# design 1

==> design_1/clk_routes.png <==
The bar under the picture is 20 um long.
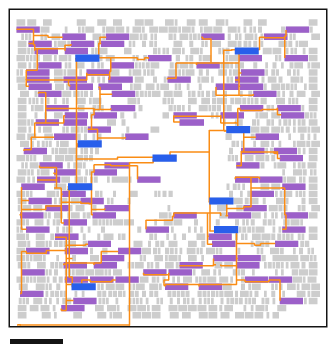

<file path="config.mk">
export PLATFORM = sky130hd
export DESIGN_NAME = bus_arbiter_flat
export DESIGN_NICKNAME = d
export VERILOG_FILES = /design/src/rtl/bus_arbiter_pkg.sv /design/src/rtl/bus_arbiter_if.sv /design/src/rtl/bus_arbiter_rr_picker.sv /design/src/rtl/bus_arbiter.sv /design/src/flat_wrapper.sv
export SDC_FILE = /design/constraint.sdc
export NUM_CORES = 1
export LEC_CHECK = 0
export ABC_AREA = 1
export CAP_MARGIN = 5
export CORE_MARGIN = 2
export CORE_UTILIZATION = 40
export DETAILED_ROUTE_END_ITERATION = 6
export GPL_TIMING_DRIVEN = 0
export HOLD_SLACK_MARGIN = 0.12
export PLACE_DENSITY = 0.81
export SYNTH_ARGS = -nofsm -noshare
export SYNTH_HDL_FRONTEND = slang
export SYNTH_SLANG_ARGS = --single-unit
</file>
<file path="constraint.sdc">
create_clock -name clk -period 1.7 [get_ports clk]
set_clock_uncertainty 0.1 [all_clocks]
set_input_delay 0.17 -clock clk [delete_from_list [all_inputs] [get_ports clk]]
set_output_delay 0.17 -clock clk [all_outputs]
set_load 0.01 [all_outputs]
</file>
<file path="src/rtl/bus_arbiter_pkg.sv">
// Shared types and constants for the round-robin memory bus arbiter.
// Package name: bus_arb_pkg.
package bus_arb_pkg;

    localparam int unsigned ADDR_W = 32;
    localparam int unsigned DATA_W = 32;
    localparam int unsigned MASK_W = 4;

    // Read data returned to a master whose transaction was aborted
    localparam logic [DATA_W-1:0] ABORT_DATA    = 32'hDEADBEEF;
    localparam logic [MASK_W-1:0] S_WR_MASK_RST = 4'b1111;

    typedef enum logic {
        IDLE = 1'b0,
        BUSY = 1'b1
    } arb_state_t;

    typedef struct packed {
        logic [ADDR_W-1:0] addr;
        logic              we;
        logic [MASK_W-1:0] wr_mask;
        logic [DATA_W-1:0] data;
    } bus_req_t;

    localparam bus_req_t REQ_RST = '{addr: '0, we: 1'b0, wr_mask: S_WR_MASK_RST, data: '0};

    // Busy-cycle counter is at least 8 bits, wider if the limit needs it
    function automatic int unsigned timeout_cnt_w(input int unsigned limit);
        int unsigned w;
        w = $clog2(limit + 1);
        return (w > 8) ? w : 8;
    endfunction

endpackage

</file>
<file path="src/rtl/bus_arbiter_if.sv">
// Master-side request/response and slave-side sel/ack bus seen by the arbiter.
// Modport master is the arbiter's view, modport slave is the surrounding system.
interface bus_arbiter_if #(
    parameter int unsigned NUM_MASTERS = 2
);
    import bus_arb_pkg::*;

    localparam int unsigned GRANT_W = $clog2(NUM_MASTERS);

    logic [NUM_MASTERS-1:0]        m_sel_i;
    logic [NUM_MASTERS*ADDR_W-1:0] m_addr_i;
    logic [NUM_MASTERS-1:0]        m_we_i;
    logic [NUM_MASTERS*MASK_W-1:0] m_wr_mask_i;
    logic [NUM_MASTERS*DATA_W-1:0] m_data_i;
    logic [NUM_MASTERS-1:0]        m_ack_o;
    logic [DATA_W-1:0]             m_data_o;

    logic                          s_sel_o;
    logic [ADDR_W-1:0]             s_addr_o;
    logic                          s_we_o;
    logic [MASK_W-1:0]             s_wr_mask_o;
    logic [DATA_W-1:0]             s_data_o;
    logic [DATA_W-1:0]             s_data_i;
    logic                          s_ack_i;

    logic [GRANT_W-1:0]            grant_o;
    logic                          timeout_o;

    modport master (
        input  m_sel_i, m_addr_i, m_we_i, m_wr_mask_i, m_data_i,
        input  s_data_i, s_ack_i,
        output m_ack_o, m_data_o,
        output s_sel_o, s_addr_o, s_we_o, s_wr_mask_o, s_data_o,
        output grant_o, timeout_o
    );

    modport slave (
        output m_sel_i, m_addr_i, m_we_i, m_wr_mask_i, m_data_i,
        output s_data_i, s_ack_i,
        input  m_ack_o, m_data_o,
        input  s_sel_o, s_addr_o, s_we_o, s_wr_mask_o, s_data_o,
        input  grant_o, timeout_o
    );

endinterface

</file>
<file path="src/rtl/bus_arbiter_rr_picker.sv">
// Combinational round-robin selector: first eligible index after last_grant,
// wrapping modulo N.
module rr_picker #(
    parameter int unsigned N     = 2,
    parameter int unsigned IDX_W = $clog2(N)
) (
    input  logic [N-1:0]     eligible,
    input  logic [IDX_W-1:0] last_grant,
    output logic             valid_c,
    output logic [IDX_W-1:0] idx_c
);

    // Scan farthest-to-nearest so the nearest eligible candidate wins
    always_comb begin
        logic [IDX_W-1:0] cand;
        cand    = '0;
        valid_c = 1'b0;
        idx_c   = '0;
        for (int unsigned d = N; d >= 1; d--) begin
            cand = IDX_W'((32'(last_grant) + d) % N);
            if (eligible[cand]) begin
                valid_c = 1'b1;
                idx_c   = cand;
            end
        end
    end

endmodule

</file>
<file path="src/rtl/bus_arbiter.sv">
// Round-robin arbiter sharing one sel/ack slave between NUM_MASTERS requesters,
// one transaction in flight. Optional abort-on-timeout under BUS_ARB_TIMEOUT_EN.
module bus_arbiter
    import bus_arb_pkg::*;
#(
    parameter int unsigned NUM_MASTERS = 2
`ifdef BUS_ARB_TIMEOUT_EN
    ,
    parameter int unsigned TIMEOUT_CYCLES = 255
`endif
) (
    input  logic          clk,
    input  logic          reset_n_i,
    bus_arbiter_if.master bus
);

    localparam int unsigned GRANT_W = $clog2(NUM_MASTERS);

    arb_state_t             state;
    logic [GRANT_W-1:0]     last_grant;
    logic [GRANT_W-1:0]     grant_q;
    logic [NUM_MASTERS-1:0] release_q;
    logic [NUM_MASTERS-1:0] eligible_c;
    logic [NUM_MASTERS-1:0] m_ack_q;
    logic [DATA_W-1:0]      m_data_q;
    logic                   s_sel_q;
    bus_req_t               s_req_q;
    bus_req_t               req_arr_c [NUM_MASTERS];
    logic                   pick_valid_c;
    logic [GRANT_W-1:0]     pick_idx_c;

    // Slice the packed master buses into one request per master
    for (genvar k = 0; k < NUM_MASTERS; k++) begin : g_unpack
        assign req_arr_c[k] = '{
            addr:    bus.m_addr_i[k*ADDR_W +: ADDR_W],
            we:      bus.m_we_i[k],
            wr_mask: bus.m_wr_mask_i[k*MASK_W +: MASK_W],
            data:    bus.m_data_i[k*DATA_W +: DATA_W]
        };
    end

    // A just-served master stays ineligible until it drops sel at least once
    assign eligible_c = bus.m_sel_i & ~release_q;

    rr_picker #(
        .N     (NUM_MASTERS),
        .IDX_W (GRANT_W)
    ) u_picker (
        .eligible   (eligible_c),
        .last_grant (last_grant),
        .valid_c    (pick_valid_c),
        .idx_c      (pick_idx_c)
    );

`ifdef BUS_ARB_TIMEOUT_EN
    localparam int unsigned TO_W = timeout_cnt_w(TIMEOUT_CYCLES);

    logic [TO_W-1:0] to_cnt;
    logic            timeout_q;

    assign bus.timeout_o = timeout_q;
`else
    assign bus.timeout_o = 1'b0;
`endif

    always_ff @(posedge clk or negedge reset_n_i) begin
        if (!reset_n_i) begin
            state      <= IDLE;
            last_grant <= GRANT_W'(NUM_MASTERS - 1);
            grant_q    <= '0;
            release_q  <= '0;
            m_ack_q    <= '0;
            m_data_q   <= '0;
            s_sel_q    <= 1'b0;
            s_req_q    <= REQ_RST;
`ifdef BUS_ARB_TIMEOUT_EN
            to_cnt     <= '0;
            timeout_q  <= 1'b0;
`endif
        end else begin
            m_ack_q   <= '0;
            release_q <= release_q & bus.m_sel_i;
`ifdef BUS_ARB_TIMEOUT_EN
            timeout_q <= 1'b0;
`endif
            case (state)
                IDLE: begin
                    if (pick_valid_c) begin
                        s_req_q    <= req_arr_c[pick_idx_c];
                        s_sel_q    <= 1'b1;
                        grant_q    <= pick_idx_c;
                        last_grant <= pick_idx_c;
                        state      <= BUSY;
`ifdef BUS_ARB_TIMEOUT_EN
                        to_cnt     <= '0;
`endif
                    end
                end
                BUSY: begin
                    // A slave ack on the limit cycle still counts as a normal completion
                    if (bus.s_ack_i) begin
                        s_sel_q            <= 1'b0;
                        s_req_q.we         <= 1'b0;
                        m_data_q           <= bus.s_data_i;
                        m_ack_q[grant_q]   <= 1'b1;
                        release_q[grant_q] <= 1'b1;
                        state              <= IDLE;
                    end
`ifdef BUS_ARB_TIMEOUT_EN
                    else if (to_cnt == TO_W'(TIMEOUT_CYCLES - 1)) begin
                        s_sel_q            <= 1'b0;
                        s_req_q.we         <= 1'b0;
                        m_data_q           <= ABORT_DATA;
                        m_ack_q[grant_q]   <= 1'b1;
                        release_q[grant_q] <= 1'b1;
                        timeout_q          <= 1'b1;
                        state              <= IDLE;
                    end else begin
                        to_cnt <= to_cnt + TO_W'(1);
                    end
`endif
                end
                default: state <= IDLE;
            endcase
        end
    end

    assign bus.m_ack_o     = m_ack_q;
    assign bus.m_data_o    = m_data_q;
    assign bus.s_sel_o     = s_sel_q;
    assign bus.s_addr_o    = s_req_q.addr;
    assign bus.s_we_o      = s_req_q.we;
    assign bus.s_wr_mask_o = s_req_q.wr_mask;
    assign bus.s_data_o    = s_req_q.data;
    assign bus.grant_o     = grant_q;

endmodule
</file>
<file path="src/flat_wrapper.sv">
// flat-port wrapper written by rule: the top's interface ports become plain ports
module bus_arbiter_flat import bus_arb_pkg::*;
#(
    parameter int unsigned NUM_MASTERS = 2

)
  (clk, reset_n_i, bus_m_sel_i, bus_m_addr_i, bus_m_we_i, bus_m_wr_mask_i, bus_m_data_i, bus_s_data_i, bus_s_ack_i, bus_m_ack_o, bus_m_data_o, bus_s_sel_o, bus_s_addr_o, bus_s_we_o, bus_s_wr_mask_o, bus_s_data_o, bus_grant_o, bus_timeout_o);
  bus_arbiter_if #(.NUM_MASTERS(NUM_MASTERS)) bus_i ();
  input  logic clk;
  input  logic reset_n_i;
  input wire logic [$bits(bus_i.m_sel_i)-1:0] bus_m_sel_i;
  input wire logic [$bits(bus_i.m_addr_i)-1:0] bus_m_addr_i;
  input wire logic [$bits(bus_i.m_we_i)-1:0] bus_m_we_i;
  input wire logic [$bits(bus_i.m_wr_mask_i)-1:0] bus_m_wr_mask_i;
  input wire logic [$bits(bus_i.m_data_i)-1:0] bus_m_data_i;
  input wire logic [$bits(bus_i.s_data_i)-1:0] bus_s_data_i;
  input wire logic [$bits(bus_i.s_ack_i)-1:0] bus_s_ack_i;
  output wire logic [$bits(bus_i.m_ack_o)-1:0] bus_m_ack_o;
  output wire logic [$bits(bus_i.m_data_o)-1:0] bus_m_data_o;
  output wire logic [$bits(bus_i.s_sel_o)-1:0] bus_s_sel_o;
  output wire logic [$bits(bus_i.s_addr_o)-1:0] bus_s_addr_o;
  output wire logic [$bits(bus_i.s_we_o)-1:0] bus_s_we_o;
  output wire logic [$bits(bus_i.s_wr_mask_o)-1:0] bus_s_wr_mask_o;
  output wire logic [$bits(bus_i.s_data_o)-1:0] bus_s_data_o;
  output wire logic [$bits(bus_i.grant_o)-1:0] bus_grant_o;
  output wire logic [$bits(bus_i.timeout_o)-1:0] bus_timeout_o;
  assign bus_i.m_sel_i = bus_m_sel_i;
  assign bus_i.m_addr_i = bus_m_addr_i;
  assign bus_i.m_we_i = bus_m_we_i;
  assign bus_i.m_wr_mask_i = bus_m_wr_mask_i;
  assign bus_i.m_data_i = bus_m_data_i;
  assign bus_i.s_data_i = bus_s_data_i;
  assign bus_i.s_ack_i = bus_s_ack_i;
  assign bus_m_ack_o = bus_i.m_ack_o;
  assign bus_m_data_o = bus_i.m_data_o;
  assign bus_s_sel_o = bus_i.s_sel_o;
  assign bus_s_addr_o = bus_i.s_addr_o;
  assign bus_s_we_o = bus_i.s_we_o;
  assign bus_s_wr_mask_o = bus_i.s_wr_mask_o;
  assign bus_s_data_o = bus_i.s_data_o;
  assign bus_grant_o = bus_i.grant_o;
  assign bus_timeout_o = bus_i.timeout_o;
  bus_arbiter #(.NUM_MASTERS(NUM_MASTERS)) u_core (.clk(clk), .reset_n_i(reset_n_i), .bus(bus_i));
endmodule
</file>
# design 2

`config.mk`:
```
export PLATFORM = sky130hd
export DESIGN_NAME = collision_detector
export DESIGN_NICKNAME = d
export VERILOG_FILES = /design/src/rtl/collision_detector_pkg.sv /design/src/rtl/collision_detector_paddle_segment_lut.sv /design/src/rtl/collision_detector.sv
export SDC_FILE = /design/constraint.sdc
export NUM_CORES = 1
export LEC_CHECK = 0
export CORE_ASPECT_RATIO = 1.75
export CORE_MARGIN = 5
export CORE_UTILIZATION = 45
export DETAILED_ROUTE_END_ITERATION = 16
export HOLD_SLACK_MARGIN = 0.1
export PLACE_DENSITY_LB_ADDON = 0.05
export SLEW_MARGIN = 30
export SYNTH_ARGS = -nofsm -noshare
export SYNTH_HDL_FRONTEND = slang
export SYNTH_HIERARCHICAL = 1
export SYNTH_SLANG_ARGS = --single-unit
export TNS_END_PERCENT = 5
```
`constraint.sdc`:
```
create_clock -name clk -period 3.1 [get_ports clk]
set_clock_uncertainty 0.05 [all_clocks]
set_input_delay 0.31 -clock clk [delete_from_list [all_inputs] [get_ports clk]]
set_output_delay 0.31 -clock clk [all_outputs]
set_load 0.005 [all_outputs]
```
`src/rtl/collision_detector_pkg.sv`:
```
`default_nettype none
// ============================================================================
// Package     : collision_detector_pkg
// Description : Shared screen geometry, brick tiling and paddle segment bounds
//               for the per-pixel collision producer.
// Revision    : 1.0 - initial release
// ============================================================================
package collision_detector_pkg;

    localparam int c_screen_w        = 640;
    localparam int c_screen_h        = 480;
    localparam int c_border_width    = 8;
    localparam int c_paddle_y        = 456;
    localparam int c_paddle_h        = 4;

    // Bricks are 32x16 tiles, so the tile index is a plain bit slice.
    localparam int c_brick_col_shift = 5;
    localparam int c_brick_row_shift = 4;

    // First offset of paddle segments 1..5; segment 0 starts at offset 0.
    localparam int c_seg_b1 = 10;
    localparam int c_seg_b2 = 21;
    localparam int c_seg_b3 = 32;
    localparam int c_seg_b4 = 43;
    localparam int c_seg_b5 = 54;

    localparam logic [0:0] c_st_idle = 1'b0;
    localparam logic [0:0] c_st_req  = 1'b1;

endpackage : collision_detector_pkg
`default_nettype wire

```
`src/rtl/collision_detector_paddle_segment_lut.sv`:
```
`default_nettype none
// ============================================================================
// Module      : collision_detector_paddle_segment_lut
// Description : Maps a 6-bit horizontal offset into the paddle onto one of
//               six bounce segments (0 = far left .. 5 = far right).
// Revision    : 1.0 - initial release
// ============================================================================
module collision_detector_paddle_segment_lut
    import collision_detector_pkg::*;
(
    input  logic [5:0] i_offset,
    output logic [2:0] o_segment
);

    always_comb begin
        o_segment = 3'd5;
        if (i_offset < 6'(c_seg_b1)) begin
            o_segment = 3'd0;
        end else if (i_offset < 6'(c_seg_b2)) begin
            o_segment = 3'd1;
        end else if (i_offset < 6'(c_seg_b3)) begin
            o_segment = 3'd2;
        end else if (i_offset < 6'(c_seg_b4)) begin
            o_segment = 3'd3;
        end else if (i_offset < 6'(c_seg_b5)) begin
            o_segment = 3'd4;
        end
    end

endmodule : collision_detector_paddle_segment_lut
`default_nettype wire

```
`src/rtl/collision_detector.sv`:
```
`default_nettype none
// ============================================================================
// Module      : collision_detector
// Description : Per-pixel ball-vs-solid overlap detection with registered
//               edge/source strobes and a first-brick-per-frame clear request.
// Revision    : 1.0 - initial release
// ============================================================================
module collision_detector
    import collision_detector_pkg::*;
#(
    parameter int BALL_SIZE    = 4,
    parameter int PADDLE_WIDTH = 64,
    parameter int PADDLE_Y     = c_paddle_y,
    parameter int BORDER_WIDTH = c_border_width
) (
    input  logic       clk,
    input  logic       nRst,
    input  logic       frame_pulse,
    input  logic       display_on,
    input  logic [9:0] hpos,
    input  logic [8:0] vpos,
    input  logic [9:0] ball_x,
    input  logic [8:0] ball_y,
    input  logic [9:0] paddle_x,
    input  logic       brick_pixel,
    output logic       collision,
    output logic       ball_top_col,
    output logic       ball_bottom_col,
    output logic       ball_left_col,
    output logic       ball_right_col,
    output logic       block_collision,
    output logic       paddle_collision,
    output logic [2:0] paddle_segment,
    output logic       clear_valid,
    output logic [4:0] clear_col,
    output logic [4:0] clear_row,
    input  logic       clear_ready
);

    logic [9:0]  r_sx;
    logic [8:0]  r_sy;
    logic [9:0]  r_px;
    logic [0:0]  r_state;
    logic        r_hit_taken;

    logic [10:0] w_h;
    logic [10:0] w_v;
    logic [10:0] w_sx;
    logic [10:0] w_sy;
    logic [10:0] w_px;
    logic        w_in_ball;
    logic        w_wall;
    logic        w_paddle;
    logic        w_hit;
    logic        w_top;
    logic        w_bottom;
    logic        w_left;
    logic        w_right;
    logic        w_capture;
    logic [5:0]  w_pad_off;
    logic [2:0]  w_seg;

    // Positions are frozen per frame so a moving ball never tears mid-scan.
    always_ff @(posedge clk) begin
        if (!nRst) begin
            r_sx <= '0;
            r_sy <= '0;
            r_px <= '0;
        end else if (frame_pulse) begin
            r_sx <= ball_x;
            r_sy <= ball_y;
            r_px <= paddle_x;
        end
    end

    // Widened to 11 bits so sx+BALL_SIZE near the right edge cannot wrap.
    assign w_h  = {1'b0, hpos};
    assign w_v  = {2'b00, vpos};
    assign w_sx = {1'b0, r_sx};
    assign w_sy = {2'b00, r_sy};
    assign w_px = {1'b0, r_px};

    assign w_in_ball = (w_h >= w_sx) && (w_h < w_sx + 11'(BALL_SIZE)) &&
                       (w_v >= w_sy) && (w_v < w_sy + 11'(BALL_SIZE));

    assign w_wall = (w_h < 11'(BORDER_WIDTH)) ||
                    (w_h >= 11'(c_screen_w - BORDER_WIDTH)) ||
                    (w_v < 11'(BORDER_WIDTH));

    assign w_paddle = (w_h >= w_px) && (w_h < w_px + 11'(PADDLE_WIDTH)) &&
                      (w_v >= 11'(PADDLE_Y)) && (w_v < 11'(PADDLE_Y + c_paddle_h));

    assign w_hit    = display_on && w_in_ball && (w_wall || brick_pixel || w_paddle);

    assign w_top    = (w_v == w_sy);
    assign w_bottom = (w_v == w_sy + 11'(BALL_SIZE - 1));
    assign w_left   = (w_h == w_sx);
    assign w_right  = (w_h == w_sx + 11'(BALL_SIZE - 1));

    // Offset is only meaningful inside the paddle, where it fits in 6 bits.
    assign w_pad_off = hpos[5:0] - r_px[5:0];

    collision_detector_paddle_segment_lut u_seg_lut (
        .i_offset  (w_pad_off),
        .o_segment (w_seg)
    );

    always_ff @(posedge clk) begin
        if (!nRst) begin
            collision        <= 1'b0;
            ball_top_col     <= 1'b0;
            ball_bottom_col  <= 1'b0;
            ball_left_col    <= 1'b0;
            ball_right_col   <= 1'b0;
            block_collision  <= 1'b0;
            paddle_collision <= 1'b0;
            paddle_segment   <= 3'd0;
        end else begin
            collision        <= w_hit;
            ball_top_col     <= w_hit && w_top;
            ball_bottom_col  <= w_hit && w_bottom;
            ball_left_col    <= w_hit && w_left;
            ball_right_col   <= w_hit && w_right;
            block_collision  <= w_hit && brick_pixel;
            paddle_collision <= w_hit && w_paddle;
            paddle_segment   <= (w_hit && w_paddle) ? w_seg : 3'd0;
        end
    end

    assign w_capture = w_hit && brick_pixel && !r_hit_taken;

    // Only the first brick touched in a frame is removed.
    always_ff @(posedge clk) begin
        if (!nRst) begin
            r_state     <= c_st_idle;
            r_hit_taken <= 1'b0;
            clear_valid <= 1'b0;
            clear_col   <= 5'd0;
            clear_row   <= 5'd0;
        end else begin
            if (frame_pulse) begin
                r_hit_taken <= 1'b0;
            end
            case (r_state)
                c_st_idle: begin
                    if (w_capture) begin
                        r_state     <= c_st_req;
                        r_hit_taken <= 1'b1;
                        clear_valid <= 1'b1;
                        clear_col   <= hpos[9:c_brick_col_shift];
                        clear_row   <= vpos[8:c_brick_row_shift];
                    end
                end
                c_st_req: begin
                    if (clear_ready) begin
                        r_state     <= c_st_idle;
                        clear_valid <= 1'b0;
                    end
                end
            endcase
        end
    end

endmodule : collision_detector
`default_nettype wire

```
==> design_2/layer_met3.png <==
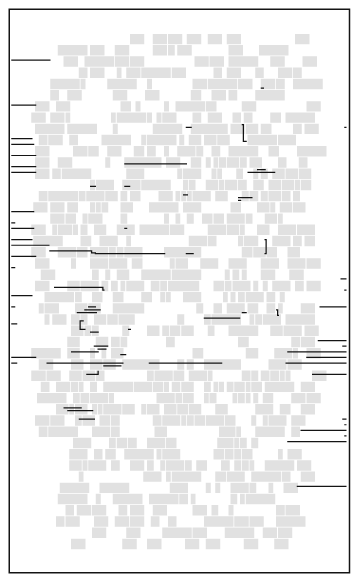
The longest straight run is 18.4 um. The wires run mostly horizontal.
GR met3 Demand/Resource: 2.653%
sum of routed wire length over all layers: 11,190 um
via total after detailed routing: 3,650

==> Implementation_results.wiki, design 2 <==
== Metrics ==
{| class="wikitable"
! Metric !! Value
|-
| Chip area || roughly 11,000 um2
|-
| Setup TNS || 0 ns
|-
| Clock-pin slew on the worst setup and hold paths || approximately 0.080 ns
|-
| Basic-gate share of the synthesized area counting and, or, nand and nor cells || around a fifth
|-
| Yosys stat cell total || 475
|-
| Clock buffer count from CTS || 5
|-
| Largest power group || sequential cells
|-
| Hold slack final || a little over 0.4 ns
|-
| Result of the run || complete, no violations
|-
| Leak Pwr || between 2 and 2.5 nW
|-
| Period utilization || a little over 90%
|-
| Reg power frac || about two fifths
|-
| Number of sequential cells in the layout || 52
|-
| CTS H-tree depth || 2
|-
| Longest Clk Path Bufs || 2
|-
| Final Max-Slew Violation Tally || 0
|-
| DP HPWL || ~9000 um
|-
| Setup slack of the critical path after layout || approximately 0.26 ns
|-
| Signal buf overhead || about 17%
|-
| Synthesized area per cell || between 8 and 9 um2
|-
| Uppermost routed layer || met4
|-
| Buffer-and-inverter tally for the worst setup path || 0
|-
| Number of filler instances in the final layout || between 800 and 900
|-
| Number of synthesis warnings || 6
|-
| Sum of overflow across all layers after global routing || 0
|-
| OpenROAD warning count || 29
|-
| Clock Root Buffer || sky130_fd_sc_hd__clkbuf_16
|-
| Count of mapped cells out of synthesis || between 400 and 500
|}
==> design 2: flip-flops by register name (all words and copies together), names as in the netlist, 3 cells and up <==
name and count:
r_sy 9, clear_col 5, clear_row 5, r_sx 10
paddle_segment 3, r_px 10
==> design 2: layer usage <==
metal	vias to the layer above	global-route usage, %
met1	1725	21.45
met2	95	40.64
met5	-	0
li1	1813	-
met3	17	2.653
met4	0	6.562
==> design 2: stage by stage <==
stage	utilization, %	std cells
after CTS	57.79	678
final	57.79	678
after global placement	56.13	670
after global routing	57.79	678
after floorplan	-	475
after detailed placement	56.13	670
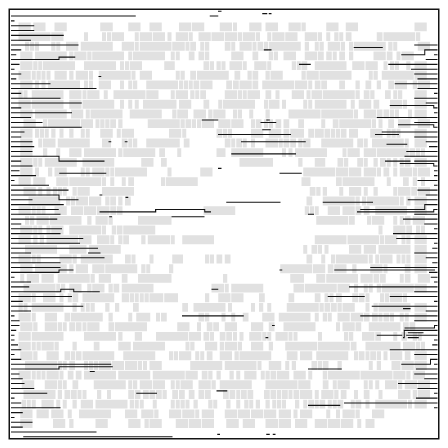
(design_1/layer_met3.png)
The wires run mostly horizontal. The longest straight run is 41.6 um. 194 nets have wire on it. The layer holds 9.8% of the routed length.
sum of routed wire length over all layers: 17,530 um
via total after detailed routing: 5,655

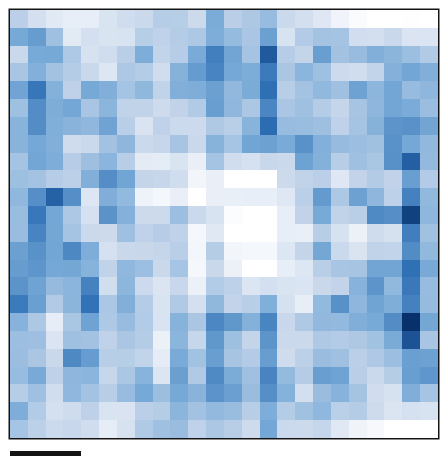
(design_1/metal_density.png)
The bar under the picture is 20 um long. The die is cut into 24 by 24 equal tiles; white is low, dark blue is high, scaled to the fullest tile. Values are wire area over tile area, all layers added.
20% of the tiles are over half the peak. The emptiest ninth of the die: center. The fullest tile reaches 0.57. 3.3% of the tiles are nearly empty. The mean over all tiles is 0.20.
total global-route track usage: 24.72%
WL/cell: 14.23 um

About design_1/clk_routes.png:
flip-flops: marked purple, count 109. clock wires: marked orange, length 1,350 um. clock drivers: marked blue, count 9.
Position of the flops: spread over the die. There are 10 routed clock nets.
Clk pwr share: 14.8%
clock group power: 2.03 mW

==> Implementation_results.wiki, design 1 <==
== Metrics ==
{| class="wikitable"
! Metric !! Value
|-
| Die outline width || around 120 um
|-
| Sequential cell area fraction in the yosys report || around half
|-
| Logic share of the area || ~22%
|-
| Total of endpoints with negative setup slack in the final report || 0
|-
| Cell area after synthesis || between 5000 and 6000 um2
|-
| HP Class || in2reg
|-
| Startpoint of the lowest-slack hold path || bus_s_data_i[12]
|-
| Initial antenna violation count || 0
|-
| Clock Root Buffer || sky130_fd_sc_hd__clkbuf_16
|-
| Highest Clock Rate || approximately 630 MHz
|-
| Period utilization || a little over nine tenths
|-
| Result of the run || complete, no violations
|-
| Inst Count DP || 1,215
|-
| Critical path data required time || around 1.4 ns
|-
| Sequential fraction of total cell area || 31.10%
|-
| Leak Pwr || 4.686 nW
|-
| Most used cells in the layout excluding fill and tap cells || sky130_fd_sc_hd__nand2_1 (311), sky130_fd_sc_hd__clkdlybuf4s50_1 (274), sky130_fd_sc_hd__inv_1 (142), sky130_fd_sc_hd__nand3_1 (139), sky130_fd_sc_hd__dfrtp_1 (104)
|-
| GR met3 Demand/Resource || between 7 and 8%
|-
| Number of standard cells in the layout, taps in and fillers out || 1,232
|-
| Pin count of the biggest net entering global routing || approximately 57
|-
| Cell area after placement || 8453 um2
|-
| CTS H-tree depth || 3
|-
| Number of sequential cells in the layout || around 110
|-
| Buffer-and-inverter tally for the worst setup path || 1
|-
| Hold Violations, Final || 0
|-
| Async S/R FF share, synth || 100.0%
|-
| Net Switching || between 5 and 6 mW
|}
[design 1: flip-flops by register name, summed over array words and instances (netlist names)]
signal	count
u_core.bus.grant_o	1
u_core.bus.m_ack_o	2
u_core.bus.m_data_o	32
u_core.bus.s_addr_o	32
u_core.bus.s_data_o	32
u_core.bus.s_sel_o	1
u_core.bus.s_we_o	1
u_core.bus.s_wr_mask_o	4
u_core.last_grant	1
u_core.release_q	2
u_core.state	1

==> notes/layouts.md <==
Pictures saved along the way, in no particular order.

The clock network.
picture 1
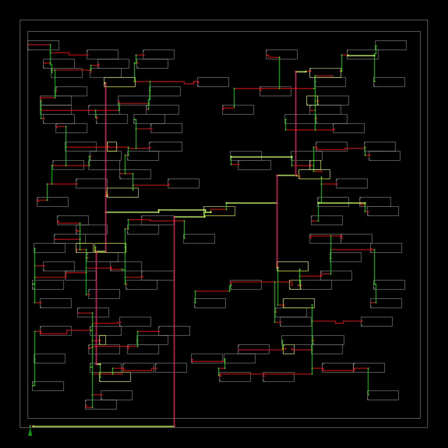
picture 2
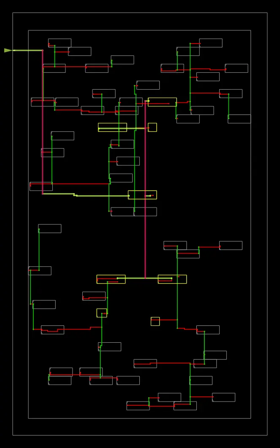
design 2 -> picture 2
design 1 -> picture 1


# design 3

==> design_3/metal_density.png <==
The bar under the picture is 20 um long. The die is cut into 20 by 20 equal tiles; white is low, dark blue is high, scaled to the fullest tile. Values are wire area over tile area, all layers added.
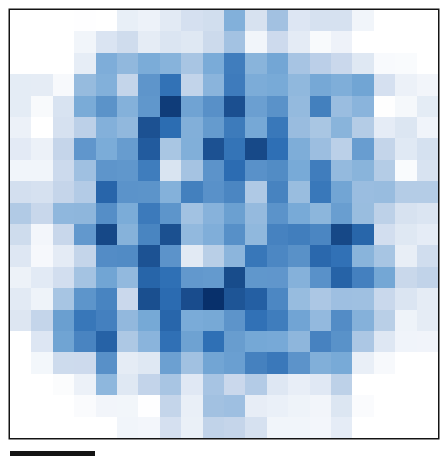

===== config.mk =====
export PLATFORM = sky130hd
export DESIGN_NAME = right_shift_seq
export DESIGN_NICKNAME = d
export VERILOG_FILES = /design/src/rtl/cpu_pkg.sv /design/src/rtl/shift_right_1.sv /design/src/rtl/right_shift_seq.sv
export SDC_FILE = /design/constraint.sdc
export NUM_CORES = 1
export LEC_CHECK = 0
export ABC_AREA = 1
export CORE_MARGIN = 2
export CORE_UTILIZATION = 45
export CTS_CLUSTER_DIAMETER = 150
export CTS_CLUSTER_SIZE = 14
export DETAILED_ROUTE_END_ITERATION = 8
export PLACE_DENSITY = 0.75
export SYNTH_ARGS = -nofsm -noshare
export SYNTH_HDL_FRONTEND = slang
export SYNTH_SLANG_ARGS = --single-unit

===== constraint.sdc =====
create_clock -name clk -period 3 [get_ports clk]
set_input_delay 0.6 -clock clk [delete_from_list [all_inputs] [get_ports clk]]
set_output_delay 0.6 -clock clk [all_outputs]
set_load 0.005 [all_outputs]

===== src/rtl/cpu_pkg.sv =====
// Shared execute-stage definitions: shifter state encoding, shift-kind
// selectors and the default datapath widths used by the ALU decoder.
package cpu_pkg;

    localparam int DEFAULT_WIDTH   = 32;
    localparam int DEFAULT_SHAMT_W = 5;

    localparam logic SHIFT_LOGICAL = 1'b0;
    localparam logic SHIFT_ARITH   = 1'b1;

    typedef enum logic [1:0] {
        ST_IDLE  = 2'd0,
        ST_SHIFT = 2'd1,
        ST_DONE  = 2'd2
    } shift_state_e;

endpackage


===== src/rtl/shift_right_1.sv =====
// Single-position right shift with a caller-supplied fill bit.
module shift_right_1 #(
    parameter int WIDTH = 32
) (
    input  logic [WIDTH-1:0] operand,
    input  logic             fill,
    output logic [WIDTH-1:0] shifted
);

    assign shifted = {fill, operand[WIDTH-1:1]};

endmodule


===== src/rtl/right_shift_seq.sv =====
// Iterative logical/arithmetic right shifter, one bit per clock, with a
// start/busy/done handshake so the pipeline can stall on it.
module right_shift_seq
    import cpu_pkg::*;
#(
    parameter int WIDTH   = DEFAULT_WIDTH,
    parameter int SHAMT_W = DEFAULT_SHAMT_W
) (
    input  logic               clk,
    input  logic               rst,
    input  logic               start,
    input  logic [WIDTH-1:0]   a,
    input  logic [SHAMT_W-1:0] shamt,
    input  logic               arith,
    output logic               busy,
    output logic               done,
    output logic [WIDTH-1:0]   result
);

    localparam logic [SHAMT_W-1:0] CNT_ONE  = {{(SHAMT_W-1){1'b0}}, 1'b1};
    localparam logic [SHAMT_W-1:0] CNT_ZERO = {SHAMT_W{1'b0}};

    shift_state_e       state_r, state_next_s;
    logic [WIDTH-1:0]   work_r, work_next_s, shifted_s;
    logic [SHAMT_W-1:0] cnt_r, cnt_next_s;
    logic               fill_r, fill_next_s;
    logic               busy_r, done_r;
    logic [WIDTH-1:0]   result_r;

    shift_right_1 #(.WIDTH(WIDTH)) u_shr (
        .operand (work_r),
        .fill    (fill_r),
        .shifted (shifted_s)
    );

    // Next-state, operand capture and per-cycle shift/decrement.
    always_comb begin
        state_next_s = state_r;
        work_next_s  = work_r;
        cnt_next_s   = cnt_r;
        fill_next_s  = fill_r;
        case (state_r)
            ST_IDLE, ST_DONE: begin
                if (start) begin
                    work_next_s = a;
                    cnt_next_s  = shamt;
                    // Sign fill is fixed at acceptance so later input changes cannot leak in.
                    if (arith == SHIFT_ARITH) begin
                        fill_next_s = a[WIDTH-1];
                    end else begin
                        fill_next_s = 1'b0;
                    end
                    if (shamt == CNT_ZERO) begin
                        state_next_s = ST_DONE;
                    end else begin
                        state_next_s = ST_SHIFT;
                    end
                end else begin
                    state_next_s = ST_IDLE;
                end
            end
            ST_SHIFT: begin
                work_next_s = shifted_s;
                cnt_next_s  = cnt_r - CNT_ONE;
                if (cnt_r == CNT_ONE) begin
                    state_next_s = ST_DONE;
                end else begin
                    state_next_s = ST_SHIFT;
                end
            end
            default: begin
                state_next_s = ST_IDLE;
            end
        endcase
    end

    // State, datapath and registered handshake outputs.
    always_ff @(posedge clk) begin
        if (rst) begin
            state_r  <= ST_IDLE;
            work_r   <= {WIDTH{1'b0}};
            cnt_r    <= CNT_ZERO;
            fill_r   <= 1'b0;
            busy_r   <= 1'b0;
            done_r   <= 1'b0;
            result_r <= {WIDTH{1'b0}};
        end else begin
            state_r <= state_next_s;
            work_r  <= work_next_s;
            cnt_r   <= cnt_next_s;
            fill_r  <= fill_next_s;
            busy_r  <= (state_next_s == ST_SHIFT);
            done_r  <= (state_next_s == ST_DONE);
            if (state_next_s == ST_DONE) begin
                result_r <= work_next_s;
            end else begin
                result_r <= result_r;
            end
        end
    end

    assign busy   = busy_r;
    assign done   = done_r;
    assign result = result_r;

endmodule

# design 4

===== src/rtl/tdm_chan_router.sv =====
// TDM channel router: holds the latest frame from each source and builds one output frame
// per master strobe, with boundary-aligned config swaps, stale tracking and a repeat counter.
module tdm_chan_router #(
   parameter int NSRC    = 4,
   parameter int NCH     = 8,
   parameter int CW      = 32,
   parameter int TIMEOUT = 4096,
   parameter int SW      = (NSRC > 1) ? $clog2(NSRC) : 1
) (
   input  logic                    clk,
   input  logic                    rstn,
   input  logic                    enable,
   input  logic [NSRC-1:0]         src_valid,
   input  logic [NSRC*NCH*CW-1:0]  src_pdata,
   input  logic [NCH*SW-1:0]       cfg_route,
   input  logic [NCH-1:0]          cfg_mute,
   input  logic [SW-1:0]           cfg_master,
   input  logic                    cfg_load,
   input  logic                    cnt_clr,
   output logic                    out_valid,
   output logic [NCH*CW-1:0]       out_pdata,
   output logic [NSRC-1:0]         src_stale,
   output logic [15:0]             repeat_cnt,
   output logic                    cfg_pending
);

   localparam int FW = NCH * CW;
   localparam int TW = $clog2(TIMEOUT + 1);
   localparam logic [TW-1:0] TMAX = TW'(TIMEOUT);

   logic [FW-1:0]     hold_q   [NSRC];
   logic [FW-1:0]     curFrame [NSRC];
   logic [TW-1:0]     timer_q  [NSRC];
   logic [TW-1:0]     timer_d  [NSRC];
   logic [NSRC-1:0]   stale, effStale;
   logic [NSRC-1:0]   fresh_q, fresh_d;
   logic [NCH*SW-1:0] actRoute_q, actRoute_d, pendRoute_q, pendRoute_d;
   logic [NCH-1:0]    actMute_q, actMute_d, pendMute_q, pendMute_d;
   logic [SW-1:0]     actMaster_q, actMaster_d, pendMaster_q, pendMaster_d;
   logic              pending_q, pending_d;
   logic              outValid_q, outValid_d;
   logic [FW-1:0]     outData_q, outData_d;
   logic [15:0]       rptCnt_q, rptCnt_d;
   logic              masterInRange, masterValid, masterStale;
   logic              emit, swapCfg, repeatHit;
   logic [FW-1:0]     routedFrame;

   // Same-cycle source data bypasses the holding register; a source strobing now is never stale.
   always_comb begin : frame_view
      for (int s = 0; s < NSRC; s++) begin
         curFrame[s] = src_valid[s] ? src_pdata[s*FW +: FW] : hold_q[s];
         stale[s]    = (timer_q[s] == TMAX);
         effStale[s] = stale[s] & ~src_valid[s];
      end
   end

   always_comb begin : master_decode
      masterInRange = (int'(actMaster_q) < NSRC);
      masterValid   = 1'b0;
      masterStale   = 1'b1;
      if (masterInRange) begin
         masterValid = src_valid[actMaster_q];
         masterStale = stale[actMaster_q];
      end
      emit    = masterValid & enable;
      // An absent or stale master would otherwise strand a pending config forever.
      swapCfg = pending_q & ~cfg_load & (masterValid | masterStale);
   end

   always_comb begin : route_select
      logic [SW-1:0] sel;
      logic          chanOk;
      sel         = '0;
      chanOk      = 1'b0;
      routedFrame = '0;
      repeatHit   = 1'b0;
      for (int c = 0; c < NCH; c++) begin
         sel    = actRoute_q[c*SW +: SW];
         chanOk = !actMute_q[c] && (int'(sel) < NSRC) && !effStale[sel];
         if (chanOk) begin
            routedFrame[c*CW +: CW] = curFrame[sel][c*CW +: CW];
            if (!fresh_q[sel] && !src_valid[sel]) begin
               repeatHit = 1'b1;
            end
         end
      end
   end

   always_comb begin : next_state
      for (int s = 0; s < NSRC; s++) begin
         if (src_valid[s]) begin
            timer_d[s] = '0;
         end else if (timer_q[s] == TMAX) begin
            timer_d[s] = TMAX;
         end else begin
            timer_d[s] = timer_q[s] + TW'(1);
         end
      end

      fresh_d      = masterValid ? '0 : (fresh_q | src_valid);

      pendRoute_d  = cfg_load ? cfg_route  : pendRoute_q;
      pendMute_d   = cfg_load ? cfg_mute   : pendMute_q;
      pendMaster_d = cfg_load ? cfg_master : pendMaster_q;
      pending_d    = cfg_load | (pending_q & ~swapCfg);

      actRoute_d   = swapCfg ? pendRoute_q  : actRoute_q;
      actMute_d    = swapCfg ? pendMute_q   : actMute_q;
      actMaster_d  = swapCfg ? pendMaster_q : actMaster_q;

      outValid_d   = emit;
      outData_d    = emit ? routedFrame : outData_q;

      rptCnt_d     = rptCnt_q;
      if (cnt_clr) begin
         rptCnt_d = '0;
      end else if (emit && repeatHit && (rptCnt_q != 16'hFFFF)) begin
         rptCnt_d = rptCnt_q + 16'd1;
      end
   end

   always_ff @(posedge clk) begin
      if (!rstn) begin
         for (int s = 0; s < NSRC; s++) begin
            hold_q[s]  <= '0;
            timer_q[s] <= TMAX;
         end
         fresh_q      <= '0;
         actRoute_q   <= '0;
         actMute_q    <= '0;
         actMaster_q  <= '0;
         pendRoute_q  <= '0;
         pendMute_q   <= '0;
         pendMaster_q <= '0;
         pending_q    <= 1'b0;
         outValid_q   <= 1'b0;
         outData_q    <= '0;
         rptCnt_q     <= '0;
      end else begin
         for (int s = 0; s < NSRC; s++) begin
            hold_q[s]  <= curFrame[s];
            timer_q[s] <= timer_d[s];
         end
         fresh_q      <= fresh_d;
         actRoute_q   <= actRoute_d;
         actMute_q    <= actMute_d;
         actMaster_q  <= actMaster_d;
         pendRoute_q  <= pendRoute_d;
         pendMute_q   <= pendMute_d;
         pendMaster_q <= pendMaster_d;
         pending_q    <= pending_d;
         outValid_q   <= outValid_d;
         outData_q    <= outData_d;
         rptCnt_q     <= rptCnt_d;
      end
   end

   assign out_valid   = outValid_q;
   assign out_pdata   = outData_q;
   assign src_stale   = stale;
   assign repeat_cnt  = rptCnt_q;
   assign cfg_pending = pending_q;

endmodule

===== config.mk =====
export PLATFORM = sky130hd
export DESIGN_NAME = tdm_chan_router
export DESIGN_NICKNAME = d
export VERILOG_FILES = /design/src/rtl/tdm_chan_router.sv
export SDC_FILE = /design/constraint.sdc
export NUM_CORES = 2
export LEC_CHECK = 0
export CAP_MARGIN = 20
export CORE_AREA = 5 5 514 516
export CTS_BUF_LIST = sky130_fd_sc_hd__clkbuf_2 sky130_fd_sc_hd__clkbuf_4 sky130_fd_sc_hd__clkbuf_8
export DETAILED_ROUTE_END_ITERATION = 6
export DIE_AREA = 0 0 519 521
export PLACE_DENSITY = 0.44
export SLEW_MARGIN = 25
export SYNTH_ARGS = -nofsm -noshare
export SYNTH_HDL_FRONTEND = slang
export SYNTH_SLANG_ARGS = --single-unit
export TNS_END_PERCENT = 1

===== constraint.sdc =====
create_clock -name clk -period 2.5 [get_ports clk]
set_input_delay 0.375 -clock clk [delete_from_list [all_inputs] [get_ports clk]]
set_output_delay 0.375 -clock clk [all_outputs]
set_load 0.02 [all_outputs]

# design 5

`config.mk`:
```
export PLATFORM = sky130hd
export DESIGN_NAME = regfile_wb_arbiter
export DESIGN_NICKNAME = d
export VERILOG_FILES = /design/src/rtl/regfile_wb_arbiter_pkg.sv /design/src/rtl/rr_arb2.sv /design/src/rtl/regfile_wb_arbiter.sv
export SDC_FILE = /design/constraint.sdc
export NUM_CORES = 1
export LEC_CHECK = 0
export ABC_AREA = 1
export CAP_MARGIN = 20
export CORE_UTILIZATION = 30
export CTS_BUF_LIST = sky130_fd_sc_hd__clkbuf_4 sky130_fd_sc_hd__clkbuf_8
export DETAILED_ROUTE_END_ITERATION = 6
export MAX_ROUTING_LAYER = met4
export PLACE_DENSITY_LB_ADDON = 0.05
export SKIP_LAST_GASP = 1
export SLEW_MARGIN = 20
export SYNTH_ARGS = -nofsm -noshare
export SYNTH_HDL_FRONTEND = slang
export SYNTH_SLANG_ARGS = --single-unit
```
`constraint.sdc`:
```
create_clock -name clk -period 4 [get_ports clk]
set_input_delay 0.8 -clock clk [delete_from_list [all_inputs] [get_ports clk]]
set_output_delay 0.8 -clock clk [all_outputs]
set_load 0.01 [all_outputs]
```
`src/rtl/regfile_wb_arbiter_pkg.sv`:
```
// Shared constants and state encodings for the regfile writeback arbiter.
package regfile_wb_arbiter_pkg;

  localparam int         NUM_REGS = 32;
  localparam logic [4:0] ZERO_REG = 5'd0;
  localparam logic [4:0] LAST_REG = 5'(NUM_REGS - 1);

  typedef enum logic {
    ST_IDLE  = 1'b0,
    ST_CLEAR = 1'b1
  } state_e;

  // Round-robin pointer values: which requester wins a tie.
  localparam logic PTR_A = 1'b0;
  localparam logic PTR_B = 1'b1;

endpackage

```
`src/rtl/rr_arb2.sv`:
```
// Two-input round-robin arbiter; the pointer flips to the loser after every grant.
module rr_arb2
  import regfile_wb_arbiter_pkg::*;
(
  input  logic       clk,
  input  logic       rst,
  input  logic [1:0] req_i,
  output logic [1:0] grant_o
);

  logic ptr_q, ptr_d;

  always_comb begin
    grant_o = req_i;
    if (req_i == 2'b11) grant_o = (ptr_q == PTR_B) ? 2'b10 : 2'b01;
    ptr_d = ptr_q;
    if (grant_o[0])      ptr_d = PTR_B;
    else if (grant_o[1]) ptr_d = PTR_A;
  end

  always_ff @(posedge clk or negedge rst) begin
    if (!rst) ptr_q <= PTR_A;
    else      ptr_q <= ptr_d;
  end

endmodule

```
`src/rtl/regfile_wb_arbiter.sv`:
```
// Arbitrates two writeback requesters onto the single regfile write port and
// runs a zero-clear sweep of registers 1..31 on request.
module regfile_wb_arbiter
  import regfile_wb_arbiter_pkg::*;
#(
  parameter int DATA_WIDTH = 32
) (
  input  logic                  clk,
  input  logic                  rst,
  input  logic                  clr_req,
  output logic                  clr_busy,
  input  logic                  a_valid,
  input  logic [4:0]            a_addr,
  input  logic [DATA_WIDTH-1:0] a_data,
  output logic                  a_ready,
  input  logic                  b_valid,
  input  logic [4:0]            b_addr,
  input  logic [DATA_WIDTH-1:0] b_data,
  output logic                  b_ready,
  output logic                  rf_we,
  output logic [4:0]            rf_waddr,
  output logic [DATA_WIDTH-1:0] rf_wdata
);

  state_e                state_q, state_d;
  logic [4:0]            cnt_q, cnt_d;
  logic                  we_q, we_d;
  logic [4:0]            waddr_q, waddr_d;
  logic [DATA_WIDTH-1:0] wdata_q, wdata_d;
  logic                  arb_open;
  logic [1:0]            req, grant;

  // Requests only reach the arbiter when a grant can actually be a transfer,
  // so the pointer never advances on a refused request.
  assign arb_open = (state_q == ST_IDLE) && !clr_req && rst;
  assign req      = {b_valid, a_valid} & {2{arb_open}};

  rr_arb2 u_arb (
    .clk     (clk),
    .rst     (rst),
    .req_i   (req),
    .grant_o (grant)
  );

  assign a_ready  = grant[0];
  assign b_ready  = grant[1];
  assign clr_busy = (state_q == ST_CLEAR);

  always_comb begin
    state_d = state_q;
    cnt_d   = cnt_q;
    we_d    = 1'b0;
    waddr_d = waddr_q;
    wdata_d = wdata_q;
    case (state_q)
      ST_IDLE: begin
        if (clr_req) begin
          state_d = ST_CLEAR;
          cnt_d   = 5'd1;
        end else if (grant[0]) begin
          we_d    = (a_addr != ZERO_REG);
          waddr_d = a_addr;
          wdata_d = a_data;
        end else if (grant[1]) begin
          we_d    = (b_addr != ZERO_REG);
          waddr_d = b_addr;
          wdata_d = b_data;
        end
      end
      ST_CLEAR: begin
        we_d    = 1'b1;
        waddr_d = cnt_q;
        wdata_d = '0;
        if (cnt_q == LAST_REG) begin
          state_d = ST_IDLE;
          cnt_d   = 5'd0;
        end else begin
          cnt_d   = cnt_q + 5'd1;
        end
      end
      default: state_d = ST_IDLE;
    endcase
  end

  always_ff @(posedge clk or negedge rst) begin
    if (!rst) begin
      state_q <= ST_IDLE;
      cnt_q   <= 5'd0;
      we_q    <= 1'b0;
      waddr_q <= 5'd0;
      wdata_q <= '0;
    end else begin
      state_q <= state_d;
      cnt_q   <= cnt_d;
      we_q    <= we_d;
      waddr_q <= waddr_d;
      wdata_q <= wdata_d;
    end
  end

  assign rf_we    = we_q;
  assign rf_waddr = waddr_q;
  assign rf_wdata = wdata_q;

endmodule

```
==> design_4/clocks.png <==
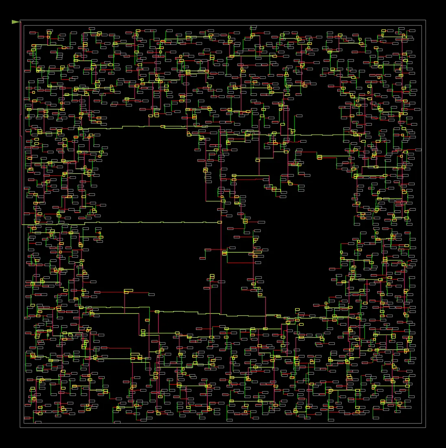
number of sequential cells in the layout: 1,406
source-to-sink clock delay at the later pin of the worst-skew pair: 1.01 ns
final setup skew: 0.1311 ns
clock group power: 25.4 mW

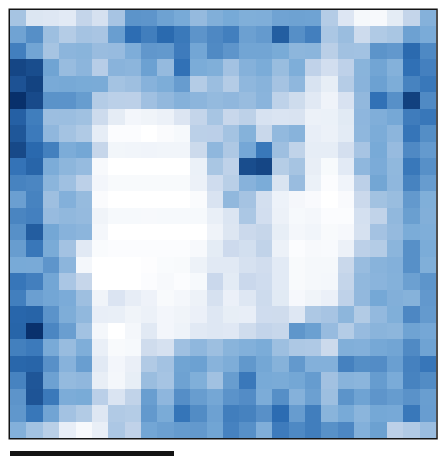
(design_4/metal_density.png)
The bar under the picture is 200 um long. The die is cut into 26 by 26 equal tiles; white is low, dark blue is high, scaled to the fullest tile. Values are wire area over tile area, all layers added.
The mean over all tiles is 0.16. The fullest tile reaches 0.43. 30% of the tiles are over half the peak. The emptiest ninth of the die: center. The densest ninth of the die: south-east. 5.8% of the tiles are nearly empty.
WL/cell: 23.21 um
sum of routed wire length over all layers: 263,700 um
via total after detailed routing: 48,710
total global-route track usage: 18.81%

==> Implementation_results.wiki, design 4 <==
== Metrics ==
{| class="wikitable"
! Metric !! Value
|-
| Result of the run || finished with violations
|-
| Net Switching || around 15 mW
|-
| CTS H-tree depth || 5
|-
| Chip area from the yosys synthesis statistics || between 50,000 and 60,000 um2
|-
| Largest power group || clock
|-
| Top cells by area || sky130_fd_sc_hd__dfxtp_1 (47%), sky130_fd_sc_hd__mux2i_1 (18%), sky130_fd_sc_hd__nor2b_1 (12%)
|-
| Critical path data required time || between 3 and 4 ns
|-
| Violations in the final reports || negative setup slack
|-
| Cell repeated most along the worst path || sky130_fd_sc_hd__nor4_4
|-
| TritonCTS clock tree || built
|-
| Total of endpoints with negative setup slack in the final report || about 260
|-
| # Taps || roughly 3,400
|-
| Kind of cell with the highest combined delay on the critical path || simple AND/OR/NAND/NOR gates
|-
| Slew HR || about two fifths
|-
| Proportion of layout cells with a drive suffix above 1 || between 10% and 20%
|-
| Initial antenna violation count || 121
|-
| Setup slack of the critical path after layout || -0.4801 ns
|}
## design 4: metal layers
| metal | routed length (um) | vias to the layer above | part of all wire, % | track usage (%) |
|---|---|---|---|---|
| li1 | - | 23270 | - | - |
| met1 | 109100 | 23310 | 41 | 22.48 |
| met2 | 127400 | 1528 | 48 | 32.25 |
| met3 | 18840 | 513 | 7.1 | 6.003 |
| met4 | 7824 | 84 | 3.0 | 5.597 |
| met5 | 494 | - | 0.19 | 0 |
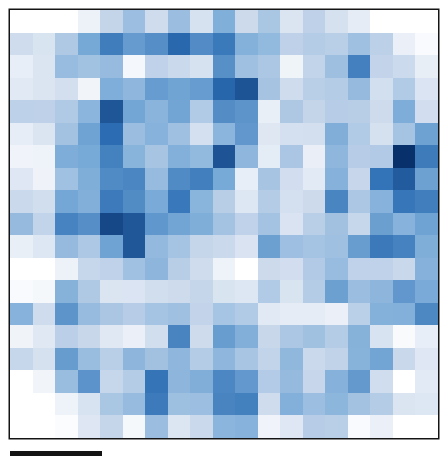
(design_5/metal_density.png)
The bar under the picture is 20 um long. The die is cut into 19 by 19 equal tiles; white is low, dark blue is high, scaled to the fullest tile. Values are wire area over tile area, all layers added.
The mean over all tiles is 0.13. 5.0% of the tiles are nearly empty. 20% of the tiles are over half the peak.
total global-route track usage: 17.22%
via total after detailed routing: 2,499
WL/cell: 12.15 um

==> Implementation_results.wiki, design 5 <==
== Metrics ==
{| class="wikitable"
! Metric !! Value
|-
| Register-to-register setup slack || 1.67 ns
|-
| Reg power frac || around 40%
|-
| Post-synthesis mux area share || 0%
|-
| Multi-input logic cell count || 244
|-
| Clock group power || between 0.2 and 0.3 mW
|-
| Number of core rows || 32
|-
| Remaining DRCs || 0
|-
| Dominant kind of combinational cell || simple AND/OR/NAND/NOR gates
|-
| Length in cells of the worst reg-to-reg path || 8
|-
| Signal buf overhead || between 30% and 40%
|-
| Yosys stat cell total || between 300 and 400
|-
| Setup slack of the critical path after layout || approximately 0.9 ns
|-
| Clock buffer count from CTS || 5
|-
| Number of filler instances in the final layout || ~830
|-
| Critical path data required time || roughly 3.2 ns
|-
| Design internal power || between 1 and 1.5 mW
|-
| Setup TNS || 0 ns
|-
| Worst slew pin tran || 0.5265 ns
|-
| Gpl congestion || about 0.82
|-
| Sequential fraction of total cell area || 29.40%
|-
| Footprint of the multi-input gates || around 1100 um2
|-
| Result of the run || complete, no violations
|-
| Worst setup endpoint || b_ready
|-
| Number of DRC markers in iteration 0 || approximately 75
|-
| Async S/R FF share, synth || 100.0%
|-
| I/O pin count || approximately 120
|-
| Total power || roughly 1.6 mW
|}
design 5: worst register-to-register path: cells and delay by family (launching register included):
kind | cells | cell delay (ns)
AND/OR/NAND/NOR | 5 | 0.81
flip-flops | 1 | 0.68
buffers and inverters | 2 | 0.50
AND-OR/OR-AND | 1 | 0.22
design 5: metal layers:
layer,GRT usage [%],wire [um],up-vias
met5,-,0,-
met4,4.231,75,0
met3,4.105,418,7
met2,27.39,3153,62
met1,22.08,3287,1114
li1,-,-,1316
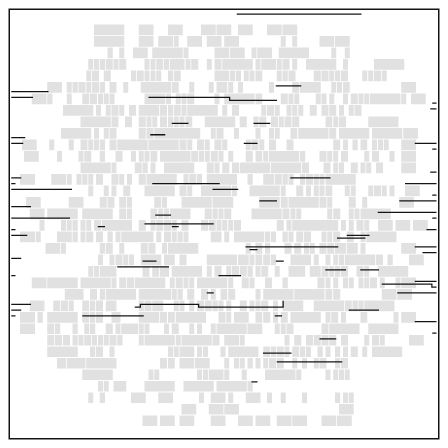
(design_3/layer_met3.png)
The layer carries 439 um of wire. 53 nets have wire on it. The longest straight run is 29.2 um. The layer holds 4.2% of the routed length.
sum of routed wire length over all layers: 10,430 um
via total after detailed routing: 4,313

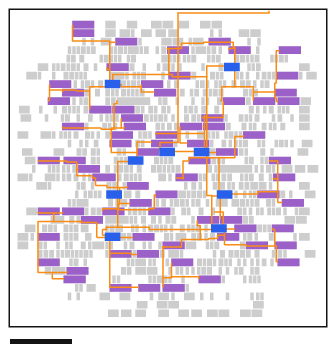
(design_3/clk_routes.png)
The bar under the picture is 20 um long.
flip-flops: marked purple, count 74. clock wires: marked orange, length 943 um. clock drivers: marked blue, count 9.
There are 10 routed clock nets. Position of the flops: spread over the die.
source-to-sink clock delay at the later pin of the worst-skew pair: 0.36 ns
final setup skew: 0.01356 ns
Clk pwr share: 34.9%
clock group power: 0.867 mW

Notes on design_3/metal_density.png above:
31% of the tiles are over half the peak. The fullest tile reaches 0.46. 12% of the tiles are nearly empty. The densest ninth of the die: center. The mean over all tiles is 0.16.
total global-route track usage: 21.55%
WL/cell: 12.09 um

==> Implementation_results.wiki, design 3 <==
== Metrics ==
{| class="wikitable"
! Metric !! Value
|-
| Result of the run || complete, no violations
|-
| DP HPWL || around 6600 um
|-
| Ranking of synthesized cells by instance count || sky130_fd_sc_hd__nand2_1 (181), sky130_fd_sc_hd__inv_1 (136), sky130_fd_sc_hd__nand3_1 (130)
|-
| Type of destination of the critical path || flop
|-
| Launch point of the worst path || start
|-
| Startpoint of the lowest-slack hold path || fill_r
|-
| Critical path data required time || 3.24 ns
|-
| Largest power group || sequential cells
|-
| Number of standard cells in the layout, taps in and fillers out || roughly 860
|-
| I/O pin count || between 70 and 80
|-
| Most used cells in the layout excluding fill and tap cells || sky130_fd_sc_hd__nand2_1 (181), sky130_fd_sc_hd__inv_1 (136), sky130_fd_sc_hd__nand3_1 (130), sky130_fd_sc_hd__clkdlybuf4s50_1 (74)
|-
| Buffer-and-inverter tally for the worst setup path || 3
|-
| Number of synthesized flops with an enable pin || 0
|-
| First-pass DRT Iterations || 5
|-
| Period utilization || 65.21%
|-
| Cell area after synthesis || between 4000 and 5000 um2
|-
| Critical path start-end classification || in2reg
|-
| XOR/XNOR Fraction of Synth Area || less than 1%
|-
| Leak Pwr || ~2.7 nW
|-
| Design internal power || 1.768 mW
|-
| Count of mapped cells out of synthesis || roughly 700
|-
| Gpl congestion || roughly 0.80
|-
| TritonCTS clock tree || built
|-
| Initial antenna violation count || 0
|-
| Synthesis-to-finish area growth || 21.93%
|-
| Clock-pin slew on the worst setup and hold paths || around 0.080 ns
|-
| Synthesized area per cell || between 6 and 7 um2
|}
## design 3: layer usage
layer	vias up	global-route usage [%]	wire length [um]
met4	0	7.692	164
met3	14	4.417	438
li1	2236	-	-
met2	95	36.37	5148
met5	-	0	0
met1	1968	27.31	4682
## design 3: flip-flops by register name (all words and copies together) (netlist names)
name	flops
result	32
work_r	32
cnt_r	5
state_r	2
busy	1
done	1
fill_r	1
## design 3: layout make-up
cell class | count | share of cell area [%]
clock inverter | 5 | 1.495
multi-input combinational | 439 | 38.74
sequential | 74 | 28.57
tap | 111 | 2.676
timing repair buffer | 83 | 15.57
inverter | 140 | 10.22
clock buffer | 11 | 2.724

==> layout pictures side by side <==
A small window of the routed layout.
(a)
Region (31, 31) to (71, 71) um. Cells in gray, sequential cells in the stronger gray; small squares are vias.
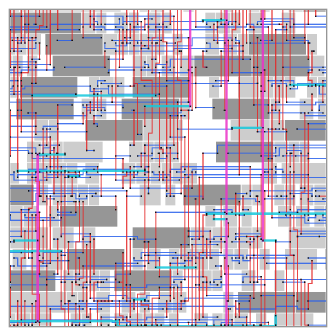
(b)
Region (240, 240) to (280, 280) um. Cells in gray, sequential cells in the stronger gray; small squares are vias.
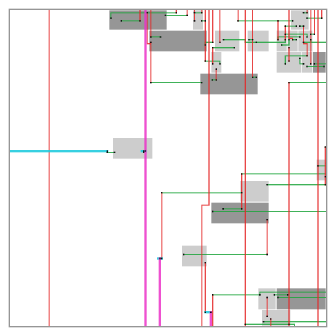
(c)
Region (26, 26) to (66, 66) um. Cells in gray, sequential cells in the stronger gray; small squares are vias.
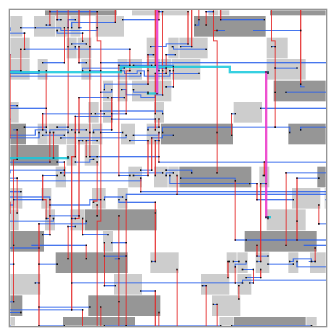
design 5: (c)
design 4: (b)
design 3: (a)

Key to (c):
metal 2: marked red. metal 4: marked magenta. metal 1: marked blue. metal 3: marked cyan.
Most frequent: nand2_1 (18), dfrtp_1 (10), clkdlybuf4s50_1 (10). 68 logic cells have their middle in the window. Sequential cells in the window: 10. Netlist names of flops here include `rf_wdata` (5), `rf_waddr` (3).


# design 6

==> design_6/layer_met3.png <==
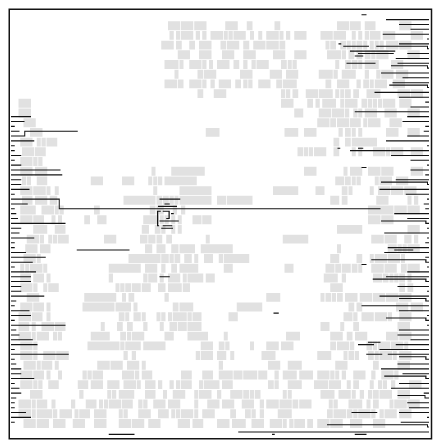

$ cat config.mk
export PLATFORM = sky130hd
export DESIGN_NAME = dmem_arbiter_flat
export DESIGN_NICKNAME = d
export VERILOG_FILES = /design/src/rtl/dmem_arb_pkg.sv /design/src/rtl/dmem_arbiter_if.sv /design/src/rtl/dmem_arb_burst_cnt.sv /design/src/rtl/dmem_arbiter.sv /design/src/flat_wrapper.sv
export SDC_FILE = /design/constraint.sdc
export NUM_CORES = 1
export LEC_CHECK = 0
export ABC_AREA = 1
export CORE_AREA = 2 2 116 118
export DETAILED_ROUTE_END_ITERATION = 6
export DIE_AREA = 0 0 118 120
export PLACE_DENSITY = 0.68
export SYNTH_ARGS = -nofsm -noshare
export SYNTH_HDL_FRONTEND = slang
export SYNTH_HIERARCHICAL = 1
export SYNTH_SLANG_ARGS = --single-unit
export TNS_END_PERCENT = 50
$ cat constraint.sdc
create_clock -name clk_i -period 2.3 [get_ports clk_i]
set_clock_uncertainty 0.05 [all_clocks]
set_input_delay 0.46 -clock clk_i [delete_from_list [all_inputs] [get_ports clk_i]]
set_output_delay 0.46 -clock clk_i [all_outputs]
set_load 0.02 [all_outputs]
$ cat src/rtl/dmem_arb_pkg.sv
// Shared types for the data-memory arbiter: owner encoding and the muxed memory access.
package dmem_arb_pkg;

    localparam int unsigned DMEM_AW = 32;
    localparam int unsigned DMEM_DW = 32;

    typedef enum logic [1:0] {
        OWN_IDLE,
        OWN_CORE,
        OWN_EXT
    } owner_e;

    typedef struct packed {
        logic               we;
        logic [DMEM_AW-1:0] addr;
        logic [DMEM_DW-1:0] wdata;
    } mem_req_t;

    function automatic owner_e other_owner(owner_e own);
        return (own == OWN_CORE) ? OWN_EXT : OWN_CORE;
    endfunction

endpackage

$ cat src/rtl/dmem_arbiter_if.sv
// Bus bundle between the two requesters, the data memory and the arbiter.
interface dmem_arbiter_if #(
    parameter int unsigned DW = 32,
    parameter int unsigned AW = 32
);

    logic          core_req_i;
    logic          core_we_i;
    logic [AW-1:0] core_addr_i;
    logic [DW-1:0] core_wdata_i;
    logic          core_gnt_o;
    logic [DW-1:0] core_rdata_o;
    logic          core_stall_o;

    logic          ext_req_i;
    logic          ext_we_i;
    logic [AW-1:0] ext_addr_i;
    logic [DW-1:0] ext_wdata_i;
    logic          ext_gnt_o;
    logic [DW-1:0] ext_rdata_o;

    logic          mem_we_o;
    logic          mem_cs_o;
    logic [AW-1:0] mem_addr_o;
    logic [DW-1:0] mem_wdata_o;
    logic [DW-1:0] mem_rdata_i;

    modport slave (
        input  core_req_i, core_we_i, core_addr_i, core_wdata_i,
        input  ext_req_i, ext_we_i, ext_addr_i, ext_wdata_i,
        input  mem_rdata_i,
        output core_gnt_o, core_rdata_o, core_stall_o,
        output ext_gnt_o, ext_rdata_o,
        output mem_we_o, mem_cs_o, mem_addr_o, mem_wdata_o
    );

    modport master (
        output core_req_i, core_we_i, core_addr_i, core_wdata_i,
        output ext_req_i, ext_we_i, ext_addr_i, ext_wdata_i,
        output mem_rdata_i,
        input  core_gnt_o, core_rdata_o, core_stall_o,
        input  ext_gnt_o, ext_rdata_o,
        input  mem_we_o, mem_cs_o, mem_addr_o, mem_wdata_o
    );

endinterface

$ cat src/rtl/dmem_arb_burst_cnt.sv
// Counts granted cycles of the current owner while the other side waits; flags the burst limit.
module dmem_arb_burst_cnt #(
    parameter int unsigned MAX_BURST = 4
) (
    input  logic clk_i,
    input  logic rst_i,
    input  logic clr_i,
    input  logic inc_i,
    output logic limit_o
);

    localparam int unsigned CntW = $clog2(MAX_BURST + 1);

    logic [CntW-1:0] cnt_q, cnt_d;

    assign limit_o = (cnt_q == CntW'(MAX_BURST - 1));

    always_comb begin
        cnt_d = cnt_q;
        if (clr_i) begin
            cnt_d = '0;
        end else if (inc_i && !limit_o) begin
            cnt_d = cnt_q + CntW'(1);
        end
    end

    always_ff @(posedge clk_i or posedge rst_i) begin
        if (rst_i) begin
            cnt_q <= '0;
        end else begin
            cnt_q <= cnt_d;
        end
    end

endmodule

$ cat src/rtl/dmem_arbiter.sv
// Round-robin data-memory arbiter between the core load/store path and an external port.
// Optional build macro DMEM_ARB_PARK_CORE_EN: core is granted with zero latency while idle.
module dmem_arbiter
    import dmem_arb_pkg::*;
#(
    parameter int unsigned DW        = DMEM_DW,
    parameter int unsigned AW        = DMEM_AW,
    parameter int unsigned MAX_BURST = 4
) (
    input  logic          clk_i,
    input  logic          rst_i,
    dmem_arbiter_if.slave bus
);

`ifdef DMEM_ARB_PARK_CORE_EN
    localparam bit ParkCore = 1'b1;
`else
    localparam bit ParkCore = 1'b0;
`endif

    owner_e   owner_q, owner_d;
    owner_e   last_q, last_d;
    logic     burst_clr, burst_inc, burst_limit;
    logic     park_gnt, core_gnt, ext_gnt;
    logic     own_req, oth_req;
    mem_req_t core_acc, ext_acc, sel_acc;

    dmem_arb_burst_cnt #(
        .MAX_BURST (MAX_BURST)
    ) u_burst_cnt (
        .clk_i   (clk_i),
        .rst_i   (rst_i),
        .clr_i   (burst_clr),
        .inc_i   (burst_inc),
        .limit_o (burst_limit)
    );

    // Parked core only gets the idle memory when the external port is not also asking.
    assign park_gnt = ParkCore & (owner_q == OWN_IDLE) & bus.core_req_i & ~bus.ext_req_i;
    assign core_gnt = ~rst_i & (((owner_q == OWN_CORE) & bus.core_req_i) | park_gnt);
    assign ext_gnt  = ~rst_i & (owner_q == OWN_EXT) & bus.ext_req_i;

    always_comb begin
        owner_d   = owner_q;
        last_d    = last_q;
        burst_clr = 1'b0;
        burst_inc = 1'b0;
        own_req   = 1'b0;
        oth_req   = 1'b0;
        unique case (owner_q)
            OWN_IDLE: begin
                burst_clr = 1'b1;
                if (bus.core_req_i && bus.ext_req_i) begin
                    owner_d = (last_q == OWN_CORE) ? OWN_EXT : OWN_CORE;
                end else if (bus.ext_req_i) begin
                    owner_d = OWN_EXT;
                end else if (bus.core_req_i && !ParkCore) begin
                    owner_d = OWN_CORE;
                end
            end
            OWN_CORE, OWN_EXT: begin
                own_req = (owner_q == OWN_CORE) ? bus.core_req_i : bus.ext_req_i;
                oth_req = (owner_q == OWN_CORE) ? bus.ext_req_i : bus.core_req_i;
                if (!own_req) begin
                    owner_d = oth_req ? other_owner(owner_q) : OWN_IDLE;
                end else if (oth_req) begin
                    if (burst_limit) begin
                        owner_d = other_owner(owner_q);
                    end else begin
                        burst_inc = 1'b1;
                    end
                end else begin
                    burst_clr = 1'b1;
                end
                if (owner_d != owner_q) begin
                    burst_clr = 1'b1;
                    burst_inc = 1'b0;
                    last_d    = owner_q;
                end
            end
            default: begin
                owner_d   = OWN_IDLE;
                burst_clr = 1'b1;
            end
        endcase
    end

    always_ff @(posedge clk_i or posedge rst_i) begin
        if (rst_i) begin
            owner_q <= OWN_IDLE;
            last_q  <= OWN_EXT;
        end else begin
            owner_q <= owner_d;
            last_q  <= last_d;
        end
    end

    // Idle selects the core side so a parked core access needs no extra mux state.
    always_comb begin
        core_acc       = '0;
        core_acc.we    = bus.core_we_i;
        core_acc.addr  = DMEM_AW'(bus.core_addr_i);
        core_acc.wdata = DMEM_DW'(bus.core_wdata_i);
        ext_acc        = '0;
        ext_acc.we     = bus.ext_we_i;
        ext_acc.addr   = DMEM_AW'(bus.ext_addr_i);
        ext_acc.wdata  = DMEM_DW'(bus.ext_wdata_i);
        sel_acc        = (owner_q == OWN_EXT) ? ext_acc : core_acc;
    end

    assign bus.core_gnt_o   = core_gnt;
    assign bus.ext_gnt_o    = ext_gnt;
    assign bus.core_stall_o = bus.core_req_i & ~core_gnt;
    assign bus.core_rdata_o = bus.mem_rdata_i;
    assign bus.ext_rdata_o  = rst_i ? '0 : bus.mem_rdata_i;

    assign bus.mem_cs_o    = ~(core_gnt | ext_gnt);
    assign bus.mem_we_o    = (core_gnt | ext_gnt) & sel_acc.we;
    assign bus.mem_addr_o  = rst_i ? '0 : AW'(sel_acc.addr);
    assign bus.mem_wdata_o = rst_i ? '0 : DW'(sel_acc.wdata);

endmodule

$ cat src/flat_wrapper.sv
// flat-port wrapper written by rule: the top's interface ports become plain ports
module dmem_arbiter_flat import dmem_arb_pkg::*;
#(
    parameter int unsigned DW        = DMEM_DW,
    parameter int unsigned AW        = DMEM_AW,
    parameter int unsigned MAX_BURST = 4
)
  (clk_i, rst_i, bus_core_req_i, bus_core_we_i, bus_core_addr_i, bus_core_wdata_i, bus_ext_req_i, bus_ext_we_i, bus_ext_addr_i, bus_ext_wdata_i, bus_mem_rdata_i, bus_core_gnt_o, bus_core_rdata_o, bus_core_stall_o, bus_ext_gnt_o, bus_ext_rdata_o, bus_mem_we_o, bus_mem_cs_o, bus_mem_addr_o, bus_mem_wdata_o);
  dmem_arbiter_if #(.DW(DW), .AW(AW)) bus_i ();
  input  logic clk_i;
  input  logic rst_i;
  input wire logic [$bits(bus_i.core_req_i)-1:0] bus_core_req_i;
  input wire logic [$bits(bus_i.core_we_i)-1:0] bus_core_we_i;
  input wire logic [$bits(bus_i.core_addr_i)-1:0] bus_core_addr_i;
  input wire logic [$bits(bus_i.core_wdata_i)-1:0] bus_core_wdata_i;
  input wire logic [$bits(bus_i.ext_req_i)-1:0] bus_ext_req_i;
  input wire logic [$bits(bus_i.ext_we_i)-1:0] bus_ext_we_i;
  input wire logic [$bits(bus_i.ext_addr_i)-1:0] bus_ext_addr_i;
  input wire logic [$bits(bus_i.ext_wdata_i)-1:0] bus_ext_wdata_i;
  input wire logic [$bits(bus_i.mem_rdata_i)-1:0] bus_mem_rdata_i;
  output wire logic [$bits(bus_i.core_gnt_o)-1:0] bus_core_gnt_o;
  output wire logic [$bits(bus_i.core_rdata_o)-1:0] bus_core_rdata_o;
  output wire logic [$bits(bus_i.core_stall_o)-1:0] bus_core_stall_o;
  output wire logic [$bits(bus_i.ext_gnt_o)-1:0] bus_ext_gnt_o;
  output wire logic [$bits(bus_i.ext_rdata_o)-1:0] bus_ext_rdata_o;
  output wire logic [$bits(bus_i.mem_we_o)-1:0] bus_mem_we_o;
  output wire logic [$bits(bus_i.mem_cs_o)-1:0] bus_mem_cs_o;
  output wire logic [$bits(bus_i.mem_addr_o)-1:0] bus_mem_addr_o;
  output wire logic [$bits(bus_i.mem_wdata_o)-1:0] bus_mem_wdata_o;
  assign bus_i.core_req_i = bus_core_req_i;
  assign bus_i.core_we_i = bus_core_we_i;
  assign bus_i.core_addr_i = bus_core_addr_i;
  assign bus_i.core_wdata_i = bus_core_wdata_i;
  assign bus_i.ext_req_i = bus_ext_req_i;
  assign bus_i.ext_we_i = bus_ext_we_i;
  assign bus_i.ext_addr_i = bus_ext_addr_i;
  assign bus_i.ext_wdata_i = bus_ext_wdata_i;
  assign bus_i.mem_rdata_i = bus_mem_rdata_i;
  assign bus_core_gnt_o = bus_i.core_gnt_o;
  assign bus_core_rdata_o = bus_i.core_rdata_o;
  assign bus_core_stall_o = bus_i.core_stall_o;
  assign bus_ext_gnt_o = bus_i.ext_gnt_o;
  assign bus_ext_rdata_o = bus_i.ext_rdata_o;
  assign bus_mem_we_o = bus_i.mem_we_o;
  assign bus_mem_cs_o = bus_i.mem_cs_o;
  assign bus_mem_addr_o = bus_i.mem_addr_o;
  assign bus_mem_wdata_o = bus_i.mem_wdata_o;
  dmem_arbiter #(.DW(DW), .AW(AW), .MAX_BURST(MAX_BURST)) u_core (.clk_i(clk_i), .rst_i(rst_i), .bus(bus_i));
endmodule
# design 7

$ cat src/rtl/pc_fetch_unit.sv
// ---------------------------------------------------------------------------
// pc_fetch_unit
//
// Instruction-fetch stage of the PMIPSL0 multi-cycle pipeline. It holds the
// program counter, drives the instruction-memory address and loads the IF/ID
// pipeline register that supplies the 4-bit opcode to the controller.
//
// The controller steps this unit through PCControl:
//   0 Stall    : everything holds
//   1 Inc      : PC += PC_STEP, IF/ID captures IMemData and PC+PC_STEP,
//                FetchCount increments (saturating)
//   2 CondLoad : PC loads JumpAddr (priority) or BranchTarget when the
//                matching *Taken flag is high, otherwise holds
//   3 reserved : behaves as Stall and sets the sticky CtrlFault flag
//
// There is no valid/ready handshake. PCControl is the only qualifier, and
// every output is a plain register or a decode of one.
//
// Ports
//   clock         in   rising-edge clock
//   reset         in   asynchronous, active-low reset
//   PCControl     in   2-bit controller command (see above)
//   JumpTaken     in   jump instruction in the memory stage
//   BranchTaken   in   branch condition satisfied in the memory stage
//   JumpAddr      in   jump target
//   BranchTarget  in   branch target
//   IMemData      in   instruction word read asynchronously at IMemAddr
//   IMemAddr      out  current PC, straight from the PC register
//   IFID_Instr    out  registered instruction
//   IFID_PCPlus2  out  registered PC+PC_STEP of that instruction
//   OpCode        out  top 4 bits of IFID_Instr
//   FetchCount    out  Inc cycles since reset, saturating at 0xFFFF
//   MisalignFault out  sticky: an odd target was selected and loaded
//   CtrlFault     out  sticky: reserved PCControl code seen
//
// RESET_PC is expected to be even.
// ---------------------------------------------------------------------------
module pc_fetch_unit #(
  parameter int unsigned         PC_WIDTH    = 16,
  parameter int unsigned         INSTR_WIDTH = 16,
  parameter logic [PC_WIDTH-1:0] RESET_PC    = '0,
  parameter int unsigned         PC_STEP     = 2
) (
  input  logic                   clock,
  input  logic                   reset,
  input  logic [1:0]             PCControl,
  input  logic                   JumpTaken,
  input  logic                   BranchTaken,
  input  logic [PC_WIDTH-1:0]    JumpAddr,
  input  logic [PC_WIDTH-1:0]    BranchTarget,
  input  logic [INSTR_WIDTH-1:0] IMemData,
  output logic [PC_WIDTH-1:0]    IMemAddr,
  output logic [INSTR_WIDTH-1:0] IFID_Instr,
  output logic [PC_WIDTH-1:0]    IFID_PCPlus2,
  output logic [3:0]             OpCode,
  output logic [15:0]            FetchCount,
  output logic                   MisalignFault,
  output logic                   CtrlFault
);

  typedef enum logic [1:0] {
    CTRL_STALL = 2'd0,
    CTRL_INC   = 2'd1,
    CTRL_LOAD  = 2'd2,
    CTRL_RSVD  = 2'd3
  } pc_ctrl_e;

  localparam logic [PC_WIDTH-1:0] STEP    = PC_WIDTH'(PC_STEP);
  localparam logic [15:0]         CNT_MAX = 16'hFFFF;

  // State registers and their next-state values
  logic [PC_WIDTH-1:0]    pc_q,       pc_d;
  logic [INSTR_WIDTH-1:0] instr_q,    instr_d;
  logic [PC_WIDTH-1:0]    pc_plus_q,  pc_plus_d;
  logic [15:0]            fcount_q,   fcount_d;
  logic                   misalign_q, misalign_d;
  logic                   ctrl_flt_q, ctrl_flt_d;

  // Combinational helpers
  pc_ctrl_e               ctrl;
  logic [PC_WIDTH-1:0]    pc_next_seq;
  logic                   load_sel;
  logic [PC_WIDTH-1:0]    load_target;

  assign ctrl        = pc_ctrl_e'(PCControl);
  // Modulo 2^PC_WIDTH: 0xFFFE + 2 wraps to 0x0000 by truncation.
  assign pc_next_seq = pc_q + STEP;

  // Redirect selection. Jump wins over branch; an unselected target (even an
  // odd one) never reaches the PC or the fault flag.
  always_comb begin
    load_sel    = 1'b0;
    load_target = pc_q;
    if (JumpTaken) begin
      load_sel    = 1'b1;
      load_target = JumpAddr;
    end else if (BranchTaken) begin
      load_sel    = 1'b1;
      load_target = BranchTarget;
    end
  end

  // Next-state logic
  always_comb begin
    pc_d       = pc_q;
    instr_d    = instr_q;
    pc_plus_d  = pc_plus_q;
    fcount_d   = fcount_q;
    misalign_d = misalign_q;
    ctrl_flt_d = ctrl_flt_q;

    case (ctrl)
      CTRL_INC: begin
        // IF/ID captures the word at the pre-edge PC together with the
        // sequential address that the branch-target adder needs downstream.
        pc_d      = pc_next_seq;
        instr_d   = IMemData;
        pc_plus_d = pc_next_seq;
        if (fcount_q != CNT_MAX) begin
          fcount_d = fcount_q + 16'd1;
        end
      end
      CTRL_LOAD: begin
        if (load_sel) begin
          // Instructions are halfword aligned; an odd target is forced even
          // and the event is recorded rather than trapped.
          pc_d = {load_target[PC_WIDTH-1:1], 1'b0};
          if (load_target[0]) begin
            misalign_d = 1'b1;
          end
        end
      end
      CTRL_RSVD: begin
        ctrl_flt_d = 1'b1;
      end
      default: begin
        // Stall: hold everything
      end
    endcase
  end

  // State registers
  always_ff @(posedge clock or negedge reset) begin
    if (!reset) begin
      pc_q       <= RESET_PC;
      instr_q    <= '0;
      pc_plus_q  <= '0;
      fcount_q   <= '0;
      misalign_q <= 1'b0;
      ctrl_flt_q <= 1'b0;
    end else begin
      pc_q       <= pc_d;
      instr_q    <= instr_d;
      pc_plus_q  <= pc_plus_d;
      fcount_q   <= fcount_d;
      misalign_q <= misalign_d;
      ctrl_flt_q <= ctrl_flt_d;
    end
  end

  // Outputs come straight from registers; no input-to-output paths.
  assign IMemAddr      = pc_q;
  assign IFID_Instr    = instr_q;
  assign IFID_PCPlus2  = pc_plus_q;
  assign OpCode        = instr_q[INSTR_WIDTH-1 -: 4];
  assign FetchCount    = fcount_q;
  assign MisalignFault = misalign_q;
  assign CtrlFault     = ctrl_flt_q;

endmodule

$ cat config.mk
export PLATFORM = sky130hd
export DESIGN_NAME = pc_fetch_unit
export DESIGN_NICKNAME = d
export VERILOG_FILES = /design/src/rtl/pc_fetch_unit.sv
export SDC_FILE = /design/constraint.sdc
export NUM_CORES = 1
export LEC_CHECK = 0
export ABC_CLOCK_PERIOD_IN_PS = 2000
export CAP_MARGIN = 20
export CORE_ASPECT_RATIO = 2
export CORE_MARGIN = 4
export CORE_UTILIZATION = 40
export DETAILED_ROUTE_END_ITERATION = 7
export PLACE_DENSITY_LB_ADDON = 0.05
export SYNTH_ARGS = -nofsm -noshare
export SYNTH_HDL_FRONTEND = slang
export SYNTH_SLANG_ARGS = --single-unit
export TNS_END_PERCENT = 10
$ cat constraint.sdc
create_clock -name clock -period 2 [get_ports clock]
set_clock_uncertainty 0.1 [all_clocks]
set_input_delay 0.6 -clock clock [delete_from_list [all_inputs] [get_ports clock]]
set_output_delay 0.6 -clock clock [all_outputs]
set_load 0.1 [all_outputs]
# design 8

$ cat config.mk
export PLATFORM = sky130hd
export DESIGN_NAME = truth_table_scanner_flat
export DESIGN_NICKNAME = d
export VERILOG_FILES = /design/src/rtl/truth_table_scanner_if.sv /design/src/rtl/truth_table_scanner.sv /design/src/flat_wrapper.sv
export SDC_FILE = /design/constraint.sdc
export NUM_CORES = 1
export LEC_CHECK = 0
export ABC_AREA = 1
export CORE_ASPECT_RATIO = 1.1
export CORE_UTILIZATION = 25
export DETAILED_ROUTE_END_ITERATION = 6
export GPL_TIMING_DRIVEN = 1
export PLACE_DENSITY = 0.48
export SLEW_MARGIN = 20
export SYNTH_ARGS = -nofsm -noshare
export SYNTH_HDL_FRONTEND = slang
export SYNTH_SLANG_ARGS = --single-unit
$ cat constraint.sdc
create_clock -name clk -period 2.1 [get_ports clk]
set_input_delay 0.42 -clock clk [delete_from_list [all_inputs] [get_ports clk]]
set_output_delay 0.42 -clock clk [all_outputs]
set_load 0.02 [all_outputs]
$ cat src/rtl/truth_table_scanner_if.sv
// Bus between the truth-table scanner and whoever drives it.
// The slave side is the scanner. The master side supplies start, the expected
// mask and the function-under-test response, and receives the rest.
interface truth_table_scanner_if #(
    parameter int N_VARS = 3
);
    localparam int N_COMB = 1 << N_VARS;

    logic                start;
    logic [N_COMB-1:0]   expected;
    logic [N_VARS-1:0]   vars;
    logic                s_in;
    logic                busy;
    logic                done;
    logic [N_COMB-1:0]   truth;
    logic [N_VARS:0]     ones;
    logic                match;

    modport master (
        output start, expected, s_in,
        input  vars, busy, done, truth, ones, match
    );

    modport slave (
        input  start, expected, s_in,
        output vars, busy, done, truth, ones, match
    );
endinterface

$ cat src/rtl/truth_table_scanner.sv
// Truth-table scanner: walks vars through 0 .. 2^N_VARS-1 and holds each value
// for SETTLE wait cycles plus one sample cycle. It records the function
// response into a minterm mask, counts the ones, and compares the mask against
// an expected mask that is latched at start.
module truth_table_scanner #(
    parameter int N_VARS = 3,
    parameter int SETTLE = 1
) (
    input  logic                  clk,
    input  logic                  reset,
    truth_table_scanner_if.slave  bus
);
    localparam int N_COMB = 1 << N_VARS;
    localparam int CW     = (SETTLE < 2) ? 1 : $clog2(SETTLE + 1);

    localparam logic [CW-1:0]     SETTLE_C = CW'(SETTLE);
    localparam logic [N_VARS-1:0] LAST     = {N_VARS{1'b1}};

    typedef enum logic [1:0] {IDLE, WAIT, SAMPLE, DONE} state_t;

    // With no settle time, each combination goes straight to its sample cycle.
    localparam state_t AFTER_LOAD = (SETTLE == 0) ? SAMPLE : WAIT;

    state_t              state_q, state_d;
    logic [N_VARS-1:0]   vars_q, vars_d;
    logic [CW-1:0]       cnt_q, cnt_d;
    logic [N_COMB-1:0]   truth_q, truth_d;
    logic [N_COMB-1:0]   exp_q, exp_d;
    logic [N_VARS:0]     ones_q, ones_d;
    logic                busy_q, busy_d;
    logic                done_q, done_d;
    logic                match_q, match_d;

    // State and result registers. A reset abandons any scan in progress.
    // NOTE: sequential state uses non-blocking assignments only, so every register samples pre-edge values.
    always_ff @(posedge clk or posedge reset) begin
        if (reset) begin
            state_q <= IDLE;
            vars_q  <= '0;
            cnt_q   <= '0;
            truth_q <= '0;
            exp_q   <= '0;
            ones_q  <= '0;
            busy_q  <= 1'b0;
            done_q  <= 1'b0;
            match_q <= 1'b0;
        end else begin
            state_q <= state_d;
            vars_q  <= vars_d;
            cnt_q   <= cnt_d;
            truth_q <= truth_d;
            exp_q   <= exp_d;
            ones_q  <= ones_d;
            busy_q  <= busy_d;
            done_q  <= done_d;
            match_q <= match_d;
        end
    end

    // Next-state and datapath updates. Start is honoured only in IDLE or DONE.
    // NOTE: every variable gets its hold value first, so no path through the case can infer a latch.
    always_comb begin
        state_d = state_q;
        vars_d  = vars_q;
        cnt_d   = cnt_q;
        truth_d = truth_q;
        exp_d   = exp_q;
        ones_d  = ones_q;
        busy_d  = busy_q;
        done_d  = done_q;
        match_d = match_q;

        case (state_q)
            IDLE, DONE: begin
                if (bus.start) begin
                    exp_d   = bus.expected;
                    vars_d  = '0;
                    truth_d = '0;
                    ones_d  = '0;
                    match_d = 1'b0;
                    cnt_d   = SETTLE_C;
                    busy_d  = 1'b1;
                    done_d  = 1'b0;
                    state_d = AFTER_LOAD;
                end
            end
            WAIT: begin
                cnt_d = cnt_q - 1'b1;
                if (cnt_q <= CW'(1)) begin
                    state_d = SAMPLE;
                end
            end
            SAMPLE: begin
                truth_d[vars_q] = bus.s_in;
                ones_d          = ones_q + {{N_VARS{1'b0}}, bus.s_in};
                if (vars_q != LAST) begin
                    vars_d  = vars_q + 1'b1;
                    cnt_d   = SETTLE_C;
                    state_d = AFTER_LOAD;
                end else begin
                    vars_d  = '0;
                    busy_d  = 1'b0;
                    done_d  = 1'b1;
                    match_d = (truth_d == exp_q);
                    state_d = DONE;
                end
            end
            default: state_d = IDLE;
        endcase
    end

    assign bus.vars  = vars_q;
    assign bus.busy  = busy_q;
    assign bus.done  = done_q;
    assign bus.truth = truth_q;
    assign bus.ones  = ones_q;
    assign bus.match = match_q;
endmodule

$ cat src/flat_wrapper.sv
// flat-port wrapper written by rule: the top's interface ports become plain ports
module truth_table_scanner_flat 
#(
    parameter int N_VARS = 3,
    parameter int SETTLE = 1
)
  (clk, reset, bus_start, bus_expected, bus_s_in, bus_vars, bus_busy, bus_done, bus_truth, bus_ones, bus_match);
  truth_table_scanner_if #(.N_VARS(N_VARS)) bus_i ();
  input  logic clk;
  input  logic reset;
  input wire logic [$bits(bus_i.start)-1:0] bus_start;
  input wire logic [$bits(bus_i.expected)-1:0] bus_expected;
  input wire logic [$bits(bus_i.s_in)-1:0] bus_s_in;
  output wire logic [$bits(bus_i.vars)-1:0] bus_vars;
  output wire logic [$bits(bus_i.busy)-1:0] bus_busy;
  output wire logic [$bits(bus_i.done)-1:0] bus_done;
  output wire logic [$bits(bus_i.truth)-1:0] bus_truth;
  output wire logic [$bits(bus_i.ones)-1:0] bus_ones;
  output wire logic [$bits(bus_i.match)-1:0] bus_match;
  assign bus_i.start = bus_start;
  assign bus_i.expected = bus_expected;
  assign bus_i.s_in = bus_s_in;
  assign bus_vars = bus_i.vars;
  assign bus_busy = bus_i.busy;
  assign bus_done = bus_i.done;
  assign bus_truth = bus_i.truth;
  assign bus_ones = bus_i.ones;
  assign bus_match = bus_i.match;
  truth_table_scanner #(.N_VARS(N_VARS), .SETTLE(SETTLE)) u_core (.clk(clk), .reset(reset), .bus(bus_i));
endmodule
# design 9

<file path="config.mk">
export PLATFORM = sky130hd
export DESIGN_NAME = dense_in_framer
export DESIGN_NICKNAME = d
export VERILOG_FILES = /design/src/rtl/dense_in_framer.sv
export SDC_FILE = /design/constraint.sdc
export NUM_CORES = 2
export LEC_CHECK = 0
export CORE_AREA = 2 2 551 553
export DETAILED_ROUTE_END_ITERATION = 10
export DIE_AREA = 0 0 553 555
export GPL_ROUTABILITY_DRIVEN = 0
export PLACE_DENSITY_LB_ADDON = 0.25
export SLEW_MARGIN = 20
export SYNTH_ARGS = -nofsm -noshare
export SYNTH_HDL_FRONTEND = slang
export SYNTH_SLANG_ARGS = --single-unit
</file>
<file path="constraint.sdc">
create_clock -name clk -period 4.5 [get_ports clk]
set_input_delay 0.675 -clock clk [delete_from_list [all_inputs] [get_ports clk]]
set_output_delay 0.675 -clock clk [all_outputs]
set_load 0.01 [all_outputs]
</file>
<file path="src/rtl/dense_in_framer.sv">
// dense_in_framer: gathers a serial word stream into NB_INPUT-word frames and
// hands them to the dense stage through a ping-pong pair of frame banks.
`timescale 1ns/1ps
module dense_in_framer #(
   parameter int unsigned FIXED    = 32,
   parameter int unsigned NB_INPUT = 42,
   parameter int unsigned ERR_W    = 8
) (
   input  logic                      clk,
   input  logic                      rst_n,
   input  logic [FIXED-1:0]          in_data,
   input  logic                      in_valid,
   input  logic                      in_last,
   output logic                      in_ready,
   output logic [NB_INPUT*FIXED-1:0] frame,
   output logic                      frame_valid,
   input  logic                      frame_ready,
   output logic [ERR_W-1:0]          err_cnt,
   output logic [15:0]               frame_cnt
);

   localparam int unsigned IDX_W = $clog2(NB_INPUT);
   localparam logic [IDX_W-1:0] IDX_LAST = IDX_W'(NB_INPUT - 1);
   localparam logic [ERR_W-1:0] ERR_MAX  = '1;

   logic             wr_bank_q, wr_bank_d;
   logic             rd_bank_q, rd_bank_d;
   logic [1:0]       full_q, full_d;
   logic [IDX_W-1:0] idx_q, idx_d;
   logic [ERR_W-1:0] err_cnt_q, err_cnt_d;
   logic [15:0]      frame_cnt_q, frame_cnt_d;

   logic [FIXED-1:0] bank_q [2][NB_INPUT];

   logic accept_c;
   logic transfer_c;

   // Handshake qualifiers; both depend only on registered state and rst_n.
   assign in_ready    = rst_n & ~full_q[wr_bank_q];
   assign frame_valid = rst_n & full_q[rd_bank_q];
   assign accept_c    = in_valid & in_ready;
   assign transfer_c  = frame_valid & frame_ready;
   assign err_cnt     = err_cnt_q;
   assign frame_cnt   = frame_cnt_q;

   // Next-state: word placement, frame completion/error and delivery bookkeeping.
   always_comb begin
      wr_bank_d   = wr_bank_q;
      rd_bank_d   = rd_bank_q;
      full_d      = full_q;
      idx_d       = idx_q;
      err_cnt_d   = err_cnt_q;
      frame_cnt_d = frame_cnt_q;

      // Completion and transfer never hit the same bank, so both may apply.
      if (transfer_c) begin
         full_d[rd_bank_q] = 1'b0;
         rd_bank_d         = ~rd_bank_q;
         frame_cnt_d       = 16'(frame_cnt_q + 16'd1);
      end

      if (accept_c) begin
         if (idx_q == IDX_LAST) begin
            idx_d = '0;
            if (in_last) begin
               full_d[wr_bank_q] = 1'b1;
               wr_bank_d         = ~wr_bank_q;
            end else if (err_cnt_q != ERR_MAX) begin
               err_cnt_d = err_cnt_q + ERR_W'(1);
            end
         end else if (in_last) begin
            idx_d = '0;
            if (err_cnt_q != ERR_MAX) begin
               err_cnt_d = err_cnt_q + ERR_W'(1);
            end
         end else begin
            idx_d = idx_q + IDX_W'(1);
         end
      end
   end

   // Control state registers with synchronous active-low reset.
   always_ff @(posedge clk) begin
      if (!rst_n) begin
         wr_bank_q   <= 1'b0;
         rd_bank_q   <= 1'b0;
         full_q      <= '0;
         idx_q       <= '0;
         err_cnt_q   <= '0;
         frame_cnt_q <= '0;
      end else begin
         wr_bank_q   <= wr_bank_d;
         rd_bank_q   <= rd_bank_d;
         full_q      <= full_d;
         idx_q       <= idx_d;
         err_cnt_q   <= err_cnt_d;
         frame_cnt_q <= frame_cnt_d;
      end
   end

   // Frame storage; contents need no reset because full_q gates visibility.
   always_ff @(posedge clk) begin
      if (accept_c) begin
         bank_q[wr_bank_q][idx_q] <= in_data;
      end
   end

   // Present the held bank flat, zeroed when nothing is held.
   always_comb begin
      frame = '0;
      if (frame_valid) begin
         for (int unsigned k = 0; k < NB_INPUT; k++) begin
            frame[k*FIXED +: FIXED] = bank_q[rd_bank_q][k];
         end
      end
   end

endmodule

</file>
==> design_8/layer_met3.png <==
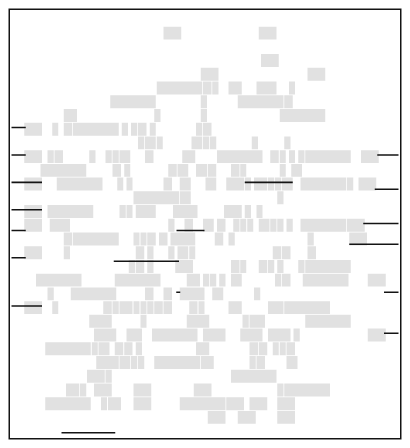
The wires run mostly horizontal. The layer carries 94.3 um of wire.
via total after detailed routing: 1,338
sum of routed wire length over all layers: 3768 um
GR met3 Demand/Resource: 1.398%

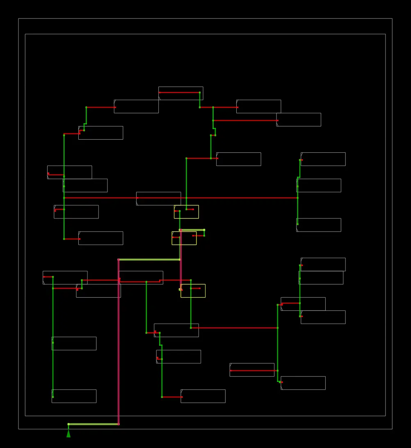
(design_8/clocks.png)
clock group power: 0.300 mW
final setup skew: 0.002271 ns
Sink Count: 28

==> Implementation_results.wiki, design 8 <==
== Metrics ==
{| class="wikitable"
! Metric !! Value
|-
| Length in cells of the worst reg-to-reg path || 4
|-
| Hold slack final || between 0.5 and 0.6 ns
|-
| Share of the core filled with cells in the final layout || between 30% and 40%
|-
| Library cell occupying the most area in the post-synthesis netlist || sky130_fd_sc_hd__dfrtp_1
|-
| Number of DRC markers in iteration 0 || 56
|-
| Inst Count DP || 302
|-
| Detailed route wirelength on metal2 || 1732 um
|-
| Result of the run || complete, no violations
|-
| Slew HR || about 69%
|-
| Kind of cell with the highest combined delay on the critical path || buffers and inverters
|-
| Area occupied by registers || approximately 700 um2
|-
| Cell with the largest stage delay on the worst path || sky130_fd_sc_hd__clkdlybuf4s50_1
|-
| HP Class || in2async
|-
| Pin count of the biggest net entering global routing || 29
|-
| Routed wl met3 || 94 um
|-
| Setup TNS || 0 ns
|-
| Clock buffer count from CTS || 3
|-
| Hold Violations, Final || 0
|-
| Logic share of the area || between 30% and 40%
|-
| Clock network share of area || approximately 2.1%
|-
| Non-clock buffer instance count of the final layout || 38
|-
| Vias in the first global route || ~1,300
|-
| Arithmetic-cell share of the synthesized area counting full adders, half adders and majority gates || 5.618%
|-
| Peak VDD IR || roughly 0.00046 V
|-
| Depth of the critical timing path with buffers and inverters included || 2
|-
| Net count after synthesis || between 200 and 250
|-
| Avg Vias per Cell || roughly 4.4
|-
| Synthesis-to-finish area growth || 29.05%
|-
| Clock-pin slew on the worst setup and hold paths || ~0.10 ns
|-
| Worst slew pin tran || about 0.46 ns
|}
==> design 8: path summary, 6_finish.rpt <==
path | start | end | slack [ns]
setup / recovery | u_core.bus.vars[0] | bus_vars[0] | 0.21
hold / removal | reset | u_core.exp_q[3] | 0.50
setup reg to reg | u_core.state_q[0] | u_core.exp_q[7] | 0.40
hold reg to reg | u_core.bus.busy | u_core.bus.busy | 0.52
max in group asynchronous | reset | u_core.bus.match | 1.33
min in group clk | u_core.bus.busy | u_core.bus.busy | 0.52
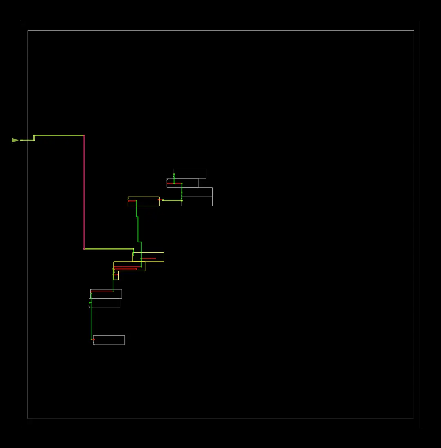
(design_6/clocks.png)
clock buffer count in the final layout: 4
clock group power: 0.291 mW
number of sequential cells in the layout: 7

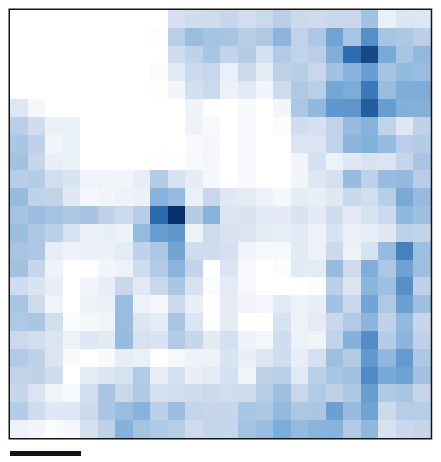
(design_6/metal_density.png)
The bar under the picture is 20 um long. The die is cut into 24 by 24 equal tiles; white is low, dark blue is high, scaled to the fullest tile. Values are wire area over tile area, all layers added.
The emptiest ninth of the die: north-west. The mean over all tiles is 0.14. 18% of the tiles are nearly empty.
via total after detailed routing: 3,508
sum of routed wire length over all layers: 12,240 um
WL/cell: 14.13 um

About design_6/layer_met3.png:
The layer holds 10% of the routed length. The layer carries 1,230 um of wire.
GR met3 Demand/Resource: 4.658%

==> Implementation_results.wiki, design 6 <==
== Metrics ==
{| class="wikitable"
! Metric !! Value
|-
| Uppermost routed layer || met4
|-
| Met1 usage in global routing || ~20%
|-
| TritonCTS clock tree || built
|-
| Critical path data required time || approximately 1.8 ns
|-
| Post-synthesis mux area share || 0%
|-
| Cell area power density || roughly 530 nW/um2
|-
| Avg Vias per Cell || approximately 4.1
|-
| Post-synthesis cell type with the largest instance count || sky130_fd_sc_hd__nor2_1
|-
| Proportion of layout cells with a drive suffix above 1 || between 15 and 20%
|-
| Result of the run || complete, no violations
|-
| Fin area || 5354 um2
|-
| Die extent in y || roughly 120 um
|-
| Inst Count DP || approximately 860
|-
| Pin count of the biggest net entering global routing || 34
|-
| Sequential cell area fraction in the yosys report || under 10%
|-
| Multi-input logic cell count || 299
|-
| Number of synthesis warnings || 6
|-
| Footprint of the multi-input gates || around 1400 um2
|-
| I/O pin count || ~300
|-
| Period utilization || between 90% and 100%
|-
| Dominant kind of combinational cell || simple AND/OR/NAND/NOR gates
|-
| Longest Clk Path Bufs || 2
|-
| Remaining DRCs || 0
|-
| CTS Hold Buffers Added || 0
|-
| Final #Nets || approximately 860
|-
| Ranking of synthesized cells by instance count || sky130_fd_sc_hd__nor2_1 (164), sky130_fd_sc_hd__o21ai_0 (57), sky130_fd_sc_hd__inv_1 (43)
|-
| Number of buffer cells added on primary ports || slightly below 300
|-
| Share of the core filled with cells in the final layout || between 40 and 50%
|}
design 6: final timing paths:
check                             startpoint                           to  slack [ns]  depth (start not counted)
setup / recovery           u_core/owner_q[1]            bus_mem_addr_o[8]        0.07                          7
max in group asynchronous              rst_i  u_core/u_burst_cnt/cnt_q[0]        1.61                          4
min in group clk_i          u_core/last_q[1]             u_core/last_q[1]        0.42                          2
setup reg to reg           u_core/owner_q[1]  u_core/u_burst_cnt/cnt_q[0]        0.38                         13
hold reg to reg             u_core/last_q[1]             u_core/last_q[1]        0.42                          2
hold / removal                         rst_i            u_core/owner_q[0]        0.32                          3
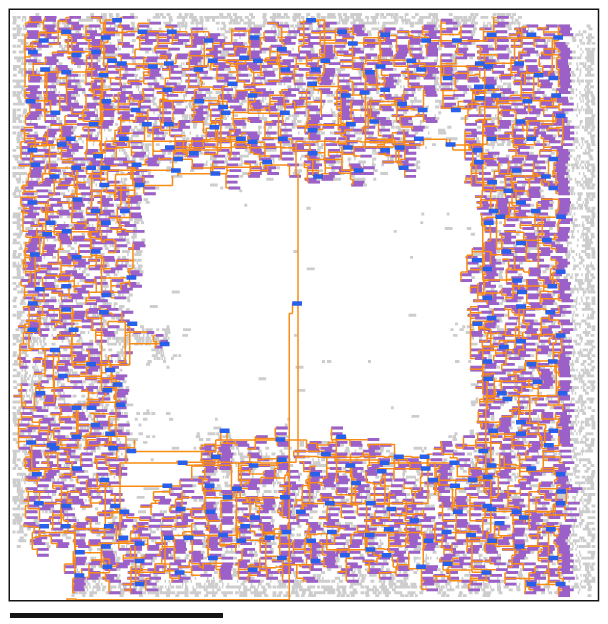
(design_9/clk_routes.png)
The bar under the picture is 200 um long.
flip-flops: marked purple, count 2,723. clock drivers: marked blue, count 291. clock wires: marked orange, length 31.3 mm.
Position of the flops: spread over the die.
final setup skew: 0.04122 ns
source-to-sink clock delay at the later pin of the worst-skew pair: 0.90 ns

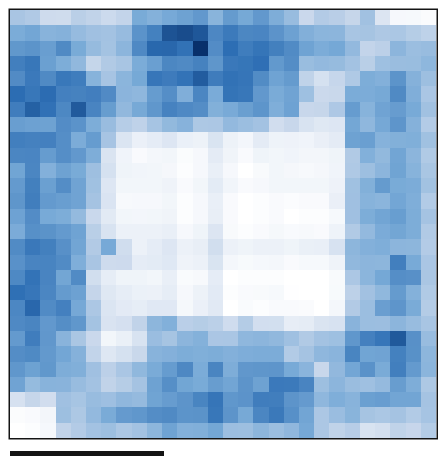
(design_9/metal_density.png)
The bar under the picture is 200 um long. The die is cut into 28 by 28 equal tiles; white is low, dark blue is high, scaled to the fullest tile. Values are wire area over tile area, all layers added.
33% of the tiles are over half the peak. 3.7% of the tiles are nearly empty. The mean over all tiles is 0.19.
via total after detailed routing: 59,230
sum of routed wire length over all layers: 351,000 um
total global-route track usage: 22.13%

==> Implementation_results.wiki, design 9 <==
== Metrics ==
{| class="wikitable"
! Metric !! Value
|-
| Result of the run || complete, no violations
|-
| Tmin final || between 4 and 5 ns
|-
| DRT met1 WL || 144,300 um
|-
| Vias in the first global route || about 58,000
|-
| Multi-input logic cell count || 2,934
|-
| Ranking of synthesized cells by instance count || sky130_fd_sc_hd__edfxtp_1 (2,688), sky130_fd_sc_hd__nor2_1 (1,452), sky130_fd_sc_hd__mux2i_1 (1,350)
|-
| Number of sequential cells in the layout || around 2,700
|-
| Leak Pwr || approximately 40 nW
|-
| Clock Root Buffer || sky130_fd_sc_hd__clkbuf_16
|-
| Signal buf overhead || 12.70%
|-
| Hold slack final || approximately 0.24 ns
|-
| Yosys reg bits || approximately 2,700
|-
| Combinational Power Share || 1.7%
|-
| Delay contributed by the slowest stage of the critical path || approximately 0.51 ns
|-
| Fin area || 133,400 um2
|-
| Met2 global-route usage || 35.94%
|-
| First-pass DRT Iterations || 5
|-
| Distinct lib cells used || 38
|-
| Yosys stat cell total || between 5,000 and 6,000
|}
[design 9: final timing paths]
path         slack (ns)             end  cells after the start
max                0.21     frame[1139]                      7
min                0.24  bank_q[1][453]                      1
max reg2reg        1.01  bank_q[1][488]                      6
min reg2reg        0.48   frame_cnt[15]                      1
[design 9: state kept, by name, summed over array words and instances (netlist names), named ones only]
register and count:
bank_q 2688, frame_cnt 16, err_cnt 8, idx_q 6
full_q 2, rd_bank_q 1, wr_bank_q 1
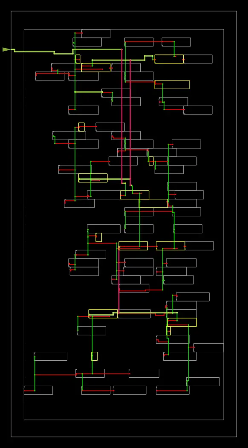
(design_7/clocks.png)
clock buffer count from CTS: 9
Sink Count: 64
clock buffer count in the final layout: 12

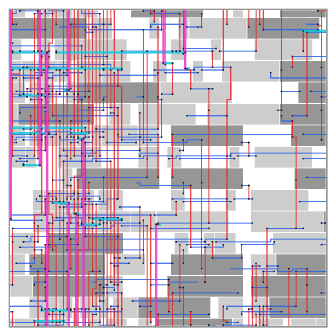
(design_7/detail.png)
Region (16, 48) to (56, 88) um. Cells in gray, sequential cells in the stronger gray; small squares are vias.
metal 2: marked red. metal 3: marked cyan. metal 1: marked blue. metal 4: marked magenta.
Netlist names of flops here include `IMemAddr` (7), `FetchCount` (4), `IFID_PCPlus2` (4). Sequential cells in the window: 18. Most frequent: nand2_1 (12), dfrtp_1 (8), buf_4 (8). 91 logic cells have their middle in the window.

==> Implementation_results.wiki, design 7 <==
== Metrics ==
{| class="wikitable"
! Metric !! Value
|-
| Total power || between 7 and 8 mW
|-
| Arithmetic-cell share of the synthesized area counting full adders, half adders and majority gates || less than 1%
|-
| Leak Pwr || approximately 2.5 nW
|-
| Cell area after placement || roughly 5600 um2
|-
| Top Usage Layer GRT || met2
|-
| Clock-pin slew on the worst setup and hold paths || about 0.05 ns
|-
| Hold slack final || about 0.17 ns
|-
| WL/cell || 16.96 um
|-
| Library cell occupying the most area in the post-synthesis netlist || sky130_fd_sc_hd__dfrtp_1
|-
| Via total after detailed routing || 3,239
|-
| Clock Root Buffer || sky130_fd_sc_hd__clkbuf_16
|-
| Worst setup endpoint || IMemAddr[6]
|-
| Proportion of layout cells with a drive suffix above 1 || 33.27%
|-
| Number of buffer cells added on primary ports || between 100 and 150
|-
| TritonCTS clock tree || built
|-
| Register-to-register setup slack || 0.11 ns
|-
| Arrival time of data at the critical path endpoint || ~2 ns
|-
| Dominant kind of combinational cell || simple AND/OR/NAND/NOR gates
|-
| Number of sequential cells in the layout || between 60 and 70
|-
| Result of the run || complete, no violations
|-
| Worst Setup Slack post-DPL || -0.3030 ns
|-
| Launch point of the worst path || BranchTaken
|}
## design 7: critical path, cell delays in order
cell                              delay (ns)
sky130_fd_sc_hd__clkdlybuf4s50_1        0.55
sky130_fd_sc_hd__o21ai_1                0.11
sky130_fd_sc_hd__buf_4                  0.18
sky130_fd_sc_hd__nand2b_1               0.13
sky130_fd_sc_hd__buf_4                  0.12
sky130_fd_sc_hd__a21oi_1                0.06
sky130_fd_sc_hd__a211oi_1               0.27
## design 7: where the power goes
group          switching, mW  total, mW  internal, mW
Combinational           2.38       3.77          1.40
Clock                  0.524       1.48         0.958
Sequential             0.388       1.96          1.57

# design 10

==> design_10/clocks.png <==
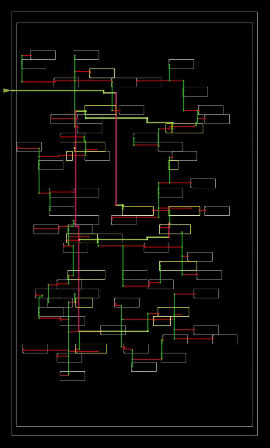

`src/rtl/sdram_port_mux.sv`:
```
// Two-port slot-synchronous arbiter in front of a single SDRAM controller port.
// Optional macro SDRAM_PORT_MUX_FAIR_EN: round-robin arbitration on simultaneous requests.
module sdram_port_mux #(
  parameter int AW = 25,
  parameter int DW = 8
) (
  input  logic          clk,
  input  logic          reset,
  input  logic          clkref,
  input  logic          p0_req,
  input  logic          p0_we,
  input  logic [AW-1:0] p0_addr,
  input  logic [DW-1:0] p0_wdata,
  output logic          p0_ack,
  output logic [DW-1:0] p0_rdata,
  input  logic          p1_req,
  input  logic          p1_we,
  input  logic [AW-1:0] p1_addr,
  input  logic [DW-1:0] p1_wdata,
  output logic          p1_ack,
  output logic [DW-1:0] p1_rdata,
  output logic [AW-1:0] mem_addr,
  output logic [DW-1:0] mem_din,
  output logic          mem_oe,
  output logic          mem_we,
  input  logic [DW-1:0] mem_dout
);

  typedef enum logic [1:0] {IDLE, ACCESS, GAP} state_t;

  state_t        state_q;
  logic          clkref_q;
  logic          slot_start;
  logic          any_req;
  logic          grant_q;
  logic          grant_d;
  logic          sel_we;
  logic [AW-1:0] sel_addr;
  logic [DW-1:0] sel_wdata;
  logic [AW-1:0] mem_addr_q;
  logic [DW-1:0] mem_din_q;
  logic          mem_oe_q;
  logic          mem_we_q;
  logic          p0_ack_q;
  logic          p1_ack_q;
  logic [DW-1:0] p0_rdata_q;
  logic [DW-1:0] p1_rdata_q;

  // clkref is sampled without reset so a level held high through reset
  // never looks like a fresh edge once reset is released.
  always_ff @(posedge clk) begin
    clkref_q <= clkref;
  end

  assign slot_start = clkref & ~clkref_q;
  assign any_req    = p0_req | p1_req;

`ifdef SDRAM_PORT_MUX_FAIR_EN
  logic p0_last_q;  // 1 when port 0 received the most recent grant

  assign grant_d = (p0_req && p1_req) ? p0_last_q : ~p0_req;
`else
  assign grant_d = ~p0_req;
`endif

  assign sel_we    = grant_d ? p1_we    : p0_we;
  assign sel_addr  = grant_d ? p1_addr  : p0_addr;
  assign sel_wdata = grant_d ? p1_wdata : p0_wdata;

  always_ff @(posedge clk) begin
    if (reset) begin
      state_q    <= IDLE;
      grant_q    <= 1'b0;
      mem_addr_q <= '0;
      mem_din_q  <= '0;
      mem_oe_q   <= 1'b0;
      mem_we_q   <= 1'b0;
      p0_ack_q   <= 1'b0;
      p1_ack_q   <= 1'b0;
      p0_rdata_q <= '0;
      p1_rdata_q <= '0;
`ifdef SDRAM_PORT_MUX_FAIR_EN
      p0_last_q  <= 1'b0;
`endif
    end else begin
      p0_ack_q <= 1'b0;
      p1_ack_q <= 1'b0;
      if (slot_start) begin
        case (state_q)
          ACCESS: begin
            mem_oe_q <= 1'b0;
            mem_we_q <= 1'b0;
            state_q  <= GAP;
            if (grant_q) begin
              p1_ack_q <= 1'b1;
              if (mem_oe_q) p1_rdata_q <= mem_dout;
            end else begin
              p0_ack_q <= 1'b1;
              if (mem_oe_q) p0_rdata_q <= mem_dout;
            end
          end
          default: begin
            if (any_req) begin
              grant_q    <= grant_d;
              mem_addr_q <= sel_addr;
              mem_din_q  <= sel_wdata;
              mem_we_q   <= sel_we;
              mem_oe_q   <= ~sel_we;
              state_q    <= ACCESS;
`ifdef SDRAM_PORT_MUX_FAIR_EN
              p0_last_q  <= ~grant_d;
`endif
            end else begin
              mem_oe_q <= 1'b0;
              mem_we_q <= 1'b0;
              state_q  <= IDLE;
            end
          end
        endcase
      end
    end
  end

  assign mem_addr = mem_addr_q;
  assign mem_din  = mem_din_q;
  assign mem_oe   = mem_oe_q;
  assign mem_we   = mem_we_q;
  assign p0_ack   = p0_ack_q;
  assign p1_ack   = p1_ack_q;
  assign p0_rdata = p0_rdata_q;
  assign p1_rdata = p1_rdata_q;

endmodule

```
`config.mk`:
```
export PLATFORM = sky130hd
export DESIGN_NAME = sdram_port_mux
export DESIGN_NICKNAME = d
export VERILOG_FILES = /design/src/rtl/sdram_port_mux.sv
export SDC_FILE = /design/constraint.sdc
export NUM_CORES = 1
export LEC_CHECK = 0
export CORE_ASPECT_RATIO = 1.75
export CORE_UTILIZATION = 31
export DETAILED_ROUTE_END_ITERATION = 6
export PLACE_DENSITY = 0.66
export SLEW_MARGIN = 20
export SYNTH_ARGS = -nofsm -noshare
export SYNTH_HDL_FRONTEND = slang
export SYNTH_SLANG_ARGS = --single-unit
```
`constraint.sdc`:
```
create_clock -name clk -period 2 [get_ports clk]
set_clock_uncertainty 0.15 [all_clocks]
set_input_delay 0.3 -clock clk [delete_from_list [all_inputs] [get_ports clk]]
set_output_delay 0.3 -clock clk [all_outputs]
set_load 0.005 [all_outputs]
```
# design 11

==> config.mk <==
export PLATFORM = sky130hd
export DESIGN_NAME = mem_stage
export DESIGN_NICKNAME = d
export VERILOG_FILES = /design/src/rtl/mem_stage_pkg.sv /design/src/rtl/mem_align.sv /design/src/rtl/mem_stage.sv
export SDC_FILE = /design/constraint.sdc
export NUM_CORES = 1
export LEC_CHECK = 0
export ABC_AREA = 0
export CAP_MARGIN = 5
export CORE_AREA = 2 2 124 126
export DETAILED_ROUTE_END_ITERATION = 6
export DIE_AREA = 0 0 126 128
export DONT_BUFFER_PORTS = 1
export PLACE_DENSITY_LB_ADDON = 0.05
export SLEW_MARGIN = 20
export SYNTH_ARGS = -nofsm -noshare
export SYNTH_HDL_FRONTEND = slang
export SYNTH_SLANG_ARGS = --single-unit
==> constraint.sdc <==
create_clock -name clk -period 5.01 [get_ports clk]
set_input_delay 0.501 -clock clk [delete_from_list [all_inputs] [get_ports clk]]
set_output_delay 0.501 -clock clk [all_outputs]
set_load 0.01 [all_outputs]
==> src/rtl/mem_stage_pkg.sv <==
// Shared types and constants for the MEM pipeline stage and its alignment helper.
package mem_stage_pkg;

    typedef logic [31:0] data_t;
    typedef logic [4:0]  reg_addr_t;
    typedef logic        enable_t;
    typedef logic [1:0]  wb_data_sel_t;

    // Load and store share encodings: F3_B is LB/SB, F3_H is LH/SH, F3_W is LW/SW.
    typedef enum logic [2:0] {
        F3_B  = 3'b000,
        F3_H  = 3'b001,
        F3_W  = 3'b010,
        F3_BU = 3'b100,
        F3_HU = 3'b101
    } mem_funct3_t;

    typedef enum logic {
        ST_IDLE = 1'b0,
        ST_WAIT = 1'b1
    } mem_state_t;

    localparam logic [3:0] STRB_NONE = 4'b0000;
    localparam logic [3:0] STRB_BYTE = 4'b0001;
    localparam logic [3:0] STRB_HALF = 4'b0011;
    localparam logic [3:0] STRB_WORD = 4'b1111;

    function automatic data_t ext8(input logic [7:0] b, input logic sgn);
        return {{24{sgn & b[7]}}, b};
    endfunction

    function automatic data_t ext16(input logic [15:0] h, input logic sgn);
        return {{16{sgn & h[15]}}, h};
    endfunction

endpackage

==> src/rtl/mem_align.sv <==
// Combinational lane steering: store replication and strobes, load extraction
// and extension, and the misalignment check for a given size and byte offset.
module mem_align
    import mem_stage_pkg::*;
(
    input  mem_funct3_t funct3,
    input  logic [1:0]  offset,
    input  logic        we,
    input  data_t       store_data,
    input  data_t       rdata,
    output data_t       wdata,
    output logic [3:0]  wstrb,
    output data_t       load_data,
    output logic        misaligned
);

    data_t      byte_lane_s;
    data_t      half_lane_s;
    logic [3:0] strb_s;

    assign byte_lane_s = rdata >> {offset, 3'b000};
    assign half_lane_s = rdata >> {offset[1], 4'b0000};

    // Size decode drives every output; loads never assert a strobe.
    always_comb begin
        wdata      = store_data;
        strb_s     = STRB_NONE;
        load_data  = rdata;
        misaligned = 1'b0;
        case (funct3)
            F3_B, F3_BU: begin
                wdata     = {4{store_data[7:0]}};
                strb_s    = STRB_BYTE << offset;
                load_data = ext8(byte_lane_s[7:0], funct3 == F3_B);
            end
            F3_H, F3_HU: begin
                misaligned = offset[0];
                wdata      = {2{store_data[15:0]}};
                strb_s     = STRB_HALF << offset;
                load_data  = ext16(half_lane_s[15:0], funct3 == F3_H);
            end
            F3_W: begin
                misaligned = |offset;
                wdata      = store_data;
                strb_s     = STRB_WORD;
                load_data  = rdata;
            end
            default: begin
                misaligned = 1'b0;
                strb_s     = STRB_NONE;
            end
        endcase
        if (we) begin
            wstrb = strb_s;
        end else begin
            wstrb = STRB_NONE;
        end
    end

endmodule

==> src/rtl/mem_stage.sv <==
// Pipeline MEM stage: issues loads/stores on a req/ready bus, stalls upstream
// while an access is outstanding and presents results or bubbles to MEM2WB.
module mem_stage
    import mem_stage_pkg::*;
#(
    parameter int TIMEOUT_CYCLES = 255,
    parameter int CNT_W          = 8
) (
    input  logic         clk,
    input  logic         rst,
    input  logic         valid_i,
    input  reg_addr_t    rd_i,
    input  data_t        alu_result_i,
    input  data_t        store_data_i,
    input  data_t        pc_next_i,
    input  enable_t      mem_read_c_i,
    input  enable_t      mem_write_c_i,
    input  mem_funct3_t  mem_funct3_c_i,
    input  enable_t      reg_write_c_i,
    input  wb_data_sel_t wb_data_sel_c_i,
    output logic         dmem_req_o,
    output logic         dmem_we_o,
    output data_t        dmem_addr_o,
    output data_t        dmem_wdata_o,
    output logic [3:0]   dmem_wstrb_o,
    input  logic         dmem_ready_i,
    input  data_t        dmem_rdata_i,
    output reg_addr_t    rd_o,
    output data_t        alu_result_o,
    output data_t        pc_next_o,
    output data_t        mem_read_data_o,
    output enable_t      reg_write_c_o,
    output wb_data_sel_t wb_data_sel_c_o,
    output logic         stall_o,
    output logic         misalign_o,
    output logic         bus_err_o
);

    mem_state_t   state_r, state_nxt_s;
    logic [CNT_W-1:0] cnt_r, cnt_nxt_s;
    data_t        addr_r, wdata_r, pc_r;
    logic [3:0]   wstrb_r;
    logic         we_r, rw_r;
    mem_funct3_t  f3_r;
    reg_addr_t    rd_r;
    wb_data_sel_t wbsel_r;

    logic         access_s, we_in_s, latch_s, in_wait_s;
    mem_funct3_t  al_f3_s;
    logic [1:0]   al_off_s;
    data_t        al_wdata_s, al_load_s;
    logic [3:0]   al_wstrb_s;
    logic         al_mis_s;

    // A read+write combination is treated as a read.
    assign access_s  = valid_i & (mem_read_c_i | mem_write_c_i);
    assign we_in_s   = mem_write_c_i & ~mem_read_c_i;
    assign in_wait_s = (state_r == ST_WAIT);
    assign al_f3_s   = in_wait_s ? f3_r : mem_funct3_c_i;
    assign al_off_s  = in_wait_s ? addr_r[1:0] : alu_result_i[1:0];

    mem_align u_align (
        .funct3     (al_f3_s),
        .offset     (al_off_s),
        .we         (we_in_s),
        .store_data (store_data_i),
        .rdata      (dmem_rdata_i),
        .wdata      (al_wdata_s),
        .wstrb      (al_wstrb_s),
        .load_data  (al_load_s),
        .misaligned (al_mis_s)
    );

    // Next-state, bus drive and MEM2WB outputs; control outputs are forced low in reset.
    always_comb begin
        state_nxt_s     = state_r;
        cnt_nxt_s       = '0;
        latch_s         = 1'b0;
        dmem_req_o      = 1'b0;
        dmem_we_o       = we_in_s;
        dmem_addr_o     = {alu_result_i[31:2], 2'b00};
        dmem_wdata_o    = al_wdata_s;
        dmem_wstrb_o    = al_wstrb_s;
        rd_o            = rd_i;
        alu_result_o    = alu_result_i;
        pc_next_o       = pc_next_i;
        mem_read_data_o = al_load_s;
        reg_write_c_o   = 1'b0;
        wb_data_sel_c_o = wb_data_sel_c_i;
        stall_o         = 1'b0;
        misalign_o      = 1'b0;
        bus_err_o       = 1'b0;
        case (state_r)
            ST_IDLE: begin
                if (access_s) begin
                    if (al_mis_s) begin
                        misalign_o = 1'b1;
                    end else begin
                        dmem_req_o = 1'b1;
                        latch_s    = 1'b1;
                        if (dmem_ready_i) begin
                            reg_write_c_o = reg_write_c_i & ~we_in_s;
                        end else begin
                            state_nxt_s = ST_WAIT;
                            stall_o     = 1'b1;
                        end
                    end
                end else begin
                    reg_write_c_o = reg_write_c_i & valid_i;
                end
            end
            ST_WAIT: begin
                dmem_req_o      = 1'b1;
                dmem_we_o       = we_r;
                dmem_addr_o     = {addr_r[31:2], 2'b00};
                dmem_wdata_o    = wdata_r;
                dmem_wstrb_o    = wstrb_r;
                rd_o            = rd_r;
                alu_result_o    = addr_r;
                pc_next_o       = pc_r;
                wb_data_sel_c_o = wbsel_r;
                if (dmem_ready_i) begin
                    reg_write_c_o = rw_r;
                    state_nxt_s   = ST_IDLE;
                end else if (cnt_r == CNT_W'(TIMEOUT_CYCLES)) begin
                    dmem_req_o  = 1'b0;
                    bus_err_o   = 1'b1;
                    state_nxt_s = ST_IDLE;
                end else begin
                    stall_o   = 1'b1;
                    cnt_nxt_s = cnt_r + CNT_W'(1);
                end
            end
            default: begin
                state_nxt_s = ST_IDLE;
            end
        endcase
        dmem_req_o    = dmem_req_o & ~rst;
        stall_o       = stall_o & ~rst;
        reg_write_c_o = reg_write_c_o & ~rst;
        misalign_o    = misalign_o & ~rst;
        bus_err_o     = bus_err_o & ~rst;
    end

    // State, wait counter and the request snapshot held across WAIT.
    always_ff @(posedge clk) begin
        if (rst) begin
            state_r <= ST_IDLE;
            cnt_r   <= '0;
            addr_r  <= '0;
            wdata_r <= '0;
            pc_r    <= '0;
            wstrb_r <= STRB_NONE;
            we_r    <= 1'b0;
            rw_r    <= 1'b0;
            f3_r    <= F3_B;
            rd_r    <= '0;
            wbsel_r <= '0;
        end else begin
            state_r <= state_nxt_s;
            cnt_r   <= cnt_nxt_s;
            if (latch_s) begin
                addr_r  <= alu_result_i;
                wdata_r <= al_wdata_s;
                pc_r    <= pc_next_i;
                wstrb_r <= al_wstrb_s;
                we_r    <= we_in_s;
                rw_r    <= reg_write_c_i & ~we_in_s;
                f3_r    <= mem_funct3_c_i;
                rd_r    <= rd_i;
                wbsel_r <= wb_data_sel_c_i;
            end
        end
    end

endmodule

# design 12

--- config.mk ---
export PLATFORM = sky130hd
export DESIGN_NAME = plcp_framer_flat
export DESIGN_NICKNAME = d
export VERILOG_FILES = /design/src/rtl/plcp_framer_if.sv /design/src/rtl/plcp_framer.sv /design/src/flat_wrapper.sv
export SDC_FILE = /design/constraint.sdc
export NUM_CORES = 1
export LEC_CHECK = 0
export CAP_MARGIN = 15
export CORE_AREA = 8 8 114 116
export DETAILED_ROUTE_END_ITERATION = 16
export DIE_AREA = 0 0 122 124
export GPL_TIMING_DRIVEN = 1
export HOLD_SLACK_MARGIN = 0.1
export PLACE_DENSITY = 0.78
export SYNTH_ARGS = -nofsm -noshare
export SYNTH_HDL_FRONTEND = slang
export SYNTH_SLANG_ARGS = --single-unit
--- constraint.sdc ---
create_clock -name clock -period 4.2 [get_ports clock]
set_input_delay 0.63 -clock clock [delete_from_list [all_inputs] [get_ports clock]]
set_output_delay 0.63 -clock clock [all_outputs]
set_load 0.005 [all_outputs]
--- src/rtl/plcp_framer_if.sv ---
// Byte-stream input and serial bit-stream output of the PLCP framer.
// The master side is the framer itself; the slave side is its environment.
interface plcp_framer_if;
  logic [7:0] byte_in;
  logic       byte_valid;
  logic       byte_ready;
  logic       bit_out;
  logic       bit_valid;
  logic       out_ready;

  modport master (
    input  byte_in, byte_valid, out_ready,
    output byte_ready, bit_out, bit_valid
  );

  modport slave (
    output byte_in, byte_valid, out_ready,
    input  byte_ready, bit_out, bit_valid
  );
endinterface

--- src/rtl/plcp_framer.sv ---
// 802.11b long-preamble PLCP framer: SYNC, SFD, header, CRC-16 and PSDU,
// serialised one bit per accepted cycle towards the scrambler.
module plcp_framer #(
  parameter int LEN_W     = 12,
  parameter int SYNC_BITS = 128
) (
  input  logic             clock,
  input  logic             reset,
  input  logic             start,
  input  logic [7:0]       signal_in,
  input  logic [7:0]       service_in,
  input  logic [15:0]      length_in,
  input  logic [LEN_W-1:0] payload_len,
  plcp_framer_if.master    bus,
  output logic             scr_reset,
  output logic             busy,
  output logic             done,
  output logic             underrun
);

  localparam logic [15:0] SFD_WORD = 16'hF3A0;
  localparam logic [15:0] CRC_POLY = 16'h1021;

  typedef enum logic [2:0] {
    S_IDLE, S_INIT, S_SYNC, S_SFD, S_HDR, S_CRC, S_PAY
  } state_t;

  state_t           state_reg, state_next;
  logic [7:0]       bit_cnt_reg;
  logic [7:0]       signal_reg, service_reg;
  logic [15:0]      length_reg;
  logic [LEN_W-1:0] plen_reg;
  logic [15:0]      crc_reg;
  logic [7:0]       hold_reg, shift_reg;
  logic             hold_full_reg;
  logic [LEN_W-1:0] fetched_reg, loaded_reg;
  logic             done_reg, underrun_reg;

  logic             tx_bit, tx_valid, byte_rdy;
  logic             accept, byte_take;
  logic             last_bit, load_shift, done_next, underrun_next;
  logic [31:0]      hdr_word;
  logic             crc_fb;
  logic [15:0]      crc_step;

  assign hdr_word  = {length_reg, service_reg, signal_reg};
  assign accept    = tx_valid & bus.out_ready;
  assign byte_rdy  = busy & ~hold_full_reg & (fetched_reg < plen_reg);
  assign byte_take = bus.byte_valid & byte_rdy;
  assign crc_fb    = tx_bit ^ crc_reg[15];
  assign crc_step  = {crc_reg[14:0], 1'b0} ^ (crc_fb ? CRC_POLY : 16'h0000);

  always_ff @(posedge clock or posedge reset) begin
    if (reset) state_reg <= S_IDLE;
    else       state_reg <= state_next;
  end

  // A new shift byte is needed at the end of CRC and at every byte boundary
  // in PAY; an empty hold register at that moment aborts the frame.
  always_comb begin
    state_next    = state_reg;
    last_bit      = 1'b0;
    load_shift    = 1'b0;
    done_next     = 1'b0;
    underrun_next = 1'b0;
    case (state_reg)
      S_IDLE: if (start) state_next = S_INIT;
      S_INIT: state_next = S_SYNC;
      S_SYNC: begin
        last_bit = (bit_cnt_reg == 8'(SYNC_BITS - 1));
        if (accept && last_bit) state_next = S_SFD;
      end
      S_SFD: begin
        last_bit = (bit_cnt_reg == 8'd15);
        if (accept && last_bit) state_next = S_HDR;
      end
      S_HDR: begin
        last_bit = (bit_cnt_reg == 8'd31);
        if (accept && last_bit) state_next = S_CRC;
      end
      S_CRC: begin
        last_bit = (bit_cnt_reg == 8'd15);
        if (accept && last_bit) begin
          if (plen_reg == '0) begin
            state_next = S_IDLE;
            done_next  = 1'b1;
          end else if (!hold_full_reg) begin
            state_next    = S_IDLE;
            underrun_next = 1'b1;
          end else begin
            state_next = S_PAY;
            load_shift = 1'b1;
          end
        end
      end
      S_PAY: begin
        last_bit = (bit_cnt_reg == 8'd7);
        if (accept && last_bit) begin
          if (loaded_reg == plen_reg) begin
            state_next = S_IDLE;
            done_next  = 1'b1;
          end else if (!hold_full_reg) begin
            state_next    = S_IDLE;
            underrun_next = 1'b1;
          end else begin
            load_shift = 1'b1;
          end
        end
      end
      default: state_next = S_IDLE;
    endcase
  end

  always_comb begin
    tx_bit    = 1'b0;
    tx_valid  = 1'b0;
    scr_reset = 1'b0;
    busy      = 1'b0;
    case (state_reg)
      S_INIT: begin
        scr_reset = 1'b1;
        busy      = 1'b1;
      end
      S_SYNC: begin
        tx_valid = 1'b1;
        busy     = 1'b1;
        tx_bit   = 1'b1;
      end
      S_SFD: begin
        tx_valid = 1'b1;
        busy     = 1'b1;
        tx_bit   = SFD_WORD[bit_cnt_reg[3:0]];
      end
      S_HDR: begin
        tx_valid = 1'b1;
        busy     = 1'b1;
        tx_bit   = hdr_word[bit_cnt_reg[4:0]];
      end
      S_CRC: begin
        tx_valid = 1'b1;
        busy     = 1'b1;
        tx_bit   = ~crc_reg[4'd15 - bit_cnt_reg[3:0]];
      end
      S_PAY: begin
        tx_valid = 1'b1;
        busy     = 1'b1;
        tx_bit   = shift_reg[0];
      end
      default: ;
    endcase
  end

  assign bus.bit_out    = tx_bit;
  assign bus.bit_valid  = tx_valid;
  assign bus.byte_ready = byte_rdy;
  assign done           = done_reg;
  assign underrun       = underrun_reg;

  always_ff @(posedge clock or posedge reset) begin
    if (reset) begin
      bit_cnt_reg   <= '0;
      signal_reg    <= '0;
      service_reg   <= '0;
      length_reg    <= '0;
      plen_reg      <= '0;
      crc_reg       <= '0;
      hold_reg      <= '0;
      shift_reg     <= '0;
      hold_full_reg <= 1'b0;
      fetched_reg   <= '0;
      loaded_reg    <= '0;
      done_reg      <= 1'b0;
      underrun_reg  <= 1'b0;
    end else begin
      done_reg     <= done_next;
      underrun_reg <= underrun_next;
      if (state_reg == S_IDLE) begin
        if (start) begin
          signal_reg    <= signal_in;
          service_reg   <= service_in;
          length_reg    <= length_in;
          plen_reg      <= payload_len;
          crc_reg       <= 16'hFFFF;
          bit_cnt_reg   <= '0;
          fetched_reg   <= '0;
          loaded_reg    <= '0;
          hold_full_reg <= 1'b0;
        end
      end else begin
        if (accept) begin
          bit_cnt_reg <= last_bit ? 8'd0 : bit_cnt_reg + 8'd1;
          if (state_reg == S_HDR) crc_reg <= crc_step;
          if (state_reg == S_PAY) shift_reg <= {1'b0, shift_reg[7:1]};
        end
        // load_shift and byte_take never coincide: one needs hold full, the other empty
        if (load_shift) begin
          shift_reg     <= hold_reg;
          hold_full_reg <= 1'b0;
          loaded_reg    <= loaded_reg + LEN_W'(1);
        end
        if (byte_take) begin
          hold_reg      <= bus.byte_in;
          hold_full_reg <= 1'b1;
          fetched_reg   <= fetched_reg + LEN_W'(1);
        end
      end
    end
  end

endmodule

--- src/flat_wrapper.sv ---
// flat-port wrapper written by rule: the top's interface ports become plain ports
module plcp_framer_flat 
#(
  parameter int LEN_W     = 12,
  parameter int SYNC_BITS = 128
)
  (clock, reset, start, signal_in, service_in, length_in, payload_len, scr_reset, busy, done, underrun, bus_byte_in, bus_byte_valid, bus_out_ready, bus_byte_ready, bus_bit_out, bus_bit_valid);
  plcp_framer_if bus_i ();
  input  logic clock;
  input  logic reset;
  input  logic start;
  input  logic [7:0] signal_in;
  input  logic [7:0] service_in;
  input  logic [15:0] length_in;
  input  logic [LEN_W-1:0] payload_len;
  output logic scr_reset;
  output logic busy;
  output logic done;
  output logic underrun;
  input wire logic [$bits(bus_i.byte_in)-1:0] bus_byte_in;
  input wire logic [$bits(bus_i.byte_valid)-1:0] bus_byte_valid;
  input wire logic [$bits(bus_i.out_ready)-1:0] bus_out_ready;
  output wire logic [$bits(bus_i.byte_ready)-1:0] bus_byte_ready;
  output wire logic [$bits(bus_i.bit_out)-1:0] bus_bit_out;
  output wire logic [$bits(bus_i.bit_valid)-1:0] bus_bit_valid;
  assign bus_i.byte_in = bus_byte_in;
  assign bus_i.byte_valid = bus_byte_valid;
  assign bus_i.out_ready = bus_out_ready;
  assign bus_byte_ready = bus_i.byte_ready;
  assign bus_bit_out = bus_i.bit_out;
  assign bus_bit_valid = bus_i.bit_valid;
  plcp_framer #(.LEN_W(LEN_W), .SYNC_BITS(SYNC_BITS)) u_core (.clock(clock), .reset(reset), .start(start), .signal_in(signal_in), .service_in(service_in), .length_in(length_in), .payload_len(payload_len), .bus(bus_i), .scr_reset(scr_reset), .busy(busy), .done(done), .underrun(underrun));
endmodule
# design 13

## config.mk

```make
export PLATFORM = sky130hd
export DESIGN_NAME = csa_mult_sequencer
export DESIGN_NICKNAME = d
export VERILOG_FILES = /design/src/rtl/csa_mult_sequencer.sv
export SDC_FILE = /design/constraint.sdc
export NUM_CORES = 1
export LEC_CHECK = 0
export CAP_MARGIN = 20
export CORE_ASPECT_RATIO = 0.8
export CORE_MARGIN = 2
export CORE_UTILIZATION = 43
export DETAILED_ROUTE_END_ITERATION = 7
export GPL_TIMING_DRIVEN = 0
export PLACE_DENSITY = 0.66
export SETUP_SLACK_MARGIN = 0.4
export SYNTH_ARGS = -nofsm -noshare
export SYNTH_HDL_FRONTEND = slang
export SYNTH_HIERARCHICAL = 1
export SYNTH_SLANG_ARGS = --single-unit
```

## constraint.sdc

```tcl
create_clock -name clk -period 4.3 [get_ports clk]
set_clock_uncertainty 0.15 [all_clocks]
set_input_delay 1.075 -clock clk [delete_from_list [all_inputs] [get_ports clk]]
set_output_delay 1.075 -clock clk [all_outputs]
set_load 0.02 [all_outputs]
```

## src/rtl/csa_mult_sequencer.sv

```systemverilog
// Sequential unsigned multiplier: one CSA row reduces a partial
// product per cycle, one CPA resolves the redundant result once.

module carry_save_adder #(
  parameter int WIDTH = 16
) (
  input  logic [WIDTH-1:0] x,
  input  logic [WIDTH-1:0] y,
  input  logic [WIDTH-1:0] z,
  output logic [WIDTH-1:0] s,
  output logic [WIDTH-1:0] c
);
  assign s = x ^ y ^ z;
  assign c = (x & y) | (x & z) | (y & z);
endmodule

module carry_propagate_adder #(
  parameter int WIDTH = 16
) (
  input  logic [WIDTH-1:0] a,
  input  logic [WIDTH-1:0] b,
  output logic [WIDTH:0]   s
);
  assign s = {1'b0, a} + {1'b0, b};
endmodule

module csa_mult_sequencer #(
  parameter int WIDTH = 8
) (
  input  logic               clk,
  input  logic               rst_n,
  input  logic               in_valid,
  output logic               in_ready,
  input  logic [WIDTH-1:0]   A,
  input  logic [WIDTH-1:0]   B,
  output logic               out_valid,
  input  logic               out_ready,
  output logic [2*WIDTH-1:0] P,
  output logic               busy
);
  localparam int PW = 2 * WIDTH;
  localparam int CW = $clog2(WIDTH);
  localparam logic [CW-1:0] LAST = CW'(WIDTH - 1);

  typedef enum logic [1:0] {
    IDLE, REDUCE, RESOLVE, DONE
  } state_t;

  state_t state_q, state_d;

  logic [WIDTH-1:0] a_q, b_q;
  logic [PW-1:0]    sum_q, carry_q;
  logic [CW-1:0]    cnt;
  logic [PW-1:0]    p_q;

  logic [PW-1:0] pp, carry_sh;
  logic [PW-1:0] csa_s, csa_c;
  logic [PW:0]   cpa_sum;
  logic          unused_cpa_top;

  assign carry_sh = carry_q << 1;
  assign pp = b_q[cnt] ? ({{WIDTH{1'b0}}, a_q} << cnt) : '0;

  carry_save_adder #(.WIDTH(PW)) u_csa (
    .x (sum_q),
    .y (carry_sh),
    .z (pp),
    .s (csa_s),
    .c (csa_c)
  );

  carry_propagate_adder #(.WIDTH(PW)) u_cpa (
    .a (sum_q),
    .b (carry_sh),
    .s (cpa_sum)
  );

  // Product fits in PW bits, so the adder carry-out is never needed
  assign unused_cpa_top = cpa_sum[PW];

  // State register
  always_ff @(posedge clk or negedge rst_n) begin
    if (!rst_n) state_q <= IDLE;
    else        state_q <= state_d;
  end

  // Next-state decode
  always_comb begin
    state_d = state_q;
    unique case (state_q)
      IDLE:    if (in_valid)       state_d = REDUCE;
      REDUCE:  if (cnt == LAST)    state_d = RESOLVE;
      RESOLVE:                     state_d = DONE;
      DONE:    if (out_ready)      state_d = IDLE;
      default:                     state_d = IDLE;
    endcase
  end

  // Operand capture, reduction and final resolve
  always_ff @(posedge clk or negedge rst_n) begin
    if (!rst_n) begin
      a_q     <= '0;
      b_q     <= '0;
      sum_q   <= '0;
      carry_q <= '0;
      cnt     <= '0;
      p_q     <= '0;
    end else begin
      unique case (state_q)
        IDLE: if (in_valid) begin
          a_q     <= A;
          b_q     <= B;
          sum_q   <= '0;
          carry_q <= '0;
          cnt     <= '0;
        end
        REDUCE: begin
          sum_q   <= csa_s;
          carry_q <= csa_c;
          cnt     <= cnt + CW'(1);
        end
        RESOLVE: p_q <= cpa_sum[PW-1:0];
        default: ;
      endcase
    end
  end

  assign in_ready  = (state_q == IDLE);
  assign out_valid = (state_q == DONE);
  assign busy      = (state_q == REDUCE) || (state_q == RESOLVE);
  assign P         = p_q;

endmodule

```


==> notes/layouts.md <==
Pictures saved along the way, in no particular order.

Routed clock nets over the placement.
shot_01.png
The bar under the picture is 20 um long.
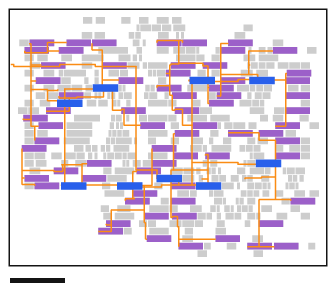
shot_02.png
The bar under the picture is 20 um long.
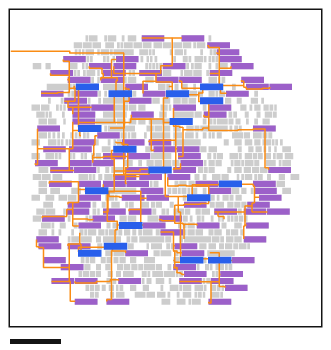
shot_03.png
The bar under the picture is 50 um long.
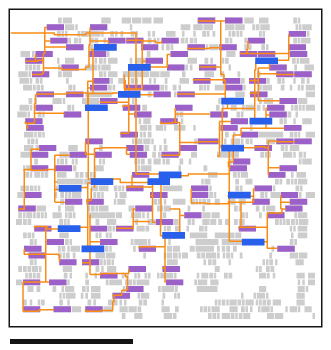
shot_04.png
The bar under the picture is 20 um long.
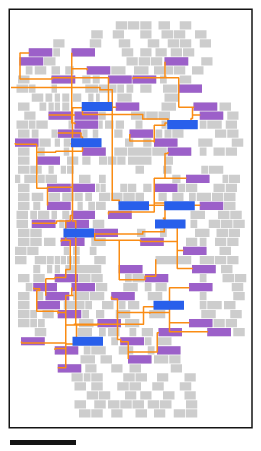
- shot_01.png = design 13
- shot_03.png = design 11
- shot_02.png = design 12
- shot_04.png = design 10
- smallest die: shot_04.png
- fewest sequential cells: shot_04.png

==> design_12/detail.png <==
Region (41, 42) to (81, 82) um. Cells in gray, sequential cells in the stronger gray; small squares are vias.
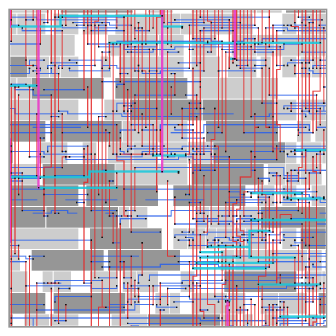
metal 3: marked cyan. metal 1: marked blue. metal 2: marked red. metal 4: marked magenta.
Netlist names of flops here include `u_core.crc_reg` (11), `u_core.loaded_reg` (5), `u_core.shift_reg` (2). Most frequent: dfrtp_1 (20), nand2_1 (12), o22a_1 (11). Sequential cells in the window: 20. 114 logic cells have their middle in the window.

==> Implementation_results.wiki, design 12 <==
== Metrics ==
{| class="wikitable"
! Metric !! Value
|-
| Cell with the largest stage delay on the worst path || sky130_fd_sc_hd__dfrtp_1
|-
| Synthesis-to-finish area growth || 22.87%
|-
| Floorplan core area || roughly 11,000 um2
|-
| Initial antenna violation count || 0
|-
| Largest power group || clock
|-
| Cell kind with the greatest summed area || combinational gates
|-
| Final #Nets || around 750
|-
| Global-route wire length before repair || around 24,000 um
|-
| Chip area || around 15,000 um2
|-
| Most used DFF post-synth || sky130_fd_sc_hd__dfrtp_1
|-
| Number of non-clock inverters in the layout || 24
|-
| Library cell occupying the most area in the post-synthesis netlist || sky130_fd_sc_hd__dfrtp_1
|-
| Crit path max fanout || 19
|-
| Logic share of the area || between 30 and 40%
|-
| Fin area || roughly 7400 um2
|-
| Net count after synthesis || approximately 700
|-
| Gpl congestion || between 0.8 and 0.9
|-
| Number of DRC markers in iteration 0 || 435
|-
| Kind of cell with the highest combined delay on the critical path || flip-flops
|-
| Pin count of the biggest net entering global routing || 87
|-
| Result of the run || complete, no violations
|-
| Avg Vias per Cell || between 5 and 6
|-
| Compound-gate portion of the synthesized area || between 10 and 15%
|-
| DP HPWL || between 9000 and 10,000 um
|-
| Yosys stat cell total || slightly above 600
|-
| Cell area after synthesis || 6012 um2
|-
| Number of standard cells in the layout, taps in and fillers out || 833
|}
design 12: path summary, 6_finish.rpt:
check	startpoint	end	slack, ns	cells after the start
max	u_core.bit_cnt_reg[0]	bus_bit_out	0.47	7
max in group asynchronous	reset	u_core.plen_reg[8]	2.69	4
min in group asynchronous	reset	u_core.length_reg[13]	0.59	2
min	u_core.signal_reg[4]	u_core.signal_reg[4]	0.48	2
min reg2reg	u_core.signal_reg[4]	u_core.signal_reg[4]	0.48	2
max reg2reg	u_core.bit_cnt_reg[0]	u_core.loaded_reg[9]	0.70	8
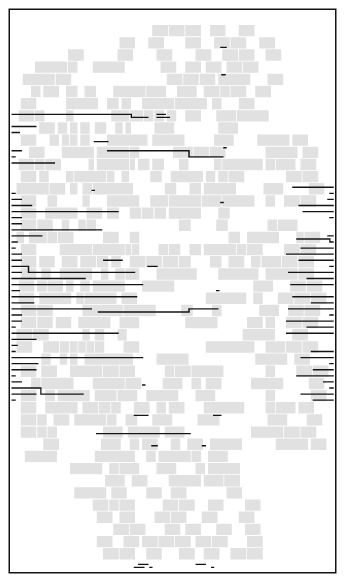
(design_10/layer_met3.png)
The longest straight run is 29.2 um. 83 nets have wire on it. The layer holds 7.9% of the routed length.
sum of routed wire length over all layers: 7944 um
via total after detailed routing: 2,511
GR met3 Demand/Resource: 5.920%

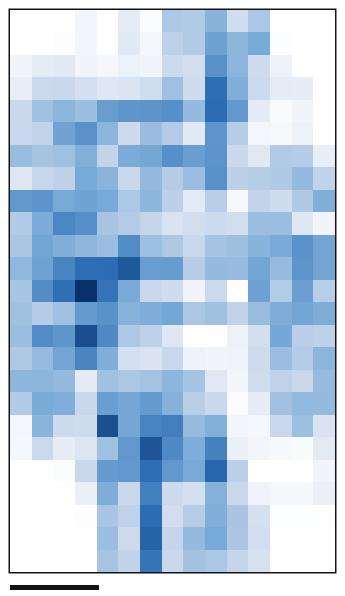
(design_10/metal_density.png)
The bar under the picture is 20 um long. The die is cut into 15 by 25 equal tiles; white is low, dark blue is high, scaled to the fullest tile. Values are wire area over tile area, all layers added.
The emptiest ninth of the die: south-east. 21% of the tiles are over half the peak. The mean over all tiles is 0.14. The fullest tile reaches 0.47. The densest ninth of the die: west.
total global-route track usage: 18.18%
WL/cell: 15.55 um

About design_10/clocks.png:
clock buffer count in the final layout: 11
clock group power: 1.67 mW

==> Implementation_results.wiki, design 10 <==
== Metrics ==
{| class="wikitable"
! Metric !! Value
|-
| Design internal power || around 2.7 mW
|-
| Critical path start-end classification || reg2out
|-
| Number of diodes added for antenna fixing || 0
|-
| Delay contributed by the slowest stage of the critical path || approximately 0.54 ns
|-
| Result of the run || complete, no violations
|-
| Share of the core filled with cells in the final layout || 53.87%
|-
| Longest Clk Path Bufs || 2
|-
| Cell with the largest stage delay on the worst path || sky130_fd_sc_hd__clkdlybuf4s50_1
|-
| Sum of overflow across all layers after global routing || 0
|-
| Number of standard cells in the layout, taps in and fillers out || 511
|-
| Library cell occupying the most area in the post-synthesis netlist || sky130_fd_sc_hd__dfxtp_1
|-
| Peak VDD IR || 0.0005354 V
|-
| Clk pwr share || just under 50%
|-
| Remaining DRCs || 0
|-
| Synth top area share || between 40% and 50%
|-
| Synthesis-to-finish area growth || 66.42%
|-
| Post-synthesis cell type with the largest instance count || sky130_fd_sc_hd__dfxtp_1
|-
| Number of buffer cells added on primary ports || 133
|-
| Chip area || slightly above 9000 um2
|-
| Critical path data required time || 1.55 ns
|-
| Cell area after placement || roughly 4200 um2
|-
| Startpoint of the lowest-slack hold path || p0_req
|-
| TritonCTS clock tree || built
|-
| DRT met1 WL || between 2000 and 3000 um
|-
| Worst Hold Endpoint || grant_q
|-
| Net Switching || approximately 0.78 mW
|-
| Clock Root Buffer || sky130_fd_sc_hd__clkbuf_16
|-
| OpenROAD warning count || 26
|-
| Arithmetic-cell share of the synthesized area counting full adders, half adders and majority gates || 0%
|-
| Depth of the critical timing path with buffers and inverters included || 1
|}
-- design 10: final cells by class --
class | count | area, um2
Tap cell | 115 | 143.9
Sequential cell | 57 | 1141
Fill cell | 775 | 3860
Clock inverter | 5 | 77.57
Timing Repair Buffer | 152 | 1489
Clock buffer | 11 | 252.7
Multi-Input combinational cell | 171 | 1404
-- design 10: stage by stage --
step / setup WS [ns] / power (mW)
finish: 0.3028 / 3.460
global route: 0.2619 / 3.591
CTS: 0.2853 / 3.497
detailed placement: 0.06501 / 1.816
global placement: 0.1302 / 1.805
floorplan: 0.4155 / 1.496
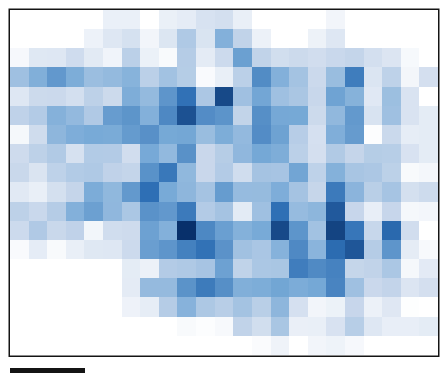
(design_13/metal_density.png)
The bar under the picture is 20 um long. The die is cut into 23 by 18 equal tiles; white is low, dark blue is high, scaled to the fullest tile. Values are wire area over tile area, all layers added.
19% of the tiles are nearly empty. The mean over all tiles is 0.12. 17% of the tiles are over half the peak. The emptiest ninth of the die: south-west.
sum of routed wire length over all layers: 8276 um
via total after detailed routing: 2,845

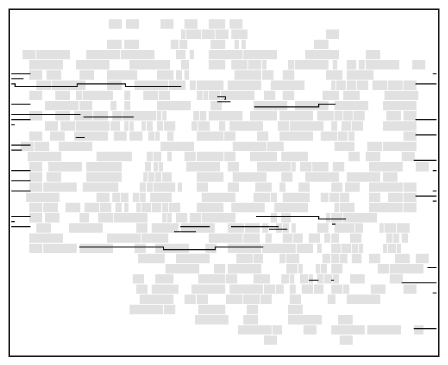
(design_13/layer_met3.png)
36 nets have wire on it. The wires run mostly horizontal. The layer carries 314 um of wire.
GR met3 Demand/Resource: 4.494%

==> Implementation_results.wiki, design 13 <==
== Metrics ==
{| class="wikitable"
! Metric !! Value
|-
| CTS H-tree depth || 3
|-
| Share of the core filled with cells in the final layout || 52.61%
|-
| Clock buffer count from CTS || 9
|-
| Cell with the largest stage delay on the worst path || sky130_fd_sc_hd__clkdlybuf4s50_1
|-
| Footprint of the multi-input gates || roughly 2300 um2
|-
| Number of diodes added for antenna fixing || 0
|-
| DP HPWL || ~6200 um
|-
| Clock buffer count in the final layout || 12
|-
| RSZ-0062 raised after global routing || false
|-
| Crit path cell chain || inv_1 -> ha_1 -> clkdlybuf4s50_1
|-
| Launch point of the worst path || state_q[0]
|-
| Cell area power density || 742.2 nW/um2
|-
| Result of the run || complete, no violations
|-
| Capture instance of the worst register-to-register path || P[15]
|-
| Setup slack of the critical path after layout || 1.335 ns
|-
| Total of endpoints with negative setup slack in the final report || 0
|-
| Critical register-to-register path startpoint || sum_q[4]
|-
| Cell area after synthesis || between 4000 and 5000 um2
|-
| First-pass DRT Iterations || 4
|-
| Worst Hold Endpoint || b_q[6]
|-
| Startpoint Class || flop
|-
| WL/cell || between 15 and 20 um
|}
design 13: routing by layer:
metal | wire length [um] | GRT usage, % | part of all wire [%]
met1 | 4159 | 25.30 | 50
met2 | 3679 | 24.36 | 44
met3 | 313 | 4.494 | 3.8
met4 | 124 | 5.285 | 1.5
met5 | 0 | 0 | 0
design 13: flip-flops by register name, indices dropped and copies added (netlist names):
register / cells
sum_q: 16
a_q: 8
carry_q: 15
b_q: 8
cnt: 3
state_q: 2
P: 16
design 13: power breakdown:
| part | switching, mW | internal (mW) |
|---|---|---|
| sequential | 0.217 | 0.886 |
| combinational | 0.959 | 0.914 |
| clock | 0.266 | 0.478 |
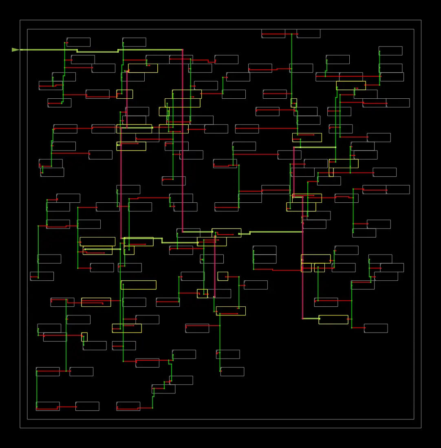
(design_11/clocks.png)
Sink Count: 121
clock buffer count from CTS: 17

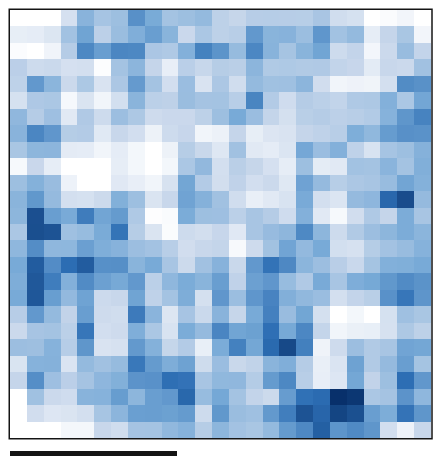
(design_11/metal_density.png)
The bar under the picture is 50 um long. The die is cut into 25 by 26 equal tiles; white is low, dark blue is high, scaled to the fullest tile. Values are wire area over tile area, all layers added.
The fullest tile reaches 0.53. 23% of the tiles are over half the peak. 3.5% of the tiles are nearly empty. The mean over all tiles is 0.19.
total global-route track usage: 22.40%
WL/cell: 18.44 um
sum of routed wire length over all layers: 19,010 um

==> Implementation_results.wiki, design 11 <==
== Metrics ==
{| class="wikitable"
! Metric !! Value
|-
| Result of the run || complete, no violations
|-
| Clock-pin slew on the worst setup and hold paths || approximately 0.060 ns
|-
| Avg Vias per Cell || roughly 5.9
|-
| Fin area || approximately 7500 um2
|-
| Net Switching || between 0.8 and 0.9 mW
|-
| Tmin final || 4.055 ns
|-
| Ranking of synthesized cells by instance count || sky130_fd_sc_hd__nand2_1 (273), sky130_fd_sc_hd__dfxtp_1 (121), sky130_fd_sc_hd__a21oi_1 (114)
|-
| Sequential fraction of total cell area || approximately 32%
|-
| HP Class || in2reg
|-
| Clk pwr share || a little under half
|-
| Startpoint Class || flop
|-
| Number of synthesized flops with an enable pin || 0
|-
| # Taps || between 150 and 200
|-
| Cell kind with the greatest summed area || combinational gates
|-
| Cell area after synthesis || between 7000 and 8000 um2
|-
| Post-synthesis mux area share || between 15 and 20%
|-
| Critical path start-end classification || reg2out
|-
| GR met3 Demand/Resource || 7.095%
|}
[design 11: registers in the layout (all words and copies together) (netlist names)]
signal and flops:
f3_r 3, wbsel_r 2, rw_r 1, rd_r 5
wdata_r 32, wstrb_r 4, we_r 1, cnt_r 8
pc_r 32, in_wait_s 1, addr_r 32
[design 11: worst paths after layout]
check,start,to,slack (ns),depth (start not counted)
hold / removal,rst,wdata_r[30],0.15,1
setup / recovery,in_wait_s,stall_o,0.95,6
hold reg to reg,wdata_r[3],wdata_r[3],0.45,2
setup reg to reg,in_wait_s,wstrb_r[2],1.49,7


==> screenshots <==
The metal 3 layer.
panel A
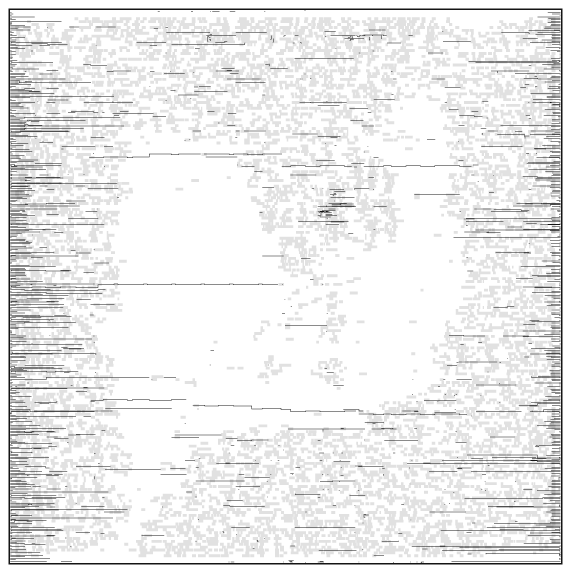
panel B
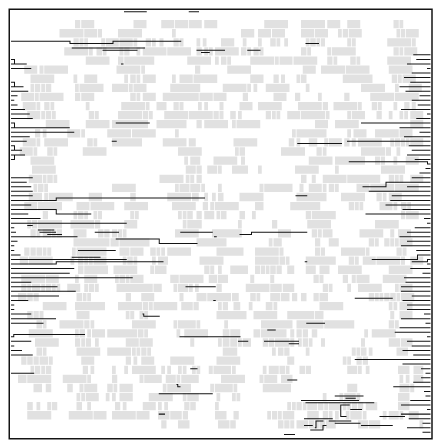
panel C
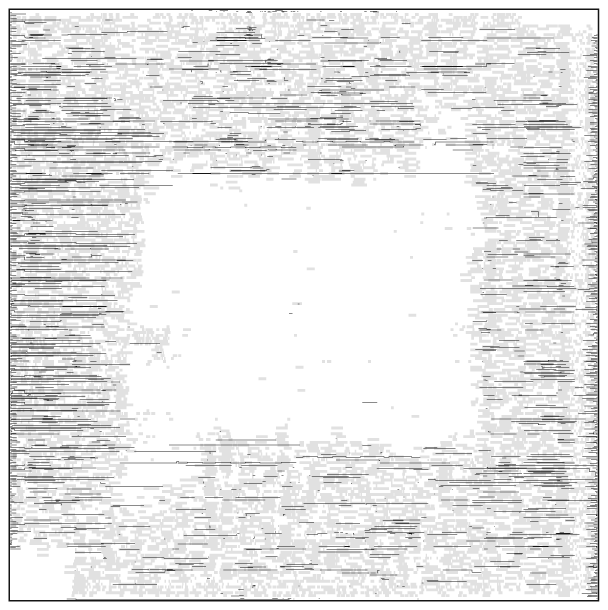
panel D
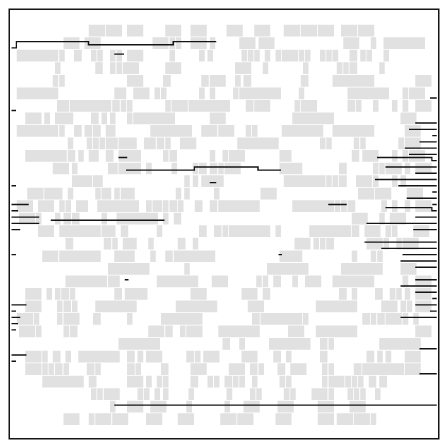
panel E
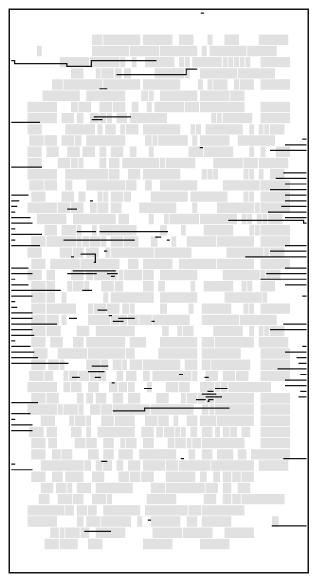
panel F
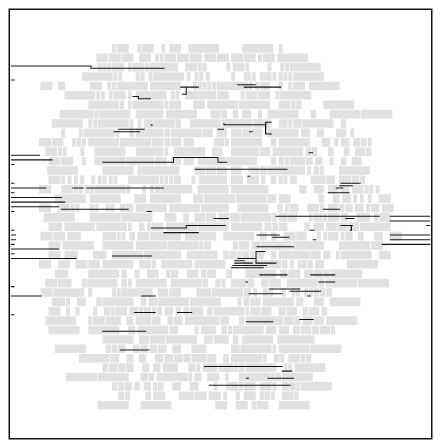
| from | picture |
|---|---|
| design 7 | panel E |
| design 9 | panel C |
| design 5 | panel D |
| design 4 | panel A |
| design 11 | panel B |
| design 12 | panel F |

Key to panel E:
The layer holds 5.7% of the routed length. The longest straight run is 20.5 um. 101 nets have wire on it. The wires run mostly horizontal.


==> notes/layouts.md <==
Pictures saved along the way, in no particular order.

A small window of the routed layout.
Plate I
Region (37, 26) to (77, 66) um. Cells in gray, sequential cells in the stronger gray; small squares are vias.
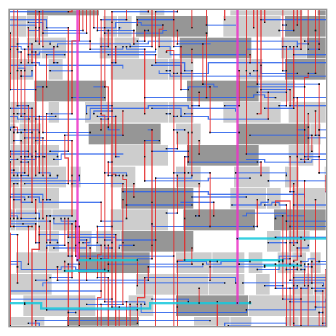
Plate II
Region (43, 44) to (83, 84) um. Cells in gray, sequential cells in the stronger gray; small squares are vias.
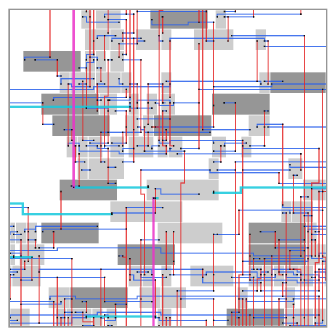
Plate III
Region (39, 40) to (79, 80) um. Cells in gray, sequential cells in the stronger gray; small squares are vias.
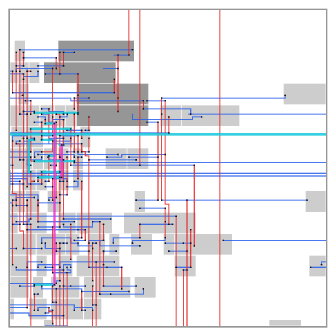
Plate IV
Region (21, 48) to (61, 88) um. Cells in gray, sequential cells in the stronger gray; small squares are vias.
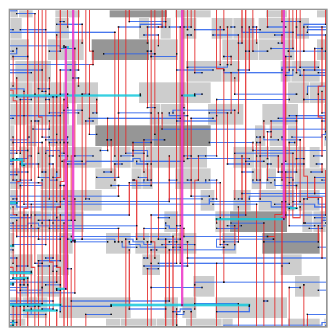
Plate V
Region (19, 22) to (59, 62) um. Cells in gray, sequential cells in the stronger gray; small squares are vias.
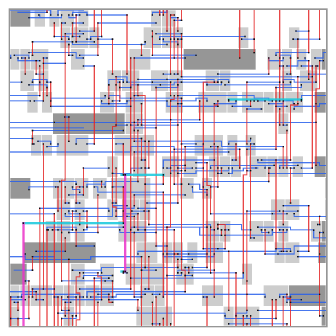
Plate VI
Region (16, 43) to (56, 83) um. Cells in gray, sequential cells in the stronger gray; small squares are vias.
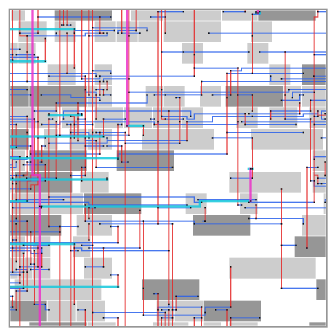
Design 2 is Plate IV.
Design 13 is Plate I.
Design 10 is Plate VI.
Design 8 is Plate V.
Design 6 is Plate III.
Design 11 is Plate II.

Key to Plate IV:
metal 3: marked cyan. metal 4: marked magenta. metal 2: marked red. metal 1: marked blue.
Sequential cells in the window: 5. Most frequent: ha_1 (14), inv_1 (8), a21oi_1 (8). 97 logic cells have their middle in the window.

Power figures rest on the tool's default switching activity, not on a simulated workload.
